######## design 1 ########
## src/rtl/vec_pkg.sv

```systemverilog
`default_nettype none
// ============================================================================
// Module   : vec_pkg
// Purpose  : Shared sizes, vector type and FSM state encoding for the
//            MEM-stage vector load/store sequencer.
// Contents : LANES, DATA_W, ADDR_W, IDX_W localparams; vec_t; vmem_state_t.
// Revision : 1.0 - initial release
// ============================================================================
package vec_pkg;

  localparam int LANES  = 16;
  localparam int DATA_W = 16;
  localparam int ADDR_W = 16;
  localparam int IDX_W  = $clog2(LANES);

  typedef logic [LANES-1:0][DATA_W-1:0] vec_t;

  typedef enum logic [1:0] {
    IDLE   = 2'd0,
    ACCESS = 2'd1,
    DRAIN  = 2'd2,
    DONE   = 2'd3
  } vmem_state_t;

endpackage
`default_nettype wire

```

## src/rtl/vec_mem_sequencer_if.sv

```systemverilog
`default_nettype none
// ============================================================================
// Module   : vec_mem_sequencer_if
// Purpose  : Bundles the request side (from EX/MEM), the single-port data
//            memory bus and the status/result signals of the sequencer.
// Modports : master - the sequencer (drives memory bus, stall, done, result)
//            slave  - pipeline + memory (drives request and read data)
// Signals  : req_valid, req_write, req_base, req_stride, req_wdata,
//            mem_addr, mem_we, mem_wdata, mem_rdata, stall, done,
//            data_vec_mem
// Revision : 1.0 - initial release
// ============================================================================
interface vec_mem_sequencer_if;
  import vec_pkg::*;

  logic              req_valid;
  logic              req_write;
  logic [ADDR_W-1:0] req_base;
  logic [ADDR_W-1:0] req_stride;
  vec_t              req_wdata;

  logic [ADDR_W-1:0] mem_addr;
  logic              mem_we;
  logic [DATA_W-1:0] mem_wdata;
  logic [DATA_W-1:0] mem_rdata;

  logic              stall;
  logic              done;
  vec_t              data_vec_mem;

  modport master (
    input  req_valid, req_write, req_base, req_stride, req_wdata, mem_rdata,
    output mem_addr, mem_we, mem_wdata, stall, done, data_vec_mem
  );

  modport slave (
    output req_valid, req_write, req_base, req_stride, req_wdata, mem_rdata,
    input  mem_addr, mem_we, mem_wdata, stall, done, data_vec_mem
  );

endinterface
`default_nettype wire

```

## src/rtl/vec_mem_sequencer_addr_gen.sv

```systemverilog
`default_nettype none
// ============================================================================
// Module   : vmem_addr_gen
// Purpose  : Lane address generator. Holds the base, stride and lane index
//            of the access in flight and forms base + idx*stride, wrapping
//            modulo 2^ADDR_W.
// Config   : VMEM_STRIDE_EN - when defined the stride is taken from the
//            request; otherwise the stride is fixed at 1 and stride_i is
//            ignored.
// Ports    : clk, rst        clock / asynchronous active-high reset
//            load_i          capture base_i/stride_i and clear the index
//            step_i          advance to the next lane
//            base_i          request base word address
//            stride_i        request lane stride
//            mem_addr_o      address of the current lane
//            idx_o           current lane index
//            last_lane_o     current lane is LANES-1
// Revision : 1.0 - initial release
// ============================================================================
module vmem_addr_gen
  import vec_pkg::*;
(
  input  logic              clk,
  input  logic              rst,
  input  logic              load_i,
  input  logic              step_i,
  input  logic [ADDR_W-1:0] base_i,
  input  logic [ADDR_W-1:0] stride_i,
  output logic [ADDR_W-1:0] mem_addr_o,
  output logic [IDX_W-1:0]  idx_o,
  output logic              last_lane_o
);

  logic [ADDR_W-1:0] base_q;
  logic [IDX_W-1:0]  idx_q;

  always_ff @(posedge clk or posedge rst) begin
    if (rst) begin
      base_q <= '0;
      idx_q  <= '0;
    end else if (load_i) begin
      base_q <= base_i;
      idx_q  <= '0;
    end else if (step_i) begin
      idx_q  <= idx_q + IDX_W'(1);
    end
  end

`ifdef VMEM_STRIDE_EN
  logic [ADDR_W-1:0] stride_q;

  always_ff @(posedge clk or posedge rst) begin
    if (rst) begin
      stride_q <= '0;
    end else if (load_i) begin
      stride_q <= stride_i;
    end
  end

  // Product is evaluated at ADDR_W bits, so overflow simply wraps.
  assign mem_addr_o = base_q + ADDR_W'(idx_q) * stride_q;
`else
  logic w_unused_stride;
  assign w_unused_stride = ^stride_i;

  assign mem_addr_o = base_q + ADDR_W'(idx_q);
`endif

  assign idx_o       = idx_q;
  assign last_lane_o = (idx_q == IDX_W'(LANES - 1));

endmodule
`default_nettype wire

```

## src/rtl/vec_mem_sequencer.sv

```systemverilog
`default_nettype none
// ============================================================================
// Module   : vec_mem_sequencer
// Purpose  : MEM-stage vector load/store engine. Serialises one LANES x
//            DATA_W vector access onto a single-port data memory, one lane
//            per cycle, assembles loaded lanes into data_vec_mem and stalls
//            the upstream pipeline while busy.
// Config   : VMEM_STRIDE_EN - enables strided lane addressing (see
//            vmem_addr_gen); default build is contiguous access only.
// Ports    : clk   clock, posedge
//            rst   asynchronous active-high reset
//            vif   vec_mem_sequencer_if.master:
//                  req_*        request from EX/MEM (stable while stall)
//                  mem_*        single-port memory, rdata 1 cycle latency
//                  stall        freeze IF..EX/MEM
//                  done         one-cycle completion pulse
//                  data_vec_mem assembled load vector to MEM/WB
// Timing   : load  = accept + LANES + 2 cycles to done
//            store = accept + LANES + 1 cycles to done
// Revision : 1.0 - initial release
// ============================================================================
module vec_mem_sequencer
  import vec_pkg::*;
(
  input  logic                  clk,
  input  logic                  rst,
  vec_mem_sequencer_if.master   vif
);

  vmem_state_t       state_q;
  logic              write_q;
  vec_t              wdata_q;
  vec_t              data_vec_q;
  logic              mem_we_q;
  logic              done_q;

  logic              w_accept;
  logic              w_step;
  logic [ADDR_W-1:0] w_addr;
  logic [IDX_W-1:0]  w_idx;
  logic              w_last;

  assign w_accept = (state_q == IDLE) & vif.req_valid;
  // The index parks on LANES-1 after the last lane; it is reloaded on accept.
  assign w_step   = (state_q == ACCESS) & ~w_last;

  vmem_addr_gen u_addr_gen (
    .clk         (clk),
    .rst         (rst),
    .load_i      (w_accept),
    .step_i      (w_step),
    .base_i      (vif.req_base),
    .stride_i    (vif.req_stride),
    .mem_addr_o  (w_addr),
    .idx_o       (w_idx),
    .last_lane_o (w_last)
  );

  always_ff @(posedge clk or posedge rst) begin
    if (rst) begin
      state_q    <= IDLE;
      write_q    <= 1'b0;
      wdata_q    <= '0;
      data_vec_q <= '0;
      mem_we_q   <= 1'b0;
      done_q     <= 1'b0;
    end else begin
      case (state_q)
        IDLE: begin
          if (vif.req_valid) begin
            state_q  <= ACCESS;
            write_q  <= vif.req_write;
            wdata_q  <= vif.req_wdata;
            mem_we_q <= vif.req_write;
          end
        end
        ACCESS: begin
          // Read data trails the address by one cycle, so the lane captured
          // on this edge is the one addressed in the previous cycle.
          if (!write_q && (w_idx != '0)) begin
            data_vec_q[w_idx - IDX_W'(1)] <= vif.mem_rdata;
          end
          if (w_last) begin
            mem_we_q <= 1'b0;
            if (write_q) begin
              state_q <= DONE;
              done_q  <= 1'b1;
            end else begin
              state_q <= DRAIN;
            end
          end
        end
        DRAIN: begin
          data_vec_q[LANES-1] <= vif.mem_rdata;
          state_q             <= DONE;
          done_q              <= 1'b1;
        end
        DONE: begin
          // A request still asserted here is taken in the following IDLE.
          state_q <= IDLE;
          done_q  <= 1'b0;
        end
        default: begin
          state_q  <= IDLE;
          mem_we_q <= 1'b0;
          done_q   <= 1'b0;
        end
      endcase
    end
  end

  assign vif.mem_addr     = w_addr;
  assign vif.mem_we       = mem_we_q;
  assign vif.mem_wdata    = wdata_q[w_idx];
  assign vif.stall        = w_accept | (state_q == ACCESS) | (state_q == DRAIN);
  assign vif.done         = done_q;
  assign vif.data_vec_mem = data_vec_q;

endmodule
`default_nettype wire

```

## src/flat_wrapper.sv

```systemverilog
// flat-port wrapper written by rule: the top's interface ports become plain ports
module vec_mem_sequencer_flat import vec_pkg::*;
  (clk, rst, vif_req_valid, vif_req_write, vif_req_base, vif_req_stride, vif_req_wdata, vif_mem_rdata, vif_mem_addr, vif_mem_we, vif_mem_wdata, vif_stall, vif_done, vif_data_vec_mem);
  vec_mem_sequencer_if vif_i ();
  input  logic clk;
  input  logic rst;
  input wire logic [$bits(vif_i.req_valid)-1:0] vif_req_valid;
  input wire logic [$bits(vif_i.req_write)-1:0] vif_req_write;
  input wire logic [$bits(vif_i.req_base)-1:0] vif_req_base;
  input wire logic [$bits(vif_i.req_stride)-1:0] vif_req_stride;
  input wire logic [$bits(vif_i.req_wdata)-1:0] vif_req_wdata;
  input wire logic [$bits(vif_i.mem_rdata)-1:0] vif_mem_rdata;
  output wire logic [$bits(vif_i.mem_addr)-1:0] vif_mem_addr;
  output wire logic [$bits(vif_i.mem_we)-1:0] vif_mem_we;
  output wire logic [$bits(vif_i.mem_wdata)-1:0] vif_mem_wdata;
  output wire logic [$bits(vif_i.stall)-1:0] vif_stall;
  output wire logic [$bits(vif_i.done)-1:0] vif_done;
  output wire logic [$bits(vif_i.data_vec_mem)-1:0] vif_data_vec_mem;
  assign vif_i.req_valid = vif_req_valid;
  assign vif_i.req_write = vif_req_write;
  assign vif_i.req_base = vif_req_base;
  assign vif_i.req_stride = vif_req_stride;
  assign vif_i.req_wdata = vif_req_wdata;
  assign vif_i.mem_rdata = vif_mem_rdata;
  assign vif_mem_addr = vif_i.mem_addr;
  assign vif_mem_we = vif_i.mem_we;
  assign vif_mem_wdata = vif_i.mem_wdata;
  assign vif_stall = vif_i.stall;
  assign vif_done = vif_i.done;
  assign vif_data_vec_mem = vif_i.data_vec_mem;
  vec_mem_sequencer u_core (.clk(clk), .rst(rst), .vif(vif_i));
endmodule
```

## config.mk

```make
export PLATFORM = sky130hd
export DESIGN_NAME = vec_mem_sequencer_flat
export DESIGN_NICKNAME = d
export VERILOG_FILES = /design/src/rtl/vec_pkg.sv /design/src/rtl/vec_mem_sequencer_if.sv /design/src/rtl/vec_mem_sequencer_addr_gen.sv /design/src/rtl/vec_mem_sequencer.sv /design/src/flat_wrapper.sv
export SDC_FILE = /design/constraint.sdc
export NUM_CORES = 1
export LEC_CHECK = 0
export ABC_AREA = 1
export CORE_ASPECT_RATIO = 1.1
export CORE_MARGIN = 2
export CORE_UTILIZATION = 35
export CTS_CLUSTER_DIAMETER = 100
export CTS_CLUSTER_SIZE = 24
export DETAILED_ROUTE_END_ITERATION = 10
export MAX_ROUTING_LAYER = met4
export PLACE_DENSITY = 0.67
export SLEW_MARGIN = 20
export SYNTH_ARGS = -nofsm -noshare
export SYNTH_HDL_FRONTEND = slang
export SYNTH_SLANG_ARGS = --single-unit
```

## constraint.sdc

```tcl
create_clock -name clk -period 19.1 [get_ports clk]
set_input_delay 3.82 -clock clk [delete_from_list [all_inputs] [get_ports clk]]
set_output_delay 3.82 -clock clk [all_outputs]
set_load 0.1 [all_outputs]
```

######## design 2 ########
`src/rtl/car_pkg.sv`:
```
// rtl/car_pkg.sv - shared command/state types and phase pattern ROM for car sensor benches
package car_pkg;

  typedef enum logic [1:0] {ENTER, EXIT, BALK, PED} cmd_t;
  typedef enum logic [1:0] {IDLE, PHASE, GAP} drv_state_t;

  // {a,b} for phase idx of a command; consecutive entries differ in one bit only
  function automatic logic [1:0] phase_pat(cmd_t cmd, logic [1:0] idx);
    logic [1:0] pat;
    pat = 2'b00;
    case (cmd)
      ENTER: pat = (idx == 2'd0) ? 2'b10 : (idx == 2'd1) ? 2'b11 : 2'b01;
      EXIT:  pat = (idx == 2'd0) ? 2'b01 : (idx == 2'd1) ? 2'b11 : 2'b10;
      BALK:  pat = (idx == 2'd1) ? 2'b11 : 2'b10;
      PED:   pat = 2'b10;
      default: pat = 2'b00;
    endcase
    return pat;
  endfunction

  function automatic logic [1:0] phase_len(cmd_t cmd);
    return (cmd == PED) ? 2'd1 : 2'd3;
  endfunction

endpackage

```
`src/rtl/dwell_timer.sv`:
```
// rtl/dwell_timer.sv - up-counter that flags the last cycle of a MAX-cycle interval
module dwell_timer #(
  parameter int MAX = 3
) (
  input  logic clk,
  input  logic reset,
  input  logic load,
  input  logic tick,
  output logic expired
);

  localparam int W = (MAX < 1) ? 1 : $clog2(MAX + 1);

  logic [W-1:0] count;

  always_ff @(posedge clk or posedge reset) begin
    if (reset) begin
      count <= '0;
    end else if (load) begin
      count <= '0;
    end else if (tick && !expired) begin
      count <= count + 1'b1;
    end
  end

  assign expired = (count == W'(MAX - 1));

endmodule

```
`src/rtl/car_sensor_driver.sv`:
```
// rtl/car_sensor_driver.sv - plays photo-sensor a/b phase sequences for one command per handshake
module car_sensor_driver #(
  parameter int DWELL = 3,
  parameter int GAP   = 2
) (
  input  logic       clk,
  input  logic       reset,
  input  logic       req_valid,
  input  logic [1:0] req_cmd,
  output logic       req_ready,
  output logic       a,
  output logic       b,
  output logic       busy,
  output logic       done,
  output logic [7:0] sent_cnt
);

  import car_pkg::*;

  localparam logic [1:0] ST_IDLE  = car_pkg::IDLE;
  localparam logic [1:0] ST_PHASE = car_pkg::PHASE;
  localparam logic [1:0] ST_GAP   = car_pkg::GAP;

  logic [1:0] state;
  cmd_t       cmd_q;
  logic [1:0] idx;
  logic       accept;
  logic       last_phase;
  logic       dwell_load;
  logic       dwell_tick;
  logic       dwell_exp;
  logic       gap_load;
  logic       gap_tick;
  logic       gap_exp;

  assign req_ready  = (state == ST_IDLE);
  assign busy       = ~req_ready;
  assign accept     = req_valid && req_ready;
  assign last_phase = (idx == (phase_len(cmd_q) - 2'd1));

  assign dwell_load = accept || ((state == ST_PHASE) && dwell_exp && !last_phase);
  assign dwell_tick = (state == ST_PHASE) && !dwell_exp;
  assign gap_load   = (state == ST_PHASE) && dwell_exp && last_phase;
  assign gap_tick   = (state == ST_GAP);

  dwell_timer #(.MAX(DWELL)) u_dwell (
    .clk     (clk),
    .reset   (reset),
    .load    (dwell_load),
    .tick    (dwell_tick),
    .expired (dwell_exp)
  );

  dwell_timer #(.MAX(GAP)) u_gap (
    .clk     (clk),
    .reset   (reset),
    .load    (gap_load),
    .tick    (gap_tick),
    .expired (gap_exp)
  );

  // a/b are registered so the first pattern appears the cycle after accept
  always_ff @(posedge clk or posedge reset) begin
    if (reset) begin
      state    <= ST_IDLE;
      cmd_q    <= ENTER;
      idx      <= 2'd0;
      a        <= 1'b0;
      b        <= 1'b0;
      done     <= 1'b0;
      sent_cnt <= 8'd0;
    end else begin
      done <= 1'b0;
      case (state)
        ST_IDLE: begin
          if (accept) begin
            cmd_q  <= cmd_t'(req_cmd);
            idx    <= 2'd0;
            {a, b} <= phase_pat(cmd_t'(req_cmd), 2'd0);
            state  <= ST_PHASE;
          end
        end
        ST_PHASE: begin
          if (dwell_exp) begin
            if (last_phase) begin
              {a, b}   <= 2'b00;
              done     <= 1'b1;
              sent_cnt <= sent_cnt + 8'd1;
              state    <= ST_GAP;
            end else begin
              idx    <= idx + 2'd1;
              {a, b} <= phase_pat(cmd_q, idx + 2'd1);
            end
          end
        end
        ST_GAP: begin
          if (gap_exp) begin
            state <= ST_IDLE;
          end
        end
        default: state <= ST_IDLE;
      endcase
    end
  end

endmodule
```
`config.mk`:
```
export PLATFORM = sky130hd
export DESIGN_NAME = car_sensor_driver
export DESIGN_NICKNAME = d
export VERILOG_FILES = /design/src/rtl/car_pkg.sv /design/src/rtl/dwell_timer.sv /design/src/rtl/car_sensor_driver.sv
export SDC_FILE = /design/constraint.sdc
export NUM_CORES = 1
export LEC_CHECK = 0
export CORE_MARGIN = 2
export CORE_UTILIZATION = 41
export CTS_BUF_LIST = sky130_fd_sc_hd__clkbuf_8
export DETAILED_ROUTE_END_ITERATION = 16
export GPL_TIMING_DRIVEN = 0
export HOLD_SLACK_MARGIN = 0.05
export MAX_ROUTING_LAYER = met4
export PLACE_DENSITY = 0.63
export SETUP_SLACK_MARGIN = 0.2
export SYNTH_ARGS = -nofsm -noshare
export SYNTH_HDL_FRONTEND = slang
export SYNTH_SLANG_ARGS = --single-unit
```
`constraint.sdc`:
```
create_clock -name clk -period 3.9 [get_ports clk]
set_clock_uncertainty 0.15 [all_clocks]
set_input_delay 0.39 -clock clk [delete_from_list [all_inputs] [get_ports clk]]
set_output_delay 0.39 -clock clk [all_outputs]
set_load 0.05 [all_outputs]
```
Fig. 1: design 1, clock routing
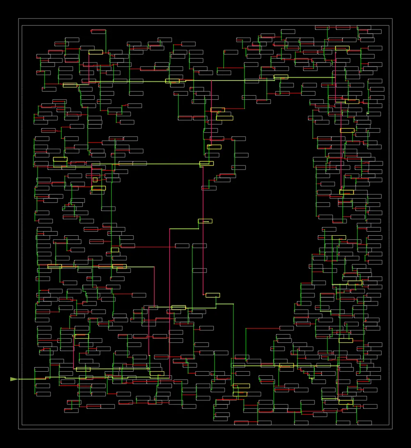
number of buffers created by CTS: 26
Clock Skew: 0.01145 ns
clock buffers: 28

==> Changelog: implementation, design 1 <==
### Changed

- Most common logic cell in the routed design: nand2_1
- CP Buf/Inv Count: 2
- Aoi share: 0.1355
- Syn. warnings: 0
- Status: finished, final reports clean
- Layout inverter count without the clock tree: about 170
- Setup Buffers After CTS: 0
- Fin crit share: 0.5013
- Final wirelength: 75.91 mm
- Synth logic family: simple AND/OR/NAND/NOR gates
- Fill count: 6192
- Asr flop ratio synth: 1.000
- Top Layout Cells: nand2_1 (963), clkdlybuf4s50_1 (582), dfrtp_1 (534)
- R2r setup slk: 15.31 ns
- Height of the chip: 271.1 µm
- Flops after synth: 537
- Simple-gate area share of the yosys netlist: 0.1974
- Crit path from: vif_req_valid
- Area growth syn-to-layout: 31.09%
- Gr busiest metal: met2
- Unique cell types: 27
- PnR worst setup slack: between 9 and 10 ns
- R2R depth: 9
- Crit start category: input pin
- M3 GR Usage: 0.03233
- Max cap viols: 0
- CP delay by family, top: buffers and inverters
- RSZ-0062 raised after global routing: false
- Grt total ovfl: 0
- CP arrival: 5.75 ns
- Register area share after synthesis: 0.5918
- Synth Area in Adders: 0.009147
- TritonCTS clock tree: yes
## design 1: flip-flops by register name (all words and copies together), names as in the netlist
signal and flops:
u_core.vif.mem_we 1, u_core.wdata_q 256, u_core.state_q 2, u_core.write_q 1, u_core.u_addr_gen.idx_o 4, u_core.vif.done 1
u_core.vif.data_vec_mem 256, u_core.u_addr_gen.base_q 16
## design 1: layer usage
| metal | part of all wire | vias to the layer above |
|---|---|---|
| met3 | 0.068 | 98 |
| met4 | 0.032 | 0 |
| met5 | 0 | - |
| met1 | 0.42 | 9215 |
| met2 | 0.48 | 710 |
| li1 | - | 9310 |
## design 1: metrics by stage
stage          cell area [µm²]  std cells
3_5_place_dp             28990       3886
4_1_cts                  29750       3917
5_1_grt                  29770       3923
6_report                 29770       3923
2_1_floorplan            22710       2626
3_3_place_gp             28990       3886
Fig. 2: design 2, sequential cells colored by netlist name
Drawn at 6 px/µm. Other sequential cells in the stronger gray, the rest of the logic in the fainter gray.
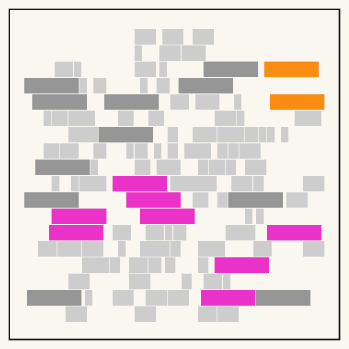
Key: orange = idx [placed flops 2]; magenta = sent_cnt [placed flops 8]
Another 11 sequential cells are not colored.
Seq area share: 0.4008
Seq. cell area: 525.5 µm²
Layout Utilization: 0.5341

==> Changelog: implementation, design 2 <==
### Changed

- H-tree depth: 1
- Core area: 2455 µm²
- Tool Warnings: 27
- Number of clock sinks: 21
- Worst Hold Class: flop to flop
- Syn. warnings: 0
- DP Area: 1265 µm²
- Detailed-route DRC error count: 0
- Cell taking the most area after synthesis: dfrtp_1
- Aoi share: 0.1065
- Hold Fails Final Rpt: 0
- Unique cell types: 32
- Final setup TNS: 0 ns
- CP Buf/Inv Count: 1
- Hold_ws: 0.3166 ns
- Area growth syn-to-layout: 24.02%
- Row cnt: 18
- Die width: 54.78 µm
- Final nets: about 130
- CP max-delay cell: clkdlybuf4s50_1
- Mapped Nets: 106
- Synth cell count leaders: dfrtp_1 (21), inv_1 (10), nor2_1 (8)
- CTS root buf: clkbuf_8
- Detailed placer's ending HPWL: approximately 1.5 mm
- Slew headroom: 0.4739
- Status: finished, final reports clean
- CP Capture Type: output port
- Drt initial violations: 15
- Number of vias per cell: 5.007
- Layout cell share with drive strength beyond 1: 0.1282
- # IOs: 18
- PnR worst setup slack: 1.668 ns
- Cell area leaders: dfrtp_1 (50%), ha_1 (5.9%), xnor2_1 (4.1%), inv_1 (3.6%), xor2_1 (3.3%)
- Final std cells w/o fill: 147
- Worst Tran Pin Value: 0.7882 ns
- Cell with the most instances after synthesis: dfrtp_1
- Levels on crit path: 2
- Asr flop ratio synth: 1.000
- Fill count: roughly 240
- Crit path from: state[1]$_DFFE_PP0P_
- Ys cells: around 96
- Setup-failing EPs final: 0
- Logic cell area: approximately 490 µm²
- Number of buffers created by CTS: 3
- Ys flop type: dfrtp_1
- Synthesized area per cell: about 11 µm²
- Design Area, Final: between 1000 and 1500 µm²
[design 2: state kept, by name, indices dropped and copies added, names as in the netlist]
register / flops
sent_cnt: 8
cmd_q: 2
idx: 2
state: 2
u_dwell.count: 2
u_gap.count: 2
a: 1
b: 1
done: 1
[design 2: metal layers]
| metal | routed length, µm | GRT usage | vias up |
|---|---|---|---|
| li1 | - | - | 370 |
| met1 | 874 | 0.2052 | 348 |
| met2 | 917 | 0.2480 | 14 |
| met3 | 74 | 0.05738 | 4 |
| met4 | 42 | 0.07500 | 0 |
| met5 | 0 | - | - |
[design 2: final cells by class]
type                            instances  share of cell area
Timing Repair Buffer                   17              0.1298
Buffer                                  1            0.005725
Inverter                               10             0.02863
Tap cell                               30             0.02863
Sequential cell                        21              0.4008
Clock inverter                          1            0.003817
Clock buffer                            3             0.03149
Multi-Input combinational cell         64              0.3712

######## design 3 ########
Fig. 3: design 3, port wiring
Drawn at 3 px/µm.
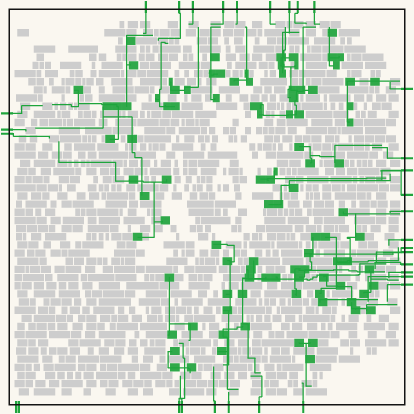

File: src/rtl/dresp_mem_if.sv
// Word-wide memory bus between dresp_mem and the memory/interconnect.
// req is held until a single-cycle ack; rdata is valid in the ack cycle.
// we == 0 marks a read, otherwise it carries byte-lane write enables.
interface dresp_mem_if;
  logic        req;
  logic [29:0] addr;
  logic [3:0]  we;
  logic [31:0] wdata;
  logic        ack;
  logic [31:0] rdata;

  // Responder side: issues requests, receives ack and read data.
  modport master (
    output req, addr, we, wdata,
    input  ack, rdata
  );

  // Memory side: accepts requests, returns ack and read data.
  modport slave (
    input  req, addr, we, wdata,
    output ack, rdata
  );
endinterface

File: src/rtl/dresp_mem.sv
// dresp_mem: data-port responder between the core's MA stage and a
// req/ack memory bus. Stalls the core by holding o_valid_d low until an
// access completes, merges a held (unchanged) request so that a completion
// is never issued twice, and aborts bus transactions after TIMEOUT cycles.
//
// Optional feature: define DRESP_WBUF_EN to add a one-entry posted write
// buffer. Stores then complete in the cycle they are presented (when the
// buffer is empty) and drain in the background; reads wait for the buffer
// to empty. Without the macro, stores take the same path as reads.
module dresp_mem #(
  parameter int unsigned TIMEOUT = 256  // 0 disables the timeout
) (
  input  logic               i_clk,
  input  logic               i_rst,
  input  logic [31:0]        i_addr_d,
  input  logic [3:0]         i_we_d,
  input  logic               i_rd_d,
  input  logic [31:0]        i_data_wr,
  output logic               o_valid_d,
  output logic [31:0]        o_data_rd,
  dresp_mem_if.master        mem,
  output logic               o_bus_err
);

  typedef enum logic [0:0] {S_IDLE, S_BUSY} state_t;

  // Everything that identifies one core access; a change in any field is a
  // new access.
  typedef struct packed {
    logic [29:0] addr;
    logic [3:0]  we;
    logic        rd;
    logic [31:0] wdata;
  } key_t;

  // Counter wide enough to hold TIMEOUT; kept at one bit when disabled.
  localparam int unsigned    CW      = (TIMEOUT > 0) ? $clog2(TIMEOUT + 1) : 1;
  localparam logic [CW-1:0]  TO_LAST = CW'((TIMEOUT > 0) ? TIMEOUT - 1 : 0);
  localparam logic [CW-1:0]  CNT_MAX = {CW{1'b1}};

  state_t       state_q;
  logic [CW-1:0] cnt_q;
  logic         req_q;
  logic [29:0]  addr_q;
  logic [3:0]   we_q;
  logic         rd_q;       // rd bit of the access in flight, for its key
  logic [31:0]  wdata_q;
  logic [31:0]  data_q;
  logic         err_q;
  logic         held_q;
  key_t         key_q;

`ifdef DRESP_WBUF_EN
  logic         wbuf_v_q;
  logic [29:0]  wbuf_addr_q;
  logic [3:0]   wbuf_we_q;
  logic [31:0]  wbuf_wdata_q;
  logic         drain_q;    // transaction in flight is a buffer drain
  logic         wr_accept;
  logic         launch_drain;
`endif

  logic         is_write;
  logic         access;
  key_t         cur_key;
  key_t         txn_key;
  logic         key_eq;
  logic         hit;
  logic         to_hit;
  logic         launch_direct;
  logic         unused_addr_lsbs;

  assign is_write = |i_we_d;
  assign access   = i_rd_d | is_write;
  assign cur_key  = {i_addr_d[31:2], i_we_d, i_rd_d, i_data_wr};
  assign txn_key  = {addr_q, we_q, rd_q, wdata_q};
  assign key_eq   = (key_q == cur_key);
  assign hit      = held_q && key_eq;

  // Byte offset is irrelevant on a word-wide bus.
  assign unused_addr_lsbs = ^i_addr_d[1:0];

  // Abort on the TIMEOUT-th unacknowledged request cycle; never when disabled.
  assign to_hit = (TIMEOUT != 0) && (state_q == S_BUSY) && !mem.ack
                  && (cnt_q == TO_LAST);

  // Completion status to the core and launch decisions for the sequencer.
  always_comb begin
    // NOTE: every output of a combinational block gets a default first so
    // no path leaves it unassigned; otherwise a latch is inferred.
    o_valid_d     = !access || hit;
    launch_direct = (state_q == S_IDLE) && access && !hit;
`ifdef DRESP_WBUF_EN
    wr_accept     = access && is_write && !hit && !wbuf_v_q;
    launch_drain  = (state_q == S_IDLE) && wbuf_v_q;
    o_valid_d     = !access || hit || (is_write && !wbuf_v_q);
    // Stores never go to the bus directly; reads wait for an empty buffer.
    launch_direct = (state_q == S_IDLE) && !wbuf_v_q && access && !is_write
                    && !hit;
`endif
  end

  // Sequencer, bus registers, merge key, read data and error flag.
  always_ff @(posedge i_clk) begin
    // NOTE: sequential state is assigned with <= so every register samples
    // pre-edge values regardless of statement order.
    if (i_rst) begin
      state_q <= S_IDLE;
      cnt_q   <= '0;
      req_q   <= 1'b0;
      addr_q  <= '0;
      we_q    <= '0;
      rd_q    <= 1'b0;
      wdata_q <= '0;
      data_q  <= '0;
      err_q   <= 1'b0;
      held_q  <= 1'b0;
      key_q   <= '0;
`ifdef DRESP_WBUF_EN
      wbuf_v_q     <= 1'b0;
      wbuf_addr_q  <= '0;
      wbuf_we_q    <= '0;
      wbuf_wdata_q <= '0;
      drain_q      <= 1'b0;
`endif
    end else begin
      // Any change of the presented access ends the merge window.
      if (held_q && !key_eq) held_q <= 1'b0;

      case (state_q)
        S_IDLE: begin
`ifdef DRESP_WBUF_EN
          if (launch_drain) begin
            addr_q  <= wbuf_addr_q;
            we_q    <= wbuf_we_q;
            rd_q    <= 1'b0;
            wdata_q <= wbuf_wdata_q;
            drain_q <= 1'b1;
            cnt_q   <= '0;
            req_q   <= 1'b1;
            state_q <= S_BUSY;
          end else
`endif
          if (launch_direct) begin
            addr_q  <= i_addr_d[31:2];
            we_q    <= i_we_d;
            rd_q    <= i_rd_d;
            wdata_q <= i_data_wr;
`ifdef DRESP_WBUF_EN
            drain_q <= 1'b0;
`endif
            cnt_q   <= '0;
            req_q   <= 1'b1;
            state_q <= S_BUSY;
          end
        end

        S_BUSY: begin
          if (mem.ack || to_hit) begin
            req_q   <= 1'b0;
            state_q <= S_IDLE;
            if (to_hit) err_q <= 1'b1;
`ifdef DRESP_WBUF_EN
            if (drain_q) begin
              // Drain done (or aborted): the entry is gone either way.
              wbuf_v_q <= 1'b0;
            end else
`endif
            if (txn_key == cur_key) begin
              // Result only counts if the core still presents this access.
              key_q  <= txn_key;
              held_q <= 1'b1;
              if (we_q == 4'b0000) data_q <= to_hit ? 32'hFFFF_FFFF : mem.rdata;
            end
          end else if (cnt_q != CNT_MAX) begin
            cnt_q <= cnt_q + 1'b1;
          end
        end

        default: state_q <= S_IDLE;
      endcase

`ifdef DRESP_WBUF_EN
      // Posted store: complete now, drain later.
      if (wr_accept) begin
        wbuf_v_q     <= 1'b1;
        wbuf_addr_q  <= i_addr_d[31:2];
        wbuf_we_q    <= i_we_d;
        wbuf_wdata_q <= i_data_wr;
        key_q        <= cur_key;
        held_q       <= 1'b1;
      end
`endif
    end
  end

  assign o_data_rd = data_q;
  assign o_bus_err = err_q;
  assign mem.req   = req_q;
  assign mem.addr  = addr_q;
  assign mem.we    = we_q;
  assign mem.wdata = wdata_q;

endmodule

File: src/flat_wrapper.sv
// flat-port wrapper written by rule: the top's interface ports become plain ports
module dresp_mem_flat 
#(
  parameter int unsigned TIMEOUT = 256                           
)
  (i_clk, i_rst, i_addr_d, i_we_d, i_rd_d, i_data_wr, o_valid_d, o_data_rd, o_bus_err, mem_req, mem_addr, mem_we, mem_wdata, mem_ack, mem_rdata);
  dresp_mem_if mem_i ();
  input  logic i_clk;
  input  logic i_rst;
  input  logic [31:0] i_addr_d;
  input  logic [3:0] i_we_d;
  input  logic i_rd_d;
  input  logic [31:0] i_data_wr;
  output logic o_valid_d;
  output logic [31:0] o_data_rd;
  output logic o_bus_err;
  output wire logic [$bits(mem_i.req)-1:0] mem_req;
  output wire logic [$bits(mem_i.addr)-1:0] mem_addr;
  output wire logic [$bits(mem_i.we)-1:0] mem_we;
  output wire logic [$bits(mem_i.wdata)-1:0] mem_wdata;
  input wire logic [$bits(mem_i.ack)-1:0] mem_ack;
  input wire logic [$bits(mem_i.rdata)-1:0] mem_rdata;
  assign mem_req = mem_i.req;
  assign mem_addr = mem_i.addr;
  assign mem_we = mem_i.we;
  assign mem_wdata = mem_i.wdata;
  assign mem_i.ack = mem_ack;
  assign mem_i.rdata = mem_rdata;
  dresp_mem #(.TIMEOUT(TIMEOUT)) u_core (.i_clk(i_clk), .i_rst(i_rst), .i_addr_d(i_addr_d), .i_we_d(i_we_d), .i_rd_d(i_rd_d), .i_data_wr(i_data_wr), .o_valid_d(o_valid_d), .o_data_rd(o_data_rd), .mem(mem_i), .o_bus_err(o_bus_err));
endmodule
File: config.mk
export PLATFORM = sky130hd
export DESIGN_NAME = dresp_mem_flat
export DESIGN_NICKNAME = d
export VERILOG_FILES = /design/src/rtl/dresp_mem_if.sv /design/src/rtl/dresp_mem.sv /design/src/flat_wrapper.sv
export SDC_FILE = /design/constraint.sdc
export NUM_CORES = 1
export LEC_CHECK = 0
export CAP_MARGIN = 5
export CORE_UTILIZATION = 55
export DETAILED_ROUTE_END_ITERATION = 16
export GPL_TIMING_DRIVEN = 0
export HOLD_SLACK_MARGIN = 0.06
export PLACE_DENSITY = 0.86
export REMOVE_ABC_BUFFERS = 1
export SYNTH_ARGS = -nofsm -noshare
export SYNTH_HDL_FRONTEND = slang
export SYNTH_SLANG_ARGS = --single-unit
File: constraint.sdc
create_clock -name i_clk -period 6.8 [get_ports i_clk]
set_input_delay 1.02 -clock i_clk [delete_from_list [all_inputs] [get_ports i_clk]]
set_output_delay 1.02 -clock i_clk [all_outputs]
set_load 0.01 [all_outputs]
######## design 4 ########
<file path="config.mk">
export PLATFORM = sky130hd
export DESIGN_NAME = manager_arbiter
export DESIGN_NICKNAME = d
export VERILOG_FILES = /design/src/rtl/manager_pkg.sv /design/src/rtl/arb_ord_fifo.sv /design/src/rtl/manager_arbiter.sv
export SDC_FILE = /design/constraint.sdc
export NUM_CORES = 1
export LEC_CHECK = 0
export ABC_CLOCK_PERIOD_IN_PS = 3000
export CAP_MARGIN = 20
export CORE_UTILIZATION = 35
export CTS_CLUSTER_DIAMETER = 60
export DETAILED_ROUTE_END_ITERATION = 12
export PLACE_DENSITY = 0.77
export SYNTH_ARGS = -nofsm -noshare
export SYNTH_HDL_FRONTEND = slang
export SYNTH_SLANG_ARGS = --single-unit
</file>
<file path="constraint.sdc">
create_clock -name i_clk -period 3 [get_ports i_clk]
set_input_delay 0.6 -clock i_clk [delete_from_list [all_inputs] [get_ports i_clk]]
set_output_delay 0.6 -clock i_clk [all_outputs]
set_load 0.05 [all_outputs]
</file>
<file path="src/rtl/manager_pkg.sv">
// Shared definitions for the manager arbiter: channel-count limits and the
// channel-ID width helper.
package manager_pkg;

  localparam int unsigned NChMin = 2;
  localparam int unsigned NChMax = 16;

  // Width of a channel ID; never narrower than one bit.
  function automatic int unsigned ch_id_w(input int unsigned n_ch);
    return (n_ch <= 2) ? 1 : $clog2(n_ch);
  endfunction

endpackage

</file>
<file path="src/rtl/arb_ord_fifo.sv">
// In-order channel-ID FIFO. It records which channel issued each
// outstanding core request so that replies can be steered back.
module arb_ord_fifo #(
  parameter int unsigned Depth = 4,
  parameter int unsigned Width = 2
) (
  input  logic             clk_i,
  input  logic             rst_ni,
  input  logic             push_i,
  input  logic [Width-1:0] data_i,
  input  logic             pop_i,
  output logic             full_o,
  output logic             empty_o,
  output logic [Width-1:0] head_o
);

  localparam int unsigned AW = (Depth > 1) ? $clog2(Depth) : 1;
  localparam logic [AW-1:0] LastPtr = AW'(Depth - 1);
  localparam logic [AW:0] FullCnt = (AW + 1)'(Depth);

  logic [Width-1:0] mem_q [Depth];
  logic [AW-1:0]    wr_ptr_q, wr_ptr_d;
  logic [AW-1:0]    rd_ptr_q, rd_ptr_d;
  logic [AW:0]      cnt_q, cnt_d;
  logic             push_en, pop_en;

  assign full_o  = (cnt_q == FullCnt);
  assign empty_o = (cnt_q == '0);
  assign head_o  = mem_q[rd_ptr_q];
  assign push_en = push_i & ~full_o;
  assign pop_en  = pop_i & ~empty_o;

  always_comb begin
    wr_ptr_d = wr_ptr_q;
    rd_ptr_d = rd_ptr_q;
    cnt_d    = cnt_q;
    if (push_en) begin
      wr_ptr_d = (wr_ptr_q == LastPtr) ? '0 : wr_ptr_q + 1'b1;
    end
    if (pop_en) begin
      rd_ptr_d = (rd_ptr_q == LastPtr) ? '0 : rd_ptr_q + 1'b1;
    end
    unique case ({push_en, pop_en})
      2'b10:   cnt_d = cnt_q + 1'b1;
      2'b01:   cnt_d = cnt_q - 1'b1;
      default: cnt_d = cnt_q;
    endcase
  end

  always_ff @(posedge clk_i or negedge rst_ni) begin
    if (!rst_ni) begin
      wr_ptr_q <= '0;
      rd_ptr_q <= '0;
      cnt_q    <= '0;
    end else begin
      wr_ptr_q <= wr_ptr_d;
      rd_ptr_q <= rd_ptr_d;
      cnt_q    <= cnt_d;
    end
  end

  // Storage needs no reset: it is only read while the count is non-zero.
  always_ff @(posedge clk_i) begin
    if (push_en) begin
      mem_q[wr_ptr_q] <= data_i;
    end
  end

endmodule

</file>
<file path="src/rtl/manager_arbiter.sv">
// Round-robin merge of per-channel alloc/dealloc requests onto one allocator
// core, with in-order reply steering. Define MANAGER_ARB_ERR_EN for o_err.
module manager_arbiter
  import manager_pkg::*;
#(
  parameter int unsigned N_CH      = 4,
  parameter int unsigned REQ_W     = 8,
  parameter int unsigned REP_W     = 8,
  parameter int unsigned MAX_OUTST = 4
) (
  input  logic                  i_clk,
  input  logic                  i_rst,
  input  logic [N_CH-1:0]       s_req_alloc_vld,
  output logic [N_CH-1:0]       s_req_alloc_rdy,
  input  logic [N_CH*REQ_W-1:0] s_req_alloc_data,
  input  logic [N_CH-1:0]       s_req_dealloc_vld,
  output logic [N_CH-1:0]       s_req_dealloc_rdy,
  input  logic [N_CH*REP_W-1:0] s_req_dealloc_data,
  output logic                  m_req_alloc_vld,
  input  logic                  m_req_alloc_rdy,
  output logic [REQ_W-1:0]      m_req_alloc_data,
  output logic                  m_req_dealloc_vld,
  input  logic                  m_req_dealloc_rdy,
  output logic [REP_W-1:0]      m_req_dealloc_data,
  input  logic                  s_rep_alloc_vld,
  output logic                  s_rep_alloc_rdy,
  input  logic [REP_W-1:0]      s_rep_alloc_data,
  output logic [N_CH-1:0]       m_rep_alloc_vld,
  input  logic [N_CH-1:0]       m_rep_alloc_rdy,
  output logic [REP_W-1:0]      m_rep_alloc_data,
  input  logic                  s_rep_dealloc_vld,
  output logic                  s_rep_dealloc_rdy,
  input  logic [REP_W-1:0]      s_rep_dealloc_data,
  output logic [N_CH-1:0]       m_rep_dealloc_vld,
  input  logic [N_CH-1:0]       m_rep_dealloc_rdy,
  output logic [REP_W-1:0]      m_rep_dealloc_data,
  output logic                  o_err
);

  localparam int unsigned IDW = ch_id_w(N_CH);
  localparam logic [IDW-1:0] LastCh = IDW'(N_CH - 1);

  if (N_CH < NChMin || N_CH > NChMax) begin : g_bad_n_ch
    $error("manager_arbiter: N_CH out of range");
  end

  // First requester strictly after last, ascending with wrap.
  function automatic logic [IDW-1:0] rr_pick(input logic [N_CH-1:0] req,
                                             input logic [IDW-1:0]  last);
    logic [IDW-1:0] pick;
    int             idx;
    pick = last;
    for (int i = N_CH; i >= 1; i--) begin
      idx = (int'(last) + i) % N_CH;
      if (req[idx]) pick = IDW'(idx);
    end
    return pick;
  endfunction

  // ---------------- alloc path ----------------
  logic             a_vld_q, a_vld_d;
  logic [REQ_W-1:0] a_data_q, a_data_d;
  logic [IDW-1:0]   a_last_q, a_last_d;
  logic [IDW-1:0]   a_sel, a_head;
  logic             a_grant, a_full, a_empty, a_pop;

  assign a_sel   = rr_pick(s_req_alloc_vld, a_last_q);
  assign a_grant = (~a_vld_q | m_req_alloc_rdy) & ~a_full & (|s_req_alloc_vld);

  always_comb begin
    s_req_alloc_rdy = '0;
    a_vld_d         = a_vld_q;
    a_data_d        = a_data_q;
    a_last_d        = a_last_q;
    if (a_grant) begin
      s_req_alloc_rdy[a_sel] = 1'b1;
      a_vld_d  = 1'b1;
      a_data_d = s_req_alloc_data[int'(a_sel)*REQ_W +: REQ_W];
      a_last_d = a_sel;
    end else if (m_req_alloc_rdy) begin
      a_vld_d = 1'b0;
    end
  end

  assign m_req_alloc_vld  = a_vld_q;
  assign m_req_alloc_data = a_data_q;

  always_comb begin
    m_rep_alloc_vld = '0;
    if (s_rep_alloc_vld && !a_empty) m_rep_alloc_vld[a_head] = 1'b1;
  end
  assign s_rep_alloc_rdy  = ~a_empty & m_rep_alloc_rdy[a_head];
  assign m_rep_alloc_data = s_rep_alloc_data;
  assign a_pop            = s_rep_alloc_vld & s_rep_alloc_rdy;

  arb_ord_fifo #(
    .Depth (MAX_OUTST),
    .Width (IDW)
  ) u_alloc_ord (
    .clk_i   (i_clk),
    .rst_ni  (i_rst),
    .push_i  (a_grant),
    .data_i  (a_sel),
    .pop_i   (a_pop),
    .full_o  (a_full),
    .empty_o (a_empty),
    .head_o  (a_head)
  );

  // ---------------- dealloc path ----------------
  logic             d_vld_q, d_vld_d;
  logic [REP_W-1:0] d_data_q, d_data_d;
  logic [IDW-1:0]   d_last_q, d_last_d;
  logic [IDW-1:0]   d_sel, d_head;
  logic             d_grant, d_full, d_empty, d_pop;

  assign d_sel   = rr_pick(s_req_dealloc_vld, d_last_q);
  assign d_grant = (~d_vld_q | m_req_dealloc_rdy) & ~d_full & (|s_req_dealloc_vld);

  always_comb begin
    s_req_dealloc_rdy = '0;
    d_vld_d           = d_vld_q;
    d_data_d          = d_data_q;
    d_last_d          = d_last_q;
    if (d_grant) begin
      s_req_dealloc_rdy[d_sel] = 1'b1;
      d_vld_d  = 1'b1;
      d_data_d = s_req_dealloc_data[int'(d_sel)*REP_W +: REP_W];
      d_last_d = d_sel;
    end else if (m_req_dealloc_rdy) begin
      d_vld_d = 1'b0;
    end
  end

  assign m_req_dealloc_vld  = d_vld_q;
  assign m_req_dealloc_data = d_data_q;

  always_comb begin
    m_rep_dealloc_vld = '0;
    if (s_rep_dealloc_vld && !d_empty) m_rep_dealloc_vld[d_head] = 1'b1;
  end
  assign s_rep_dealloc_rdy  = ~d_empty & m_rep_dealloc_rdy[d_head];
  assign m_rep_dealloc_data = s_rep_dealloc_data;
  assign d_pop              = s_rep_dealloc_vld & s_rep_dealloc_rdy;

  arb_ord_fifo #(
    .Depth (MAX_OUTST),
    .Width (IDW)
  ) u_dealloc_ord (
    .clk_i   (i_clk),
    .rst_ni  (i_rst),
    .push_i  (d_grant),
    .data_i  (d_sel),
    .pop_i   (d_pop),
    .full_o  (d_full),
    .empty_o (d_empty),
    .head_o  (d_head)
  );

  always_ff @(posedge i_clk or negedge i_rst) begin
    if (!i_rst) begin
      a_vld_q  <= 1'b0;
      a_data_q <= '0;
      a_last_q <= LastCh;
      d_vld_q  <= 1'b0;
      d_data_q <= '0;
      d_last_q <= LastCh;
    end else begin
      a_vld_q  <= a_vld_d;
      a_data_q <= a_data_d;
      a_last_q <= a_last_d;
      d_vld_q  <= d_vld_d;
      d_data_q <= d_data_d;
      d_last_q <= d_last_d;
    end
  end

`ifdef MANAGER_ARB_ERR_EN
  logic err_q;

  // A reply with nothing outstanding means the core broke request ordering.
  always_ff @(posedge i_clk or negedge i_rst) begin
    if (!i_rst) begin
      err_q <= 1'b0;
    end else if ((s_rep_alloc_vld & a_empty) | (s_rep_dealloc_vld & d_empty)) begin
      err_q <= 1'b1;
    end
  end

  assign o_err = err_q;
`else
  assign o_err = 1'b0;
`endif

endmodule

</file>
######## design 5 ########
<file path="src/rtl/codec_pkg.sv">
// Shared 4B5B definitions for the codificador/decodificador pair:
// code table, IDLE symbol and the receive lock state type.
package codec_pkg;

  localparam logic [4:0] SYM_IDLE = 5'b11111;

  // Index is the nibble value, entry is its 5-bit line symbol.
  localparam logic [4:0] SYM_TABLE [16] = '{
    5'b11110, 5'b01001, 5'b10100, 5'b10101,
    5'b01010, 5'b01011, 5'b01110, 5'b01111,
    5'b10010, 5'b10011, 5'b10110, 5'b10111,
    5'b11010, 5'b11011, 5'b11100, 5'b11101
  };

  typedef enum logic {
    UNLOCKED = 1'b0,
    LOCKED   = 1'b1
  } lock_state_t;

endpackage

</file>
<file path="src/rtl/decodificador_if.sv">
// Symbol-in / nibble-out bundle between the symbol source, the decoder and
// the nibble consumers.
interface decodificador_if #(
  parameter int ERR_W = 4
);
  logic             m1, m2, m3, m4, m5;
  logic             ready;
  logic             a, b, c, d;
  logic             valid;
  logic             idle;
  logic             error;
  logic             locked;
  logic [ERR_W-1:0] err_count;

  modport master (
    output m1, m2, m3, m4, m5, ready,
    input  a, b, c, d, valid, idle, error, locked, err_count
  );

  modport slave (
    input  m1, m2, m3, m4, m5, ready,
    output a, b, c, d, valid, idle, error, locked, err_count
  );
endinterface

</file>
<file path="src/rtl/decodificador_sym_lookup.sv">
// Combinational reverse lookup of a 5-bit 4B5B symbol into its nibble,
// with data/IDLE classification; anything else is invalid.
module sym_lookup
  import codec_pkg::*;
(
  input  logic [4:0] sym_i,
  output logic [3:0] nibble_o,
  output logic       is_data_o,
  output logic       is_idle_o
);

  always_comb begin
    nibble_o  = 4'd0;
    is_data_o = 1'b0;
    for (int i = 0; i < 16; i++) begin
      if (sym_i == SYM_TABLE[i]) begin
        nibble_o  = 4'(i);
        is_data_o = 1'b1;
      end
    end
  end

  assign is_idle_o = (sym_i == SYM_IDLE);

endmodule

</file>
<file path="src/rtl/decodificador.sv">
// Registered 4B5B decoder with a lock FSM that withholds data and error
// reporting until an IDLE has been seen on the line.
module decodificador
  import codec_pkg::*;
#(
  parameter int ERR_W     = 4,
  parameter int LOCK_ERRS = 3
) (
  input  logic            clk,
  input  logic            reset,
  decodificador_if.slave  bus
);

  localparam logic [3:0] LOCK_LIM = 4'(LOCK_ERRS);

  logic [4:0]       sym;
  logic [3:0]       nibble;
  logic             is_data;
  logic             is_idle;

  lock_state_t      state_q;
  logic [3:0]       nibble_q;
  logic             valid_q;
  logic             idle_q;
  logic             error_q;
  logic [ERR_W-1:0] err_count_q;
  logic [ERR_W-1:0] err_count_d;
  logic [3:0]       cons_q;
  logic [3:0]       cons_d;

  assign sym = {bus.m1, bus.m2, bus.m3, bus.m4, bus.m5};

  sym_lookup u_lookup (
    .sym_i     (sym),
    .nibble_o  (nibble),
    .is_data_o (is_data),
    .is_idle_o (is_idle)
  );

  assign err_count_d = (&err_count_q) ? err_count_q : ERR_W'(err_count_q + 1'b1);
  assign cons_d      = cons_q + 4'd1;

  always_ff @(posedge clk or negedge reset) begin
    if (!reset) begin
      state_q     <= UNLOCKED;
      nibble_q    <= 4'd0;
      valid_q     <= 1'b0;
      idle_q      <= 1'b0;
      error_q     <= 1'b0;
      err_count_q <= '0;
      cons_q      <= 4'd0;
    end else begin
      valid_q <= 1'b0;
      idle_q  <= 1'b0;
      error_q <= 1'b0;
      if (bus.ready) begin
        case (state_q)
          UNLOCKED: begin
            // Only IDLE is trusted before lock; everything else is dropped.
            if (is_idle) begin
              state_q <= LOCKED;
              idle_q  <= 1'b1;
            end
          end
          LOCKED: begin
            if (is_data) begin
              nibble_q <= nibble;
              valid_q  <= 1'b1;
              cons_q   <= 4'd0;
            end else if (is_idle) begin
              idle_q <= 1'b1;
              cons_q <= 4'd0;
            end else begin
              error_q     <= 1'b1;
              err_count_q <= err_count_d;
              if (cons_d >= LOCK_LIM) begin
                state_q <= UNLOCKED;
                cons_q  <= 4'd0;
              end else begin
                cons_q <= cons_d;
              end
            end
          end
          default: state_q <= UNLOCKED;
        endcase
      end
    end
  end

  assign {bus.a, bus.b, bus.c, bus.d} = nibble_q;
  assign bus.valid     = valid_q;
  assign bus.idle      = idle_q;
  assign bus.error     = error_q;
  assign bus.locked    = (state_q == LOCKED);
  assign bus.err_count = err_count_q;

endmodule

</file>
<file path="src/flat_wrapper.sv">
// flat-port wrapper written by rule: the top's interface ports become plain ports
module decodificador_flat import codec_pkg::*;
#(
  parameter int ERR_W     = 4,
  parameter int LOCK_ERRS = 3
)
  (clk, reset, bus_m1, bus_m2, bus_m3, bus_m4, bus_m5, bus_ready, bus_a, bus_b, bus_c, bus_d, bus_valid, bus_idle, bus_error, bus_locked, bus_err_count);
  decodificador_if #(.ERR_W(ERR_W)) bus_i ();
  input  logic clk;
  input  logic reset;
  input wire logic [$bits(bus_i.m1)-1:0] bus_m1;
  input wire logic [$bits(bus_i.m2)-1:0] bus_m2;
  input wire logic [$bits(bus_i.m3)-1:0] bus_m3;
  input wire logic [$bits(bus_i.m4)-1:0] bus_m4;
  input wire logic [$bits(bus_i.m5)-1:0] bus_m5;
  input wire logic [$bits(bus_i.ready)-1:0] bus_ready;
  output wire logic [$bits(bus_i.a)-1:0] bus_a;
  output wire logic [$bits(bus_i.b)-1:0] bus_b;
  output wire logic [$bits(bus_i.c)-1:0] bus_c;
  output wire logic [$bits(bus_i.d)-1:0] bus_d;
  output wire logic [$bits(bus_i.valid)-1:0] bus_valid;
  output wire logic [$bits(bus_i.idle)-1:0] bus_idle;
  output wire logic [$bits(bus_i.error)-1:0] bus_error;
  output wire logic [$bits(bus_i.locked)-1:0] bus_locked;
  output wire logic [$bits(bus_i.err_count)-1:0] bus_err_count;
  assign bus_i.m1 = bus_m1;
  assign bus_i.m2 = bus_m2;
  assign bus_i.m3 = bus_m3;
  assign bus_i.m4 = bus_m4;
  assign bus_i.m5 = bus_m5;
  assign bus_i.ready = bus_ready;
  assign bus_a = bus_i.a;
  assign bus_b = bus_i.b;
  assign bus_c = bus_i.c;
  assign bus_d = bus_i.d;
  assign bus_valid = bus_i.valid;
  assign bus_idle = bus_i.idle;
  assign bus_error = bus_i.error;
  assign bus_locked = bus_i.locked;
  assign bus_err_count = bus_i.err_count;
  decodificador #(.ERR_W(ERR_W), .LOCK_ERRS(LOCK_ERRS)) u_core (.clk(clk), .reset(reset), .bus(bus_i));
endmodule
</file>
<file path="config.mk">
export PLATFORM = sky130hd
export DESIGN_NAME = decodificador_flat
export DESIGN_NICKNAME = d
export VERILOG_FILES = /design/src/rtl/codec_pkg.sv /design/src/rtl/decodificador_if.sv /design/src/rtl/decodificador_sym_lookup.sv /design/src/rtl/decodificador.sv /design/src/flat_wrapper.sv
export SDC_FILE = /design/constraint.sdc
export NUM_CORES = 1
export LEC_CHECK = 0
export ABC_AREA = 1
export CORE_AREA = 2 2 47 49
export DETAILED_ROUTE_END_ITERATION = 16
export DIE_AREA = 0 0 49 51
export MAX_ROUTING_LAYER = met4
export PLACE_DENSITY = 0.79
export SYNTH_ARGS = -nofsm -noshare
export SYNTH_HDL_FRONTEND = slang
export SYNTH_SLANG_ARGS = --single-unit
export TNS_END_PERCENT = 50
</file>
<file path="constraint.sdc">
create_clock -name clk -period 2.1 [get_ports clk]
set_input_delay 0.21 -clock clk [delete_from_list [all_inputs] [get_ports clk]]
set_output_delay 0.21 -clock clk [all_outputs]
set_load 0.02 [all_outputs]
</file>
######## design 6 ########
<file path="config.mk">
export PLATFORM = sky130hd
export DESIGN_NAME = encoder_8_to_3_seq
export DESIGN_NICKNAME = d
export VERILOG_FILES = /design/src/rtl/encoder_8_to_3_seq.sv
export SDC_FILE = /design/constraint.sdc
export NUM_CORES = 1
export LEC_CHECK = 0
export CORE_UTILIZATION = 49
export DETAILED_ROUTE_END_ITERATION = 6
export GPL_TIMING_DRIVEN = 0
export PLACE_DENSITY = 0.83
export SLEW_MARGIN = 10
export SYNTH_ARGS = -nofsm -noshare
export SYNTH_HDL_FRONTEND = slang
export SYNTH_SLANG_ARGS = --single-unit
</file>
<file path="constraint.sdc">
create_clock -name clk -period 7.6 [get_ports clk]
set_clock_uncertainty 0.15 [all_clocks]
set_input_delay 1.52 -clock clk [delete_from_list [all_inputs] [get_ports clk]]
set_output_delay 1.52 -clock clk [all_outputs]
set_load 0.05 [all_outputs]
</file>
<file path="src/rtl/encoder_8_to_3_seq.sv">
// -----------------------------------------------------------------------------
// encoder_8_to_3_seq
//
// Sequential 8-to-3 encoder, the inverse of a 3-to-8 line decoder. A request
// vector (one-hot or multi-hot) is accepted over a valid/ready handshake, and
// the binary index of every set bit is then emitted, one index per output beat,
// in priority order. Feeding the emitted indices into a decoder reproduces the
// set bits one at a time.
//
// Parameters
//   MSB_FIRST  0: bit 0 serviced first, 1: bit 7 serviced first
//
// Ports
//   clk        in   1  rising-edge clock
//   rst_n      in   1  synchronous reset, active-low
//   in_valid   in   1  req is valid this cycle
//   in_ready   out  1  block can accept a new vector
//   req        in   8  request vector; bit i set = index i requested
//   out_valid  out  1  out_idx/out_last/out_none/out_count are valid
//   out_ready  in   1  consumer accepts the current beat
//   out_idx    out  3  binary index of the serviced bit
//   out_last   out  1  final beat for the current vector
//   out_none   out  1  vector was all-zero; the beat carries no index
//   out_count  out  4  popcount (0..8) of the accepted vector
// -----------------------------------------------------------------------------
module encoder_8_to_3_seq #(
    parameter bit MSB_FIRST = 1'b0
) (
    input  logic       clk,
    input  logic       rst_n,
    input  logic       in_valid,
    output logic       in_ready,
    input  logic [7:0] req,
    output logic       out_valid,
    input  logic       out_ready,
    output logic [2:0] out_idx,
    output logic       out_last,
    output logic       out_none,
    output logic [3:0] out_count
);

    typedef enum logic {
        ST_IDLE = 1'b0,
        ST_EMIT = 1'b1
    } state_t;

    state_t     r_state;
    logic [7:0] r_pending;
    logic       r_in_ready;
    logic       r_out_valid;
    logic [2:0] r_out_idx;
    logic       r_out_last;
    logic       r_out_none;
    logic [3:0] r_out_count;

    // Number of set bits; 4 bits wide so a full vector reads as 8, not 0.
    function automatic logic [3:0] f_popcount(input logic [7:0] vec);
        logic [3:0] cnt;
        cnt = 4'd0;
        for (int i = 0; i < 8; i++) begin
            cnt = cnt + {3'b000, vec[i]};
        end
        return cnt;
    endfunction

    // Index of the highest-priority set bit. The scan runs from the
    // lowest-priority end so the final match is the winner. Returns 0 for
    // an all-zero vector, which is exactly what the out_none beat carries.
    function automatic logic [2:0] f_pick_idx(input logic [7:0] vec);
        logic [2:0] idx;
        idx = 3'd0;
        if (MSB_FIRST) begin
            for (int i = 0; i < 8; i++) begin
                if (vec[i]) idx = i[2:0];
            end
        end else begin
            for (int i = 7; i >= 0; i--) begin
                if (vec[i]) idx = i[2:0];
            end
        end
        return idx;
    endfunction

    logic       w_accept;
    logic       w_beat_done;
    logic [7:0] w_pending_next;
    logic [2:0] w_req_idx;
    logic [3:0] w_req_count;
    logic [2:0] w_next_idx;
    logic [3:0] w_next_count;

    assign w_accept     = in_valid & r_in_ready;
    assign w_beat_done  = r_out_valid & out_ready;

    // Pending vector after the current beat's bit is retired. For the
    // out_none beat pending is already zero, so clearing bit 0 is harmless.
    assign w_pending_next = r_pending & ~(8'b0000_0001 << r_out_idx);

    assign w_req_idx    = f_pick_idx(req);
    assign w_req_count  = f_popcount(req);
    assign w_next_idx   = f_pick_idx(w_pending_next);
    assign w_next_count = f_popcount(w_pending_next);

    // Beat contents are precomputed one cycle ahead (from req on accept, from
    // the post-retire pending on each completed beat) so every output comes
    // straight from a flop and holds naturally during a stall.
    always_ff @(posedge clk) begin
        if (!rst_n) begin
            r_state     <= ST_IDLE;
            r_pending   <= 8'd0;
            r_in_ready  <= 1'b1;
            r_out_valid <= 1'b0;
            r_out_idx   <= 3'd0;
            r_out_last  <= 1'b0;
            r_out_none  <= 1'b0;
            r_out_count <= 4'd0;
        end else if (r_state == ST_IDLE) begin
            if (w_accept) begin
                r_state     <= ST_EMIT;
                r_pending   <= req;
                r_in_ready  <= 1'b0;
                r_out_valid <= 1'b1;
                r_out_idx   <= w_req_idx;
                // A zero vector still produces one (terminal) beat.
                r_out_last  <= (w_req_count <= 4'd1);
                r_out_none  <= (req == 8'd0);
                r_out_count <= w_req_count;
            end
        end else begin
            if (w_beat_done) begin
                r_pending <= w_pending_next;
                if (r_out_last) begin
                    r_state     <= ST_IDLE;
                    r_in_ready  <= 1'b1;
                    r_out_valid <= 1'b0;
                    r_out_idx   <= 3'd0;
                    r_out_last  <= 1'b0;
                    r_out_none  <= 1'b0;
                    r_out_count <= 4'd0;
                end else begin
                    r_out_idx  <= w_next_idx;
                    r_out_last <= (w_next_count == 4'd1);
                end
            end
        end
    end

    assign in_ready  = r_in_ready;
    assign out_valid = r_out_valid;
    assign out_idx   = r_out_idx;
    assign out_last  = r_out_last;
    assign out_none  = r_out_none;
    assign out_count = r_out_count;

endmodule
</file>

==> screenshots <==
Sequential cells colored by netlist name.
shot_01.png
Drawn at 4 px/µm. Other sequential cells in the stronger gray, the rest of the logic in the fainter gray.
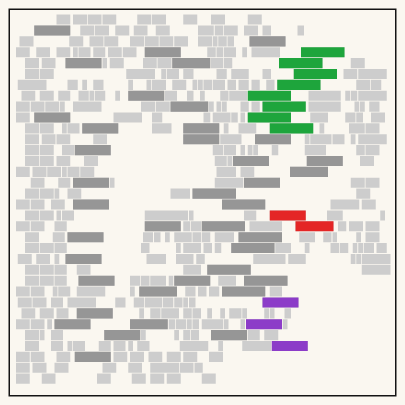
shot_02.png
Drawn at 3 px/µm. Other sequential cells in the stronger gray, the rest of the logic in the fainter gray.
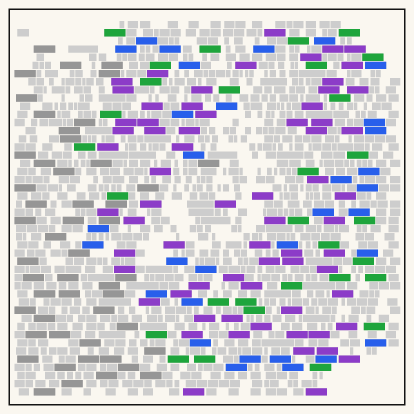
shot_03.png
Drawn at 6 px/µm. Other sequential cells in the stronger gray, the rest of the logic in the fainter gray.
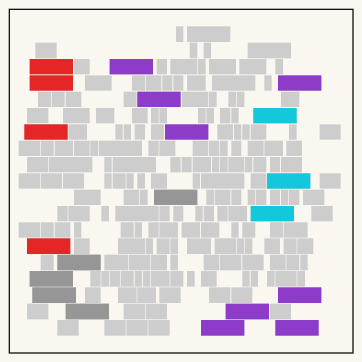
Design 3 is shot_02.png.
Design 4 is shot_01.png.
Design 6 is shot_03.png.

Fig. 4: design 5, clock routing
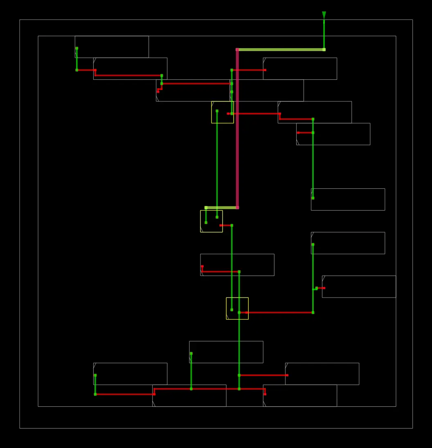
Worst-Skew Late Latency: 0.28 ns
clock buffers: 3
Clock Skew: 0.004502 ns
number of clock sinks: 16

Fig. 5: design 5, sizing map
Drawn at 10 px/µm.
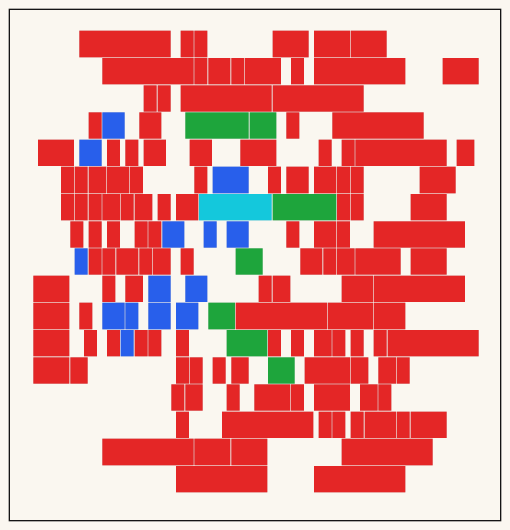
Key: cyan = x6 and larger [cells 1, most used nor2_8]; red = x1 and smaller [cells 132, most used nand2_1]; green = x3 and x4 [cells 7, most used clkbuf_4]; blue = x2 [cells 14, most used nand2_2]

==> Changelog: implementation, design 5 <==
### Changed

- RSZ-0062 raised after global routing: false
- R2R depth: 5
- Critical setup path kind: flop to output port
- TritonCTS clock tree: yes
- Max cap viols: 0
- Setup Buffers After CTS: 0
- Detailed placer's ending HPWL: 1.660 mm
- Synth top area share: 0.3965
- Grt total ovfl: 0
- Total power: 1.219 mW
- Vias in the first global route: 832
- Crit path cell chain: clkdlybuf4s50_1
- Setup-failing EPs final: 0
- I/O Buffers: 19
- Max Fclk: 585.0 MHz
- Status: finished, final reports clean
- Syn. warnings: 0
- Cell Area, Synth: slightly above 1000 µm²
- Cell taking the most area after synthesis: dfrtp_1
- Top Layout Cells: nand2_1 (38), clkdlybuf4s50_1 (19), dfrtp_1 (16)
- Synth Area in Adders: 0.03717
- Drt initial violations: 13
- Number of buffers created by CTS: 3
- Drt first pass iters: 4
- Layout cell share with drive strength beyond 1: 0.1429
- Cell with the most instances after synthesis: nand2_1
- Final setup TNS: 0 ns
- Wirelength per Cell: roughly 11 µm
- Post-CTS sizing: 0
- Hold_ws: 0.3471 ns
- Crit start category: flop
design 5: flip-flops by register name (all words and copies together) (netlist names):
name / count
u_core.cons_q: 4
u_core.bus.idle: 1
u_core.nibble_q: 4
u_core.bus.error: 1
u_core.bus.valid: 1
u_core.bus.locked: 1
u_core.bus.err_count: 4
design 5: final cells by class:
class / instances / area (µm²)
fill: 186 / 808.3
multi-input combinational: 97 / 531.8
sequential: 16 / 400.4
timing repair buffer: 20 / 197.7
inverter: 18 / 67.56
tap: 28 / 35.03
clock buffer: 3 / 22.52
design 5: metal layers:
layer / vias up / share of wire / GRT usage / routed length [µm]
li1: 468 / - / - / -
met3: 2 / 0.033 / 0.02047 / 67
met4: 0 / 0.0095 / 0.08571 / 19
met5: - / 0 / - / 0
met2: 19 / 0.54 / 0.3402 / 1073
met1: 413 / 0.42 / 0.2146 / 844
design 5: power breakdown:
| part | leakage, nW | switching [mW] | internal (mW) |
|---|---|---|---|
| clock | 0.0138 | 0.0876 | 0.0664 |
| combinational | 0.441 | 0.308 | 0.256 |
| sequential | 0.207 | 0.104 | 0.397 |
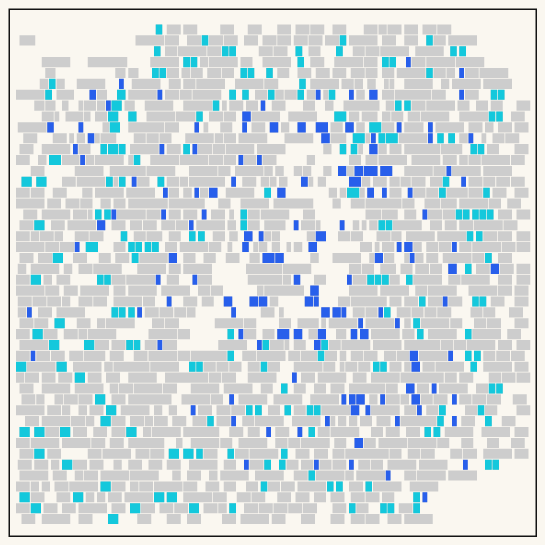
Fig. 6. Logic cells by family (design 3).
Drawn at 4 px/µm.
Key: blue = nor cells [cells 136]; cyan = aoi and oai cells [cells 189, where widely spread]

## Picture notes: Fig. 3
Key: green = i_addr_d [direction input, end cells 99, buffers 30, wire 1490 µm]

==> Changelog: implementation, design 3 <==
### Changed

- I/O Buffers: 202
- Wirelength per Cell: 19.40 µm
- Synth Area in Adders: 0.004079
- Unique cell types: 44
- Cells after Synth: 1020
- Setup crit end: o_valid_d
- Mux share: 0.1089
- Number of enable flip-flop cells: 0
- Number of vias per cell: 5.905
- RSZ-0062 raised after global routing: false
- Area growth syn-to-layout: 31.73%
- Number of buffers created by CTS: 17
- Status: finished, final reports clean
- Drt first pass iters: 5
- H-tree depth: 4
- Combinational Gates: 762
- Pre-CTS WS: 1.799 ns
- Row cnt: 46
- # IOs: slightly above 200
- Crit path from: i_data_wr[16]
- Hold_ws: 0.4783 ns
- NonClk Buf Share: 0.1887
- Asr flop ratio synth: 0
- Hold Path Origin: u_core.o_data_rd[20]$_SDFFE_PP0P_
- Total power: 2.567 mW
- Initial core utilization: 0.5710
- Number of clock sinks: ~180
- Core area: 16120 µm²
- Worst Tran Pin Value: 0.8966 ns
- Reg clk slew, reported paths: around 0.070 ns
- Aoi share: 0.1199
- DP Area: 11490 µm²
- Simple-gate area share of the yosys netlist: 0.2269
- Worst-Skew Late Latency: 0.43 ns
- Critical setup path kind: input pin to output port
- Tool Warnings: 30
- Cell Area, Synth: ~9200 µm²
- Die width: 131.4 µm
- Design Area, Final: 12120 µm²
- R2r setup slk: 3.08 ns
- Fill count: 1185
design 3: through the flow:
stage / TNS (ns) / util
after floorplan: -46.65 / -
after global placement: -484.55 / 0.6958
after detailed placement: 0 / 0.7129
after CTS: 0 / 0.7523
after global routing: 0 / 0.7523
final: 0 / 0.7523
design 3: power by group:
group	leakage, nW	switching, mW	total [mW]	internal (mW)
Clock	0.299	0.430	1.07	0.636
Sequential	1.46	0.0401	1.12	1.08
Combinational	3.33	0.190	0.383	0.193
design 3: metal layers:
metal	track usage	up-vias	wire, µm
li1	-	3932	-
met5	0	-	0
met4	0.1163	0	720
met3	0.07407	50	2196
met2	0.5254	354	13040
met1	0.3977	4032	11520
design 3: critical path, stage by stage:
cell and delay, ns:
clkdlybuf4s50_1 0.49, xor2_1 0.20, or4_1 0.51, or4b_2 0.62, nor4_1 0.21, nand4_1 0.24
o21ai_0 0.16, clkdlybuf4s50_1 0.59
design 3: flip-flops by register name, indices dropped and copies added (netlist names), 4 cells and up:
name              cells
u_core.mem.addr      30
u_core.key_q         67
u_core.mem.we         4
u_core.mem.wdata     32
u_core.o_data_rd     32
u_core.cnt_q          9
Fig. 7: design 6, logic cells by family
Drawn at 8 px/µm.
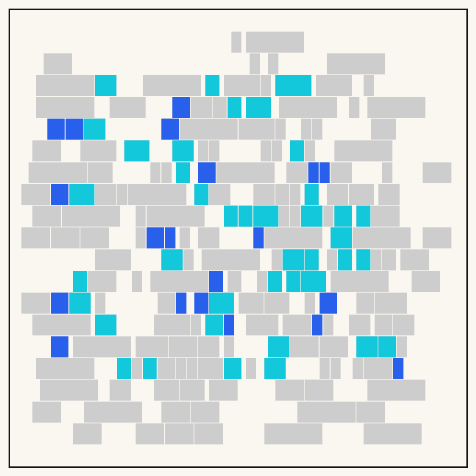
Key: cyan = aoi and oai cells [cells 40]; blue = nor cells [cells 20]
most common logic cell in the routed design: inv_1
final std cells w/o fill: 232
Comb area share: 0.5297

Fig. 8: design 6, port wiring
Drawn at 6 px/µm.
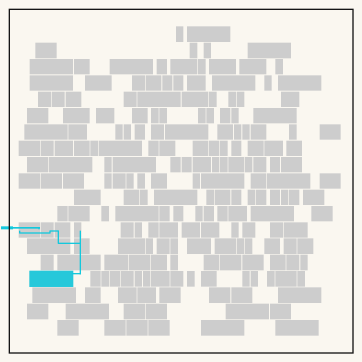
Key: cyan = out_none [direction output, end cells 1, buffers 1, wire 25.9 µm]

==> Changelog: implementation, design 6 <==
### Changed

- R2R depth: 14
- Grt total ovfl: 0
- Placed insts: 229
- Chip area: 3255 µm²
- Seq pwr: 0.127 mW
- Fill count: 249
- Drt first pass iters: 6
- Flops: 20
- P_sw: about 0.13 mW
- PnR worst setup slack: 2.557 ns
- Final setup TNS: 0 ns
- Hold Path Origin: out_none$_SDFFE_PN0P_
- Non-clk bufs: 31
- Gr busiest metal: met2
- Worst Tran Pin Value: 0.5543 ns
- Peak fanout along the critical path: 5
- Cells after Synth: 176
- R2r setup slk: between 3 and 4 ns
- M3 GR Usage: 0.02268
- Seq. cell area: approximately 400 µm²
- Total power: 0.3345 mW
- Detailed-route DRC error count: 2
- Cell Area, Synth: between 1000 and 1500 µm²
- Top Consumer: combinational logic
- Antenna viol nets, final: 0
- Failing checks: DRC
- Routed met1 length: about 1.5 mm
- Gr usage total: 0.2324
- N_diodes: 0
- Status: finished with violations
- Cell with the most instances after synthesis: inv_1
- Max Root-Sink Buffers: 2
- Synthesized area per cell: 8.438 µm²
- Flops after synth: 20
- Tool Warnings: 27
- Final Max Slew Viols: 0
- Tap cells: 31
- Initial core utilization: 0.5294
- Ys cells: 176
- Core area: 2805 µm²
- Hold_ws: 0.3527 ns
- Power Clock: 0.0526 mW
- Layout Utilization: 0.6298
- First-pass GRT wire length: between 5 and 6 mm
[design 6: worst min-delay path: cells and delay by family (launching register included)]
| kind | cells | cell delay (ns) |
|---|---|---|
| AND-OR/OR-AND | 1 | 0.08 |
| flip-flops | 1 | 0.34 |
| AND/OR/NAND/NOR | 1 | 0.05 |
[design 6: worst max path at each step]
stage	start	endpoint	slack (ns)
detailed placement	req[0]	out_last$_SDFFE_PN0P_	2.30
finish	req[0]	out_last$_SDFFE_PN0P_	2.56
CTS	req[0]	out_last$_SDFFE_PN0P_	2.60
global route	req[0]	out_last$_SDFFE_PN0P_	2.45
global placement	req[0]	out_last$_SDFFE_PN0P_	2.27
floorplan	req[0]	out_last$_SDFFE_PN0P_	3.15
[design 6: sequential cells by signal (all words and copies together) (netlist names)]
| signal | flops |
|---|---|
| in_ready | 1 |
| out_last | 1 |
| out_idx | 3 |
| r_state | 1 |
| out_count | 4 |
| out_valid | 1 |
| r_pending | 8 |
| out_none | 1 |
[design 6: cell families after synthesis]
group	after synthesis	synth area share
AOI/OAI and AO/OA	56	0.2721
xor gates and xnor gates	1	0.005898
adders and majority gates	15	0.1668
buffers and inverters	32	0.1003
DFF	20	0.2696
muxes	3	0.02022
and+or+nand+nor	49	0.1651
Fig. 9: design 4, clock routing
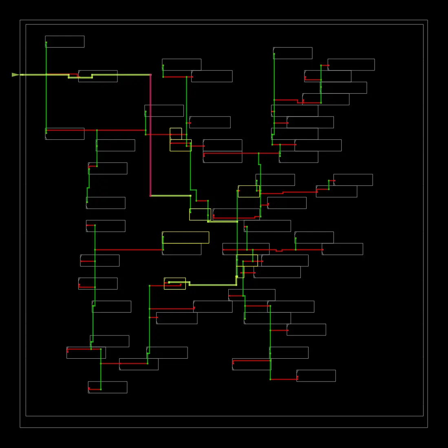
clock buffers: 5
Flops: 52
Power Clock: 0.479 mW
Worst-Skew Late Latency: 0.30 ns
Clock Skew: 0.007607 ns

Fig. 10: design 4, cell density map
Drawn at 3 px/µm. 10 x 10 tiles, from dark purple (low) to yellow (high), 0 to 100% covered.
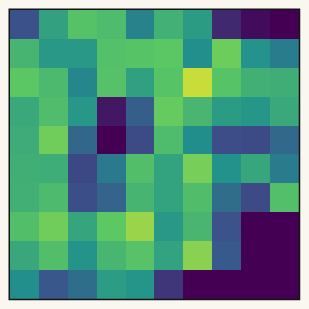
8.0% of the tiles are over 75% full. The emptiest ninth of the die: lower right. 10% of the tiles are nearly empty. The mean over all tiles is 49%.

==> Changelog: implementation, design 4 <==
### Changed

- Tool Warnings: 33
- CP Capture Type: flop
- Cell taking the most area after synthesis: dfrtp_1
- Worst Tran Pin Value: 0.8483 ns
- Worst Hold Class: input pin to asynchronous set/reset pin
- Met2 Wirelength: 3.717 mm
- Gr busiest metal: met2
- TritonCTS clock tree: yes
- Status: finished, final reports clean
- Hold Buf Count CTS: 0
- Seq. cell area: 1389 µm²
- PnR worst setup slack: 0.1473 ns
- Layout cell share with drive strength beyond 1: 0.1700
- Cell with the most instances after synthesis: dfrtp_1
- Minimum period implied by the final worst setup slack: ~2.9 ns
- Setup Buffers After CTS: 0
- Gpl congestion: 0.7952
- Most common logic cell in the routed design: clkdlybuf4s50_1
- Crit path from: u_alloc_ord.rd_ptr_q[0]$_DFFE_PN0P_
- RR Endpoint: u_alloc_ord.cnt_q[2]$_DFFE_PN0P_
- Design Area, Final: 4667 µm²
- Aoi share: 0.1075
- Die width: about 96 µm
design 4: logic make-up after synthesis:
| family | after synthesis |
|---|---|
| AOI/OAI and AO/OA | 44 |
| and+or+nand+nor | 75 |
| DFF | 52 |
| adders and majority gates | 14 |
| buffers and inverters | 55 |
| other | 1 |
| muxes | 42 |
| xor gates and xnor gates | 6 |
design 4: cell type report:
type                       instances  share of cell area
sequential                        52              0.2976
clock buffer                       5             0.01475
tap                              108             0.02895
multi-input combinational        182              0.3131
timing repair buffer             137              0.3147
clock inverter                     3            0.009115
inverter                          27             0.02172
design 4: worst min-delay path by stage:
stage	start	to	depth (start not counted)
final	i_rst	m_req_alloc_vld$_DFFE_PN0P_	1
after global routing	i_rst	m_req_alloc_vld$_DFFE_PN0P_	1
after CTS	i_rst	m_req_alloc_vld$_DFFE_PN0P_	1
after detailed placement	m_req_alloc_data[2]$_DFFE_PN0P_	m_req_alloc_data[2]$_DFFE_PN0P_	2
after global placement	m_req_alloc_data[2]$_DFFE_PN0P_	m_req_alloc_data[2]$_DFFE_PN0P_	2
after floorplan	i_rst	m_req_alloc_data[0]$_DFFE_PN0P_	0

######## design 7 ########
$ cat config.mk
export PLATFORM = sky130hd
export DESIGN_NAME = multicycle_ctrl
export DESIGN_NICKNAME = d
export VERILOG_FILES = /design/src/rtl/multicycle_ctrl.sv
export SDC_FILE = /design/constraint.sdc
export NUM_CORES = 1
export LEC_CHECK = 0
export CORE_UTILIZATION = 28
export CTS_CLUSTER_SIZE = 30
export DETAILED_ROUTE_END_ITERATION = 8
export GPL_ROUTABILITY_DRIVEN = 0
export GPL_TIMING_DRIVEN = 0
export PLACE_DENSITY = 0.86
export SKIP_CTS_REPAIR_TIMING = 1
export SLEW_MARGIN = 10
export SYNTH_ARGS = -nofsm -noshare
export SYNTH_HDL_FRONTEND = slang
export SYNTH_SLANG_ARGS = --single-unit
$ cat constraint.sdc
create_clock -name clk -period 2.4 [get_ports clk]
set_input_delay 0.48 -clock clk [delete_from_list [all_inputs] [get_ports clk]]
set_output_delay 0.48 -clock clk [all_outputs]
set_load 0.02 [all_outputs]
$ cat src/rtl/multicycle_ctrl.sv
// Control FSM for a multi-cycle RV32I datapath: sequences FETCH/DECODE/EXEC/MEM/WB,
// drives ALU opcode/operand selects and resolves branches from ALU feedback.
`timescale 1ns/1ps
module multicycle_ctrl #(
   parameter logic [2:0] RESET_STATE = 3'd0
) (
   input  logic        clk,
   input  logic        rst,
   input  logic [31:0] instr,
   input  logic        mem_ready,
   input  logic [31:0] alu_result,
   input  logic        alu_zero,
   output logic        mem_read,
   output logic        mem_write,
   output logic        ir_write,
   output logic        pc_write,
   output logic [1:0]  pc_sel,
   output logic        target_write,
   output logic        reg_write,
   output logic [1:0]  wb_sel,
   output logic [2:0]  alu_op,
   output logic [1:0]  alu_src_a,
   output logic [1:0]  alu_src_b,
   output logic        alu_swap,
   output logic        illegal,
   output logic [2:0]  state
);

   typedef enum logic [2:0] {
      S_FETCH  = 3'd0,
      S_DECODE = 3'd1,
      S_EXEC   = 3'd2,
      S_MEM    = 3'd3,
      S_WB     = 3'd4,
      S_HALT   = 3'd5
   } state_t;

   typedef enum logic [3:0] {
      K_R, K_I, K_LOAD, K_STORE, K_BRANCH, K_JAL, K_LUI, K_AUIPC, K_BAD
   } kind_t;

   localparam logic [2:0] OP_ADD = 3'b000;
   localparam logic [2:0] OP_SUB = 3'b001;
   localparam logic [2:0] OP_AND = 3'b010;
   localparam logic [2:0] OP_OR  = 3'b011;
   localparam logic [2:0] OP_SRL = 3'b100;
   localparam logic [2:0] OP_SRA = 3'b101;
   localparam logic [2:0] OP_UGT = 3'b110;
   localparam logic [2:0] OP_SLT = 3'b111;

   localparam logic [1:0] SA_RS1  = 2'b00;
   localparam logic [1:0] SA_PC   = 2'b01;
   localparam logic [1:0] SA_ZERO = 2'b10;
   localparam logic [1:0] SB_RS2  = 2'b00;
   localparam logic [1:0] SB_IMM  = 2'b01;
   localparam logic [1:0] SB_FOUR = 2'b10;
   localparam logic [1:0] PC_ALU    = 2'b00;
   localparam logic [1:0] PC_TARGET = 2'b01;
   localparam logic [1:0] WB_ALU = 2'b00;
   localparam logic [1:0] WB_MEM = 2'b01;
   localparam logic [1:0] WB_PC  = 2'b10;

   localparam logic [6:0] F7_BASE = 7'b0000000;
   localparam logic [6:0] F7_ALT  = 7'b0100000;

   state_t      state_q, state_d;
   kind_t       kind;
   logic [2:0]  exec_op;
   logic        exec_swap;
   logic [1:0]  exec_src_a, exec_src_b;
   logic        f7_ok, is_r, taken;
   logic [6:0]  opcode, funct7;
   logic [2:0]  funct3;
   logic [4:0]  rd;
   logic        unused_bits;

   assign opcode = instr[6:0];
   assign rd     = instr[11:7];
   assign funct3 = instr[14:12];
   assign funct7 = instr[31:25];
   assign state  = state_q;
   assign unused_bits = ^{instr[24:15], alu_result[31:1]};

   // Compare-type branches look at bit 0 of the ALU result; funct3[0] inverts the sense.
   assign taken = (funct3[2] ? alu_result[0] : alu_zero) ^ funct3[0];

   always_comb begin : decode
      kind       = K_BAD;
      exec_op    = OP_ADD;
      exec_swap  = 1'b0;
      exec_src_a = SA_RS1;
      exec_src_b = SB_RS2;
      f7_ok      = 1'b1;
      is_r       = (opcode == 7'b0110011);
      case (opcode)
         7'b0110011, 7'b0010011: begin
            exec_src_b = is_r ? SB_RS2 : SB_IMM;
            case (funct3)
               3'b000: begin
                  exec_op = (is_r && funct7 == F7_ALT) ? OP_SUB : OP_ADD;
                  f7_ok   = !is_r || funct7 == F7_BASE || funct7 == F7_ALT;
               end
               3'b010: begin
                  exec_op = OP_SLT;
                  f7_ok   = !is_r || funct7 == F7_BASE;
               end
               3'b011: begin
                  exec_op   = OP_UGT;
                  exec_swap = 1'b1;
                  f7_ok     = !is_r || funct7 == F7_BASE;
               end
               3'b110: begin
                  exec_op = OP_OR;
                  f7_ok   = !is_r || funct7 == F7_BASE;
               end
               3'b111: begin
                  exec_op = OP_AND;
                  f7_ok   = !is_r || funct7 == F7_BASE;
               end
               3'b101: begin
                  exec_op = (funct7 == F7_ALT) ? OP_SRA : OP_SRL;
                  f7_ok   = funct7 == F7_BASE || funct7 == F7_ALT;
               end
               default: f7_ok = 1'b0;
            endcase
            if (f7_ok) kind = is_r ? K_R : K_I;
         end
         7'b0000011: begin
            exec_src_b = SB_IMM;
            if (funct3 == 3'b010) kind = K_LOAD;
         end
         7'b0100011: begin
            exec_src_b = SB_IMM;
            if (funct3 == 3'b010) kind = K_STORE;
         end
         7'b1100011: begin
            kind = K_BRANCH;
            case (funct3)
               3'b000, 3'b001: exec_op = OP_SUB;
               3'b100, 3'b101: exec_op = OP_SLT;
               3'b110, 3'b111: begin
                  exec_op   = OP_UGT;
                  exec_swap = 1'b1;
               end
               default: kind = K_BAD;
            endcase
         end
         7'b1101111: kind = K_JAL;
         7'b0110111: begin
            kind       = K_LUI;
            exec_src_a = SA_ZERO;
            exec_src_b = SB_IMM;
         end
         7'b0010111: begin
            kind       = K_AUIPC;
            exec_src_a = SA_PC;
            exec_src_b = SB_IMM;
         end
         default: kind = K_BAD;
      endcase
   end

   // NOTE: sequential state uses non-blocking assignment so every flop samples pre-edge values.
   always_ff @(posedge clk) begin
      if (rst) state_q <= state_t'(RESET_STATE);
      else     state_q <= state_d;
   end

   always_comb begin : fsm_outputs
      // NOTE: every signal written here is defaulted first so no path can infer a latch.
      state_d      = state_q;
      mem_read     = 1'b0;
      mem_write    = 1'b0;
      ir_write     = 1'b0;
      pc_write     = 1'b0;
      pc_sel       = PC_ALU;
      target_write = 1'b0;
      reg_write    = 1'b0;
      wb_sel       = WB_ALU;
      alu_op       = OP_ADD;
      alu_src_a    = SA_RS1;
      alu_src_b    = SB_RS2;
      alu_swap     = 1'b0;
      illegal      = 1'b0;
      case (state_q)
         S_FETCH: begin
            mem_read  = 1'b1;
            alu_src_a = SA_PC;
            alu_src_b = SB_FOUR;
            if (mem_ready) begin
               ir_write = 1'b1;
               pc_write = 1'b1;
               state_d  = S_DECODE;
            end
         end
         S_DECODE: begin
            alu_src_a    = SA_PC;
            alu_src_b    = SB_IMM;
            target_write = 1'b1;
            state_d      = (kind == K_BAD) ? S_HALT : S_EXEC;
         end
         S_EXEC: begin
            alu_op    = exec_op;
            alu_swap  = exec_swap;
            alu_src_a = exec_src_a;
            alu_src_b = exec_src_b;
            case (kind)
               K_LOAD, K_STORE: state_d = S_MEM;
               K_JAL: begin
                  pc_write = 1'b1;
                  pc_sel   = PC_TARGET;
                  state_d  = S_WB;
               end
               K_BRANCH: begin
                  pc_write = taken;
                  pc_sel   = taken ? PC_TARGET : PC_ALU;
                  state_d  = S_FETCH;
               end
               K_R, K_I, K_LUI, K_AUIPC: state_d = S_WB;
               default: state_d = S_FETCH;
            endcase
         end
         S_MEM: begin
            alu_op    = exec_op;
            alu_swap  = exec_swap;
            alu_src_a = exec_src_a;
            alu_src_b = exec_src_b;
            mem_read  = (kind == K_LOAD);
            mem_write = (kind != K_LOAD);
            if (mem_ready) state_d = (kind == K_LOAD) ? S_WB : S_FETCH;
         end
         S_WB: begin
            reg_write = (rd != 5'd0);
            wb_sel    = (kind == K_LOAD) ? WB_MEM : (kind == K_JAL) ? WB_PC : WB_ALU;
            state_d   = S_FETCH;
         end
         S_HALT: illegal = 1'b1;
         default: state_d = S_FETCH;
      endcase
      // Reset silences every strobe in the same cycle, including mid-handshake.
      if (rst) begin
         mem_read     = 1'b0;
         mem_write    = 1'b0;
         ir_write     = 1'b0;
         pc_write     = 1'b0;
         pc_sel       = PC_ALU;
         target_write = 1'b0;
         reg_write    = 1'b0;
         wb_sel       = WB_ALU;
         alu_op       = OP_ADD;
         alu_src_a    = SA_RS1;
         alu_src_b    = SB_RS2;
         alu_swap     = 1'b0;
         illegal      = 1'b0;
      end
   end

endmodule

######## design 8 ########
===== src/rtl/hazard_pkg.sv =====
// Shared definitions for the pipeline hazard unit.
//   ZERO_REG    : architectural register that is hard-wired to zero
//   ld_state_e  : load-stall FSM state encoding
//   slot_match  : per-slot source/destination compare that ignores ZERO_REG
package hazard_pkg;

  localparam int ZERO_REG = 0;

  typedef enum logic {
    IDLE,
    LSTALL
  } ld_state_e;

  // Operands are zero-extended to 32 bits by the caller, so one function
  // serves every REG_W the unit is built with.
  function automatic logic slot_match(input logic        used,
                                      input logic [31:0] src,
                                      input logic [31:0] rd);
    return used && (src == rd) && (rd != 32'(ZERO_REG));
  endfunction

endpackage


===== src/rtl/stall_counter.sv =====
// Parametrised-width down-counter used for the load-stall and mult/div timers.
// Ports:
//   clk      in  rising-edge clock
//   clear    in  synchronous clear (highest priority)
//   load     in  load load_val
//   load_val in  W-bit reload value
//   dec      in  decrement by one, saturating at zero
//   count    out current value
//   zero     out count == 0
module stall_counter #(
  parameter int W = 1
) (
  input  logic         clk,
  input  logic         clear,
  input  logic         load,
  input  logic [W-1:0] load_val,
  input  logic         dec,
  output logic [W-1:0] count,
  output logic         zero
);

  // NOTE: sequential state is written with non-blocking assignments so every
  // flop samples pre-edge values regardless of process evaluation order.
  always_ff @(posedge clk) begin
    if (clear) begin
      count <= '0;
    end else if (load) begin
      count <= load_val;
    end else if (dec && (count != '0)) begin
      count <= count - W'(1);
    end
  end

  assign zero = (count == '0);

endmodule


===== src/rtl/hazard_unit.sv =====
// Pipeline hazard unit for the 5-stage MIPS core. Detects load-use hazards
// (with multi-cycle stalls for slow memory), interlocks dependent instructions
// against an iterative mult/div unit, and flushes on a taken branch, which
// takes priority over any stall.
// Ports:
//   Clock          in  rising-edge clock
//   Reset          in  synchronous, active-high
//   Src_ID         in  packed ID source register numbers, slot i at [i*REG_W +: REG_W]
//   SrcUsed_ID     in  bit i set when slot i is read
//   MulDivUse_ID   in  ID instruction reads HI/LO or starts a mult/div
//   Rd_EX          in  destination register of the EX instruction
//   MemRead_EX     in  EX instruction is a load
//   RegWrite_EX    in  EX instruction writes Rd_EX
//   MulDivStart_EX in  mult/div issues from EX this cycle
//   BranchTaken_EX in  branch/jump in EX resolved taken
//   Stall          out hold PC and IF/ID
//   Bubble_EX      out load a NOP into ID/EX
//   Flush_IFID     out clear IF/ID
//   MulDivBusy     out mult/div unit still computing
module hazard_unit
  import hazard_pkg::*;
#(
  parameter int REG_W      = 5,
  parameter int NUM_SRC    = 2,
  parameter int LOAD_LAT   = 1,
  parameter int MULDIV_LAT = 32
) (
  input  logic                     Clock,
  input  logic                     Reset,
  input  logic [NUM_SRC*REG_W-1:0] Src_ID,
  input  logic [NUM_SRC-1:0]       SrcUsed_ID,
  input  logic                     MulDivUse_ID,
  input  logic [REG_W-1:0]         Rd_EX,
  input  logic                     MemRead_EX,
  input  logic                     RegWrite_EX,
  input  logic                     MulDivStart_EX,
  input  logic                     BranchTaken_EX,
  output logic                     Stall,
  output logic                     Bubble_EX,
  output logic                     Flush_IFID,
  output logic                     MulDivBusy
);

  localparam int LD_W = $clog2(LOAD_LAT + 1);
  localparam int MD_W = $clog2(MULDIV_LAT + 1);

  ld_state_e         state_q, state_d;
  logic              load_match;
  logic              load_stall;
  logic              ld_load, ld_dec, ld_zero;
  logic [LD_W-1:0]   ldcnt;
  logic [MD_W-1:0]   mdcnt;
  logic              md_zero;
  logic              md_stall;

  // NOTE: every variable written in an always_comb gets a default first, so
  // no path leaves it unassigned and no latch is inferred.
  always_comb begin
    load_match = 1'b0;
    for (int i = 0; i < NUM_SRC; i++) begin
      if (slot_match(SrcUsed_ID[i], 32'(Src_ID[i*REG_W +: REG_W]), 32'(Rd_EX))) begin
        load_match = 1'b1;
      end
    end
    load_match = load_match & MemRead_EX & RegWrite_EX;
  end

  // Load-stall FSM. IDLE covers the first stall cycle itself; LSTALL covers
  // the remaining LOAD_LAT-1 cycles counted down by ldcnt.
  always_comb begin
    state_d    = state_q;
    ld_load    = 1'b0;
    ld_dec     = 1'b0;
    load_stall = 1'b0;
    case (state_q)
      IDLE: begin
        if (load_match) begin
          load_stall = 1'b1;
          if (LOAD_LAT > 1) begin
            state_d = LSTALL;
            ld_load = 1'b1;
          end
        end
      end
      LSTALL: begin
        load_stall = 1'b1;
        ld_dec     = 1'b1;
        // Leave when this decrement brings the count to zero.
        if (ld_zero || (ldcnt == LD_W'(1))) begin
          state_d = IDLE;
        end
      end
      default: state_d = IDLE;
    endcase
    // The stalled ID instruction is wrong-path once a branch is taken.
    if (BranchTaken_EX) begin
      state_d = IDLE;
    end
  end

  always_ff @(posedge Clock) begin
    if (Reset) begin
      state_q <= IDLE;
    end else begin
      state_q <= state_d;
    end
  end

  stall_counter #(.W(LD_W)) u_ldcnt (
    .clk      (Clock),
    .clear    (Reset | BranchTaken_EX),
    .load     (ld_load),
    .load_val (LD_W'(LOAD_LAT - 1)),
    .dec      (ld_dec),
    .count    (ldcnt),
    .zero     (ld_zero)
  );

  // The mult/div is older than any branch in EX, so a taken branch leaves
  // this counter running.
  stall_counter #(.W(MD_W)) u_mdcnt (
    .clk      (Clock),
    .clear    (Reset),
    .load     (MulDivStart_EX),
    .load_val (MD_W'(MULDIV_LAT)),
    .dec      (1'b1),
    .count    (mdcnt),
    .zero     (md_zero)
  );

  assign md_stall = ~md_zero & MulDivUse_ID;

  always_comb begin
    Stall      = 1'b1;
    Bubble_EX  = 1'b1;
    Flush_IFID = 1'b1;
    MulDivBusy = 1'b0;
    if (!Reset) begin
      Stall      = (load_stall | md_stall) & ~BranchTaken_EX;
      Bubble_EX  = Stall | BranchTaken_EX;
      Flush_IFID = BranchTaken_EX;
      MulDivBusy = ~md_zero;
    end
  end

endmodule


===== config.mk =====
export PLATFORM = sky130hd
export DESIGN_NAME = hazard_unit
export DESIGN_NICKNAME = d
export VERILOG_FILES = /design/src/rtl/hazard_pkg.sv /design/src/rtl/stall_counter.sv /design/src/rtl/hazard_unit.sv
export SDC_FILE = /design/constraint.sdc
export NUM_CORES = 1
export LEC_CHECK = 0
export CELL_PAD_IN_SITES_DETAIL_PLACEMENT = 1
export CELL_PAD_IN_SITES_GLOBAL_PLACEMENT = 2
export CORE_UTILIZATION = 20
export CTS_BUF_LIST = sky130_fd_sc_hd__clkbuf_8
export DETAILED_ROUTE_END_ITERATION = 16
export PLACE_DENSITY = 0.89
export SLEW_MARGIN = 10
export SYNTH_ARGS = -nofsm -noshare
export SYNTH_HDL_FRONTEND = slang
export SYNTH_SLANG_ARGS = --single-unit

===== constraint.sdc =====
create_clock -name Clock -period 2.5 [get_ports Clock]
set_clock_uncertainty 0.15 [all_clocks]
set_input_delay 0.5 -clock Clock [delete_from_list [all_inputs] [get_ports Clock]]
set_output_delay 0.5 -clock Clock [all_outputs]
set_load 0.1 [all_outputs]

######## design 9 ########
--- src/rtl/lcd1602_pkg.sv ---
// Shared types and HD44780 command constants for the LCD1602 refresh driver.
package lcd1602_pkg;

    typedef enum logic [2:0] {
        POWERUP,
        INIT,
        L1_ADDR,
        L1_DATA,
        L2_ADDR,
        L2_DATA
    } state_e;

    localparam logic [7:0] CMD_FUNC_SET = 8'h38;  // 8-bit bus, 2 lines, 5x8 font
    localparam logic [7:0] CMD_DISP_ON  = 8'h0C;  // display on, cursor off
    localparam logic [7:0] CMD_ENTRY    = 8'h06;  // increment address, no shift
    localparam logic [7:0] CMD_CLEAR    = 8'h01;  // clear display (long execution)
    localparam logic [7:0] CMD_L1_ADDR  = 8'h80;  // DDRAM address of line 1, column 0
    localparam logic [7:0] CMD_L2_ADDR  = 8'hC0;  // DDRAM address of line 2, column 0

    // Command byte for each of the four init steps, in issue order.
    function automatic logic [7:0] init_cmd(input logic [1:0] step);
        case (step)
            2'd0:    return CMD_FUNC_SET;
            2'd1:    return CMD_DISP_ON;
            2'd2:    return CMD_ENTRY;
            default: return CMD_CLEAR;
        endcase
    endfunction

endpackage

--- src/rtl/lcd1602_slot_timer.sv ---
// Bus slot sequencer: counts c = 0..slot_len-1 after each start pulse,
// drives the enable strobe for c in 1..EN_CYCLES and flags the slot's last cycle.
module lcd1602_slot_timer #(
    parameter int unsigned EN_CYCLES = 25
) (
    input  logic        clk,
    input  logic        rst,
    input  logic        start,
    input  logic [31:0] slot_len,
    output logic [31:0] slot_cnt,
    output logic        active,
    output logic        lcd_en,
    output logic        slot_end
);

    logic        active_q, active_d;
    logic [31:0] cnt_q, cnt_d;

    assign slot_end = active_q && (cnt_q == slot_len - 32'd1);
    assign lcd_en   = active_q && (cnt_q >= 32'd1) && (cnt_q <= EN_CYCLES);
    assign slot_cnt = cnt_q;
    assign active   = active_q;

    // Next counter value: a start (re)opens a slot at c=0, otherwise count up and stop at the end.
    always_comb begin
        // NOTE: every signal gets a default before any branch, so no path leaves it unassigned and no latch is inferred.
        active_d = active_q;
        cnt_d    = cnt_q;
        if (start) begin
            active_d = 1'b1;
            cnt_d    = 32'd0;
        end else if (active_q) begin
            if (slot_end) begin
                active_d = 1'b0;
                cnt_d    = 32'd0;
            end else begin
                cnt_d = cnt_q + 32'd1;
            end
        end
    end

    // Counter registers with synchronous reset.
    always_ff @(posedge clk) begin
        // NOTE: sequential state uses non-blocking assignments so every flop samples pre-edge values.
        if (rst) begin
            active_q <= 1'b0;
            cnt_q    <= 32'd0;
        end else begin
            active_q <= active_d;
            cnt_q    <= cnt_d;
        end
    end

endmodule

--- src/rtl/lcd1602_driver.sv ---
// LCD1602 (HD44780, 8-bit bus) write-only driver: power-up wait, init sequence,
// then endless 34-slot refresh of 32 characters from a per-frame snapshot.
module lcd1602_driver
    import lcd1602_pkg::*;
#(
    parameter int unsigned POWERUP_CYCLES = 750000,
    parameter int unsigned WR_CYCLES      = 2500,
    parameter int unsigned CLR_CYCLES     = 100000,
    parameter int unsigned EN_CYCLES      = 25
) (
    input  logic         clk,
    input  logic         rst,
    input  logic [255:0] dis_data,
    output logic         lcd_rs,
    output logic         lcd_rw,
    output logic         lcd_en,
    output logic [7:0]   lcd_data,
    output logic         init_done,
    output logic         frame_done
);

    state_e       state_q, state_d;
    logic [4:0]   idx_q, idx_d;        // init step in INIT, character index in the data states
    logic [31:0]  pwr_q, pwr_d;
    logic [255:0] snap_q, snap_d;
    logic         init_done_q, init_done_d;

    logic         start;
    logic [31:0]  slot_len;
    logic [31:0]  slot_cnt;
    logic         slot_active;
    logic         slot_end;

    // Only the clear command needs the long slot.
    assign slot_len = (state_q == INIT && idx_q == 5'd3) ? CLR_CYCLES : WR_CYCLES;

    lcd1602_slot_timer #(
        .EN_CYCLES (EN_CYCLES)
    ) u_slot_timer (
        .clk      (clk),
        .rst      (rst),
        .start    (start),
        .slot_len (slot_len),
        .slot_cnt (slot_cnt),
        .active   (slot_active),
        .lcd_en   (lcd_en),
        .slot_end (slot_end)
    );

    // State and counter registers.
    always_ff @(posedge clk) begin
        // NOTE: the snapshot is an ordinary 256-bit register, not a RAM, so it is cleared on reset like any other flop.
        if (rst) begin
            state_q     <= POWERUP;
            idx_q       <= 5'd0;
            pwr_q       <= 32'd0;
            snap_q      <= '0;
            init_done_q <= 1'b0;
        end else begin
            state_q     <= state_d;
            idx_q       <= idx_d;
            pwr_q       <= pwr_d;
            snap_q      <= snap_d;
            init_done_q <= init_done_d;
        end
    end

    // Next state: every slot end immediately starts the following slot, so frames have no gaps.
    always_comb begin
        state_d     = state_q;
        idx_d       = idx_q;
        pwr_d       = pwr_q;
        init_done_d = init_done_q;
        start       = 1'b0;
        snap_d      = (state_q == L1_ADDR && slot_active && slot_cnt == 32'd0) ? dis_data : snap_q;
        case (state_q)
            POWERUP: begin
                if (pwr_q == POWERUP_CYCLES - 32'd1) begin
                    start   = 1'b1;
                    state_d = INIT;
                    idx_d   = 5'd0;
                    pwr_d   = 32'd0;
                end else begin
                    pwr_d = pwr_q + 32'd1;
                end
            end
            INIT: begin
                if (slot_end) begin
                    start = 1'b1;
                    if (idx_q == 5'd3) begin
                        state_d     = L1_ADDR;
                        idx_d       = 5'd0;
                        init_done_d = 1'b1;
                    end else begin
                        idx_d = idx_q + 5'd1;
                    end
                end
            end
            L1_ADDR: begin
                if (slot_end) begin
                    start   = 1'b1;
                    state_d = L1_DATA;
                end
            end
            L1_DATA: begin
                if (slot_end) begin
                    start = 1'b1;
                    idx_d = idx_q + 5'd1;
                    if (idx_q == 5'd15) state_d = L2_ADDR;
                end
            end
            L2_ADDR: begin
                if (slot_end) begin
                    start   = 1'b1;
                    state_d = L2_DATA;
                end
            end
            L2_DATA: begin
                if (slot_end) begin
                    start = 1'b1;
                    idx_d = idx_q + 5'd1;  // wraps 31 -> 0 at the frame boundary
                    if (idx_q == 5'd31) state_d = L1_ADDR;
                end
            end
            default: state_d = POWERUP;
        endcase
    end

    // Bus outputs: rs/data are held for the whole slot; the strobe comes from the slot timer.
    always_comb begin
        lcd_rs   = 1'b0;
        lcd_data = 8'h00;
        case (state_q)
            INIT:    lcd_data = init_cmd(idx_q[1:0]);
            L1_ADDR: lcd_data = CMD_L1_ADDR;
            L2_ADDR: lcd_data = CMD_L2_ADDR;
            L1_DATA, L2_DATA: begin
                lcd_rs   = 1'b1;
                lcd_data = snap_q[{idx_q, 3'b000} +: 8];
            end
            default: ;
        endcase
    end

    assign lcd_rw     = 1'b0;
    assign init_done  = init_done_q;
    assign frame_done = (state_q == L2_DATA) && (idx_q == 5'd31) && slot_end;

endmodule

--- config.mk ---
export PLATFORM = sky130hd
export DESIGN_NAME = lcd1602_driver
export DESIGN_NICKNAME = d
export VERILOG_FILES = /design/src/rtl/lcd1602_pkg.sv /design/src/rtl/lcd1602_slot_timer.sv /design/src/rtl/lcd1602_driver.sv
export SDC_FILE = /design/constraint.sdc
export NUM_CORES = 1
export LEC_CHECK = 0
export CAP_MARGIN = 40
export CORE_UTILIZATION = 45
export DETAILED_ROUTE_END_ITERATION = 12
export GPL_TIMING_DRIVEN = 0
export PLACE_DENSITY = 0.69
export SETUP_SLACK_MARGIN = 0.02
export SLEW_MARGIN = 20
export SYNTH_ARGS = -nofsm -noshare
export SYNTH_HDL_FRONTEND = slang
export SYNTH_HIERARCHICAL = 1
export SYNTH_SLANG_ARGS = --single-unit
--- constraint.sdc ---
create_clock -name clk -period 5.07 [get_ports clk]
set_clock_uncertainty 0.1 [all_clocks]
set_input_delay 1.014 -clock clk [delete_from_list [all_inputs] [get_ports clk]]
set_output_delay 1.014 -clock clk [all_outputs]
set_load 0.005 [all_outputs]
######## design 10 ########
<file path="config.mk">
export PLATFORM = sky130hd
export DESIGN_NAME = fifo_ctrl_flat
export DESIGN_NICKNAME = d
export VERILOG_FILES = /design/src/rtl/fifo_pkg.sv /design/src/rtl/fifo_ctrl_if.sv /design/src/rtl/fifo_ptr_cnt.sv /design/src/rtl/fifo_ctrl.sv /design/src/flat_wrapper.sv
export SDC_FILE = /design/constraint.sdc
export NUM_CORES = 1
export LEC_CHECK = 0
export ABC_AREA = 1
export CAP_MARGIN = 0
export CELL_PAD_IN_SITES_DETAIL_PLACEMENT = 1
export CELL_PAD_IN_SITES_GLOBAL_PLACEMENT = 1
export CORE_ASPECT_RATIO = 0.75
export CORE_MARGIN = 8
export CORE_UTILIZATION = 33
export DETAILED_ROUTE_END_ITERATION = 10
export GPL_TIMING_DRIVEN = 0
export PLACE_DENSITY = 0.89
export SLEW_MARGIN = 20
export SYNTH_ARGS = -nofsm -noshare
export SYNTH_HDL_FRONTEND = slang
export SYNTH_SLANG_ARGS = --single-unit
</file>
<file path="constraint.sdc">
create_clock -name clk -period 3.5 [get_ports clk]
set_clock_uncertainty 0.1 [all_clocks]
set_input_delay 0.525 -clock clk [delete_from_list [all_inputs] [get_ports clk]]
set_output_delay 0.525 -clock clk [all_outputs]
set_load 0.005 [all_outputs]
</file>
<file path="src/rtl/fifo_pkg.sv">
// fifo_pkg: shared defaults for the FIFO controller.
package fifo_pkg;
   localparam int ADDRESS_SIZE_D = 2;
   localparam int MEMORY_DEPTH_D = 4;
   localparam int AF_LEVEL_D     = 3;
   localparam int PTR_W_D        = ADDRESS_SIZE_D + 1;
endpackage

</file>
<file path="src/rtl/fifo_ctrl_if.sv">
// fifo_ctrl_if: producer/consumer requests and memory-side controls of the FIFO controller.
interface fifo_ctrl_if import fifo_pkg::*; #(parameter int ADDRESS_SIZE = ADDRESS_SIZE_D);
   logic                  wr_en, rd_en, cw_en, cr_en, rvalid;
   logic                  full, empty, almost_full, overflow, underflow;
   logic [ADDRESS_SIZE-1:0] w_ptr, r_ptr;
   logic [ADDRESS_SIZE:0]   count;
   modport master (output wr_en, rd_en,
                   input cw_en, cr_en, w_ptr, r_ptr, rvalid, full, empty, almost_full, count, overflow, underflow);
   modport slave  (input wr_en, rd_en,
                   output cw_en, cr_en, w_ptr, r_ptr, rvalid, full, empty, almost_full, count, overflow, underflow);
endinterface

</file>
<file path="src/rtl/fifo_ptr_cnt.sv">
// fifo_ptr_cnt: wrapping pointer counter that advances on inc.
module fifo_ptr_cnt #(parameter int W = fifo_pkg::PTR_W_D) (
   input  logic         clk,
   input  logic         rst,
   input  logic         inc,
   output logic [W-1:0] ptr
);
   always_ff @(posedge clk)
      if (rst) ptr <= '0;
      else if (inc) ptr <= ptr + 1'b1;
endmodule

</file>
<file path="src/rtl/fifo_ctrl.sv">
// fifo_ctrl: pointer, occupancy and status control for a synchronous FIFO around a registered-read memory.
module fifo_ctrl import fifo_pkg::*; #(
   parameter int ADDRESS_SIZE = ADDRESS_SIZE_D,
   parameter int MEMORY_DEPTH = MEMORY_DEPTH_D,
   parameter int AF_LEVEL     = AF_LEVEL_D
) (
   input logic        clk,
   input logic        rst,
   fifo_ctrl_if.slave bus
);
   localparam int PW = $clog2(MEMORY_DEPTH) + 1;
   logic [PW-1:0] wp, rp, cnt;
   logic full, empty, cw, cr, rvalid_q, ovf_q, unf_q;
   // Status comes only from registered pointers, so a request never affects its own qualification.
   assign empty = wp == rp;
   assign full  = (wp[PW-1] != rp[PW-1]) && (wp[PW-2:0] == rp[PW-2:0]);
   assign cnt   = wp - rp;
   assign cw    = bus.wr_en & ~full & ~rst;
   assign cr    = bus.rd_en & ~empty & ~rst;
   fifo_ptr_cnt #(.W(PW)) u_wr (.clk(clk), .rst(rst), .inc(cw), .ptr(wp));
   fifo_ptr_cnt #(.W(PW)) u_rd (.clk(clk), .rst(rst), .inc(cr), .ptr(rp));
   always_ff @(posedge clk)
      if (rst) begin
         rvalid_q <= 1'b0;
         ovf_q    <= 1'b0;
         unf_q    <= 1'b0;
      end else begin
         rvalid_q <= cr;
         ovf_q    <= bus.wr_en & full;
         unf_q    <= bus.rd_en & empty;
      end
   assign bus.cw_en       = cw;
   assign bus.cr_en       = cr;
   assign bus.w_ptr       = wp[PW-2:0];
   assign bus.r_ptr       = rp[PW-2:0];
   assign bus.full        = full;
   assign bus.empty       = empty;
   assign bus.count       = cnt;
   assign bus.almost_full = cnt >= PW'(AF_LEVEL);
   assign bus.rvalid      = rvalid_q;
   assign bus.overflow    = ovf_q;
   assign bus.underflow   = unf_q;
endmodule

</file>
<file path="src/flat_wrapper.sv">
// flat-port wrapper written by rule: the top's interface ports become plain ports
module fifo_ctrl_flat import fifo_pkg::*;
#(
   parameter int ADDRESS_SIZE = ADDRESS_SIZE_D,
   parameter int MEMORY_DEPTH = MEMORY_DEPTH_D,
   parameter int AF_LEVEL     = AF_LEVEL_D
)
  (clk, rst, bus_wr_en, bus_rd_en, bus_cw_en, bus_cr_en, bus_w_ptr, bus_r_ptr, bus_rvalid, bus_full, bus_empty, bus_almost_full, bus_count, bus_overflow, bus_underflow);
  fifo_ctrl_if #(.ADDRESS_SIZE(ADDRESS_SIZE)) bus_i ();
  input logic clk;
  input logic rst;
  input wire logic [$bits(bus_i.wr_en)-1:0] bus_wr_en;
  input wire logic [$bits(bus_i.rd_en)-1:0] bus_rd_en;
  output wire logic [$bits(bus_i.cw_en)-1:0] bus_cw_en;
  output wire logic [$bits(bus_i.cr_en)-1:0] bus_cr_en;
  output wire logic [$bits(bus_i.w_ptr)-1:0] bus_w_ptr;
  output wire logic [$bits(bus_i.r_ptr)-1:0] bus_r_ptr;
  output wire logic [$bits(bus_i.rvalid)-1:0] bus_rvalid;
  output wire logic [$bits(bus_i.full)-1:0] bus_full;
  output wire logic [$bits(bus_i.empty)-1:0] bus_empty;
  output wire logic [$bits(bus_i.almost_full)-1:0] bus_almost_full;
  output wire logic [$bits(bus_i.count)-1:0] bus_count;
  output wire logic [$bits(bus_i.overflow)-1:0] bus_overflow;
  output wire logic [$bits(bus_i.underflow)-1:0] bus_underflow;
  assign bus_i.wr_en = bus_wr_en;
  assign bus_i.rd_en = bus_rd_en;
  assign bus_cw_en = bus_i.cw_en;
  assign bus_cr_en = bus_i.cr_en;
  assign bus_w_ptr = bus_i.w_ptr;
  assign bus_r_ptr = bus_i.r_ptr;
  assign bus_rvalid = bus_i.rvalid;
  assign bus_full = bus_i.full;
  assign bus_empty = bus_i.empty;
  assign bus_almost_full = bus_i.almost_full;
  assign bus_count = bus_i.count;
  assign bus_overflow = bus_i.overflow;
  assign bus_underflow = bus_i.underflow;
  fifo_ctrl #(.ADDRESS_SIZE(ADDRESS_SIZE), .MEMORY_DEPTH(MEMORY_DEPTH), .AF_LEVEL(AF_LEVEL)) u_core (.clk(clk), .rst(rst), .bus(bus_i));
endmodule
</file>
Fig. 11: design 8, cell density map
Drawn at 6 px/µm. 10 x 10 tiles, from dark purple (low) to yellow (high), 0 to 100% covered.
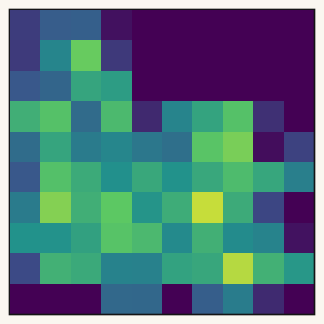
The mean over all tiles is 36%. The fullest tile reaches 91%. 25% of the tiles are nearly empty. The emptiest ninth of the die: upper right. 5.0% of the tiles are over 75% full.
initial core utilization: 0.2138
core area: 2212 µm²

==> Changelog: implementation, design 8 <==
### Changed

- DR vias: 533
- CP Capture Type: output port
- Flops: 6
- CP arrival: roughly 1.8 ns
- Logic cell area: just over 400 µm²
- Cells after Synth: 56
- CP Buf/Inv Count: 2
- Asr flop ratio synth: 0
- Mapped Nets: between 80 and 90
- Clock buffers: 3
- First-pass GRT wire length: 2.242 mm
- Final setup TNS: 0 ns
- Leading cell kind: combinational gates
- Placed insts: around 110
- Logic pwr share: 0.616
- Drt first pass iters: 1
- Tool Warnings: 30
- Levels on crit path: 6
- Seq. cell area: roughly 120 µm²
- Drt initial violations: 0
- # IOs: 28
- Final wirelength: 1.521 mm
- Peak fanout along the critical path: 2
- Seq pwr: 0.147 mW
- Hold Buf Count CTS: 0
- Area growth syn-to-layout: 102.1%
- Cell taking the most area after synthesis: dfxtp_1
- Flop pwr share: 0.192
- Final Max Slew Viols: 0
- Non-clk bufs: 34
- Tap cells: 28
- Synthesized area per cell: ~8.4 µm²
- Pin count of the biggest net entering global routing: 7
- Hold_ws: between 0.3 and 0.4 ns
- Ys cells: 56
- Status: finished, final reports clean
- Hold Fails Final Rpt: 0
- Cell area leaders: dfxtp_1 (25%), xor2_1 (17%), xnor2_1 (9.3%), ha_1 (5.3%), nor2_1 (4.8%)
- Power Clock: 0.146 mW
- Synth cell count leaders: xor2_1 (9), dfxtp_1 (6), nor2_1 (6)
- Chip Area, Yosys: 473.0 µm²
- Number of vias per cell: 4.442
- Reg clk slew, reported paths: roughly 0.040 ns
- Crit path from: Src_ID[4]
- N_diodes: 0
- Wirelength per Cell: 12.68 µm
- R2r setup slk: 0.36 ns
- Grt total ovfl: 0
- Aoi share: 0.1561
- Regs by FF count: u_mdcnt.count (6)
-- design 8: per-layer routing --
metal,vias to the layer above,routed length [µm],GRT usage
li1,265,-,-
met1,246,520,0.1005
met2,22,894,0.2444
met3,0,106,0.03333
met4,0,0,0.05556
met5,-,0,0
-- design 8: cells in the final DEF (no fill, tap or decap), types with 2 or more instances in the layout --
| cell | synthesis | final |
|---|---|---|
| buf_12 | 0 | 4 |
| buf_4 | 0 | 6 |
| clkbuf_2 | 0 | 4 |
| clkbuf_8 | 0 | 3 |
| clkdlybuf4s15_1 | 0 | 3 |
| clkdlybuf4s50_1 | 0 | 9 |
| dfxtp_1 | 6 | 4 |
| dfxtp_2 | 0 | 2 |
| dlygate4sd2_1 | 0 | 5 |
| ha_1 | 2 | 2 |
| inv_1 | 4 | 4 |
| nand2_1 | 2 | 2 |
| nor2_1 | 6 | 6 |
| nor3_1 | 2 | 2 |
| nor4_2 | 0 | 2 |
| xnor2_1 | 5 | 5 |
| xor2_1 | 9 | 8 |
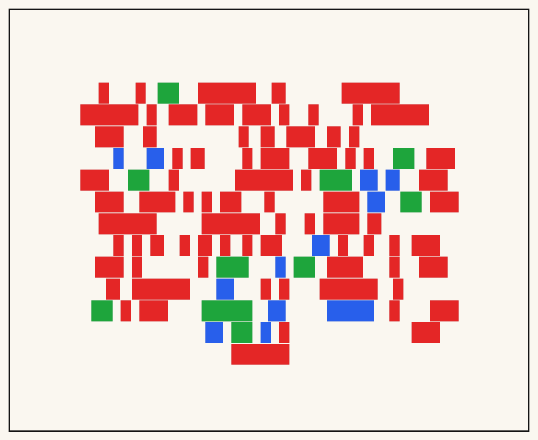
Fig. 12. Sizing map (design 10).
Drawn at 8 px/µm.
Key: blue = x2 [cells 12, most used nand2_2]; green = x3 and x4 [cells 10, most used buf_4]; red = x1 and smaller [cells 79, most used clkdlybuf4s50_1]

Fig. 13: design 10, cell density map
Drawn at 4 px/µm. 6 x 5 tiles, from dark purple (low) to yellow (high), 0 to 100% covered.
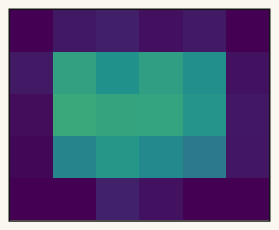
23% of the tiles are nearly empty. The mean over all tiles is 23%. The fullest tile reaches 60%. The densest ninth of the die: center.

==> Changelog: implementation, design 10 <==
### Changed

- H-tree depth: 1
- Cell Area, Synth: a little under 600 µm²
- Seq. cell area: 180.2 µm²
- P_sw: 0.1045 mW
- Top sig layer: met4
- Cells after Synth: just under 80
- Power Clock: 0.0864 mW
- Gr usage total: 0.1022
- Status: finished, final reports clean
- Layout cell share with drive strength beyond 1: 0.2178
- Final Max Slew Viols: 0
- Setup-failing EPs final: 0
- # IOs: 19
- Max Fclk: 366.0 MHz
- Met3 WL: about 160 µm
- Top Layout Cells: clkdlybuf4s50_1 (18), inv_1 (15), nand2_1 (15)
[design 10: sequential cells by signal, indices dropped and copies added (netlist names)]
register / count
u_core.u_rd.ptr: 3
u_core.u_wr.ptr: 3
u_core.bus.overflow: 1
u_core.bus.rvalid: 1
u_core.bus.underflow: 1
[design 10: per-stage QoR]
| step | area [µm²] | power, mW | setup WS [ns] | cells |
|---|---|---|---|---|
| after floorplan | 588.1 | 0.1818 | 1.616 | 79 |
| after global placement | 795.8 | 0.2396 | 0.9517 | 119 |
| after detailed placement | 795.8 | 0.2449 | 0.9234 | 119 |
| after CTS | 822.0 | 0.3359 | 0.7383 | 123 |
| after global routing | 822.0 | 0.3530 | 0.6568 | 123 |
| final | 822.0 | 0.3256 | 0.7680 | 123 |
[design 10: cell type report]
class | count | share of cell area
timing repair buffer | 18 | 0.2192
inverter | 19 | 0.08828
sequential | 9 | 0.2192
tap | 22 | 0.03349
multi-input combinational | 47 | 0.3714
buffer | 4 | 0.03653
clock buffer | 4 | 0.03196
[design 10: layer usage]
metal / track usage / vias up
li1: - / 273
met1: 0.08970 / 244
met2: 0.1763 / 16
met3: 0.06410 / 5
met4: 0.06498 / 0
met5: 0 / -
Fig. 14: design 9, cell density map
Drawn at 1.5 px/µm. 19 x 19 tiles, from dark purple (low) to yellow (high), 0 to 100% covered.
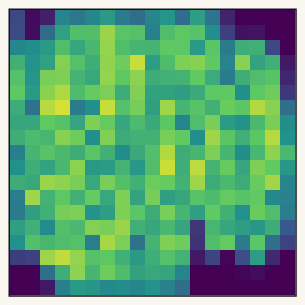
7.2% of the tiles are nearly empty. The fullest tile reaches 94%. 24% of the tiles are over 75% full. The emptiest ninth of the die: lower right.

==> Changelog: implementation, design 9 <==
### Changed

- Cell Area, Synth: 15940 µm²
- Gr usage total: 0.2915
- Largest Register: snap_q
- Critical setup path kind: flop to output port
- Status: finished, final reports clean
- Worst stage delay on the critical path: 0.53 ns
- Number of vias per cell: 5.516
- DR vias: ~16000
- Hold Path Origin: snap_q[20]$_SDFFE_PP0P_
- Height of the chip: around 190 µm
- Initial core utilization: 0.4593
- Area growth syn-to-layout: 33.01%
- Core area: between 30000 and 40000 µm²
- Wirelength per Cell: 18.72 µm
- Placed insts: approximately 2800
- Aoi share: 0.1496
- Synth logic family: simple AND/OR/NAND/NOR gates
- Gpl congestion: 0.9178
- Worst r2r src: state_q[2]$_SDFFE_PP0P_
- I/O Buffers: 269
- CP arrival: a little under 4 ns
- Pre-CTS WS: -1.834 ns
- Number of enable flip-flop cells: 0
- Final std cells w/o fill: 2839
- Final nets: 2625
- PnR worst setup slack: 0.03767 ns
- Vias in the first global route: 15220
- Reg clk slew, reported paths: 0.06 ns
- Fill count: 3064
- Crit path from: state_q[2]$_SDFFE_PP0P_
-- design 9: area by class of cell --
class | count | share of cell area
antenna | 3 | 0.0003540
buffer | 151 | 0.03522
clock buffer | 50 | 0.05021
clock inverter | 14 | 0.008673
inverter | 17 | 0.003776
multi-input combinational | 1530 | 0.4288
sequential | 330 | 0.3118
tap | 455 | 0.02685
timing repair buffer | 288 | 0.1340
timing repair inverter | 1 | 0.0002360
-- design 9: power by group --
group | internal (mW) | switching [mW]
logic | 0.201 | 0.132
registers | 2.59 | 0.00159
clock network | 1.63 | 1.09
-- design 9: synth_stat cells, types with 34 or more instances --
cell type / count / area, µm²
nand2_1: 553 / 2076
dfxtp_1: 330 / 6606
a21oi_1: 287 / 1436
clkbuf_1: 71 / 266.5
nor2_1: 65 / 244.0
buf_2: 64 / 320.3
xor2_1: 64 / 560.5
mux4_2: 50 / 1126
a211oi_1: 37 / 277.8
nor4_1: 37 / 231.5
nand4_1: 36 / 225.2
xnor2_1: 35 / 306.5
nand3_1: 34 / 170.2
-- design 9: per-layer routing --
layer	up-vias	track usage	routed length, µm
met3	120	0.04619	3997
met4	0	0.1222	1957
li1	7492	-	-
met2	639	0.4872	25620
met5	-	0	0
met1	7410	0.3733	21580
Fig. 15: design 7, clock routing
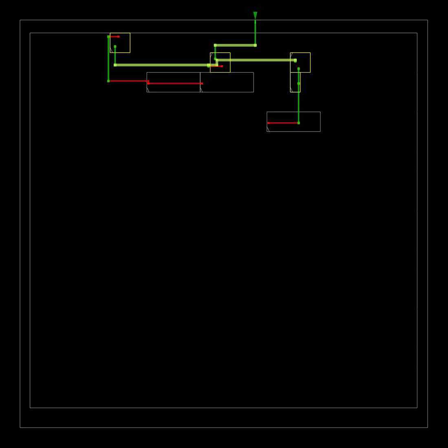
clock buffers: 4
number of buffers created by CTS: 3
Worst-Skew Late Latency: 0.23 ns
Power Clock: 0.0895 mW
Flops: 3

==> Changelog: implementation, design 7 <==
### Changed

- Mux share: 0.01218
- Aoi share: 0.3014
- Chip Area, Yosys: 822.0 µm²
- Register area share after synthesis: 0.07306
- Status: finished with violations
- Number of enable flip-flop cells: 0
- Tool Warnings: 69
- Cell Area, Synth: 822.0 µm²
- Cells after Synth: 131
- Synthesized area per cell: 6.275 µm²
- TritonCTS clock tree: yes
- Final nets: 249
- Setup-failing EPs final: 7
- Vias in the first global route: 1001
- Ys cells: 131
- CP arrival: 2.09 ns
- CP max-delay cell: or4b_4
- P_sw: around 0.14 mW
- Flops after synth: 3
- Worst r2r src: state[0]$_SDFFE_PP0P_
- DR vias: 1170
- Top sig layer: met4
- Final setup TNS: -0.8188 ns
- Gr usage total: 0.1632
- Met3 WL: ~240 µm
- Critical setup path kind: input pin to output port
- Cell area leaders: dfxtp_1 (7.3%), nand2_1 (7.3%), nor3_1 (6.7%), nor2_1 (4.6%), a21oi_1 (4.3%)
- Failing checks: setup timing
- PnR worst setup slack: -0.1672 ns
- LEAKAGE: 0.7894 nW
- Worst stage delay on the critical path: 0.54 ns
- Height of the chip: 56.19 µm
- Hold_ws: a little over 0.5 ns
- Placed insts: 204
- Wirelength per Cell: ~14 µm
## design 7: metrics by stage
stage	worst slack, ns	instance area (µm²)	utilization
3_3_place_gp	-1.061	1311	0.4755
5_1_grt	-0.1974	1536	0.5572
2_1_floorplan	-0.05917	852.1	-
4_1_cts	-1.049	1338	0.4850
3_5_place_dp	-1.039	1311	0.4755
6_report	-0.1672	1536	0.5572
## design 7: power groups by stage
stage                     clock network [mW]  registers, mW  logic [mW]
after floorplan                            0         0.0609       0.106
after global placement                     0         0.0561       0.193
after detailed placement                   0         0.0562       0.194
after CTS                             0.0940         0.0556       0.195
after global routing                   0.103         0.0644       0.221
final                                 0.0895         0.0632       0.207
## design 7: worst reg2reg max path: stages (launching register included)
cell and delay [ns]:
dfxtp_1 0.39, or3_1 0.47, a211o_1 0.25, and3_1 0.16
o22ai_1 0.13
## design 7: per-layer routing
layer	vias to the layer above	GRT usage
li1	581	-
met1	530	0.2296
met2	55	0.2483
met3	4	0.05814
met4	0	0.01394
met5	-	0
## design 7: layout make-up
type,count,area share
inverters,7,0.01710
multi-input cells,111,0.5423
repair buffers,48,0.3192
clock buffers,4,0.01710
flip-flops and latches,3,0.03909
plain buffers,7,0.03990
well taps,31,0.02524

######## design 11 ########
Fig. 16: design 11, port wiring
Drawn at 1 px/µm.
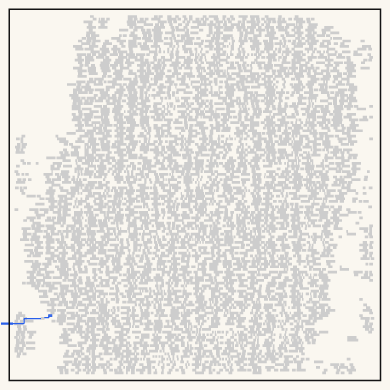

<file path="config.mk">
export PLATFORM = sky130hd
export DESIGN_NAME = grf_regfile
export DESIGN_NICKNAME = d
export VERILOG_FILES = /design/src/rtl/mips_pkg.sv /design/src/rtl/grf_read_port.sv /design/src/rtl/grf_regfile.sv
export SDC_FILE = /design/constraint.sdc
export NUM_CORES = 2
export LEC_CHECK = 0
export CAP_MARGIN = 5
export CELL_PAD_IN_SITES_DETAIL_PLACEMENT = 1
export CELL_PAD_IN_SITES_GLOBAL_PLACEMENT = 2
export CORE_MARGIN = 4
export CORE_UTILIZATION = 45
export DETAILED_ROUTE_END_ITERATION = 10
export GPL_ROUTABILITY_DRIVEN = 1
export HOLD_SLACK_MARGIN = 0.03
export PLACE_DENSITY = 0.83
export SLEW_MARGIN = 10
export SYNTH_ARGS = -nofsm -noshare
export SYNTH_HDL_FRONTEND = slang
export SYNTH_HIERARCHICAL = 1
export SYNTH_SLANG_ARGS = --single-unit
</file>
<file path="constraint.sdc">
create_clock -name clk -period 105 [get_ports clk]
set_input_delay 15.75 -clock clk [delete_from_list [all_inputs] [get_ports clk]]
set_output_delay 15.75 -clock clk [all_outputs]
set_load 0.01 [all_outputs]
</file>
<file path="src/rtl/mips_pkg.sv">
// Shared MIPS datapath constants: special register numbers, data width, reset PC.
package mips_pkg;

   localparam logic [4:0]  REG_ZERO   = 5'd0;
   localparam logic [4:0]  REG_RA     = 5'd31;
   localparam int          DATA_W_DEF = 32;
   localparam int          NUM_REGS   = 32;
   localparam int          NUM_RPORTS = 2;
   localparam logic [31:0] RESET_PC   = 32'h0000_3000;

endpackage

</file>
<file path="src/rtl/grf_read_port.sv">
// One combinational register-file read port: $0 forced to zero, optional
// same-cycle forwarding of the in-flight write.
module grf_read_port
   import mips_pkg::*;
#(
   parameter int DATA_W = DATA_W_DEF,
   parameter int BYPASS = 1
) (
   input  logic [4:0]                        ra,
   input  logic [NUM_REGS-1:0][DATA_W-1:0]   regs,
   input  logic                              we,
   input  logic [4:0]                        wa,
   input  logic [DATA_W-1:0]                 wd,
   output logic [DATA_W-1:0]                 rd
);

   // Zero-check first, then let a matching write override the stored word.
   always_comb begin
      rd = '0;
      if (ra != REG_ZERO) begin
         rd = regs[ra];
         if ((BYPASS != 0) && we && (wa == ra))
            rd = wd;
      end
   end

endmodule

</file>
<file path="src/rtl/grf_regfile.sv">
// 32 x DATA_W general-purpose register file, two combinational read ports,
// one write port and a registered write-trace for the reference log compare.
module grf_regfile
   import mips_pkg::*;
#(
   parameter int DATA_W = DATA_W_DEF,
   parameter int BYPASS = 1
) (
   input  logic              clk,
   input  logic              reset,
   input  logic [4:0]        ra1,
   input  logic [4:0]        ra2,
   output logic [DATA_W-1:0] rd1,
   output logic [DATA_W-1:0] rd2,
   input  logic              we,
   input  logic [4:0]        wa,
   input  logic [DATA_W-1:0] wd,
   input  logic [31:0]       wpc,
   output logic              trace_valid,
   output logic [31:0]       trace_pc,
   output logic [4:0]        trace_addr,
   output logic [DATA_W-1:0] trace_data
);

   logic [NUM_REGS-1:0][DATA_W-1:0]   regs;
   logic [NUM_RPORTS-1:0][4:0]        ra_v;
   logic [NUM_RPORTS-1:0][DATA_W-1:0] rd_v;
   logic                              wr_ok;

   // A write to $0 is architecturally a no-op, including for the trace.
   assign wr_ok = we && (wa != REG_ZERO);

   // Storage: async clear, then commit the write; entry 0 is never loaded.
   always_ff @(posedge clk or posedge reset) begin
      if (reset)
         regs <= '0;
      else if (wr_ok)
         regs[wa] <= wd;
   end

   // Trace: valid pulses per committed write, payload holds between writes.
   always_ff @(posedge clk or posedge reset) begin
      if (reset) begin
         trace_valid <= 1'b0;
         trace_pc    <= '0;
         trace_addr  <= '0;
         trace_data  <= '0;
      end else begin
         trace_valid <= wr_ok;
         if (wr_ok) begin
            trace_pc   <= wpc;
            trace_addr <= wa;
            trace_data <= wd;
         end
      end
   end

   assign ra_v = {ra2, ra1};

   for (genvar p = 0; p < NUM_RPORTS; p++) begin : g_rport
      grf_read_port #(
         .DATA_W (DATA_W),
         .BYPASS (BYPASS)
      ) u_rport (
         .ra   (ra_v[p]),
         .regs (regs),
         .we   (we),
         .wa   (wa),
         .wd   (wd),
         .rd   (rd_v[p])
      );
   end

   assign rd1 = rd_v[0];
   assign rd2 = rd_v[1];

endmodule

</file>
######## design 12 ########
==> src/rtl/uart_pkg.sv <==
// Shared UART definitions: oversampling geometry, receiver states and the
// majority vote used for bit decisions. The transmitter reuses this package.
package uart_pkg;

    localparam int unsigned OVERSAMPLE = 8;
    localparam int unsigned SAMPLE_LO  = 3;
    localparam int unsigned SAMPLE_MID = 4;
    localparam int unsigned SAMPLE_HI  = 5;

    typedef enum logic [2:0] {
        IDLE,
        START,
        DATA,
        STOP,
        WAIT_IDLE
    } rx_state_t;

    // 2-of-3 vote over the mid-bit samples
    function automatic logic majority3(input logic a, input logic b, input logic c);
        return (a & b) | (a & c) | (b & c);
    endfunction

endpackage

==> src/rtl/uart_baud_tick.sv <==
// Oversample tick generator: one-cycle tick every DIV clocks. The counter is
// parked at zero while restart is high, so the tick phase follows the release.
module uart_baud_tick #(
    parameter int unsigned DIV = 13
) (
    input  logic clk,
    input  logic reset,
    input  logic restart,
    output logic tick
);

    localparam int unsigned     CntW   = (DIV > 1) ? $clog2(DIV) : 1;
    localparam logic [CntW-1:0] CntMax = CntW'(DIV - 1);

    logic [CntW-1:0] cnt_q;

    // Count 0..DIV-1 and wrap; reset and restart both park it at zero
    always_ff @(posedge clk) begin
        if (reset || restart) begin
            cnt_q <= '0;
        end else if (cnt_q == CntMax) begin
            cnt_q <= '0;
        end else begin
            cnt_q <= cnt_q + CntW'(1);
        end
    end

    assign tick = (cnt_q == CntMax) && !restart;

endmodule

==> src/rtl/uart_rx.sv <==
// UART receiver, 8N1, 8x oversampled with 3-sample majority voting. Writes
// each good byte to the downstream FIFO and flags overrun / framing errors.
module uart_rx #(
    parameter int unsigned CLK_HZ = 12_000_000,
    parameter int unsigned BAUD   = 115200,
    parameter int unsigned DIV    = (CLK_HZ + 4 * BAUD) / (8 * BAUD)
) (
    input  logic       clk,
    input  logic       reset,
    input  logic       rxd,
    input  logic       full,
    output logic [7:0] data_out,
    output logic       wr,
    output logic       busy,
    output logic       frame_err,
    output logic       overrun
);

    import uart_pkg::*;

    localparam logic [2:0] SubLo   = 3'(SAMPLE_LO);
    localparam logic [2:0] SubMid  = 3'(SAMPLE_MID);
    localparam logic [2:0] SubHi   = 3'(SAMPLE_HI);
    localparam logic [2:0] SubLast = 3'(OVERSAMPLE - 1);

    rx_state_t  state_q, state_d;
    logic [1:0] sync_q;
    logic [2:0] sub_q, sub_d;
    logic [2:0] bit_q, bit_d;
    logic [7:0] shift_q, shift_d;
    logic [7:0] data_q, data_d;
    logic       s_lo_q, s_lo_d;
    logic       s_mid_q, s_mid_d;
    logic       wr_q, wr_d;
    logic       ferr_q, ferr_d;
    logic       ovr_q, ovr_d;

    logic rxd_s;
    logic tick;
    logic decide;
    logic bit_end;
    logic maj;

    assign rxd_s   = sync_q[1];
    assign decide  = tick && (sub_q == SubHi);
    assign bit_end = tick && (sub_q == SubLast);
    assign maj     = majority3(s_lo_q, s_mid_q, rxd_s);

    // Tick phase is pinned to the start edge: the divider idles at zero in IDLE
    uart_baud_tick #(
        .DIV(DIV)
    ) u_baud_tick (
        .clk    (clk),
        .reset  (reset),
        .restart(state_q == IDLE),
        .tick   (tick)
    );

    // Two-flop synchronizer for the asynchronous pin; idles high
    always_ff @(posedge clk) begin
        if (reset) begin
            sync_q <= 2'b11;
        end else begin
            sync_q <= {sync_q[0], rxd};
        end
    end

    // State and datapath registers
    always_ff @(posedge clk) begin
        if (reset) begin
            state_q <= IDLE;
            sub_q   <= '0;
            bit_q   <= '0;
            shift_q <= '0;
            data_q  <= '0;
            s_lo_q  <= 1'b1;
            s_mid_q <= 1'b1;
            wr_q    <= 1'b0;
            ferr_q  <= 1'b0;
            ovr_q   <= 1'b0;
        end else begin
            state_q <= state_d;
            sub_q   <= sub_d;
            bit_q   <= bit_d;
            shift_q <= shift_d;
            data_q  <= data_d;
            s_lo_q  <= s_lo_d;
            s_mid_q <= s_mid_d;
            wr_q    <= wr_d;
            ferr_q  <= ferr_d;
            ovr_q   <= ovr_d;
        end
    end

    // Next-state: sample capture, bit assembly and frame decisions
    always_comb begin
        state_d = state_q;
        sub_d   = sub_q;
        bit_d   = bit_q;
        shift_d = shift_q;
        data_d  = data_q;
        s_lo_d  = s_lo_q;
        s_mid_d = s_mid_q;
        wr_d    = 1'b0;
        ferr_d  = 1'b0;
        ovr_d   = 1'b0;

        if (tick) begin
            sub_d = sub_q + 3'd1;
            if (sub_q == SubLo) begin
                s_lo_d = rxd_s;
            end
            if (sub_q == SubMid) begin
                s_mid_d = rxd_s;
            end
        end

        unique case (state_q)
            IDLE: begin
                sub_d = '0;
                bit_d = '0;
                if (!rxd_s) begin
                    state_d = START;
                end
            end
            START: begin
                if (decide && maj) begin
                    state_d = IDLE;  // glitch, not a real start bit
                end else if (bit_end) begin
                    state_d = DATA;
                end
            end
            DATA: begin
                if (decide) begin
                    shift_d = {maj, shift_q[7:1]};
                end
                if (bit_end) begin
                    bit_d = bit_q + 3'd1;
                    if (bit_q == 3'd7) begin
                        state_d = STOP;
                    end
                end
            end
            STOP: begin
                // Leave at mid-stop so the next start edge is caught early
                if (decide) begin
                    if (maj) begin
                        state_d = IDLE;
                        if (full) begin
                            ovr_d = 1'b1;
                        end else begin
                            wr_d   = 1'b1;
                            data_d = shift_q;
                        end
                    end else begin
                        ferr_d  = 1'b1;
                        state_d = WAIT_IDLE;
                    end
                end
            end
            WAIT_IDLE: begin
                // Hold off until the line recovers so a break is not read as 0x00
                sub_d = '0;
                if (rxd_s) begin
                    state_d = IDLE;
                end
            end
            default: begin
                state_d = IDLE;
            end
        endcase
    end

    assign data_out  = data_q;
    assign wr        = wr_q;
    assign frame_err = ferr_q;
    assign overrun   = ovr_q;
    assign busy      = (state_q != IDLE);

endmodule
==> config.mk <==
export PLATFORM = sky130hd
export DESIGN_NAME = uart_rx
export DESIGN_NICKNAME = d
export VERILOG_FILES = /design/src/rtl/uart_pkg.sv /design/src/rtl/uart_baud_tick.sv /design/src/rtl/uart_rx.sv
export SDC_FILE = /design/constraint.sdc
export NUM_CORES = 1
export LEC_CHECK = 0
export CORE_MARGIN = 1.5
export CORE_UTILIZATION = 37
export CTS_CLUSTER_DIAMETER = 50
export DETAILED_ROUTE_END_ITERATION = 7
export HOLD_SLACK_MARGIN = 0.08
export MAX_ROUTING_LAYER = met4
export SYNTH_ARGS = -nofsm -noshare
export SYNTH_HDL_FRONTEND = slang
export SYNTH_HIERARCHICAL = 1
export SYNTH_SLANG_ARGS = --single-unit
==> constraint.sdc <==
create_clock -name clk -period 1.9 [get_ports clk]
set_clock_uncertainty 0.1 [all_clocks]
set_input_delay 0.19 -clock clk [delete_from_list [all_inputs] [get_ports clk]]
set_output_delay 0.19 -clock clk [all_outputs]
set_load 0.1 [all_outputs]
######## design 13 ########
File: src/rtl/pool2x2_line.sv
// 2x2 / stride-2 max (optionally average) pooling over a raster-scan pixel stream.
// Define POOL2X2_AVG_EN to build the average path selected by mode=1; otherwise max-only.
module pool2x2_line #(
  parameter int DATA_W   = 16,
  parameter int MAX_LINE = 32,
  parameter int ADDR_W   = 5,
  parameter int SIGNED   = 0
) (
  input  logic              clk,
  input  logic              rst_n,
  input  logic              ena,
  input  logic              frame_start_in,
  input  logic              line_start_in,
  input  logic              frame_end_in,
  input  logic [DATA_W-1:0] pix_in,
  input  logic              mode,
  output logic [DATA_W-1:0] pool_out,
  output logic              valid,
  output logic              line_start_out,
  output logic              frame_start_out,
  output logic              frame_end_out,
  output logic              ovf_err
);

  typedef enum logic [1:0] {IDLE, TOP, BOT} state_t;

  // One spare counter bit lets col reach MAX_LINE even when 2^ADDR_W == MAX_LINE.
  localparam logic [ADDR_W:0] LINE_LIM = (ADDR_W+1)'(MAX_LINE);

  state_t            state_q, state_d;
  logic [ADDR_W:0]   col_q, col_d;
  logic [DATA_W-1:0] linebuf [0:MAX_LINE-1];
  logic [DATA_W-1:0] held_q, latched_q, pool_q;
  logic              valid_q, lineStart_q, frameStart_q, frameEnd_q, ovf_q;
  logic              lsArm_q, fsArm_q;

  logic              accept, rowStart, rowBot, inRange;
  logic              doWrite, doHold, doPool, doDrop;
  logic [ADDR_W:0]   curCol;
  logic [ADDR_W-1:0] colIdx;
  logic [DATA_W-1:0] topRd, maxL, maxR, maxAll, result;

  function automatic logic greater(input logic [DATA_W-1:0] a, input logic [DATA_W-1:0] b);
    if (SIGNED != 0) return $signed(a) > $signed(b);
    return a > b;
  endfunction

  assign accept   = ena && ((state_q != IDLE) || frame_start_in);
  assign rowStart = frame_start_in || line_start_in;
  assign rowBot   = frame_start_in ? 1'b0 :
                    line_start_in  ? (state_q == TOP) : (state_q == BOT);
  assign curCol   = rowStart ? '0 : col_q;
  assign inRange  = curCol < LINE_LIM;
  assign colIdx   = curCol[ADDR_W-1:0];
  assign topRd    = linebuf[colIdx];

  assign doWrite = accept && !rowBot && inRange;
  assign doHold  = accept && rowBot && inRange && !curCol[0];
  assign doPool  = accept && rowBot && inRange && curCol[0];
  assign doDrop  = accept && !inRange;

  assign maxL   = greater(held_q, latched_q) ? held_q : latched_q;
  assign maxR   = greater(topRd, pix_in) ? topRd : pix_in;
  assign maxAll = greater(maxL, maxR) ? maxL : maxR;

`ifdef POOL2X2_AVG_EN
  logic              mode_q;
  logic [DATA_W+1:0] sum;

  function automatic logic [DATA_W+1:0] ext(input logic [DATA_W-1:0] v);
    if (SIGNED != 0) return {{2{v[DATA_W-1]}}, v};
    return {2'b00, v};
  endfunction

  // Dropping the two LSBs of the widened sum is a floor divide for both signednesses.
  assign sum    = ext(held_q) + ext(latched_q) + ext(topRd) + ext(pix_in);
  assign result = mode_q ? sum[DATA_W+1:2] : maxAll;
`else
  assign result = maxAll;
`endif

  always_comb begin
    state_d = state_q;
    col_d   = col_q;
    if (accept) begin
      if (rowStart) begin
        state_d = rowBot ? BOT : TOP;
        col_d   = (ADDR_W+1)'(1);
      end else if (col_q < LINE_LIM) begin
        col_d = col_q + (ADDR_W+1)'(1);
      end
      if (frame_end_in) state_d = IDLE;
    end
  end

  always_ff @(posedge clk) begin
    if (doWrite) linebuf[colIdx] <= pix_in;
  end

  always_ff @(posedge clk or negedge rst_n) begin
    if (!rst_n) begin
      state_q      <= IDLE;
      col_q        <= '0;
      held_q       <= '0;
      latched_q    <= '0;
      pool_q       <= '0;
      valid_q      <= 1'b0;
      lineStart_q  <= 1'b0;
      frameStart_q <= 1'b0;
      frameEnd_q   <= 1'b0;
      ovf_q        <= 1'b0;
      lsArm_q      <= 1'b0;
      fsArm_q      <= 1'b0;
`ifdef POOL2X2_AVG_EN
      mode_q       <= 1'b0;
`endif
    end else begin
      state_q      <= state_d;
      col_q        <= col_d;
      valid_q      <= 1'b0;
      lineStart_q  <= 1'b0;
      frameStart_q <= 1'b0;
      frameEnd_q   <= accept && frame_end_in;
      if (accept && frame_start_in) begin
        fsArm_q <= 1'b1;
        lsArm_q <= 1'b0;
        ovf_q   <= 1'b0;
`ifdef POOL2X2_AVG_EN
        mode_q  <= mode;
`endif
      end else if (accept && line_start_in && rowBot) begin
        lsArm_q <= 1'b1;
      end
      if (doDrop) ovf_q <= 1'b1;
      if (doHold) begin
        held_q    <= pix_in;
        latched_q <= topRd;
      end
      if (doPool) begin
        valid_q      <= 1'b1;
        pool_q       <= result;
        lineStart_q  <= lsArm_q;
        frameStart_q <= lsArm_q && fsArm_q;
        lsArm_q      <= 1'b0;
        fsArm_q      <= 1'b0;
      end
    end
  end

  assign pool_out        = pool_q;
  assign valid           = valid_q;
  assign line_start_out  = lineStart_q;
  assign frame_start_out = frameStart_q;
  assign frame_end_out   = frameEnd_q;
  assign ovf_err         = ovf_q;

endmodule

File: config.mk
export PLATFORM = sky130hd
export DESIGN_NAME = pool2x2_line
export DESIGN_NICKNAME = d
export VERILOG_FILES = /design/src/rtl/pool2x2_line.sv
export SDC_FILE = /design/constraint.sdc
export NUM_CORES = 1
export LEC_CHECK = 0
export CAP_MARGIN = 15
export CORE_ASPECT_RATIO = 0.5
export CORE_MARGIN = 8
export CORE_UTILIZATION = 55
export CTS_BUF_LIST = sky130_fd_sc_hd__clkbuf_4 sky130_fd_sc_hd__clkbuf_8 sky130_fd_sc_hd__clkbuf_16
export CTS_CLUSTER_SIZE = 24
export DETAILED_ROUTE_END_ITERATION = 7
export PLACE_DENSITY = 0.72
export SETUP_SLACK_MARGIN = 0.2
export SYNTH_ARGS = -nofsm -noshare
export SYNTH_HDL_FRONTEND = slang
export SYNTH_SLANG_ARGS = --single-unit
File: constraint.sdc
create_clock -name clk -period 8.5 [get_ports clk]
set_input_delay 0.85 -clock clk [delete_from_list [all_inputs] [get_ports clk]]
set_output_delay 0.85 -clock clk [all_outputs]
set_load 0.005 [all_outputs]
######## design 14 ########
<file path="src/rtl/mult_pkg.sv">
// Shared types and defaults for the sequential-multiplier dispatcher.
package mult_pkg;

   typedef enum logic [1:0] {IDLE, LAUNCH, WAIT, HOLD} state_e;

   localparam int DEF_W        = 4;
   localparam int DEF_DEPTH    = 4;
   localparam int DEF_MULT_LAT = 8;

   // Ceiling log2; clog2(1) = 0.
   function automatic int clog2(input int n);
      int r;
      int v;
      r = 0;
      v = 1;
      while (v < n) begin
         v = v << 1;
         r++;
      end
      return r;
   endfunction

endpackage

</file>
<file path="src/rtl/op_fifo.sv">
// Operand-pair FIFO: DEPTH entries of DW bits, power-of-2 depth, no bypass.
module op_fifo
   import mult_pkg::*;
#(
   parameter int DW    = 2 * DEF_W,
   parameter int DEPTH = DEF_DEPTH
) (
   input  logic                         clk,
   input  logic                         clr_n,
   input  logic                         push,
   input  logic                         pop,
   input  logic [DW-1:0]                din,
   output logic [DW-1:0]                dout,
   output logic [clog2(DEPTH+1)-1:0]    count,
   output logic                         full,
   output logic                         empty
);

   localparam int AW = (DEPTH > 1) ? clog2(DEPTH) : 1;
   localparam int CW = clog2(DEPTH + 1);

   logic [DW-1:0] mem [DEPTH];
   logic [AW-1:0] wr_ptr;
   logic [AW-1:0] rd_ptr;
   logic          do_push;
   logic          do_pop;

   assign full    = (count == CW'(DEPTH));
   assign empty   = (count == '0);
   assign do_push = push && !full;
   assign do_pop  = pop && !empty;
   assign dout    = mem[rd_ptr];

   always_ff @(posedge clk) begin
      if (do_push) mem[wr_ptr] <= din;
   end

   // Pointers wrap naturally because DEPTH is a power of 2.
   always_ff @(posedge clk or negedge clr_n) begin
      if (!clr_n) begin
         wr_ptr <= '0;
         rd_ptr <= '0;
         count  <= '0;
      end else begin
         if (do_push) wr_ptr <= wr_ptr + AW'(1);
         if (do_pop)  rd_ptr <= rd_ptr + AW'(1);
         case ({do_push, do_pop})
            2'b10:   count <= count + CW'(1);
            2'b01:   count <= count - CW'(1);
            default: count <= count;
         endcase
      end
   end

endmodule

</file>
<file path="src/rtl/seq_mult_dispatch.sv">
// Feeds operand pairs to a fixed-latency sequential multiplier one at a time
// and returns products downstream in acceptance order.
module seq_mult_dispatch
   import mult_pkg::*;
#(
   parameter int W        = DEF_W,
   parameter int DEPTH    = DEF_DEPTH,
   parameter int MULT_LAT = DEF_MULT_LAT
) (
   input  logic                         clk,
   input  logic                         clr_n,
   input  logic                         in_valid,
   output logic                         in_ready,
   input  logic [W-1:0]                 in_a,
   input  logic [W-1:0]                 in_b,
   output logic                         mult_start,
   output logic [W-1:0]                 mult_a,
   output logic [W-1:0]                 mult_b,
   input  logic [2*W-1:0]               mult_p,
   output logic                         out_valid,
   input  logic                         out_ready,
   output logic [2*W-1:0]               out_p,
   output logic                         busy,
   output logic [clog2(DEPTH+1)-1:0]    fifo_count
);

   localparam int CNT_W = (MULT_LAT > 1) ? clog2(MULT_LAT) : 1;

   state_e           state;
   logic [CNT_W-1:0] cnt;
   logic [2*W-1:0]   head;
   logic             fifo_full;
   logic             fifo_empty;
   logic             pop;

   // in_ready comes from the registered count, so a same-cycle pop never frees a slot.
   assign in_ready = !fifo_full;
   assign busy     = (state != IDLE);
   assign pop      = (state == IDLE) && !fifo_empty;

   op_fifo #(.DW(2 * W), .DEPTH(DEPTH)) u_fifo (
      .clk   (clk),
      .clr_n (clr_n),
      .push  (in_valid && in_ready),
      .pop   (pop),
      .din   ({in_a, in_b}),
      .dout  (head),
      .count (fifo_count),
      .full  (fifo_full),
      .empty (fifo_empty)
   );

   always_ff @(posedge clk or negedge clr_n) begin
      if (!clr_n) begin
         state      <= IDLE;
         cnt        <= '0;
         mult_start <= 1'b0;
         mult_a     <= '0;
         mult_b     <= '0;
         out_valid  <= 1'b0;
         out_p      <= '0;
      end else begin
         mult_start <= 1'b0;
         case (state)
            IDLE: begin
               if (!fifo_empty) begin
                  {mult_a, mult_b} <= head;
                  mult_start       <= 1'b1;
                  state            <= LAUNCH;
               end
            end
            LAUNCH: begin
               cnt   <= CNT_W'(MULT_LAT - 1);
               state <= WAIT;
            end
            WAIT: begin
               // Product is valid on mult_p in the cycle the counter reads zero.
               if (cnt == '0) begin
                  out_p     <= mult_p;
                  out_valid <= 1'b1;
                  state     <= HOLD;
               end else begin
                  cnt <= cnt - CNT_W'(1);
               end
            end
            HOLD: begin
               if (out_ready) begin
                  out_valid <= 1'b0;
                  state     <= IDLE;
               end
            end
            default: state <= IDLE;
         endcase
      end
   end

endmodule

</file>
<file path="config.mk">
export PLATFORM = sky130hd
export DESIGN_NAME = seq_mult_dispatch
export DESIGN_NICKNAME = d
export VERILOG_FILES = /design/src/rtl/mult_pkg.sv /design/src/rtl/op_fifo.sv /design/src/rtl/seq_mult_dispatch.sv
export SDC_FILE = /design/constraint.sdc
export NUM_CORES = 1
export LEC_CHECK = 0
export ABC_AREA = 1
export ABC_CLOCK_PERIOD_IN_PS = 2000
export CAP_MARGIN = 10
export CORE_UTILIZATION = 32
export DETAILED_ROUTE_END_ITERATION = 16
export PLACE_DENSITY_LB_ADDON = 0.25
export SLEW_MARGIN = 20
export SYNTH_ARGS = -nofsm -noshare
export SYNTH_HDL_FRONTEND = slang
export SYNTH_SLANG_ARGS = --single-unit
</file>
<file path="constraint.sdc">
create_clock -name clk -period 2 [get_ports clk]
set_input_delay 0.6 -clock clk [delete_from_list [all_inputs] [get_ports clk]]
set_output_delay 0.6 -clock clk [all_outputs]
set_load 0.02 [all_outputs]
</file>
######## design 15 ########
`src/rtl/pipe_hazard_ctrl.sv`:
```
// rtl/pipe_hazard_ctrl.sv - pipeline enable/flush/bubble control with load-use, flag-use, branch and memory-freeze handling
// Optional stall performance counter enabled by defining STALL_PERF_CNT_EN.
module pipe_hazard_ctrl #(
  parameter int MEM_LAT = 2,
  parameter int CNT_W   = 32
) (
  input  logic             clk,
  input  logic             reset,
  input  logic [4:0]       id_rn,
  input  logic [4:0]       id_rm,
  input  logic             id_uses_rn,
  input  logic             id_uses_rm,
  input  logic             id_cond_br,
  input  logic             ex_mem_read,
  input  logic [4:0]       ex_rd,
  input  logic             ex_set_flags,
  input  logic             ex_br_taken,
  input  logic             mem_req,
  output logic             pc_en,
  output logic             ifid_en,
  output logic             idex_en,
  output logic             exmem_en,
  output logic             memwb_en,
  output logic             ifid_flush,
  output logic             idex_bubble,
  output logic             flag_en,
  output logic             busy,
  output logic [CNT_W-1:0] stall_cycles
);

  typedef enum logic {
    RUN      = 1'b0,
    MEM_WAIT = 1'b1
  } state_t;

  localparam bit         MEM_FREEZES = (MEM_LAT > 1);
  localparam logic [3:0] CNT_INIT    = MEM_FREEZES ? 4'(MEM_LAT - 2) : 4'd0;

  state_t     state;
  state_t     state_nxt;
  logic [3:0] cnt;
  logic [3:0] cnt_nxt;
  logic       load_use;
  logic       flag_use;
  logic       freeze;

  // XZR reads as zero, so a load targeting X31 never feeds a dependent.
  assign load_use = ex_mem_read && (ex_rd != 5'd31) &&
                    ((id_uses_rn && (id_rn == ex_rd)) || (id_uses_rm && (id_rm == ex_rd)));
  assign flag_use = id_cond_br && ex_set_flags;

  always_ff @(posedge clk) begin
    if (reset) begin
      state <= RUN;
      cnt   <= 4'd0;
    end else begin
      state <= state_nxt;
      cnt   <= cnt_nxt;
    end
  end

  always_comb begin
    state_nxt = state;
    cnt_nxt   = cnt;
    freeze    = 1'b0;
    case (state)
      RUN: begin
        if (mem_req && MEM_FREEZES) begin
          freeze    = 1'b1;
          cnt_nxt   = CNT_INIT;
          state_nxt = MEM_WAIT;
        end
      end
      MEM_WAIT: begin
        // Final cycle of an access: mem_req still belongs to it, so it is not re-armed here.
        if (cnt != 4'd0) begin
          freeze  = 1'b1;
          cnt_nxt = cnt - 4'd1;
        end else begin
          state_nxt = RUN;
        end
      end
      default: begin
        state_nxt = RUN;
        cnt_nxt   = 4'd0;
      end
    endcase
  end

  always_comb begin
    pc_en       = 1'b1;
    ifid_en     = 1'b1;
    idex_en     = 1'b1;
    exmem_en    = 1'b1;
    memwb_en    = 1'b1;
    ifid_flush  = 1'b0;
    idex_bubble = 1'b0;
    if (reset) begin
      pc_en       = 1'b0;
      ifid_en     = 1'b0;
      idex_en     = 1'b0;
      exmem_en    = 1'b0;
      memwb_en    = 1'b0;
      ifid_flush  = 1'b1;
      idex_bubble = 1'b1;
    end else if (freeze) begin
      pc_en    = 1'b0;
      ifid_en  = 1'b0;
      idex_en  = 1'b0;
      exmem_en = 1'b0;
      memwb_en = 1'b0;
    end else if (ex_br_taken) begin
      ifid_flush  = 1'b1;
      idex_bubble = 1'b1;
    end else if (load_use || flag_use) begin
      pc_en       = 1'b0;
      ifid_en     = 1'b0;
      idex_bubble = 1'b1;
    end
  end

  assign flag_en = ex_set_flags && exmem_en;
  assign busy    = (state == MEM_WAIT) && !reset;

`ifdef STALL_PERF_CNT_EN
  logic [CNT_W-1:0] stall_cnt;

  always_ff @(posedge clk) begin
    if (reset) begin
      stall_cnt <= '0;
    end else if (!pc_en && (stall_cnt != {CNT_W{1'b1}})) begin
      stall_cnt <= stall_cnt + 1'b1;
    end
  end

  assign stall_cycles = stall_cnt;
`else
  assign stall_cycles = '0;
`endif

endmodule

```
`config.mk`:
```
export PLATFORM = sky130hd
export DESIGN_NAME = pipe_hazard_ctrl
export DESIGN_NICKNAME = d
export VERILOG_FILES = /design/src/rtl/pipe_hazard_ctrl.sv
export SDC_FILE = /design/constraint.sdc
export NUM_CORES = 1
export LEC_CHECK = 0
export CAP_MARGIN = 20
export CORE_MARGIN = 4
export CORE_UTILIZATION = 33
export CTS_BUF_LIST = sky130_fd_sc_hd__clkbuf_16
export DETAILED_ROUTE_END_ITERATION = 12
export HOLD_SLACK_MARGIN = 0.1
export PLACE_DENSITY_LB_ADDON = 0.12
export SLEW_MARGIN = 20
export SYNTH_ARGS = -nofsm -noshare
export SYNTH_HDL_FRONTEND = slang
export SYNTH_SLANG_ARGS = --single-unit
```
`constraint.sdc`:
```
create_clock -name clk -period 3 [get_ports clk]
set_input_delay 0.6 -clock clk [delete_from_list [all_inputs] [get_ports clk]]
set_output_delay 0.6 -clock clk [all_outputs]
set_load 0.01 [all_outputs]
```

==> notes/layouts.md <==
Pictures saved along the way, in no particular order.

Cell density map.
image #1
Drawn at 4 px/µm. 11 x 11 tiles, from dark purple (low) to yellow (high), 0 to 100% covered.
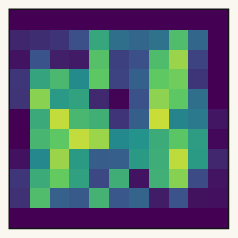
image #2
Drawn at 3 px/µm. 10 x 10 tiles, from dark purple (low) to yellow (high), 0 to 100% covered.
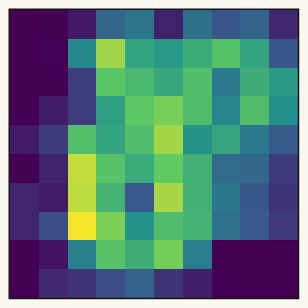
image #3
Drawn at 4 px/µm. 7 x 7 tiles, from dark purple (low) to yellow (high), 0 to 100% covered.
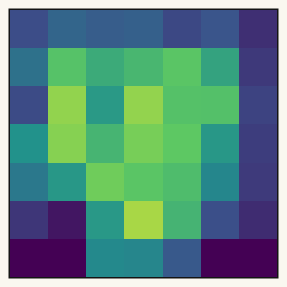
image #4
Drawn at 1 px/µm. 32 x 17 tiles, from dark purple (low) to yellow (high), 0 to 100% covered.
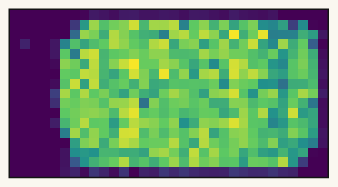
image #5
37 x 37 tiles, from dark purple (low) to yellow (high), 0 to 100% covered.
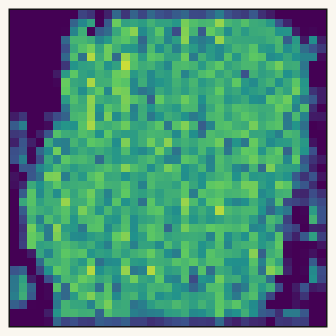
Of these, largest die: image #5
Of these, highest utilization: image #4
image #1 -> design 15
image #3 -> design 12
image #2 -> design 14
image #4 -> design 13
image #5 -> design 11

Fig. 17: design 13, port wiring
Drawn at 1.5 px/µm.
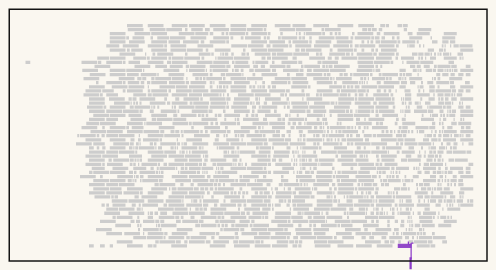
Key: purple = frame_end_out [direction output, end cells 1, buffers 1, wire 16.8 µm]
# IOs: 44
I/O Buffers: 42

==> Changelog: implementation, design 13 <==
### Changed

- PwrDens: 235.4 nW/µm²
- Setup-failing EPs final: 0
- Final Max Slew Viols: 0
- TritonCTS clock tree: yes
- Met3 WL: 9.814 mm
- Simple-gate area share of the yosys netlist: 0.1001
- Worst-Skew Late Latency: between 0.5 and 0.6 ns
- Status: finished, final reports clean
- CP arrival: ~7.6 ns
- Drt initial violations: 2598
- Most frequent CP cell: nand2_1
- Crit start category: input pin
- Detailed placer's ending HPWL: 44.30 mm
- Most common logic cell in the routed design: edfxtp_1
- Slew headroom: 0.1479
- Aoi share: 0.1122
- M1 GR Usage: 0.3629
- Gpl congestion: slightly below 0.9
- Cell with the most instances after synthesis: edfxtp_1
- Clock Skew: 0.02312 ns
- Synth Area in Adders: 0.02452
- Max reg flops: a little over 500
- Max Fclk: 139.6 MHz
- Syn. warnings: 0
- Final std cells w/o fill: 2417
- PnR worst setup slack: 1.336 ns
- Chip Area, Yosys: 25010 µm²
- Design Area, Final: 27880 µm²
- Layout Utilization: 0.6194
- Final wirelength: 68.96 mm
- Antenna viol nets, final: 0
- RSZ-0062 raised after global routing: false
- Chip area: 52960 µm²
- Worst stage delay on the critical path: 0.66 ns
-- design 13: path summary, 6_finish.rpt --
check                                      from  slack [ns]  depth (start not counted)                 endpoint
setup reg to reg           col_q[0]$_DFFE_PN0P_        1.41                         22  pool_out[1]$_DFFE_PN0P_
hold / removal                            rst_n        0.45                          2   held_q[14]$_DFFE_PN0P_
setup / recovery                  line_start_in        1.34                         23  pool_out[1]$_DFFE_PN0P_
hold reg to reg             fsArm_q$_DFFE_PN0N_        0.50                          2      fsArm_q$_DFFE_PN0N_
min in group clk            fsArm_q$_DFFE_PN0N_        0.50                          2      fsArm_q$_DFFE_PN0N_
max in group asynchronous                 rst_n        7.43                          2     col_q[0]$_DFFE_PN0P_
-- design 13: final cells by class --
cell class,count,area (µm²)
clock inverter,15,146.4
tap,598,748.2
inverter,41,153.9
fill,3307,17130
multi-input combinational,986,7351
clock buffer,66,1389
timing repair buffer,136,1131
sequential,575,16960
-- design 13: report_power, final --
| part | leakage [nW] | internal [mW] | total [mW] | switching, mW |
|---|---|---|---|---|
| Clock | 0.756 | 1.21 | 2.20 | 0.996 |
| Sequential | 5.41 | 3.17 | 3.25 | 0.0802 |
| Combinational | 3.08 | 0.474 | 1.11 | 0.637 |
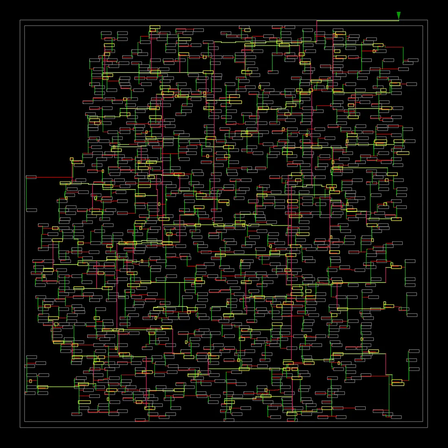
Fig. 18. Clock routing (design 11).
Power Clock: 0.449 mW
clock buffers: 179
Worst-Skew Late Latency: 0.75 ns
Clock Skew: 0 ns
number of buffers created by CTS: 121

Fig. 19: design 11, sequential cells colored by netlist name
Drawn at 1 px/µm. Other sequential cells in the stronger gray, the rest of the logic in the fainter gray.
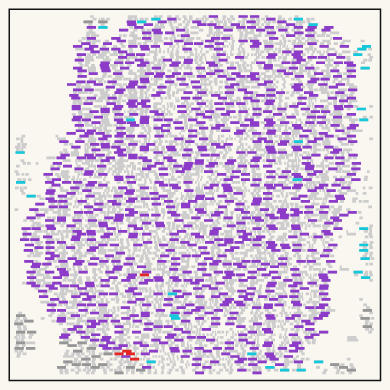
Key: red = trace_addr [placed flops 5]; cyan = trace_data [placed flops 32, where widely spread]; purple = regs [placed flops 1024, where widely spread]
Another 33 sequential cells are not colored.

Notes on Fig. 16 above:
Key: blue = reset [direction input, end cells 1, buffers 1, wire 42.2 µm]

==> Changelog: implementation, design 11 <==
### Changed

- Ys flop type: dfrtp_1
- Synth top area share: 0.4652
- Worst Hold Class: flop to flop
- CP max-delay cell: buf_4
- Number of vias per cell: 6.652
- Syn. warnings: 6
- Layout cell share with drive strength beyond 1: 0.4200
- Register area share after synthesis: 0.4652
- Final nets: 4256
- Levels on crit path: 9
- Core area: 129600 µm²
- Mapped Nets: 4232
- Detailed placer's ending HPWL: 123.2 mm
- M1 GR Usage: 0.4087
- Crit path cell chain: buf_8 > buf_4 > buf_4 > mux4_2 > nor3_1 > a2111oi_0 > a21oi_1 > a21oi_1 > clkdlybuf4s50_1
- Gr busiest metal: met2
- # IOs: 216
- Fin crit share: 0.3416
- Layout Utilization: 0.5094
- PnR worst setup slack: 69.13 ns
- Tool Warnings: between 40 and 50
- Ys cells: between 4000 and 5000
- Cell Area, Synth: 58850 µm²
- VDD IR max: about 0.015 mV
- Aoi share: 0.06300
- Worst stage delay on the critical path: 0.81 ns
- Max Fclk: ~28 MHz
- Status: finished, final reports clean
- Post-Synth XOR/XNOR Area: 0.001488
- CP arrival: approximately 20 ns
- Mux share: 0.3943
- Number of enable flip-flop cells: 0
- CTS root buf: clkbuf_16
- Met3 WL: 15.80 mm
- Placed insts: 5793
- Top sig layer: met5
- Hold Path Origin: regs[5]$_DFFE_PP0P_
- Synthesized area per cell: 14.18 µm²
- TritonCTS clock tree: yes
- Worst r2r src: trace_data[28]$_DFFE_PP0P_
- Cells after Synth: 4150
- H-tree depth: 3
- First-pass GRT wire length: 301.0 mm
- Die width: ~370 µm
[design 11: through the flow]
step / power, mW / instance area (µm²)
final: 1.267 / 66040
after global routing: 1.319 / 66030
after CTS: 1.272 / 66040
after detailed placement: 0.8210 / 61840
after global placement: 0.8050 / 61840
after floorplan: 0.7357 / 58850
[design 11: where the power goes]
group / switching [mW] / internal [mW] / total (mW) / leakage [nW]
clock network: 0.186 / 0.262 / 0.449 / 2.05
logic: 0.113 / 0.146 / 0.260 / 12.4
registers: 0.0594 / 0.500 / 0.559 / 13.9
total: 0.359 / 0.908 / 1.27 / 28.4
[design 11: cell type report]
type	count	area share
Multi-Input combinational cell	2594	0.4385
Sequential cell	1094	0.4146
Antenna cell	4	0.0001516
Clock inverter	46	0.009473
Timing Repair Buffer	355	0.04964
Tap cell	1742	0.03300
Clock buffer	179	0.05415
Inverter	8	0.0005684
[design 11: state kept, by name (all words and copies together) (netlist names)]
| name | count |
|---|---|
| regs | 1024 |
| trace_addr | 5 |
| trace_data | 32 |
| trace_pc | 32 |
| trace_valid | 1 |
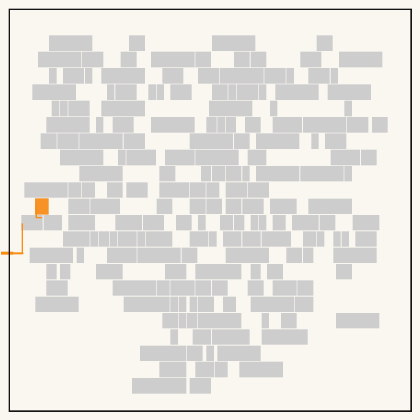
Fig. 20. Port wiring (design 12).
Drawn at 6 px/µm.
Key: orange = rxd [direction input, end cells 1, buffers 1, wire 9.50 µm]
I/O Buffers: 15
# IOs: 16

Fig. 21: design 12, clock routing
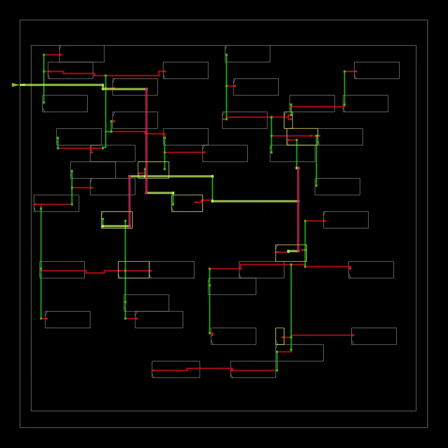
clock buffers: 8
number of clock sinks: 36

==> Changelog: implementation, design 12 <==
### Changed

- Layout inverter count without the clock tree: 9
- Initial antenna violation count: 0
- Aoi share: 0.06744
- Total power: 1.335 mW
- Flop pwr share: 0.567
- Unique cell types: 33
- Worst EP required: slightly below 2 ns
- Synth Area in Adders: 0.08160
- Synth cell count leaders: dfxtp_1 (36), nor2_1 (28), mux2i_1 (19)
- Final setup TNS: 0 ns
- Mux share: 0.1266
- Worst Hold Class: flop to flop
- Layout Utilization: 0.5345
- Cells after Synth: 154
- Status: finished, final reports clean
==> design 12: power groups by stage <==
stage                     clock network (mW)  logic, mW  registers, mW
after floorplan                            0     0.0148          0.775
after global placement                     0     0.0286          0.774
after detailed placement                   0     0.0291          0.774
after CTS                              0.562     0.0296          0.757
after global routing                   0.601     0.0323          0.757
final                                  0.548     0.0297          0.757
==> design 12: worst paths after layout <==
path                                   start                       end  slack, ns  depth (start not counted)
max          u_baud_tick/cnt_q[1]$_SDFF_PP0_  data_out[0]$_SDFFE_PP0P_       0.02                          9
min                     sync_q[0]$_SDFF_PP1_      sync_q[1]$_SDFF_PP1_       0.31                          1
max reg2reg  u_baud_tick/cnt_q[1]$_SDFF_PP0_  data_out[0]$_SDFFE_PP0P_       0.02                          9
min reg2reg             sync_q[0]$_SDFF_PP1_      sync_q[1]$_SDFF_PP1_       0.31                          1
==> design 12: sequential cells by signal, indices dropped and copies added (netlist names) <==
name               flops
bit_q                  3
s_mid_q                1
shift_q                8
frame_err              1
s_lo_q                 1
wr                     1
sub_q                  3
u_baud_tick/cnt_q      4
sync_q                 2
data_out               8
state_q                3
overrun                1
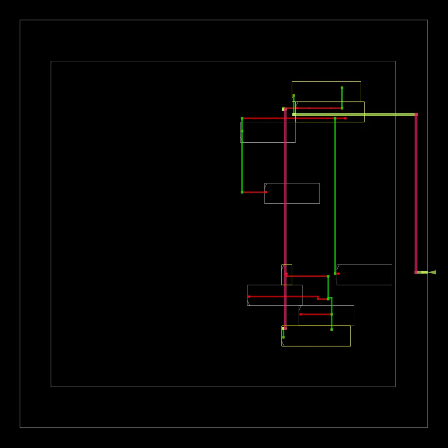
Fig. 22. Clock routing (design 15).
number of buffers created by CTS: 3
number of clock sinks: 5
Flops: 5

==> Changelog: implementation, design 15 <==
### Changed

- Design Area, Final: 1017 µm²
- Status: finished, final reports clean
- Gpl congestion: 0.6852
- Syn. warnings: 0
- Ys flop type: dfxtp_1
- Aoi share: 0.1125
- Hold Buf Count CTS: 0
- Wirelength per Cell: 9.859 µm
- Synth Area in Adders: 0.01757
- Post-Synth XOR/XNOR Area: 0.1353
- Number of vias per cell: between 3 and 4
- Final setup TNS: 0 ns
- Cell with the most instances after synthesis: buf_4
- Critical setup path kind: input pin to output port
- # IOs: 65
- Top sig layer: met4
- Setup-failing EPs final: 0
- Layout Utilization: 0.5081
- Final nets: 155
- Crit start category: input pin
- Synthesized area per cell: 7.574 µm²
- Detailed-route DRC error count: 0
- Clock Skew: around 0.0026 ns
- Final wirelength: ~1.5 mm
- Minimum period implied by the final worst setup slack: roughly 2.9 ns
- Vias in the first global route: around 560
design 15: path summary, 6_finish.rpt:
path	slack, ns	start	endpoint	cells past startpoint
setup / recovery	0.11	mem_req	flag_en	6
hold / removal	0.48	cnt[1]$_SDFFE_PP0P_	cnt[1]$_SDFFE_PP0P_	2
setup reg to reg	1.62	cnt[0]$_SDFFE_PP0P_	cnt[3]$_SDFFE_PP0P_	7
hold reg to reg	0.48	cnt[1]$_SDFFE_PP0P_	cnt[1]$_SDFFE_PP0P_	2
design 15: area by class of cell:
cell class / count / share of cell area
clock buffer: 3 / 0.07380
clock inverter: 1 / 0.003690
inverter: 5 / 0.01845
multi-input combinational: 80 / 0.4391
sequential: 5 / 0.09840
tap: 27 / 0.03321
timing repair buffer: 35 / 0.3333
design 15: power by group:
group / internal, mW / switching, mW / total [mW]
clock: 0.173 / 0.0480 / 0.221
combinational: 0.0583 / 0.0550 / 0.113
sequential: 0.0681 / 0.00126 / 0.0693
design 15: worst max-delay path: stages:
cell and delay, ns:
clkdlybuf4s50_1 0.41, or2_2 0.32, a21oi_2 0.15, buf_4 0.16, and2_1 0.12, clkdlybuf4s50_1 0.53
Fig. 23: design 14, clock routing
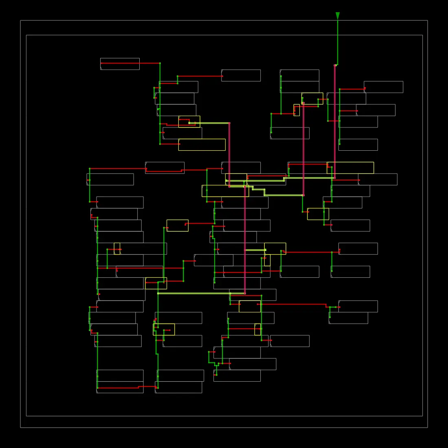
Clock Skew: 0.005734 ns
Power Clock: 1.27 mW
clock buffers: 11
Flops: 62
Worst-Skew Late Latency: 0.33 ns

==> Changelog: implementation, design 14 <==
### Changed

- Synth Area in Adders: 0.06026
- Number of clock sinks: 62
- Worst Tran Pin Value: 0.4921 ns
- N_diodes: 0
- RSZ-0062 raised after global routing: false
- Setup-failing EPs final: 0
- Crit path from: state[1]$_DFFE_PN0P_
- Worst r2r src: u_fifo.count[0]$_DFFE_PN0P_
- CP Buf/Inv Count: 3
- Pin count of the biggest net entering global routing: 31
- Gpl congestion: between 0.7 and 0.8
- Logic pwr share: 0.431
- CTS root buf: clkbuf_8
- Flop pwr share: 0.352
- Top Consumer: combinational logic
- Synth logic family: simple AND/OR/NAND/NOR gates
- Final Max Slew Viols: 0
- Chip Area, Yosys: 2824 µm²
- Hold Buf Count CTS: 0
- Worst stage delay on the critical path: slightly below 0.4 ns
- Number of buffers created by CTS: 9
- Layout inverter count without the clock tree: 56
- Chip area: slightly above 9000 µm²
- CP arrival: 1.30 ns
- Cell Area, Synth: 2824 µm²
- Tool Warnings: 34
- Row cnt: 33
- Wirelength per Cell: 11.26 µm
- RR Endpoint: u_fifo.count[2]$_DFFE_PN0P_
- TritonCTS clock tree: yes
- Ys cells: 291
- Detailed placer's ending HPWL: 3.549 mm
- Pre-CTS WS: -0.1397 ns
- Peak fanout along the critical path: 3
- Design Area, Final: ~3700 µm²
- Setup crit end: busy
- VDD IR max: 0.3870 mV
- Core area: 8382 µm²
- Final clock-cell share: 0.06231
- Detailed-route DRC error count: 0
- Clock share of power: 0.217
- Final std cells w/o fill: 462
- Minimum period implied by the final worst setup slack: roughly 1.9 ns
- Vias in the first global route: approximately 1700
- Status: finished, final reports clean
## design 14: worst register-to-register path, delay by kind of cell (launching register included)
family / cells / cell delay [ns]
flip-flops: 1 / 0.41
XOR/XNOR: 1 / 0.14
buffers and inverters: 3 / 0.26
AND/OR/NAND/NOR: 5 / 0.35
adder cells (fa/ha/maj): 2 / 0.54
## design 14: per-layer routing
metal | GRT usage | share of wire | up-vias
met5 | 0 | 0 | -
met4 | 0.04478 | 0.017 | 0
met3 | 0.03555 | 0.038 | 9
met2 | 0.1982 | 0.48 | 39
met1 | 0.1606 | 0.47 | 851
li1 | - | - | 1016
## design 14: cell usage after synthesis
library cell  instances
nor2_2                1
buf_4                 2
inv_2                 3
buf_2                 1
inv_4                 1
buf_6                 2
nor2_1                4
nand4_1               3
o21a_1                1
dfrtp_1              30
nand3b_1              1
nand2_1             109
edfxtp_1             32
inv_1                52
nor2_8                1
nand3_1              21
o211ai_1              1
o21ai_1               1
xnor2_1               2
fa_1                  1
ha_1                 12
or2_2                 1
nand2_2               4
xor2_1                3
o21ai_0               2

######## design 16 ########
<file path="src/rtl/edge_count_sequencer.sv">
`default_nettype none
// ============================================================================
//  Module   : edge_count_sequencer
//  Purpose  : Measurement controller for the falling-edge counter datapath.
//             Opens a gate window of a programmed length, latches the count
//             and a wrap flag, and hands the result to a consumer through a
//             valid/ack handshake. Supports single-shot and continuous mode.
//  Revision : 1.0  initial release
// ============================================================================
module edge_count_sequencer #(
    parameter int WIDTH = 8,
    parameter int WIN_W = 16
) (
    input  logic             clk,
    input  logic             reset,
    input  logic             start,
    input  logic             abort,
    input  logic             continuous,
    input  logic [WIN_W-1:0] win_len,
    output logic             cnt_nul,
    input  logic [WIDTH-1:0] cnt_value,
    output logic             busy,
    output logic [WIDTH-1:0] result,
    output logic             result_ovf,
    output logic             result_valid,
    input  logic             result_ack,
    output logic             overrun
);

    // ------------------------------------------------------------------------
    // Constants and state encoding
    // ------------------------------------------------------------------------
    localparam logic [WIDTH-1:0] c_all_ones = '1;
    localparam logic [WIN_W-1:0] c_win_one  = {{(WIN_W-1){1'b0}}, 1'b1};

    typedef enum logic [1:0] {
        ST_IDLE   = 2'd0,
        ST_WINDOW = 2'd1,
        ST_LATCH  = 2'd2
    } state_t;

    state_t             r_state;
    state_t             w_state_nxt;

    // Captured measurement configuration
    logic [WIN_W-1:0]   r_win_len;
    logic               r_cont;

    // Window timer
    logic [WIN_W-1:0]   r_timer;
    logic [WIN_W-1:0]   w_timer_load;

    // Wrap detection
    logic [WIDTH-1:0]   r_prev;
    logic               r_wrap;
    logic               w_wrap_now;

    // Qualified events
    logic               w_start_ok;
    logic               w_abort;
    logic               w_capture;
    logic               w_enter_window;

    // ------------------------------------------------------------------------
    // Event decode
    // ------------------------------------------------------------------------
    // A zero-length window is a no-op request; abort only matters while active.
    assign w_start_ok     = (r_state == ST_IDLE) && start && (win_len != '0);
    assign w_abort        = (r_state != ST_IDLE) && abort;
    assign w_capture      = (r_state == ST_LATCH) && !abort;
    assign w_enter_window = (w_state_nxt == ST_WINDOW) && (r_state != ST_WINDOW);
    // Restarting from IDLE uses the live win_len; continuous re-arm uses the copy.
    assign w_timer_load   = (r_state == ST_IDLE) ? win_len : r_win_len;

    // A wrap that lands on the final window edge is only visible during LATCH,
    // so the capture path also looks at the live comparison.
    assign w_wrap_now     = (r_prev == c_all_ones) && (cnt_value == '0);

    // ------------------------------------------------------------------------
    // FSM
    // ------------------------------------------------------------------------
    // State register.
    always_ff @(posedge clk or negedge reset) begin
        if (!reset) begin
            r_state <= ST_IDLE;
        end else begin
            r_state <= w_state_nxt;
        end
    end

    // Next-state and state-decoded outputs; cnt_nul depends on state only.
    always_comb begin
        w_state_nxt = r_state;
        cnt_nul     = 1'b0;
        busy        = 1'b0;
        case (r_state)
            ST_IDLE: begin
                if (w_start_ok) begin
                    w_state_nxt = ST_WINDOW;
                end
            end
            ST_WINDOW: begin
                cnt_nul = 1'b1;
                busy    = 1'b1;
                if (abort) begin
                    w_state_nxt = ST_IDLE;
                end else if (r_timer == c_win_one) begin
                    w_state_nxt = ST_LATCH;
                end
            end
            ST_LATCH: begin
                busy = 1'b1;
                if (abort) begin
                    w_state_nxt = ST_IDLE;
                end else if (r_cont) begin
                    w_state_nxt = ST_WINDOW;
                end else begin
                    w_state_nxt = ST_IDLE;
                end
            end
            default: begin
                w_state_nxt = ST_IDLE;
            end
        endcase
    end

    // ------------------------------------------------------------------------
    // Configuration and timer
    // ------------------------------------------------------------------------
    // Capture window length and mode on an accepted start.
    always_ff @(posedge clk or negedge reset) begin
        if (!reset) begin
            r_win_len <= '0;
            r_cont    <= 1'b0;
        end else if (w_start_ok) begin
            r_win_len <= win_len;
            r_cont    <= continuous;
        end
    end

    // Window timer: loaded on window entry, counts down to 1 during WINDOW.
    always_ff @(posedge clk or negedge reset) begin
        if (!reset) begin
            r_timer <= '0;
        end else if (w_enter_window) begin
            r_timer <= w_timer_load;
        end else if ((r_state == ST_WINDOW) && !abort) begin
            r_timer <= r_timer - c_win_one;
        end else if (w_state_nxt == ST_IDLE) begin
            r_timer <= '0;
        end
    end

    // ------------------------------------------------------------------------
    // Wrap detection
    // ------------------------------------------------------------------------
    // Track the previous count while active; the history is cleared on every
    // window entry so a full count from the last window cannot fake a wrap.
    always_ff @(posedge clk or negedge reset) begin
        if (!reset) begin
            r_prev <= '0;
            r_wrap <= 1'b0;
        end else if (w_enter_window) begin
            r_prev <= '0;
            r_wrap <= 1'b0;
        end else if (r_state != ST_IDLE) begin
            r_prev <= cnt_value;
            if (w_wrap_now) begin
                r_wrap <= 1'b1;
            end
        end
    end

    // ------------------------------------------------------------------------
    // Result handshake
    // ------------------------------------------------------------------------
    // Capture on LATCH (unless aborted); an ack on the capture edge is absorbed
    // by the new data, otherwise ack drops valid.
    always_ff @(posedge clk or negedge reset) begin
        if (!reset) begin
            result       <= '0;
            result_ovf   <= 1'b0;
            result_valid <= 1'b0;
        end else if (w_capture) begin
            result       <= cnt_value;
            result_ovf   <= r_wrap | w_wrap_now;
            result_valid <= 1'b1;
        end else if (result_ack) begin
            result_valid <= 1'b0;
        end
    end

    // Sticky overrun: set when an unacknowledged result is overwritten,
    // cleared by an accepted start or by abort.
    always_ff @(posedge clk or negedge reset) begin
        if (!reset) begin
            overrun <= 1'b0;
        end else if (w_start_ok || w_abort) begin
            overrun <= 1'b0;
        end else if (w_capture && result_valid && !result_ack) begin
            overrun <= 1'b1;
        end
    end

endmodule
`default_nettype wire

</file>
<file path="config.mk">
export PLATFORM = sky130hd
export DESIGN_NAME = edge_count_sequencer
export DESIGN_NICKNAME = d
export VERILOG_FILES = /design/src/rtl/edge_count_sequencer.sv
export SDC_FILE = /design/constraint.sdc
export NUM_CORES = 1
export LEC_CHECK = 0
export CAP_MARGIN = 15
export CORE_MARGIN = 2
export CORE_UTILIZATION = 35
export CTS_BUF_LIST = sky130_fd_sc_hd__clkbuf_8
export DETAILED_ROUTE_END_ITERATION = 16
export PLACE_DENSITY_LB_ADDON = 0.25
export SETUP_SLACK_MARGIN = 0.02
export SLEW_MARGIN = 20
export SYNTH_ARGS = -nofsm -noshare
export SYNTH_HDL_FRONTEND = slang
export SYNTH_SLANG_ARGS = --single-unit
export TNS_END_PERCENT = 5
</file>
<file path="constraint.sdc">
create_clock -name clk -period 5.1 [get_ports clk]
set_clock_uncertainty 0.1 [all_clocks]
set_input_delay 0.51 -clock clk [delete_from_list [all_inputs] [get_ports clk]]
set_output_delay 0.51 -clock clk [all_outputs]
set_load 0.1 [all_outputs]
</file>
######## design 17 ########
[config.mk]
export PLATFORM = sky130hd
export DESIGN_NAME = msk_mux_n_pipe
export DESIGN_NICKNAME = d
export VERILOG_FILES = /design/src/rtl/msk_pkg.sv /design/src/rtl/msk_mux_n_sel.sv /design/src/rtl/msk_mux_n_pipe.sv
export SDC_FILE = /design/constraint.sdc
export NUM_CORES = 1
export LEC_CHECK = 0
export CORE_AREA = 10 10 47 49
export CTS_CLUSTER_SIZE = 8
export DETAILED_ROUTE_END_ITERATION = 12
export DIE_AREA = 0 0 57 59
export HOLD_SLACK_MARGIN = 0.03
export PLACE_DENSITY = 0.71
export SYNTH_ARGS = -nofsm -noshare
export SYNTH_HDL_FRONTEND = slang
export SYNTH_SLANG_ARGS = --single-unit
[constraint.sdc]
create_clock -name clk -period 1.9 [get_ports clk]
set_clock_uncertainty 0.2 [all_clocks]
set_input_delay 0.19 -clock clk [delete_from_list [all_inputs] [get_ports clk]]
set_output_delay 0.19 -clock clk [all_outputs]
set_load 0.02 [all_outputs]
[src/rtl/msk_pkg.sv]
// Shared constants and helpers for the masked share-wise multiplexer.
package msk_pkg;

    localparam int DEFAULTSHARES = 2;

    function automatic int sel_width(input int n);
        return (n <= 2) ? 1 : $clog2(n);
    endfunction

endpackage

[src/rtl/msk_mux_n_sel.sv]
// Share-wise ways-to-1 selection; each output share comes only from the same share of one way.
module msk_mux_n_sel
    import msk_pkg::*;
#(
    parameter int d     = DEFAULTSHARES,
    parameter int count = 1,
    parameter int ways  = 4
) (
    input  logic [sel_width(ways)-1:0]  sel,
    input  logic [ways*count*d-1:0]     in_data,
    output logic [count*d-1:0]          out_data
);

    localparam int CD   = count * d;
    localparam int SELW = sel_width(ways);

    // An out-of-range sel matches no way, so the result is all-zero.
    always_comb begin
        out_data = '0;
        for (int w = 0; w < ways; w++) begin
            out_data = out_data
                     | (in_data[w*CD +: CD] & {CD{sel == SELW'(w)}});
        end
    end

endmodule

[src/rtl/msk_mux_n_pipe.sv]
// Masked share-wise mux with a 2-entry output FIFO.
// Define MSK_MUX_SEL_CHECK_EN to add the sticky err output for sel >= ways.
module msk_mux_n_pipe
    import msk_pkg::*;
#(
    parameter int d     = DEFAULTSHARES,
    parameter int count = 1,
    parameter int ways  = 4
) (
    input  logic                        clk,
    input  logic                        rst,
    input  logic                        in_valid,
    output logic                        in_ready,
    input  logic [sel_width(ways)-1:0]  sel,
    input  logic [ways*count*d-1:0]     in_data,
    output logic                        out_valid,
    input  logic                        out_ready,
    output logic [count*d-1:0]          out_data
`ifdef MSK_MUX_SEL_CHECK_EN
    ,
    output logic                        err
`endif
);

    localparam int CD = count * d;

    logic [CD-1:0] pick;
    logic [CD-1:0] head;
    logic [CD-1:0] tail;
    logic [1:0]    occ;
    logic          push;
    logic          pop;

    msk_mux_n_sel #(
        .d     (d),
        .count (count),
        .ways  (ways)
    ) u_sel (
        .sel      (sel),
        .in_data  (in_data),
        .out_data (pick)
    );

    assign push     = in_valid & in_ready;
    assign pop      = out_valid & out_ready;
    assign out_data = head;

    // head is always the oldest entry; tail only ever holds a second one.
    always_ff @(posedge clk) begin
        if (rst) begin
            occ       <= 2'd0;
            in_ready  <= 1'b1;
            out_valid <= 1'b0;
            head      <= '0;
            tail      <= '0;
        end else begin
            case ({push, pop})
                2'b10: begin
                    if (occ == 2'd0) head <= pick;
                    else             tail <= pick;
                    occ       <= occ + 2'd1;
                    in_ready  <= (occ == 2'd0);
                    out_valid <= 1'b1;
                end
                2'b01: begin
                    if (occ == 2'd2) head <= tail;
                    occ       <= occ - 2'd1;
                    in_ready  <= 1'b1;
                    out_valid <= (occ == 2'd2);
                end
                2'b11: begin
                    head <= pick;
                end
                default: begin
                end
            endcase
        end
    end

`ifdef MSK_MUX_SEL_CHECK_EN
    always_ff @(posedge clk) begin
        if (rst)                            err <= 1'b0;
        else if (push && int'(sel) >= ways) err <= 1'b1;
    end
`endif

endmodule

Fig. 24: design 16, logic cells by family
Drawn at 4 px/µm.
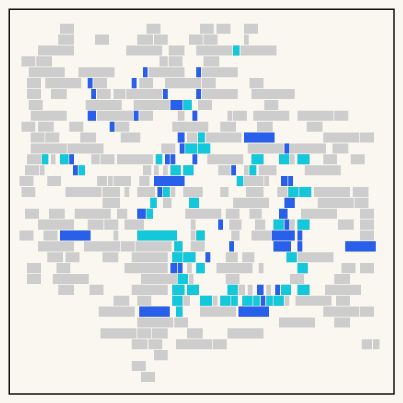
Key: cyan = aoi and oai cells [cells 47]; blue = nor cells [cells 46]
Comb area share: 0.4141
final std cells w/o fill: 406
most common logic cell in the routed design: dfrtp_1

==> Changelog: implementation, design 16 <==
### Changed

- Status: finished, final reports clean
- Synth cell count leaders: dfrtp_1 (55), nor2_1 (29), mux2_2 (25)
- PwrDens: roughly 600 nW/µm²
- Drt first pass iters: 4
- Register area share after synthesis: 0.4665
- Layout cell share with drive strength beyond 1: 0.1528
- Final setup TNS: 0 ns
- Chip Area, Yosys: roughly 3000 µm²
- Number of vias per cell: 5.369
- Tool Warnings: 30
- Crit path cell chain: clkdlybuf4s50_1 > nor4_4 > a41oi_4 > o211a_1 > or2_1 > a221o_1
- Crit start category: input pin
- Minimum period implied by the final worst setup slack: just over 3 ns
- Met2 Wirelength: 2.804 mm
- Reg clk slew, reported paths: around 0.10 ns
- Final Max Slew Viols: 0
- CP max-delay cell: o211a_1
- H-tree depth: 2
- Antenna viol nets, final: 0
- Design Area, Final: roughly 3600 µm²
- Post-CTS sizing: 0
- Aoi share: 0.1383
- CP Capture Type: flop
- # IOs: roughly 43
- Switching part of the total power: 0.4370
- Worst stage delay on the critical path: approximately 0.58 ns
- Routed met1 length: about 3.2 mm
- Area growth syn-to-layout: 21.97%
- R2r setup slk: 2.32 ns
- Initial antenna violation count: 0
- DP Area: 3458 µm²
- Number of buffers created by CTS: 5
- Hold Buf Count CTS: 0
- Chip area: 9180 µm²
- Cell area leaders: dfrtp_1 (47%), mux2_2 (9.5%), mux2i_1 (7.8%), nor4_4 (4.3%), nor2_1 (3.7%)
- Final nets: 336
- Fin crit share: 0.5977
- Row cnt: 33
- Layout Utilization: 0.4402
- Pre-CTS WS: 1.507 ns
design 16: per-layer routing:
layer	track usage	up-vias
li1	-	1047
met1	0.2354	1075
met2	0.2150	53
met3	0.02819	5
met4	0.03810	0
met5	0	-
design 16: cell type report:
class	instances	area [µm²]
Fill cell	808	4577
Timing Repair Buffer	44	430.4
Tap cell	105	131.4
Sequential cell	55	1376
Clock buffer	5	68.82
Clock inverter	3	67.56
Multi-Input combinational cell	185	1490
Inverter	9	33.78
design 16: how the worst max path moves through the flow:
stage                     depth (start not counted)                       to  slack [ns]
after floorplan                                   8  r_timer[14]$_DFFE_PN0P_        2.16
after global placement                            6  r_timer[15]$_DFFE_PN0P_        1.54
after detailed placement                          6  r_timer[14]$_DFFE_PN0P_        1.51
after CTS                                         6  r_timer[14]$_DFFE_PN0P_        1.85
after global routing                              6  r_timer[14]$_DFFE_PN0P_        1.87
final                                             6  r_timer[14]$_DFFE_PN0P_        2.05
design 16: state kept, by name, indices dropped and copies added, names as in the netlist:
register,cells
result_ovf,1
overrun,1
r_wrap,1
result_valid,1
r_prev,8
r_state,2
r_win_len,16
r_timer,16
r_cont,1
result,8
Fig. 25: design 17, port wiring
Drawn at 6 px/µm.
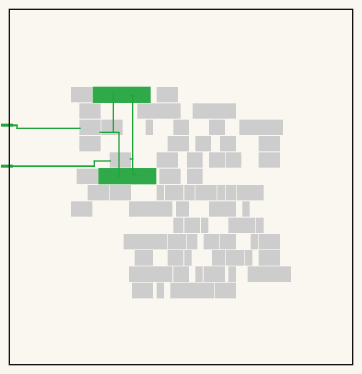
Key: green = sel [direction input, end cells 2, buffers 2, wire 60.8 µm]
I/O Buffers: 17
# IOs: 18

Fig. 26: design 17, logic cells by family
Drawn at 8 px/µm.
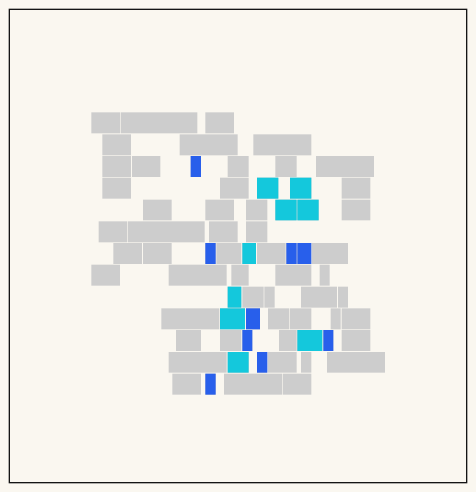
Key: cyan = aoi and oai cells [cells 9, where center]; blue = nor cells [cells 9]
most common logic cell in the routed design: clkdlybuf4s50_1
final std cells w/o fill: 86

==> Changelog: implementation, design 17 <==
### Changed

- Design Area, Final: ~700 µm²
- CP Buf/Inv Count: 2
- Clock share of power: 0.211
- Status: finished, final reports clean
- Crit path from: out_ready
- Hold Fails Final Rpt: 0
- Initial core utilization: 0.3330
- Gr usage total: 0.07084
- Critical setup path kind: input pin to flop
- Detailed placer's ending HPWL: 855.8 µm
- Tool Warnings: 28
- Fin crit share: 0.8890
- Post-CTS sizing: 0
- Cells after Synth: about 48
- Worst EP required: 1.87 ns
- Ys cells: 48
- Unique cell types: 19
- PwrDens: 888.4 nW/µm²
- Final wirelength: 1.032 mm
- Setup-failing EPs final: 0
- Drt initial violations: 5
- Slew headroom: 0.7312
- Height of the chip: about 60 µm
- R2R depth: 6
- Internal: 0.4193 mW
design 17: area by class of cell:
cell class,instances,area (µm²),area share
multi-input cells,35,286.5,0.4089
repair buffers,21,200.2,0.2857
flip-flops and latches,8,160.2,0.2286
clock buffers,3,22.52,0.03214
well taps,16,20.02,0.02857
inverters,3,11.26,0.01607
design 17: cells by family (layout without fill, tap and decap cells):
group | after synthesis | after routing | share of synthesized area
buf+inv | 5 | 27 | 0.04288
compound gates | 10 | 10 | 0.1555
mux | 7 | 7 | 0.2198
fa+ha+maj | 3 | 3 | 0.08044
simple gates | 13 | 13 | 0.1207
flops | 8 | 8 | 0.3432
xor+xnor | 2 | 2 | 0.03754
design 17: power groups by stage:
| stage | Sequential (mW) | Combinational, mW | Clock (mW) |
|---|---|---|---|
| 2_1_floorplan | 0.254 | 0.137 | 0 |
| 3_3_place_gp | 0.236 | 0.257 | 0 |
| 3_5_place_dp | 0.237 | 0.259 | 0 |
| 4_1_cts | 0.234 | 0.261 | 0.136 |
| 5_1_grt | 0.241 | 0.286 | 0.152 |
| 6_report | 0.233 | 0.258 | 0.131 |
design 17: flip-flops by register name, summed over array words and instances, names as in the netlist:
register,flops
occ,2
out_valid,1
tail,2
out_data,2
in_ready,1

==> notes/layouts.md <==
Pictures saved along the way, in no particular order.

Cell density map.
picture 1
Drawn at 4 px/µm. 11 x 12 tiles, from dark purple (low) to yellow (high), 0 to 100% covered.
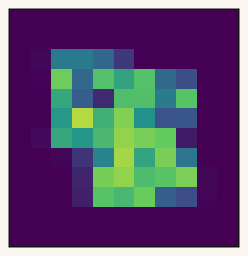
picture 2
Drawn at 3 px/µm. 10 x 10 tiles, from dark purple (low) to yellow (high), 0 to 100% covered.
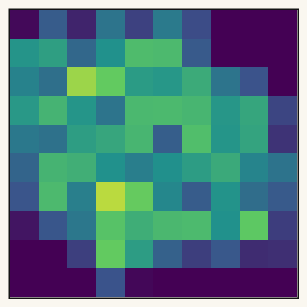
picture 1: design 17
picture 2: design 16
Of these, largest die: picture 2


######## design 18 ########
Fig. 27: design 18, port wiring
Drawn at 3 px/µm.
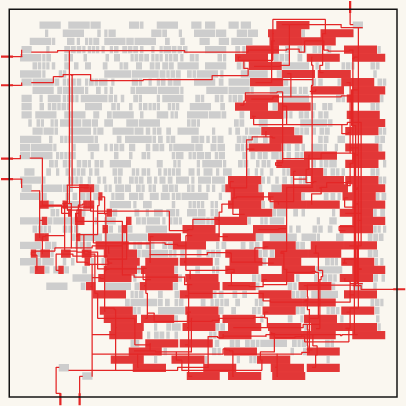

File: config.mk
export PLATFORM = sky130hd
export DESIGN_NAME = uart_frame_rx
export DESIGN_NICKNAME = d
export VERILOG_FILES = /design/src/rtl/uart_frame_rx.sv
export SDC_FILE = /design/constraint.sdc
export NUM_CORES = 1
export LEC_CHECK = 0
export ABC_AREA = 1
export ABC_CLOCK_PERIOD_IN_PS = 5430
export CORE_MARGIN = 3
export CORE_UTILIZATION = 55
export CTS_CLUSTER_SIZE = 40
export DETAILED_ROUTE_END_ITERATION = 10
export GPL_TIMING_DRIVEN = 0
export HOLD_SLACK_MARGIN = 0.05
export MAX_ROUTING_LAYER = met4
export PLACE_DENSITY = 0.72
export SLEW_MARGIN = 20
export SYNTH_ARGS = -nofsm -noshare
export SYNTH_HDL_FRONTEND = slang
export SYNTH_SLANG_ARGS = --single-unit
File: constraint.sdc
create_clock -name clk -period 5.43 [get_ports clk]
set_input_delay 0.8145 -clock clk [delete_from_list [all_inputs] [get_ports clk]]
set_output_delay 0.8145 -clock clk [all_outputs]
set_load 0.01 [all_outputs]
File: src/rtl/uart_frame_rx.sv
// Receive-side frame parser: pops bytes from the UART RX FIFO, validates SOF/LEN/payload/XOR
// checksum frames and replays accepted payloads on a valid/ready byte stream.
module uart_frame_rx #(
  parameter int unsigned       DBITS          = 8,
  parameter int unsigned       MAX_LEN        = 16,
  parameter logic [DBITS-1:0]  SOF            = 8'hA5,
  parameter int unsigned       TIMEOUT_CYCLES = 100000
) (
  input  logic             clk,
  input  logic             reset_n,
  input  logic [DBITS-1:0] r_data,
  input  logic             rx_empty,
  output logic             rd_uart,
  output logic [DBITS-1:0] m_data,
  output logic             m_valid,
  input  logic             m_ready,
  output logic             m_last,
  output logic             frame_ok,
  output logic             err_len,
  output logic             err_csum,
  output logic             err_timeout,
  output logic             busy
);

  localparam int unsigned AW    = (MAX_LEN > 1) ? $clog2(MAX_LEN) : 1;
  localparam int unsigned IW    = AW + 1;
  localparam int unsigned DEPTH = 1 << AW;
  localparam int unsigned TW    = $clog2(TIMEOUT_CYCLES + 1);

  typedef enum logic [2:0] {HUNT, LEN, PAYLOAD, CSUM, EMIT} state_t;

  state_t           state, state_n;
  logic             byte_valid;
  logic [IW-1:0]    len, len_n;
  logic [IW-1:0]    idx, idx_n;
  logic [IW-1:0]    emit_idx;
  logic [DBITS-1:0] csum_acc, csum_n;
  logic [TW-1:0]    tcnt, tcnt_n;
  logic             rd_n, m_valid_n, m_last_n;
  logic [DBITS-1:0] m_data_n;
  logic             ok_n, elen_n, ecs_n, eto_n;
  logic             wr_en;

  logic [DBITS-1:0] buf_mem [DEPTH];

  // Payload buffer; contents are don't-care after reset.
  always_ff @(posedge clk) begin
    if (wr_en) buf_mem[idx[AW-1:0]] <= r_data;
  end

  // Next-state, datapath and output decode.
  always_comb begin
    state_n   = state;
    len_n     = len;
    idx_n     = idx;
    csum_n    = csum_acc;
    tcnt_n    = tcnt;
    m_valid_n = m_valid;
    m_data_n  = m_data;
    m_last_n  = m_last;
    ok_n      = 1'b0;
    elen_n    = 1'b0;
    ecs_n     = 1'b0;
    eto_n     = 1'b0;
    wr_en     = 1'b0;
    emit_idx  = m_valid ? idx + IW'(1) : idx;

    case (state)
      HUNT: begin
        tcnt_n = '0;
        if (byte_valid && r_data == SOF) state_n = LEN;
      end
      LEN: begin
        if (byte_valid) begin
          if (r_data == '0 || r_data > DBITS'(MAX_LEN)) begin
            elen_n  = 1'b1;
            state_n = HUNT;
          end else begin
            len_n   = IW'(r_data);
            csum_n  = r_data;
            idx_n   = '0;
            state_n = PAYLOAD;
          end
        end
      end
      PAYLOAD: begin
        if (byte_valid) begin
          wr_en  = 1'b1;
          csum_n = csum_acc ^ r_data;
          idx_n  = idx + IW'(1);
          if (idx + IW'(1) == len) state_n = CSUM;
        end
      end
      CSUM: begin
        if (byte_valid) begin
          if ((csum_acc ^ r_data) == '0) begin
            ok_n    = 1'b1;
            idx_n   = '0;
            state_n = EMIT;
          end else begin
            ecs_n   = 1'b1;
            state_n = HUNT;
          end
        end
      end
      EMIT: begin
        tcnt_n = '0;
        // Output register is loaded when empty or when its byte is accepted.
        if (!m_valid || m_ready) begin
          if (m_valid && m_last) begin
            m_valid_n = 1'b0;
            m_data_n  = '0;
            m_last_n  = 1'b0;
            state_n   = HUNT;
          end else begin
            idx_n     = emit_idx;
            m_valid_n = 1'b1;
            m_data_n  = buf_mem[emit_idx[AW-1:0]];
            m_last_n  = (emit_idx == len - IW'(1));
          end
        end
      end
      default: state_n = HUNT;
    endcase

    // Inter-byte timeout; a byte arriving in the expiry cycle takes priority.
    if (state inside {LEN, PAYLOAD, CSUM}) begin
      if (byte_valid) begin
        tcnt_n = '0;
      end else if (tcnt == TW'(TIMEOUT_CYCLES - 1)) begin
        eto_n   = 1'b1;
        state_n = HUNT;
        tcnt_n  = '0;
      end else begin
        tcnt_n = tcnt + TW'(1);
      end
    end

    rd_n = (state_n inside {HUNT, LEN, PAYLOAD, CSUM}) && !rx_empty && !rd_uart;
  end

  always_ff @(posedge clk) begin
    if (!reset_n) begin
      state       <= HUNT;
      byte_valid  <= 1'b0;
      len         <= '0;
      idx         <= '0;
      csum_acc    <= '0;
      tcnt        <= '0;
      rd_uart     <= 1'b0;
      m_valid     <= 1'b0;
      m_data      <= '0;
      m_last      <= 1'b0;
      frame_ok    <= 1'b0;
      err_len     <= 1'b0;
      err_csum    <= 1'b0;
      err_timeout <= 1'b0;
      busy        <= 1'b0;
    end else begin
      state       <= state_n;
      byte_valid  <= rd_uart;
      len         <= len_n;
      idx         <= idx_n;
      csum_acc    <= csum_n;
      tcnt        <= tcnt_n;
      rd_uart     <= rd_n;
      m_valid     <= m_valid_n;
      m_data      <= m_data_n;
      m_last      <= m_last_n;
      frame_ok    <= ok_n;
      err_len     <= elen_n;
      err_csum    <= ecs_n;
      err_timeout <= eto_n;
      busy        <= (state_n != HUNT);
    end
  end

endmodule

######## design 19 ########
`config.mk`:
```
export PLATFORM = sky130hd
export DESIGN_NAME = dlx_ctrl_pipe
export DESIGN_NICKNAME = d
export VERILOG_FILES = /design/src/rtl/dlx_ctrl_pipe.sv
export SDC_FILE = /design/constraint.sdc
export NUM_CORES = 1
export LEC_CHECK = 0
export CAP_MARGIN = 20
export CORE_MARGIN = 2
export CORE_UTILIZATION = 39
export DETAILED_ROUTE_END_ITERATION = 10
export GPL_TIMING_DRIVEN = 0
export PLACE_DENSITY = 0.81
export SLEW_MARGIN = 20
export SYNTH_ARGS = -nofsm -noshare
export SYNTH_HDL_FRONTEND = slang
export SYNTH_SLANG_ARGS = --single-unit
```
`constraint.sdc`:
```
create_clock -name clk -period 1.7 [get_ports clk]
set_clock_uncertainty 0.1 [all_clocks]
set_input_delay 0.255 -clock clk [delete_from_list [all_inputs] [get_ports clk]]
set_output_delay 0.255 -clock clk [all_outputs]
set_load 0.02 [all_outputs]
```
`src/rtl/dlx_ctrl_pipe.sv`:
```
// rtl/dlx_ctrl_pipe.sv - DLX control pipeline registers and interlock; optional forwarding under CTRL_PIPE_FWD_EN
module dlx_ctrl_pipe #(
  parameter int FPU_LAT = 4
) (
  input  logic        clk,
  input  logic        rst_n,
  input  logic        id_valid,
  input  logic [0:24] id_ctrl,
  input  logic [0:4]  id_rs1,
  input  logic [0:4]  id_rs2,
  input  logic        id_use_rs1,
  input  logic        id_use_rs2,
  input  logic [0:4]  id_rd,
  input  logic        ex_flush,
  output logic        id_stall,
  output logic        ex_valid,
  output logic [0:24] ex_ctrl,
  output logic        ex_fpu_done,
  output logic        mem_valid,
  output logic [0:1]  mem_size,
  output logic        mem_we,
  output logic        mem_ext,
  output logic        wb_valid,
  output logic [0:1]  wb_din_src,
  output logic [0:4]  wb_rd,
  output logic        wb_gpr_we,
  output logic        wb_fpr_we,
  output logic [0:1]  fwd_a,
  output logic [0:1]  fwd_b
);

  localparam logic [0:1] DIN_FPU  = 2'b10;
  localparam logic [0:1] DIN_LOAD = 2'b11;
  localparam logic [3:0] FPU_LOAD = 4'(FPU_LAT - 1);

  // ID/EX stage
  logic        ex_valid_q, ex_valid_d;
  logic [0:24] ex_ctrl_q, ex_ctrl_d;
  logic [0:4]  ex_rd_q, ex_rd_d;
  logic [3:0]  fpu_cnt_q, fpu_cnt_d;

  // EX/MEM stage keeps only the fields MEM and WB still need
  logic        mem_valid_q, mem_valid_d;
  logic [0:1]  mem_din_q, mem_din_d;
  logic        mem_regwe_q, mem_regwe_d;
  logic        mem_fpd_q, mem_fpd_d;
  logic [0:1]  mem_size_q, mem_size_d;
  logic        mem_we_q, mem_we_d;
  logic        mem_ext_q, mem_ext_d;
  logic [0:4]  mem_rd_q, mem_rd_d;

  // MEM/WB stage
  logic        wb_valid_q, wb_valid_d;
  logic [0:1]  wb_din_q, wb_din_d;
  logic        wb_regwe_q, wb_regwe_d;
  logic        wb_fpd_q, wb_fpd_d;
  logic [0:4]  wb_rd_q, wb_rd_d;

  logic hold, id_fp, ex_dst_we, mem_dst_we, wb_dst_we;
  logic rs1_ex, rs2_ex, hazard, load_id;

  // Register-file match: same index, same file, and r0 never aliases in the GPR file
  function automatic logic dst_match(input logic [0:4] src, input logic src_fp,
                                     input logic dst_we, input logic dst_fp,
                                     input logic [0:4] dst);
    return dst_we && (dst_fp == src_fp) && (dst == src) && (src_fp || (src != 5'd0));
  endfunction

  assign hold       = (fpu_cnt_q != 4'd0);
  assign id_fp      = id_ctrl[10];
  assign ex_dst_we  = ex_valid_q & ex_ctrl_q[2];
  assign mem_dst_we = mem_valid_q & mem_regwe_q;
  assign wb_dst_we  = wb_valid_q & wb_regwe_q;
  assign rs1_ex     = id_use_rs1 & dst_match(id_rs1, id_fp, ex_dst_we, ex_ctrl_q[3], ex_rd_q);
  assign rs2_ex     = id_use_rs2 & dst_match(id_rs2, id_fp, ex_dst_we, ex_ctrl_q[3], ex_rd_q);

`ifdef CTRL_PIPE_FWD_EN
  logic [0:4] ex_rs1_q, ex_rs1_d, ex_rs2_q, ex_rs2_d;
  logic       ex_use1_q, ex_use1_d, ex_use2_q, ex_use2_d;

  // With forwarding only a load in EX (data not yet read) or a busy FPU forces a stall
  assign hazard = id_valid & (rs1_ex | rs2_ex) &
                  ((ex_ctrl_q[0:1] == DIN_LOAD) | ((ex_ctrl_q[0:1] == DIN_FPU) & hold));

  // EX/MEM result has priority over the older MEM/WB result
  assign fwd_a = !ex_use1_q ? 2'b00 :
                 dst_match(ex_rs1_q, ex_ctrl_q[10], mem_dst_we, mem_fpd_q, mem_rd_q) ? 2'b01 :
                 dst_match(ex_rs1_q, ex_ctrl_q[10], wb_dst_we, wb_fpd_q, wb_rd_q)    ? 2'b10 : 2'b00;
  assign fwd_b = !ex_use2_q ? 2'b00 :
                 dst_match(ex_rs2_q, ex_ctrl_q[10], mem_dst_we, mem_fpd_q, mem_rd_q) ? 2'b01 :
                 dst_match(ex_rs2_q, ex_ctrl_q[10], wb_dst_we, wb_fpd_q, wb_rd_q)    ? 2'b10 : 2'b00;

  // Source indices follow the ID/EX word: held, loaded, or cleared with a bubble
  always_comb begin
    ex_rs1_d  = ex_rs1_q;
    ex_rs2_d  = ex_rs2_q;
    ex_use1_d = ex_use1_q;
    ex_use2_d = ex_use2_q;
    if (!hold) begin
      ex_rs1_d  = load_id ? id_rs1 : 5'd0;
      ex_rs2_d  = load_id ? id_rs2 : 5'd0;
      ex_use1_d = load_id & id_use_rs1;
      ex_use2_d = load_id & id_use_rs2;
    end
  end

  // Source index registers
  always_ff @(posedge clk or negedge rst_n) begin
    if (!rst_n) begin
      ex_rs1_q  <= '0;
      ex_rs2_q  <= '0;
      ex_use1_q <= 1'b0;
      ex_use2_q <= 1'b0;
    end else begin
      ex_rs1_q  <= ex_rs1_d;
      ex_rs2_q  <= ex_rs2_d;
      ex_use1_q <= ex_use1_d;
      ex_use2_q <= ex_use2_d;
    end
  end
`else
  logic rs1_mem, rs2_mem;

  // Without forwarding any producer still in EX or MEM blocks the reader
  assign rs1_mem = id_use_rs1 & dst_match(id_rs1, id_fp, mem_dst_we, mem_fpd_q, mem_rd_q);
  assign rs2_mem = id_use_rs2 & dst_match(id_rs2, id_fp, mem_dst_we, mem_fpd_q, mem_rd_q);
  assign hazard  = id_valid & (rs1_ex | rs2_ex | rs1_mem | rs2_mem);
  assign fwd_a   = 2'b00;
  assign fwd_b   = 2'b00;
`endif

  assign load_id  = id_valid & ~hazard & ~ex_flush;
  assign id_stall = hold | (hazard & ~ex_flush);

  // Next state: FPU hold freezes EX and bubbles MEM, otherwise ID/EX takes an instruction or a bubble
  always_comb begin
    ex_valid_d  = ex_valid_q;
    ex_ctrl_d   = ex_ctrl_q;
    ex_rd_d     = ex_rd_q;
    fpu_cnt_d   = fpu_cnt_q;
    mem_valid_d = ex_valid_q;
    mem_din_d   = ex_ctrl_q[0:1];
    mem_regwe_d = ex_ctrl_q[2];
    mem_fpd_d   = ex_ctrl_q[3];
    mem_size_d  = ex_ctrl_q[21:22];
    mem_we_d    = ex_ctrl_q[23];
    mem_ext_d   = ex_ctrl_q[24];
    mem_rd_d    = ex_rd_q;
    wb_valid_d  = mem_valid_q;
    wb_din_d    = mem_din_q;
    wb_regwe_d  = mem_regwe_q;
    wb_fpd_d    = mem_fpd_q;
    wb_rd_d     = mem_rd_q;
    if (hold) begin
      fpu_cnt_d   = fpu_cnt_q - 4'd1;
      mem_valid_d = 1'b0;
      mem_din_d   = 2'b00;
      mem_regwe_d = 1'b0;
      mem_fpd_d   = 1'b0;
      mem_size_d  = 2'b00;
      mem_we_d    = 1'b0;
      mem_ext_d   = 1'b0;
      mem_rd_d    = 5'd0;
    end else if (load_id) begin
      ex_valid_d = 1'b1;
      ex_ctrl_d  = id_ctrl;
      ex_rd_d    = id_rd;
      fpu_cnt_d  = (id_ctrl[0:1] == DIN_FPU) ? FPU_LOAD : 4'd0;
    end else begin
      ex_valid_d = 1'b0;
      ex_ctrl_d  = '0;
      ex_rd_d    = 5'd0;
      fpu_cnt_d  = 4'd0;
    end
  end

  // Pipeline registers; reset abandons any FPU countdown
  always_ff @(posedge clk or negedge rst_n) begin
    if (!rst_n) begin
      ex_valid_q  <= 1'b0;
      ex_ctrl_q   <= '0;
      ex_rd_q     <= '0;
      fpu_cnt_q   <= '0;
      mem_valid_q <= 1'b0;
      mem_din_q   <= '0;
      mem_regwe_q <= 1'b0;
      mem_fpd_q   <= 1'b0;
      mem_size_q  <= '0;
      mem_we_q    <= 1'b0;
      mem_ext_q   <= 1'b0;
      mem_rd_q    <= '0;
      wb_valid_q  <= 1'b0;
      wb_din_q    <= '0;
      wb_regwe_q  <= 1'b0;
      wb_fpd_q    <= 1'b0;
      wb_rd_q     <= '0;
    end else begin
      ex_valid_q  <= ex_valid_d;
      ex_ctrl_q   <= ex_ctrl_d;
      ex_rd_q     <= ex_rd_d;
      fpu_cnt_q   <= fpu_cnt_d;
      mem_valid_q <= mem_valid_d;
      mem_din_q   <= mem_din_d;
      mem_regwe_q <= mem_regwe_d;
      mem_fpd_q   <= mem_fpd_d;
      mem_size_q  <= mem_size_d;
      mem_we_q    <= mem_we_d;
      mem_ext_q   <= mem_ext_d;
      mem_rd_q    <= mem_rd_d;
      wb_valid_q  <= wb_valid_d;
      wb_din_q    <= wb_din_d;
      wb_regwe_q  <= wb_regwe_d;
      wb_fpd_q    <= wb_fpd_d;
      wb_rd_q     <= wb_rd_d;
    end
  end

  assign ex_valid    = ex_valid_q;
  assign ex_ctrl     = ex_ctrl_q;
  assign ex_fpu_done = ~hold & ex_valid_q & (ex_ctrl_q[0:1] == DIN_FPU);
  assign mem_valid   = mem_valid_q;
  assign mem_size    = mem_size_q;
  assign mem_we      = mem_we_q & mem_valid_q;
  assign mem_ext     = mem_ext_q;
  assign wb_valid    = wb_valid_q;
  assign wb_din_src  = wb_din_q;
  assign wb_rd       = wb_rd_q;
  assign wb_gpr_we   = wb_regwe_q & ~wb_fpd_q & wb_valid_q & (wb_rd_q != 5'd0);
  assign wb_fpr_we   = wb_regwe_q & wb_fpd_q & wb_valid_q;

endmodule

```
######## design 20 ########
**src/rtl/line_writer_if.sv**
```systemverilog
// line_writer_if: character-beat input, memory/pointer-table write ports and status of line_writer
interface line_writer_if;
   logic        in_valid;
   logic        in_ready;
   logic [7:0]  in_lhs;
   logic [7:0]  in_rhs;
   logic        in_last;
   logic        mem_we;
   logic [7:0]  mem_addr;
   logic [15:0] mem_din;
   logic        ptr_we;
   logic [7:0]  ptr_line;
   logic [15:0] ptr_din;
   logic [7:0]  line_count;
   logic        full;
   logic        overflow;
   modport slave (
      input  in_valid, in_lhs, in_rhs, in_last,
      output in_ready, mem_we, mem_addr, mem_din, ptr_we, ptr_line, ptr_din, line_count, full, overflow
   );
   modport master (
      output in_valid, in_lhs, in_rhs, in_last,
      input  in_ready, mem_we, mem_addr, mem_din, ptr_we, ptr_line, ptr_din, line_count, full, overflow
   );
endinterface

```
**src/rtl/line_writer.sv**
```systemverilog
// line_writer: packs character beats into a char memory and records {len,start} per line; LINE_WRITER_TERM_EN adds a 16'h0000 terminator after each line
module line_writer #(
   parameter int MEM_DEPTH = 255,
   parameter int MAX_LINES = 256
) (
   input logic         clk,
   input logic         rst,
   line_writer_if.slave bus
);
   typedef enum logic [1:0] {IDLE, WRITE, COMMIT, FULL} state_t;
   localparam logic [8:0] DEPTH = 9'(MEM_DEPTH);
   localparam logic [8:0] LINES = 9'(MAX_LINES);
   state_t      state_q, state_d;
   logic [7:0]  wr_ptr_q, wr_ptr_d, char_count_q, char_count_d;
   logic [7:0]  line_start_q, line_start_d, line_count_q, line_count_d;
   logic [7:0]  mem_addr_q, mem_addr_d, ptr_line_q, ptr_line_d;
   logic [15:0] mem_din_q, mem_din_d, ptr_din_q, ptr_din_d;
   logic        in_ready_q, in_ready_d, mem_we_q, mem_we_d, ptr_we_q, ptr_we_d;
   logic        full_q, full_d, overflow_q, overflow_d;
   logic        accept, trunc, commit, term, room_after, lines_done;
   assign accept = bus.in_valid & in_ready_q;
   assign trunc  = accept & ~bus.in_last & ({1'b0, wr_ptr_q} == DEPTH - 9'd1);
   assign commit = state_q == COMMIT;
`ifdef LINE_WRITER_TERM_EN
   assign term = commit & ({1'b0, wr_ptr_q} < DEPTH);
`else
   assign term = 1'b0;
`endif
   assign wr_ptr_d   = wr_ptr_q + 8'(accept | term);
   assign room_after = {1'b0, wr_ptr_d} < DEPTH;
   assign lines_done = {1'b0, line_count_q} + 9'd1 == LINES;
   // state and registered outputs
   always_ff @(posedge clk) begin
      if (!rst) begin
         state_q      <= IDLE;
         wr_ptr_q     <= 8'd0;
         char_count_q <= 8'd0;
         line_start_q <= 8'd0;
         line_count_q <= 8'd0;
         in_ready_q   <= 1'b0;
         mem_we_q     <= 1'b0;
         mem_addr_q   <= 8'hFF;
         mem_din_q    <= 16'h0000;
         ptr_we_q     <= 1'b0;
         ptr_line_q   <= 8'd0;
         ptr_din_q    <= 16'h0000;
         full_q       <= 1'b0;
         overflow_q   <= 1'b0;
      end else begin
         state_q      <= state_d;
         wr_ptr_q     <= wr_ptr_d;
         char_count_q <= char_count_d;
         line_start_q <= line_start_d;
         line_count_q <= line_count_d;
         in_ready_q   <= in_ready_d;
         mem_we_q     <= mem_we_d;
         mem_addr_q   <= mem_addr_d;
         mem_din_q    <= mem_din_d;
         ptr_we_q     <= ptr_we_d;
         ptr_line_q   <= ptr_line_d;
         ptr_din_q    <= ptr_din_d;
         full_q       <= full_d;
         overflow_q   <= overflow_d;
      end
   end
   // a final or truncating beat closes the line; COMMIT decides between more lines and FULL
   always_comb begin
      state_d = state_q;
      case (state_q)
         IDLE, WRITE: if (accept) state_d = (bus.in_last | trunc) ? COMMIT : WRITE;
         COMMIT:      state_d = (lines_done | ~room_after) ? FULL : IDLE;
         default:     state_d = FULL;
      endcase
   end
   // datapath and output next values; COMMIT publishes the pointer entry of the line just closed
   always_comb begin
      char_count_d = commit ? 8'd0 : char_count_q + 8'(accept);
      line_start_d = (accept && state_q == IDLE) ? wr_ptr_q : line_start_q;
      line_count_d = line_count_q + 8'(commit);
      overflow_d   = overflow_q | trunc;
      mem_we_d     = accept | term;
      mem_addr_d   = mem_we_d ? wr_ptr_q : 8'hFF;
      mem_din_d    = accept ? {bus.in_lhs, bus.in_rhs} : 16'h0000;
      ptr_we_d     = commit;
      ptr_line_d   = commit ? line_count_q : ptr_line_q;
      ptr_din_d    = commit ? {char_count_q, line_start_q} : ptr_din_q;
      full_d       = state_d == FULL;
      in_ready_d   = (state_d == IDLE || state_d == WRITE) && room_after;
   end
   assign bus.in_ready   = in_ready_q;
   assign bus.mem_we     = mem_we_q;
   assign bus.mem_addr   = mem_addr_q;
   assign bus.mem_din    = mem_din_q;
   assign bus.ptr_we     = ptr_we_q;
   assign bus.ptr_line   = ptr_line_q;
   assign bus.ptr_din    = ptr_din_q;
   assign bus.line_count = line_count_q;
   assign bus.full       = full_q;
   assign bus.overflow   = overflow_q;
endmodule
```
**src/flat_wrapper.sv**
```systemverilog
// flat-port wrapper written by rule: the top's interface ports become plain ports
module line_writer_flat 
#(
   parameter int MEM_DEPTH = 255,
   parameter int MAX_LINES = 256
)
  (clk, rst, bus_in_valid, bus_in_lhs, bus_in_rhs, bus_in_last, bus_in_ready, bus_mem_we, bus_mem_addr, bus_mem_din, bus_ptr_we, bus_ptr_line, bus_ptr_din, bus_line_count, bus_full, bus_overflow);
  line_writer_if bus_i ();
  input logic clk;
  input logic rst;
  input wire logic [$bits(bus_i.in_valid)-1:0] bus_in_valid;
  input wire logic [$bits(bus_i.in_lhs)-1:0] bus_in_lhs;
  input wire logic [$bits(bus_i.in_rhs)-1:0] bus_in_rhs;
  input wire logic [$bits(bus_i.in_last)-1:0] bus_in_last;
  output wire logic [$bits(bus_i.in_ready)-1:0] bus_in_ready;
  output wire logic [$bits(bus_i.mem_we)-1:0] bus_mem_we;
  output wire logic [$bits(bus_i.mem_addr)-1:0] bus_mem_addr;
  output wire logic [$bits(bus_i.mem_din)-1:0] bus_mem_din;
  output wire logic [$bits(bus_i.ptr_we)-1:0] bus_ptr_we;
  output wire logic [$bits(bus_i.ptr_line)-1:0] bus_ptr_line;
  output wire logic [$bits(bus_i.ptr_din)-1:0] bus_ptr_din;
  output wire logic [$bits(bus_i.line_count)-1:0] bus_line_count;
  output wire logic [$bits(bus_i.full)-1:0] bus_full;
  output wire logic [$bits(bus_i.overflow)-1:0] bus_overflow;
  assign bus_i.in_valid = bus_in_valid;
  assign bus_i.in_lhs = bus_in_lhs;
  assign bus_i.in_rhs = bus_in_rhs;
  assign bus_i.in_last = bus_in_last;
  assign bus_in_ready = bus_i.in_ready;
  assign bus_mem_we = bus_i.mem_we;
  assign bus_mem_addr = bus_i.mem_addr;
  assign bus_mem_din = bus_i.mem_din;
  assign bus_ptr_we = bus_i.ptr_we;
  assign bus_ptr_line = bus_i.ptr_line;
  assign bus_ptr_din = bus_i.ptr_din;
  assign bus_line_count = bus_i.line_count;
  assign bus_full = bus_i.full;
  assign bus_overflow = bus_i.overflow;
  line_writer #(.MEM_DEPTH(MEM_DEPTH), .MAX_LINES(MAX_LINES)) u_core (.clk(clk), .rst(rst), .bus(bus_i));
endmodule
```
**config.mk**
```make
export PLATFORM = sky130hd
export DESIGN_NAME = line_writer_flat
export DESIGN_NICKNAME = d
export VERILOG_FILES = /design/src/rtl/line_writer_if.sv /design/src/rtl/line_writer.sv /design/src/flat_wrapper.sv
export SDC_FILE = /design/constraint.sdc
export NUM_CORES = 1
export LEC_CHECK = 0
export CAP_MARGIN = 25
export CORE_AREA = 2 2 81 83
export DETAILED_ROUTE_END_ITERATION = 10
export DIE_AREA = 0 0 83 85
export GPL_TIMING_DRIVEN = 0
export MAX_ROUTING_LAYER = met4
export PLACE_DENSITY = 0.82
export SLEW_MARGIN = 10
export SYNTH_ARGS = -nofsm -noshare
export SYNTH_HDL_FRONTEND = slang
export SYNTH_SLANG_ARGS = --single-unit
```
**constraint.sdc**
```tcl
create_clock -name clk -period 4.5 [get_ports clk]
set_clock_uncertainty 0.05 [all_clocks]
set_input_delay 1.35 -clock clk [delete_from_list [all_inputs] [get_ports clk]]
set_output_delay 1.35 -clock clk [all_outputs]
set_load 0.05 [all_outputs]
```
Fig. 28: design 20, logic cells by family
Drawn at 6 px/µm.
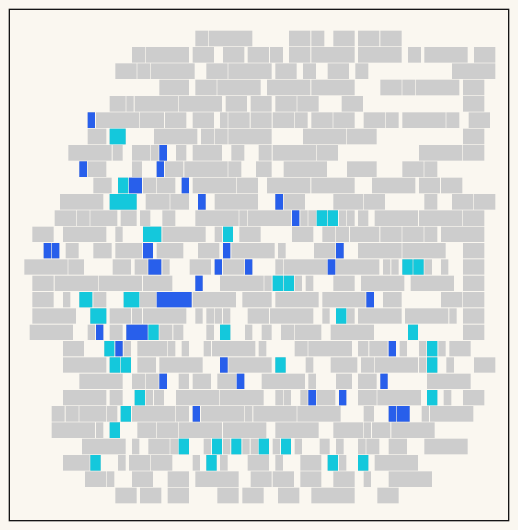
Key: cyan = aoi and oai cells [cells 37]; blue = nor cells [cells 34]

Fig. 29: design 20, port wiring
Drawn at 4 px/µm.
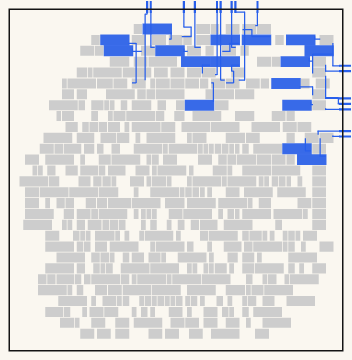
Key: blue = bus_mem_din [direction output, end cells 16, buffers 16, wire 237 µm]

==> Changelog: implementation, design 20 <==
### Changed

- Status: finished, final reports clean
- Pre-CTS WS: roughly 0.5 ns
- Antenna viol nets, final: 0
- Mux share: 0.02612
- Logic pwr share: 0.087
- Most frequent CP cell: ha_1
- Worst EP required: around 4.7 ns
- Design Area, Final: between 4000 and 5000 µm²
- CTS root buf: clkbuf_8
- Grt total ovfl: 0
- Max Root-Sink Buffers: 2
- # IOs: 81
- Chip area: 7055 µm²
- Drt initial violations: ~110
- Number of enable flip-flop cells: 0
- Tool Warnings: 26
- Peak fanout along the critical path: 10
- LEAKAGE: 1.544 nW
- Top Layout Cells: dfxtp_1 (87), clkdlybuf4s50_1 (80), nand2_1 (55)
- Synth Area in Adders: 0.02449
- Gpl congestion: 0.7852
- Hold_ws: 0.4068 ns
- Final std cells w/o fill: 492
- Core area: 6205 µm²
- P_sw: 0.3494 mW
- Layout cell share with drive strength beyond 1: 0.06747
- Area growth syn-to-layout: 34.94%
- Synthesized area per cell: 9.610 µm²
- Post-Synth XOR/XNOR Area: 0.04857
- CP Buf/Inv Count: 3
- Met2 Wirelength: 3.244 mm
- Ys flop type: dfxtp_1
- Aoi share: 0.07265
- CP delay by family, top: buffers and inverters
- DP Area: just under 4000 µm²
- Mapped Nets: 345
- Number of vias per cell: 4.955
- Seq. cell area: 1742 µm²
- M3 GR Usage: 0.03794
- Synth top area share: 0.5682
- Crit start category: input pin
[design 20: registers in the layout, summed over array words and instances (netlist names)]
name and flops:
u_core.bus.in_ready 1, u_core.line_start_q 8, u_core.bus.ptr_din 16, u_core.state_q 2
u_core.bus.mem_din 16, u_core.bus.ptr_line 8, u_core.bus.ptr_we 1, u_core.char_count_q 8
u_core.wr_ptr_q 8, u_core.bus.overflow 1, u_core.bus.full 1, u_core.bus.line_count 8
u_core.bus.mem_addr 8, u_core.bus.mem_we 1
[design 20: final timing paths]
kind | depth (start not counted) | from | end | slack, ns
max reg2reg | 10 | u_core.bus.in_ready$_SDFF_PN0_ | u_core.bus.full$_SDFF_PN0_ | 1.93
min reg2reg | 2 | u_core.bus.ptr_line[2]$_SDFFE_PN0P_ | u_core.bus.ptr_line[2]$_SDFFE_PN0P_ | 0.41
max | 11 | bus_in_valid | u_core.bus.full$_SDFF_PN0_ | 0.83
min | 2 | u_core.bus.ptr_line[2]$_SDFFE_PN0P_ | u_core.bus.ptr_line[2]$_SDFFE_PN0P_ | 0.41
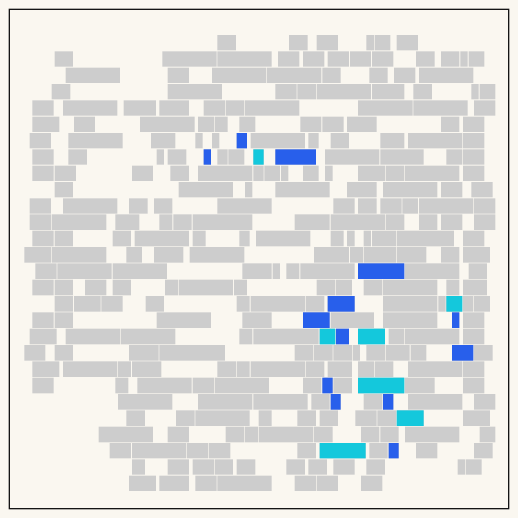
Fig. 30. Logic cells by family (design 19).
Drawn at 6 px/µm.
Key: blue = nor cells [cells 13]; cyan = aoi and oai cells [cells 7]
most common logic cell in the routed design: clkdlybuf4s50_1
final std cells w/o fill: 375
Comb area share: 0.2436

==> Changelog: implementation, design 19 <==
### Changed

- Setup-failing EPs final: 35
- Synth top area share: 0.6070
- Initial antenna violation count: 0
- Total power: 5.917 mW
- Peak fanout along the critical path: 2
- Logic power comb: 2.35 mW
- Cell with the most instances after synthesis: dfrtp_1
- Number of vias per cell: 5.043
- Synth Area in Adders: 0.005144
- Status: finished with violations
- Design Area, Final: approximately 3900 µm²
- Height of the chip: a little over 80 µm
- PwrDens: 1530 nW/µm²
- Failing checks: setup timing
- Seq area share: 0.3821
- Post-CTS sizing: about 45
- Synth logic family: AND-OR/OR-AND gates
- Gr busiest metal: met2
- Layout inverter count without the clock tree: 5
- Gpl congestion: 0.7555
- PnR worst setup slack: -0.6493 ns
- CP max-delay cell: dfrtp_2
- Seq. cell area: 1478 µm²
- Placed insts: 347
- Seq pwr: 2.18 mW
- Gr usage total: 0.1779
- Clock share of power: 0.234
- Ys flop type: dfrtp_1
- Mux share: 0
- Layout cell share with drive strength beyond 1: 0.2000
-- design 19: worst max-delay path: cells and delay by family, from the launching register on --
family                 cells  cell delay (ns)
AND-OR/OR-AND              3             0.45
buffers and inverters      2             0.27
XOR/XNOR                   1             0.16
flip-flops                 1             0.43
AND/OR/NAND/NOR            1             0.35
-- design 19: worst paths after layout --
| check | from | end | cells past startpoint |
|---|---|---|---|
| min in group asynchronous | rst_n | wb_rd[1]$_DFF_PN0_ | 2 |
| worst min register to register | mem_din_q[1]$_DFF_PN0_ | wb_din_src[1]$_DFF_PN0_ | 0 |
| worst max-delay path | ex_ctrl[3]$_DFFE_PN0N_ | id_stall | 7 |
| worst max register to register | ex_ctrl[3]$_DFFE_PN0N_ | ex_rd_q[1]$_DFFE_PN0N_ | 8 |
| worst min-delay path | mem_din_q[1]$_DFF_PN0_ | wb_din_src[1]$_DFF_PN0_ | 0 |
| max in group asynchronous | rst_n | ex_ctrl[3]$_DFFE_PN0N_ | 2 |
-- design 19: routing by layer --
metal | wire, µm | part of all wire
met2 | 3013 | 0.51
met5 | 0 | 0
met3 | 457 | 0.077
met4 | 107 | 0.018
met1 | 2379 | 0.40
Fig. 31: design 18, sequential cells colored by netlist name
Drawn at 3 px/µm. Other sequential cells in the stronger gray, the rest of the logic in the fainter gray.
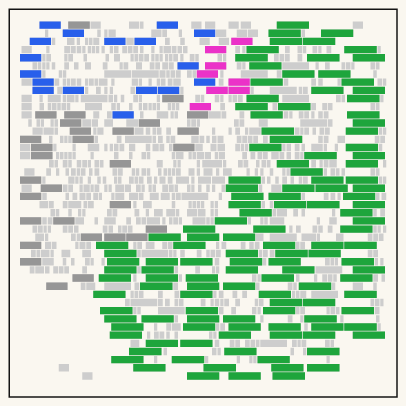
Key: green = buf_mem [placed flops 128]; magenta = m_data [placed flops 8, where top center]; blue = tcnt [placed flops 17]
Another 30 sequential cells are not colored.
Seq area share: 0.5274
seq pwr: 1.49 mW
Layout Utilization: 0.6403
Seq. cell area: 4945 µm²

About Fig. 27:
Key: red = r_data [direction input, end cells 155, buffers 8, wire 2820 µm]
I/O Buffers: 27
# IOs: 28

==> Changelog: implementation, design 18 <==
### Changed

- RSZ-0062 raised after global routing: false
- P_sw: 0.5657 mW
- Vias in the first global route: 6021
- Power Clock: 1.18 mW
- Switching part of the total power: 0.2082
- Flops: 183
- DR vias: 6395
- N_diodes: 0
- Crit start category: input pin
- Pin count of the biggest net entering global routing: 21
- Cell with the most instances after synthesis: nand2_1
- Top Consumer: registers
- Worst stage delay on the critical path: 0.96 ns
- Setup Buffers After CTS: 0
- Fill count: ~1200
- Synth top area share: 0.4636
- Clock share of power: 0.433
- H-tree depth: 4
- Critical setup path kind: input pin to flop
- Layout inverter count without the clock tree: 70
- Setup-failing EPs final: 0
- Syn. warnings: 0
- Drt first pass iters: 5
- Placed insts: 1095
- Hold Buf Count CTS: 0
- CTS root buf: clkbuf_16
- CP Capture Type: flop
- Max reg flops: 128
- Gr busiest metal: met2
- TritonCTS clock tree: yes
- Flops after synth: 183
- Mux share: 0
- Top sig layer: met4
- Tap cells: 184
- DP Area: approximately 9000 µm²
- Peak fanout along the critical path: 20
- Initial antenna violation count: 0
- PnR worst setup slack: 2.552 ns
- VDD IR max: 0.1864 mV
- Number of vias per cell: 5.674
- Ys cells: 884
- Comb area share: 0.3074
- M1 GR Usage: 0.3486
- Tool Warnings: 29
- Detailed-route DRC error count: 0
- Pre-CTS WS: 2.152 ns
- Height of the chip: 128.8 µm
- Internal: between 2 and 2.5 mW
- Synth logic family: simple AND/OR/NAND/NOR gates
- Final std cells w/o fill: 1127
- Grt total ovfl: 0
- Combinational Gates: 596
- Max Fclk: 347.5 MHz
- Ys flop type: edfxtp_1
- Fin crit share: 0.5300
- Total power: 2.718 mW
- Status: finished, final reports clean
- Leading cell kind: flip-flops and latches
- Logic power comb: 0.0498 mW
- PwrDens: 289.8 nW/µm²
==> design 18: critical path, delay by kind of cell <==
| kind | cells | cell delay [ns] |
|---|---|---|
| AND/OR/NAND/NOR | 6 | 0.84 |
| buffers and inverters | 1 | 0.96 |
| XOR/XNOR | 1 | 0.48 |
| AND-OR/OR-AND | 1 | 0.06 |
==> design 18: worst paths after layout <==
check	start	end	slack, ns	cells after the start
hold / removal	rd_uart$_SDFF_PN0_	byte_valid$_SDFF_PN0_	0.45	2
setup / recovery	r_data[7]	idx[1]$_SDFFE_PN0P_	2.55	9
hold reg to reg	rd_uart$_SDFF_PN0_	byte_valid$_SDFF_PN0_	0.45	2
setup reg to reg	idx[0]$_SDFFE_PN0P_	m_data[3]$_SDFFE_PN0P_	2.69	10
==> design 18: cells in the final DEF (no fill, tap or decap), drive strengths merged, types with 4 or more instances in the layout <==
cell type,Yosys,final
clkdlybuf4s50,0,27
inv,68,73
buf,30,30
nor3,21,21
ha,6,6
o21ai,36,36
edfxtp,128,128
xor2,9,9
a21oi,37,37
nand4,13,13
xnor2,7,7
nand2,234,234
nor3b,4,4
dfxtp,55,55
clkbuf,5,27
clkinv,2,7
nand3,166,166
nor2,50,50

## Gallery

Cell density map.
Plate I
Drawn at 3 px/µm. 8 x 8 tiles, from dark purple (low) to yellow (high), 0 to 100% covered.
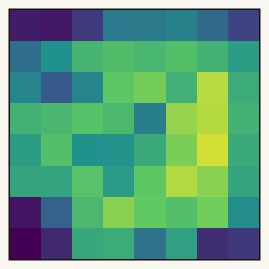
Plate II
Drawn at 2 px/µm. 13 x 13 tiles, from dark purple (low) to yellow (high), 0 to 100% covered.
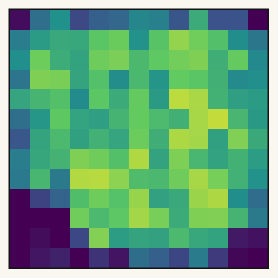
Plate III
Drawn at 3 px/µm. 8 x 8 tiles, from dark purple (low) to yellow (high), 0 to 100% covered.
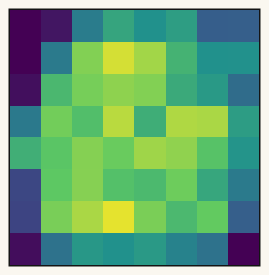
Plate III -> design 20
Plate II -> design 18
Plate I -> design 19
- largest die: Plate II

Key to Plate II:
The emptiest ninth of the die: lower left. The fullest tile reaches 91%. 6.5% of the tiles are nearly empty. 25% of the tiles are over 75% full. The mean over all tiles is 55%.


######## design 21 ########
`src/rtl/rd_seq_ctrl_pkg.sv`:
```
// Shared constants and types for the read-device sequencer: counter-enable
// levels, 3-bit state encoding and the registered control-output bundle.
package rd_seq_ctrl_pkg;

   localparam int CNT_W = 4;

   // Asserted level of each phase-counter enable.
   localparam logic RST_CNT_ENABLE = 1'b1;
   localparam logic CLK_ST2_CNT_EN = 1'b1;
   localparam logic RD_ST_CNT_EN   = 1'b1;

   typedef enum logic [2:0] {
      ST_IDLE = 3'd0,
      ST_RST  = 3'd1,
      ST_WAIT = 3'd2,
      ST_READ = 3'd3,
      ST_OUT  = 3'd4
   } state_e;

   typedef struct packed {
      logic busy;
      logic dev_rst;
      logic dev_cs;
      logic rd_valid;
      logic rst_cnt_en;
      logic wait_en;
      logic rd_en;
   } ctrl_t;

   // Final count of a phase, truncated to the 4-bit counter width (16 -> 4'hF).
   function automatic logic [CNT_W-1:0] last_count(input int cycles);
      return CNT_W'(cycles - 1);
   endfunction

endpackage

```
`src/rtl/rd_seq_ctrl_shift_reg.sv`:
```
// MSB-first capture register for serial read data: shifts left while shift_en
// is high and clears synchronously on rst.
module rd_shift_reg #(
   parameter int WIDTH = 8
) (
   input  logic             clk,
   input  logic             rst,
   input  logic             shift_en,
   input  logic             sdi,
   output logic [WIDTH-1:0] data
);

   logic [WIDTH-1:0] data_q;
   logic [WIDTH-1:0] data_d;

   always_comb begin
      // NOTE: default assignment first so every path drives data_d and no latch is inferred.
      data_d = data_q;
      if (shift_en) begin
         data_d = WIDTH'({data_q, sdi});
      end
   end

   // NOTE: this is a plain register bank, so it takes the reset like any other flop;
   // non-blocking assignment keeps the update order-independent across always_ff blocks.
   always_ff @(posedge clk) begin
      if (rst) begin
         data_q <= '0;
      end else begin
         data_q <= data_d;
      end
   end

   assign data = data_q;

endmodule

```
`src/rtl/rd_seq_ctrl.sv`:
```
// Read-device sequencer: RST -> WAIT -> READ -> OUT, timed by an external counter block.
// Optional feature macro: RD_AUTO_REPEAT_EN (OUT handshake with start=1 re-enters WAIT).
module rd_seq_ctrl #(
   parameter int RST_CYCLES  = 10,
   parameter int WAIT_CYCLES = 4,
   parameter int RD_BITS     = 8
) (
   input  logic               clk,
   input  logic               rst,
   input  logic               start,
   output logic               busy,
   output logic               dev_rst,
   output logic               dev_cs,
   input  logic               dev_sdi,
   output logic [RD_BITS-1:0] rd_data,
   output logic               rd_valid,
   input  logic               rd_ready,
   output logic               rst_cnt_en,
   output logic               wait_st2_cnt_en,
   output logic               rd_st_cnt_en,
   input  logic [3:0]         rst_cnt,
   input  logic [3:0]         wait_st2_cnt,
   input  logic [3:0]         rd_st_cnt
);

   import rd_seq_ctrl_pkg::*;

   localparam logic [CNT_W-1:0] RST_LAST  = last_count(RST_CYCLES);
   localparam logic [CNT_W-1:0] WAIT_LAST = last_count(WAIT_CYCLES);
   localparam logic [CNT_W-1:0] RD_LAST   = last_count(RD_BITS);

   state_e state_q, state_d;
   ctrl_t  ctrl_q, ctrl_d;

   always_ff @(posedge clk) begin
      if (rst) begin
         state_q <= ST_IDLE;
         ctrl_q  <= '0;
      end else begin
         state_q <= state_d;
         ctrl_q  <= ctrl_d;
      end
   end

   always_comb begin
      state_d = state_q;
      unique case (state_q)
         ST_IDLE: if (start) state_d = ST_RST;
         ST_RST:  if (rst_cnt == RST_LAST) state_d = ST_WAIT;
         ST_WAIT: if (wait_st2_cnt == WAIT_LAST) state_d = ST_READ;
         ST_READ: if (rd_st_cnt == RD_LAST) state_d = ST_OUT;
         ST_OUT: begin
            if (ctrl_q.rd_valid && rd_ready) begin
`ifdef RD_AUTO_REPEAT_EN
               state_d = start ? ST_WAIT : ST_IDLE;
`else
               state_d = ST_IDLE;
`endif
            end
         end
         default: state_d = ST_IDLE;
      endcase
   end

   // Outputs decode the next state so the registered values line up with state_q.
   always_comb begin
      ctrl_d      = '0;
      ctrl_d.busy = (state_d != ST_IDLE);
      case (state_d)
         ST_RST: begin
            ctrl_d.dev_rst    = 1'b1;
            ctrl_d.rst_cnt_en = RST_CNT_ENABLE;
         end
         ST_WAIT: ctrl_d.wait_en = CLK_ST2_CNT_EN;
         ST_READ: begin
            ctrl_d.dev_cs = 1'b1;
            ctrl_d.rd_en  = RD_ST_CNT_EN;
         end
         ST_OUT:  ctrl_d.rd_valid = 1'b1;
         default: ;
      endcase
   end

   rd_shift_reg #(
      .WIDTH(RD_BITS)
   ) u_shift (
      .clk      (clk),
      .rst      (rst),
      .shift_en (state_q == ST_READ),
      .sdi      (dev_sdi),
      .data     (rd_data)
   );

   assign busy            = ctrl_q.busy;
   assign dev_rst         = ctrl_q.dev_rst;
   assign dev_cs          = ctrl_q.dev_cs;
   assign rd_valid        = ctrl_q.rd_valid;
   assign rst_cnt_en      = ctrl_q.rst_cnt_en;
   assign wait_st2_cnt_en = ctrl_q.wait_en;
   assign rd_st_cnt_en    = ctrl_q.rd_en;

endmodule

```
`config.mk`:
```
export PLATFORM = sky130hd
export DESIGN_NAME = rd_seq_ctrl
export DESIGN_NICKNAME = d
export VERILOG_FILES = /design/src/rtl/rd_seq_ctrl_pkg.sv /design/src/rtl/rd_seq_ctrl_shift_reg.sv /design/src/rtl/rd_seq_ctrl.sv
export SDC_FILE = /design/constraint.sdc
export NUM_CORES = 1
export LEC_CHECK = 0
export CORE_UTILIZATION = 40
export CTS_CLUSTER_SIZE = 24
export DETAILED_ROUTE_END_ITERATION = 12
export PLACE_DENSITY = 0.81
export SYNTH_ARGS = -nofsm -noshare
export SYNTH_HDL_FRONTEND = slang
export SYNTH_SLANG_ARGS = --single-unit
```
`constraint.sdc`:
```
create_clock -name clk -period 2.71 [get_ports clk]
set_input_delay 0.813 -clock clk [delete_from_list [all_inputs] [get_ports clk]]
set_output_delay 0.813 -clock clk [all_outputs]
set_load 0.03 [all_outputs]
```
######## design 22 ########
**config.mk**
```make
export PLATFORM = sky130hd
export DESIGN_NAME = brick_hit_handler
export DESIGN_NICKNAME = d
export VERILOG_FILES = /design/src/rtl/brick_hit_handler_pkg.sv /design/src/rtl/brick_hit_index.sv /design/src/rtl/brick_hit_handler.sv
export SDC_FILE = /design/constraint.sdc
export NUM_CORES = 1
export LEC_CHECK = 0
export CORE_MARGIN = 4
export CORE_UTILIZATION = 40
export CTS_BUF_LIST = sky130_fd_sc_hd__clkbuf_4 sky130_fd_sc_hd__clkbuf_8
export DETAILED_ROUTE_END_ITERATION = 8
export PLACE_DENSITY = 0.69
export SLEW_MARGIN = 20
export SYNTH_ARGS = -nofsm -noshare
export SYNTH_HDL_FRONTEND = slang
export SYNTH_SLANG_ARGS = --single-unit
```
**constraint.sdc**
```tcl
create_clock -name clk -period 5.9 [get_ports clk]
set_clock_uncertainty 0.05 [all_clocks]
set_input_delay 1.18 -clock clk [delete_from_list [all_inputs] [get_ports clk]]
set_output_delay 1.18 -clock clk [all_outputs]
set_load 0.03 [all_outputs]
```
**src/rtl/brick_hit_handler_pkg.sv**
```systemverilog
// Shared brick-field geometry and hit-handler FSM encodings.
// The geometry constants are also used by the collision stage.
package brick_hit_handler_pkg;

    localparam int GRIDX    = 16;
    localparam int GRIDY    = 4;
    localparam int BRICKX   = 4;
    localparam int BRICKY   = 2;
    localparam int BRICKNUM = GRIDX * GRIDY;

    localparam logic [2:0] HIT_IDLE  = 3'd0;
    localparam logic [2:0] HIT_READ  = 3'd1;
    localparam logic [2:0] HIT_CALC  = 3'd2;
    localparam logic [2:0] HIT_WRITE = 3'd3;
    localparam logic [2:0] HIT_DRAW  = 3'd4;

endpackage

```
**src/rtl/brick_hit_index.sv**
```systemverilog
// Pixel coordinate to brick index, plus the in-field check.
// Brick sizes are powers of two, so the divides reduce to shifts.
module brick_hit_index
    import brick_hit_handler_pkg::*;
#(
    parameter int GRID_X  = GRIDX,
    parameter int GRID_Y  = GRIDY,
    parameter int BRICK_W = BRICKX,
    parameter int BRICK_H = BRICKY,
    parameter int IDX_W   = $clog2(GRIDX * GRIDY)
) (
    input  logic [9:0]       x,
    input  logic [9:0]       y,
    output logic [IDX_W-1:0] idx,
    output logic             in_range
);
    localparam int SH_X = $clog2(BRICK_W);
    localparam int SH_Y = $clog2(BRICK_H);

    logic [9:0] col;
    logic [9:0] row;

    assign col      = x >> SH_X;
    assign row      = y >> SH_Y;
    assign idx      = IDX_W'(row * 10'(GRID_X) + col);
    assign in_range = (x < 10'(GRID_X * BRICK_W)) && (y < 10'(GRID_Y * BRICK_H));

endmodule

```
**src/rtl/brick_hit_handler.sv**
```systemverilog
// Turns brick collision reports into one health RMW per hit plus a redraw
// request; tracks bricks remaining and flags level clear.
module brick_hit_handler
    import brick_hit_handler_pkg::*;
#(
    parameter int GRID_X     = GRIDX,
    parameter int GRID_Y     = GRIDY,
    parameter int BRICK_W    = BRICKX,
    parameter int BRICK_H    = BRICKY,
    parameter int NUM_BRICKS = GRID_X * GRID_Y
) (
    input  logic                              clk,
    input  logic                              resetn,
    input  logic                              col1_valid,
    input  logic [9:0]                        col_x1,
    input  logic [9:0]                        col_y1,
    input  logic                              col2_valid,
    input  logic [9:0]                        col_x2,
    input  logic [9:0]                        col_y2,
    output logic [$clog2(NUM_BRICKS)-1:0]     mem_addr,
    output logic                              mem_we,
    output logic [1:0]                        mem_wdata,
    input  logic [1:0]                        mem_rdata,
    output logic                              draw_req,
    output logic [9:0]                        draw_x,
    output logic [9:0]                        draw_y,
    output logic [1:0]                        draw_health,
    input  logic                              draw_ack,
    output logic                              busy,
    output logic [$clog2(NUM_BRICKS+1)-1:0]   bricks_left,
    output logic                              all_cleared,
    output logic                              overflow
);
    localparam int IDX_W = $clog2(NUM_BRICKS);
    localparam int CNT_W = $clog2(NUM_BRICKS + 1);

    logic [IDX_W-1:0] idx1, idx2;
    logic             rng1, rng2;

    brick_hit_index #(
        .GRID_X(GRID_X), .GRID_Y(GRID_Y), .BRICK_W(BRICK_W), .BRICK_H(BRICK_H), .IDX_W(IDX_W)
    ) u_idx1 (.x(col_x1), .y(col_y1), .idx(idx1), .in_range(rng1));

    brick_hit_index #(
        .GRID_X(GRID_X), .GRID_Y(GRID_Y), .BRICK_W(BRICK_W), .BRICK_H(BRICK_H), .IDX_W(IDX_W)
    ) u_idx2 (.x(col_x2), .y(col_y2), .idx(idx2), .in_range(rng2));

    logic [2:0]       state;
    logic             p1_vld, p2_vld;
    logic [IDX_W-1:0] p1_idx, p2_idx, cur_idx;
    logic [1:0]       nh;
    logic [9:0]       cur_ext;

    logic             idle, act_vld;
    logic [IDX_W-1:0] act_idx;
    logic             hit1, hit2, sel_p1, sel_p2, byp1, byp2;
    logic             full1, full2, load1, load2, drop;

    assign idle    = (state == HIT_IDLE);
    assign cur_ext = 10'(cur_idx);

    // act_idx is the brick in flight, or the one IDLE is about to pick.
    always_comb begin
        act_vld = !idle || p1_vld || p2_vld;
        act_idx = !idle ? cur_idx : (p1_vld ? p1_idx : p2_idx);
        hit1 = col1_valid && rng1
               && !(act_vld && idx1 == act_idx)
               && !(p2_vld && idx1 == p2_idx);
        hit2 = col2_valid && rng2
               && !(act_vld && idx2 == act_idx)
               && !(p1_vld && idx2 == p1_idx)
               && !(col1_valid && rng1 && idx1 == idx2);
        sel_p1 = idle && p1_vld;
        sel_p2 = idle && !p1_vld && p2_vld;
        // With both slots empty, IDLE takes a fresh hit straight to READ.
        byp1  = idle && !p1_vld && !p2_vld && hit1;
        byp2  = idle && !p1_vld && !p2_vld && !hit1 && hit2;
        full1 = p1_vld && !sel_p1;
        full2 = p2_vld && !sel_p2;
        load1 = hit1 && !byp1 && !full1;
        load2 = hit2 && !byp2 && !full2;
        drop  = (hit1 && !byp1 && full1) || (hit2 && !byp2 && full2);
    end

    always_ff @(posedge clk or negedge resetn) begin
        if (!resetn) begin
            state       <= HIT_IDLE;
            p1_vld      <= 1'b0;
            p2_vld      <= 1'b0;
            p1_idx      <= '0;
            p2_idx      <= '0;
            cur_idx     <= '0;
            nh          <= 2'd0;
            draw_req    <= 1'b0;
            draw_x      <= 10'd0;
            draw_y      <= 10'd0;
            draw_health <= 2'd0;
            bricks_left <= CNT_W'(NUM_BRICKS);
            overflow    <= 1'b0;
        end else begin
            if (load1) begin
                p1_vld <= 1'b1;
                p1_idx <= idx1;
            end else if (sel_p1) begin
                p1_vld <= 1'b0;
            end
            if (load2) begin
                p2_vld <= 1'b1;
                p2_idx <= idx2;
            end else if (sel_p2) begin
                p2_vld <= 1'b0;
            end
            if (drop) overflow <= 1'b1;

            case (state)
                HIT_IDLE: begin
                    if (sel_p1) begin
                        cur_idx <= p1_idx;
                        state   <= HIT_READ;
                    end else if (sel_p2) begin
                        cur_idx <= p2_idx;
                        state   <= HIT_READ;
                    end else if (byp1) begin
                        cur_idx <= idx1;
                        state   <= HIT_READ;
                    end else if (byp2) begin
                        cur_idx <= idx2;
                        state   <= HIT_READ;
                    end
                end
                HIT_READ: state <= HIT_CALC;
                HIT_CALC: begin
                    if (mem_rdata == 2'd0) begin
                        state <= HIT_IDLE;
                    end else begin
                        nh    <= mem_rdata - 2'd1;
                        state <= HIT_WRITE;
                    end
                end
                HIT_WRITE: begin
                    if (nh == 2'd0 && bricks_left != '0) bricks_left <= bricks_left - CNT_W'(1);
                    draw_req    <= 1'b1;
                    draw_x      <= (cur_ext % 10'(GRID_X)) * 10'(BRICK_W);
                    draw_y      <= (cur_ext / 10'(GRID_X)) * 10'(BRICK_H);
                    draw_health <= nh;
                    state       <= HIT_DRAW;
                end
                HIT_DRAW: begin
                    if (draw_ack) begin
                        draw_req <= 1'b0;
                        state    <= HIT_IDLE;
                    end
                end
                default: state <= HIT_IDLE;
            endcase
        end
    end

    assign mem_addr    = cur_idx;
    assign mem_we      = (state == HIT_WRITE);
    assign mem_wdata   = nh;
    assign busy        = !idle || p1_vld || p2_vld;
    assign all_cleared = (bricks_left == '0);

endmodule

```
Fig. 32: design 22, logic cells by family
Drawn at 4 px/µm.
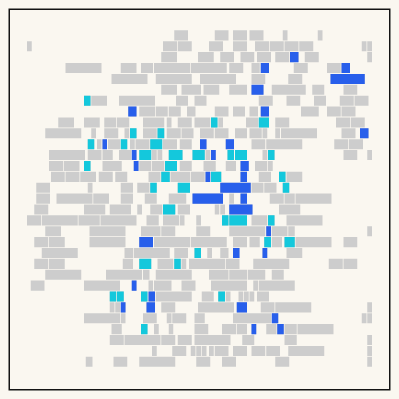
Key: cyan = aoi and oai cells [cells 36]; blue = nor cells [cells 33]

==> Changelog: implementation, design 22 <==
### Changed

- Status: finished, final reports clean
- Reg clk slew, reported paths: 0.09 ns
- Vias in the first global route: roughly 2400
- Initial core utilization: 0.4128
- Cell taking the most area after synthesis: dfrtp_1
- Flops: 42
- Final setup TNS: 0 ns
- Peak fanout along the critical path: 6
- Most common logic cell in the routed design: clkdlybuf4s50_1
- Cell Area, Synth: 3010 µm²
- Largest Register: bricks_left
- Critical setup path kind: input pin to flop
- Simple-gate area share of the yosys netlist: 0.1446
- RR Endpoint: mem_addr[1]$_DFFE_PN0P_
- Worst stage delay on the critical path: 0.72 ns
- Worst EP required: 6.04 ns
- Drt first pass iters: 4
- H-tree depth: 2
- Leading cell kind: combinational gates
- Placed insts: 439
- R2R depth: 8
- Worst Tran Pin Value: 0.9525 ns
- VDD IR max: 0.1228 mV
- Detailed-route DRC error count: 0
- Hold Buf Count CTS: 0
- Cells after Synth: 291
- TritonCTS clock tree: yes
- Logic cell area: 1672 µm²
- Design Area, Final: 3677 µm²
- Setup Buffers After CTS: 0
- Hold_ws: 0.4389 ns
- Logic power comb: 0.436 mW
- Max reg flops: 7
- First-pass GRT wire length: 11.88 mm
- CP Capture Type: flop
- Crit path from: col_x2[6]
==> design 22: worst min path at each step <==
stage,from,to,slack [ns]
3_3_place_gp,draw_health[0]$_DFFE_PN0P_,draw_health[0]$_DFFE_PN0P_,0.41
5_1_grt,draw_x[5]$_DFFE_PN0P_,draw_x[5]$_DFFE_PN0P_,0.47
2_1_floorplan,state[2]$_DFFE_PN0P_,state[1]$_DFFE_PN0P_,0.46
3_5_place_dp,draw_health[0]$_DFFE_PN0P_,draw_health[0]$_DFFE_PN0P_,0.42
4_1_cts,draw_health[0]$_DFFE_PN0P_,draw_health[0]$_DFFE_PN0P_,0.44
6_report,draw_health[0]$_DFFE_PN0P_,draw_health[0]$_DFFE_PN0P_,0.44
==> design 22: cell usage after synthesis, types with 2 or more instances <==
library cell  count
nor4_4            2
o221ai_1          3
o21ai_0          17
ha_1              5
mux2_2           20
nand4_1           3
xor2_1           22
inv_1            15
nor2_1           10
or4_1             4
or3_1             2
buf_6             5
nor3_1            7
clkbuf_1          6
nand2_1          24
mux2_4            5
dfrtp_1          41
xnor2_1          16
nand3b_1          3
nor4_1            7
a21oi_1           5
buf_4            15
mux2i_1          16
clkbuf_8          6
Fig. 33: design 21, cell density map
Drawn at 6 px/µm. 8 x 8 tiles, from dark purple (low) to yellow (high), 0 to 100% covered.
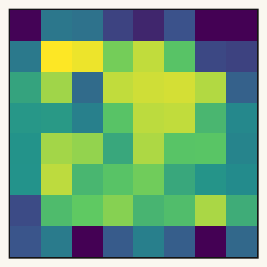
7.8% of the tiles are nearly empty. 30% of the tiles are over 75% full. The mean over all tiles is 56%. The densest ninth of the die: center.
core area: 1366 µm²
initial core utilization: 0.4496
Layout Utilization: 0.7033

Fig. 34: design 21, clock routing
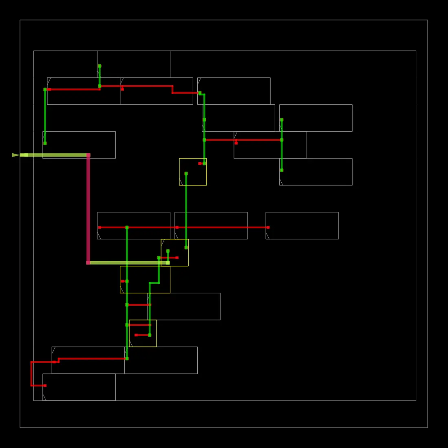
clock buffers: 4
number of buffers created by CTS: 3

==> Changelog: implementation, design 21 <==
### Changed

- Synth Area in Adders: 0
- Simple-gate area share of the yosys netlist: 0.2077
- N_diodes: 0
- Final wirelength: 1.201 mm
- Fin crit share: 0.7916
- Post-CTS sizing: 0
- Ys cells: roughly 60
- Drt first pass iters: 2
- Switching part of the total power: 0.2014
- Status: finished, final reports clean
- Cell Area, Synth: 614.3 µm²
- Die width: 41.19 µm
- Non-clk bufs: 32
- Final setup TNS: 0 ns
- Layout cell share with drive strength beyond 1: 0.08791
- Mapped Nets: 76
-- design 21: cell usage in the layout (no fill, tap or decap) --
cell type	n
o21a_1	1
buf_4	1
clkbuf_8	1
nor3b_2	1
and4b_1	1
nand2_1	1
nand3b_1	2
clkdlybuf4s50_1	31
and2_1	1
clkbuf_4	3
a41oi_1	1
mux2i_1	8
a21oi_2	1
dfxtp_1	16
nor2_1	12
o22ai_2	1
or4b_1	1
nand2b_1	1
and3_1	1
nor2b_1	1
a21oi_1	3
nor4_1	1
a211oi_1	1
-- design 21: worst min-delay path: stages (launching register included) --
cell     delay [ns]
dfxtp_1        0.34
mux2i_1        0.07
nor2_1         0.08
-- design 21: through the flow --
stage | instances | cell area, µm² | setup WS, ns | util | power, mW
2_1_floorplan | 59 | 614.3 | 0.9636 | - | 0.2708
3_3_place_gp | 102 | 924.6 | 0.5093 | 0.6767 | 0.3035
3_5_place_dp | 102 | 924.6 | 0.4986 | 0.6767 | 0.3035
4_1_cts | 106 | 960.9 | 0.5573 | 0.7033 | 0.4520
5_1_grt | 106 | 960.9 | 0.5274 | 0.7033 | 0.4640
6_report | 106 | 960.9 | 0.5646 | 0.7033 | 0.4439

######## design 23 ########
===== config.mk =====
export PLATFORM = sky130hd
export DESIGN_NAME = fetch_stage
export DESIGN_NICKNAME = d
export VERILOG_FILES = /design/src/rtl/fetch_pkg.sv /design/src/rtl/fetch_fifo.sv /design/src/rtl/fetch_stage.sv
export SDC_FILE = /design/constraint.sdc
export NUM_CORES = 1
export LEC_CHECK = 0
export ABC_AREA = 1
export ABC_CLOCK_PERIOD_IN_PS = 8300
export CAP_MARGIN = 30
export CORE_ASPECT_RATIO = 1.5
export CORE_MARGIN = 2
export CORE_UTILIZATION = 45
export DETAILED_ROUTE_END_ITERATION = 10
export PLACE_DENSITY = 0.71
export SYNTH_ARGS = -nofsm -noshare
export SYNTH_HDL_FRONTEND = slang
export SYNTH_SLANG_ARGS = --single-unit

===== constraint.sdc =====
create_clock -name CLK -period 8.3 [get_ports CLK]
set_input_delay 0.83 -clock CLK [delete_from_list [all_inputs] [get_ports CLK]]
set_output_delay 0.83 -clock CLK [all_outputs]
set_load 0.03 [all_outputs]

===== src/rtl/fetch_pkg.sv =====
// fetch_pkg: shared state encoding, entry layout and constants for the fetch stage
package fetch_pkg;
  localparam int XLEN = 32;
  localparam int INSTR_BYTES = 4;
  typedef enum logic [1:0] {IDLE, RUN, DRAIN} fetch_state_t;
  typedef struct packed {
    logic [XLEN-1:0] pc;
    logic [XLEN-1:0] instr;
  } fetch_entry_t;
endpackage


===== src/rtl/fetch_fifo.sv =====
// fetch_fifo: synchronous FIFO of fetch_entry_t with flush
// Ports: clk; rst (sync, active-low); push/pop/flush controls; din/dout entry;
// count/empty/full status. Push while full is accepted when a pop happens in the same cycle.
module fetch_fifo
  import fetch_pkg::*;
#(
  parameter int DEPTH = 2
) (
  input  logic                     clk,
  input  logic                     rst,
  input  logic                     push,
  input  logic                     pop,
  input  logic                     flush,
  input  fetch_entry_t             din,
  output fetch_entry_t             dout,
  output logic [$clog2(DEPTH):0]   count,
  output logic                     empty,
  output logic                     full
);
  localparam int AW = $clog2(DEPTH);
  localparam int CW = AW + 1;
  fetch_entry_t mem [DEPTH];
  logic [AW-1:0] rd, wr;
  logic do_push, do_pop;
  assign empty = count == '0;
  assign full = count == CW'(DEPTH);
  assign do_pop = pop && !empty && !flush;
  assign do_push = push && !flush && (!full || do_pop);
  assign dout = mem[rd];
  always_ff @(posedge clk) begin
    if (!rst || flush) begin
      rd <= '0;
      wr <= '0;
      count <= '0;
    end else begin
      rd <= rd + AW'(do_pop);
      wr <= wr + AW'(do_push);
      count <= count + CW'(do_push) - CW'(do_pop);
    end
  end
  always_ff @(posedge clk) begin
    if (do_push) mem[wr] <= din;
  end
endmodule


===== src/rtl/fetch_stage.sv =====
// fetch_stage: in-order instruction fetch with credit-limited requests, output buffer and redirect flush
// Ports: CLK; rst (sync, active-low); redirect_valid/redirect_pc from execute;
// imem_req_valid/ready/addr and imem_rsp_valid/data to instruction memory;
// if_valid/ready/instr/pc to decode.
// Build option FETCH_PERF_EN adds perf_fetched/perf_dropped event counters.
module fetch_stage
  import fetch_pkg::*;
#(
  parameter int               WIDTH      = 32,
  parameter int               ADDR_W     = 20,
  parameter logic [WIDTH-1:0] RESET_PC   = 32'h0000_0000,
  parameter int               FIFO_DEPTH = 2
) (
  input  logic              CLK,
  input  logic              rst,
  input  logic              redirect_valid,
  input  logic [WIDTH-1:0]  redirect_pc,
  output logic              imem_req_valid,
  input  logic              imem_req_ready,
  output logic [ADDR_W-1:0] imem_req_addr,
  input  logic              imem_rsp_valid,
  input  logic [WIDTH-1:0]  imem_rsp_data,
  output logic              if_valid,
  input  logic              if_ready,
  output logic [WIDTH-1:0]  if_instr,
  output logic [WIDTH-1:0]  if_pc
`ifdef FETCH_PERF_EN
  ,
  output logic [31:0]       perf_fetched,
  output logic [31:0]       perf_dropped
`endif
);
  localparam int CW = $clog2(FIFO_DEPTH) + 1;
  fetch_state_t state, state_nx;
  logic [WIDTH-1:0] fetch_pc;
  logic [CW-1:0] drop_cnt, drop_nx, out_cnt, buf_cnt;
  logic fire, take, drop, pop, tag_empty, tag_full, buf_empty, buf_full;
  fetch_entry_t tag_head, buf_head;
  logic unused;
  assign unused = ^{tag_head.instr, tag_full, buf_full, redirect_pc[1:0]};
  // Tag queue occupancy is the outstanding-request count; credits cover both queues.
  assign imem_req_valid = state == RUN && !redirect_valid && (out_cnt + buf_cnt < CW'(FIFO_DEPTH));
  assign imem_req_addr = fetch_pc[ADDR_W-1:0];
  assign fire = imem_req_valid && imem_req_ready;
  // Older stale responses come back first, so they are retired before live ones.
  assign drop = imem_rsp_valid && drop_cnt != '0;
  assign take = imem_rsp_valid && drop_cnt == '0 && !tag_empty;
  assign pop = if_valid && if_ready && !redirect_valid;
  assign drop_nx = redirect_valid ? drop_cnt - CW'(drop) + out_cnt - CW'(take) : drop_cnt - CW'(drop);
  assign if_valid = !buf_empty;
  assign if_instr = if_valid ? buf_head.instr : '0;
  assign if_pc = if_valid ? buf_head.pc : '0;
  fetch_fifo #(.DEPTH(FIFO_DEPTH)) u_tag (
    .clk(CLK), .rst(rst), .push(fire), .pop(take), .flush(redirect_valid),
    .din('{pc: fetch_pc, instr: '0}), .dout(tag_head), .count(out_cnt),
    .empty(tag_empty), .full(tag_full)
  );
  fetch_fifo #(.DEPTH(FIFO_DEPTH)) u_buf (
    .clk(CLK), .rst(rst), .push(take), .pop(pop), .flush(redirect_valid),
    .din('{pc: tag_head.pc, instr: imem_rsp_data}), .dout(buf_head), .count(buf_cnt),
    .empty(buf_empty), .full(buf_full)
  );
  always_ff @(posedge CLK) begin
    if (!rst) begin
      state <= IDLE;
      fetch_pc <= RESET_PC;
      drop_cnt <= '0;
    end else begin
      state <= state_nx;
      drop_cnt <= drop_nx;
      fetch_pc <= redirect_valid ? {redirect_pc[WIDTH-1:2], 2'b00} : fire ? fetch_pc + WIDTH'(INSTR_BYTES) : fetch_pc;
    end
  end
  always_comb begin
    state_nx = state;
    if (state == IDLE) state_nx = RUN;
    else if (state == RUN && redirect_valid && drop_nx != '0) state_nx = DRAIN;
    else if (state == DRAIN && drop_nx == '0) state_nx = RUN;
  end
`ifdef FETCH_PERF_EN
  // A response retired in a redirect cycle is lost with the flush, so it counts as dropped.
  always_ff @(posedge CLK) begin
    if (!rst) begin
      perf_fetched <= '0;
      perf_dropped <= '0;
    end else begin
      perf_fetched <= perf_fetched + 32'(pop);
      perf_dropped <= perf_dropped + 32'(drop) + (redirect_valid ? 32'(buf_cnt) + 32'(take) : 32'd0);
    end
  end
`endif
endmodule


Fig. 35: design 23, sequential cells colored by netlist name
Drawn at 2 px/µm. Other sequential cells in the stronger gray, the rest of the logic in the fainter gray.
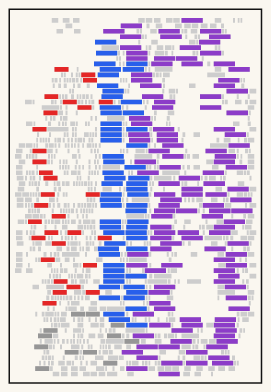
Key: blue = u_tag.mem [placed flops 60]; purple = u_buf.mem [placed flops 124]; red = fetch_pc [placed flops 30]
Another 12 sequential cells are not colored.

Fig. 36: design 23, port wiring
Drawn at 2 px/µm.
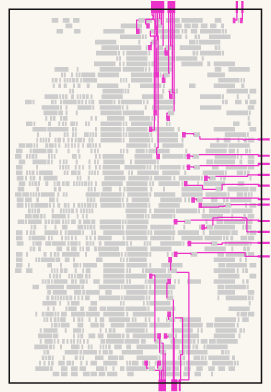
Key: magenta = if_pc [direction output, end cells 32, buffers 30, wire 1100 µm]

Fig. 37: design 23, logic cells by family
Drawn at 2 px/µm.
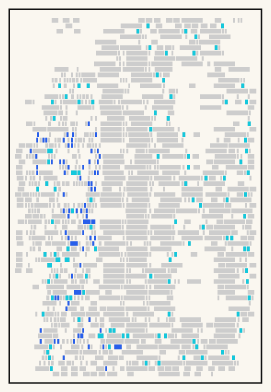
Key: blue = nor cells [cells 75]; cyan = aoi and oai cells [cells 107, where widely spread]
Comb area share: 0.2475
final std cells w/o fill: 1431
most common logic cell in the routed design: nand2_1

==> Changelog: implementation <==
### Changed

- Asr flop ratio synth: 0
- Status: finished, final reports clean
- Layout inverter count without the clock tree: approximately 61
- Synthesized area per cell: 9.733 µm²
- Synth logic family: simple AND/OR/NAND/NOR gates
- Power Clock: 0.913 mW
- R2R depth: 7
- Cell area leaders: edfxtp_1 (56%), nand2_1 (15%), dfxtp_1 (8.5%), a21oi_1 (4.5%), nor2_1 (2.6%)
- Fill count: 1892
- Detailed-route DRC error count: 0
- Fin crit share: 0.4468
- VDD IR max: 0.1349 mV
- Chip Area, Yosys: 9947 µm²
- Chip area: 23330 µm²
- Pin count of the biggest net entering global routing: 64
- Post-CTS sizing: 0
- Flops: 226
- Crit path from: u_buf.rd$_SDFF_PP0_
- Peak fanout along the critical path: 63
- LEAKAGE: roughly 4.6 nW
- NonClk Buf Share: 0.1321
- Critical setup path kind: flop to output port
- Worst Tran Pin Value: 0.9034 ns
- Cell with the most instances after synthesis: nand2_1
- CP arrival: 2.88 ns
- Combinational Gates: 676
- Ys cells: 1022
- Seq pwr: 1.27 mW
- Die width: 125.4 µm
- Height of the chip: 186.1 µm
- Clock Skew: 0.006812 ns
- Hold path cells: 0
- Hold Buf Count CTS: 0
- I/O Buffers: 149
- Number of buffers created by CTS: 21
- Max cap viols: 0
- Simple-gate area share of the yosys netlist: 0.2184
- Top Layout Cells: nand2_1 (401), edfxtp_1 (184), clkdlybuf4s50_1 (149)
- Number of clock sinks: 226
- Setup-failing EPs final: 0
==> sequential cells by signal (all words and copies together), names as in the netlist, 2 cells and up <==
register / flops
u_tag.mem: 60
u_tag.count: 2
drop_cnt: 2
state: 2
u_buf.count: 2
fetch_pc: 30
u_buf.mem: 124
==> worst max-delay path, stage by stage, from the launching register on <==
cell and delay, ns:
dfxtp_2 0.31, buf_4 0.32, inv_2 0.37, buf_12 0.27
nand2_1 0.09, a21oi_1 0.25, clkdlybuf4s50_1 0.73
==> stage by stage <==
stage | cells | setup slack [ns] | cell area [µm²] | hold WS (ns) | util
final | 1431 | 4.592 | 12250 | 0.5142 | 0.5642
after detailed placement | 1394 | 4.374 | 11590 | 0.5022 | 0.5336
after floorplan | 1025 | 4.713 | 9958 | 0.4715 | -
after CTS | 1431 | 4.520 | 12250 | 0.5148 | 0.5642
after global routing | 1431 | 4.428 | 12250 | 0.5353 | 0.5642
after global placement | 1391 | 4.444 | 11510 | 0.4919 | 0.5301
==> routing by layer <==
metal / global-route usage / wire length, µm
met1: 0.2079 / 8205
met2: 0.3396 / 10990
met3: 0.02213 / 948
met4: 0.07333 / 770
met5: 0 / 0


## Gallery

Cell density map.
(a)
Drawn at 4 px/µm. 11 x 11 tiles, from dark purple (low) to yellow (high), 0 to 100% covered.
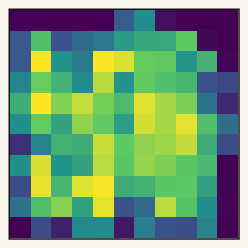
(b)
Drawn at 1 px/µm. 25 x 27 tiles, from dark purple (low) to yellow (high), 0 to 100% covered.
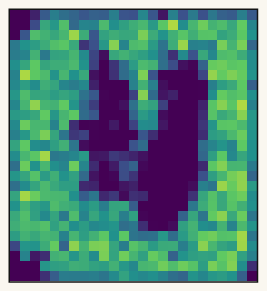
(c)
Drawn at 2 px/µm. 13 x 13 tiles, from dark purple (low) to yellow (high), 0 to 100% covered.
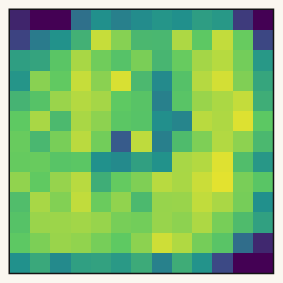
(d)
Drawn at 4 px/µm. 11 x 11 tiles, from dark purple (low) to yellow (high), 0 to 100% covered.
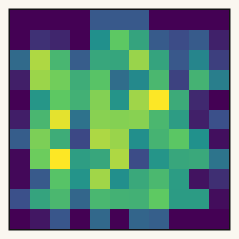
(e)
Drawn at 6 px/µm. 10 x 10 tiles, from dark purple (low) to yellow (high), 0 to 100% covered.
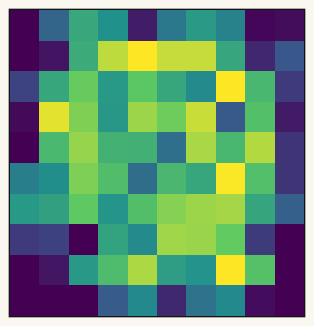
(f)
Drawn at 1.5 px/µm. 13 x 19 tiles, from dark purple (low) to yellow (high), 0 to 100% covered.
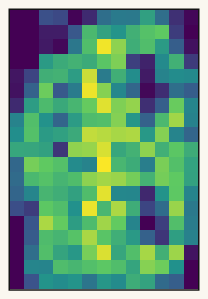
The one with the largest die is (b).
| from | picture |
|---|---|
| design 1 | (b) |
| design 23 | (f) |
| design 2 | (d) |
| design 5 | (e) |
| design 6 | (a) |
| design 3 | (c) |


==> screenshots <==
Sequential cells colored by netlist name.
panel A
Drawn at 1.5 px/µm. Other sequential cells in the stronger gray, the rest of the logic in the fainter gray.
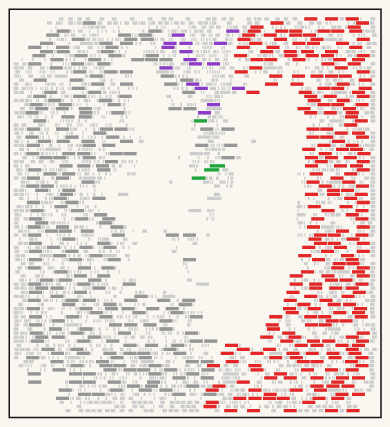
panel B
Drawn at 4 px/µm. Other sequential cells in the stronger gray, the rest of the logic in the fainter gray.
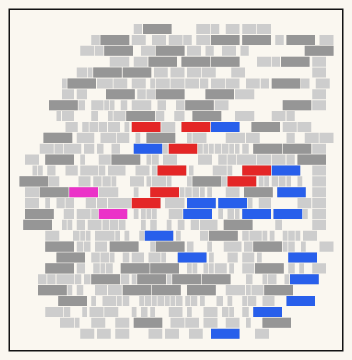
panel C
Drawn at 6 px/µm. Other sequential cells in the stronger gray, the rest of the logic in the fainter gray.
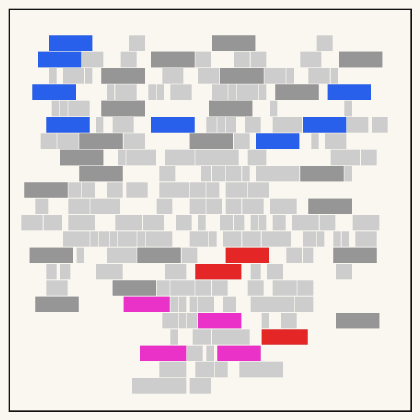
panel D
Drawn at 4 px/µm. Other sequential cells in the stronger gray, the rest of the logic in the fainter gray.
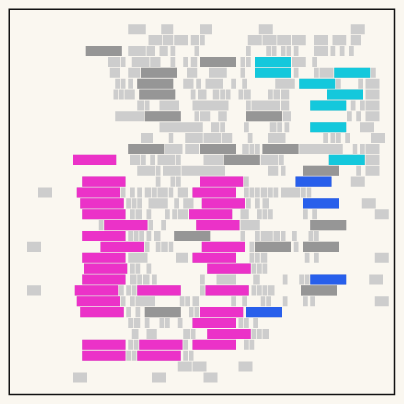
panel E
Drawn at 4 px/µm. Other sequential cells in the stronger gray, the rest of the logic in the fainter gray.
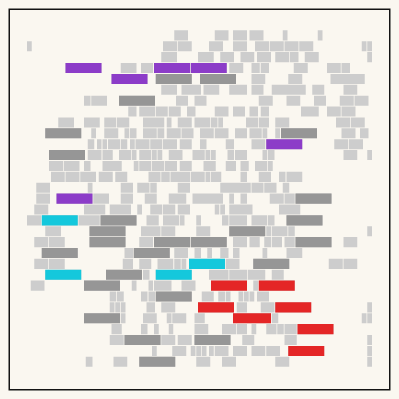
panel F
Drawn at 4 px/µm. Other sequential cells in the stronger gray, the rest of the logic in the fainter gray.
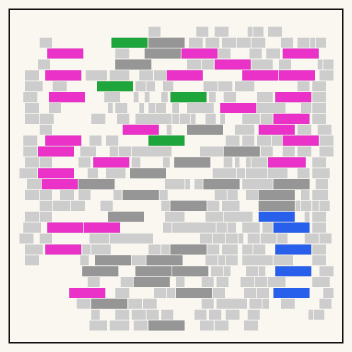
Panel A is design 1.
Panel C is design 12.
Panel B is design 20.
Panel E is design 22.
Panel F is design 19.
Panel D is design 14.
Of these, fewest cells: panel C

Power figures rest on the tool's default switching activity, not on a simulated workload.
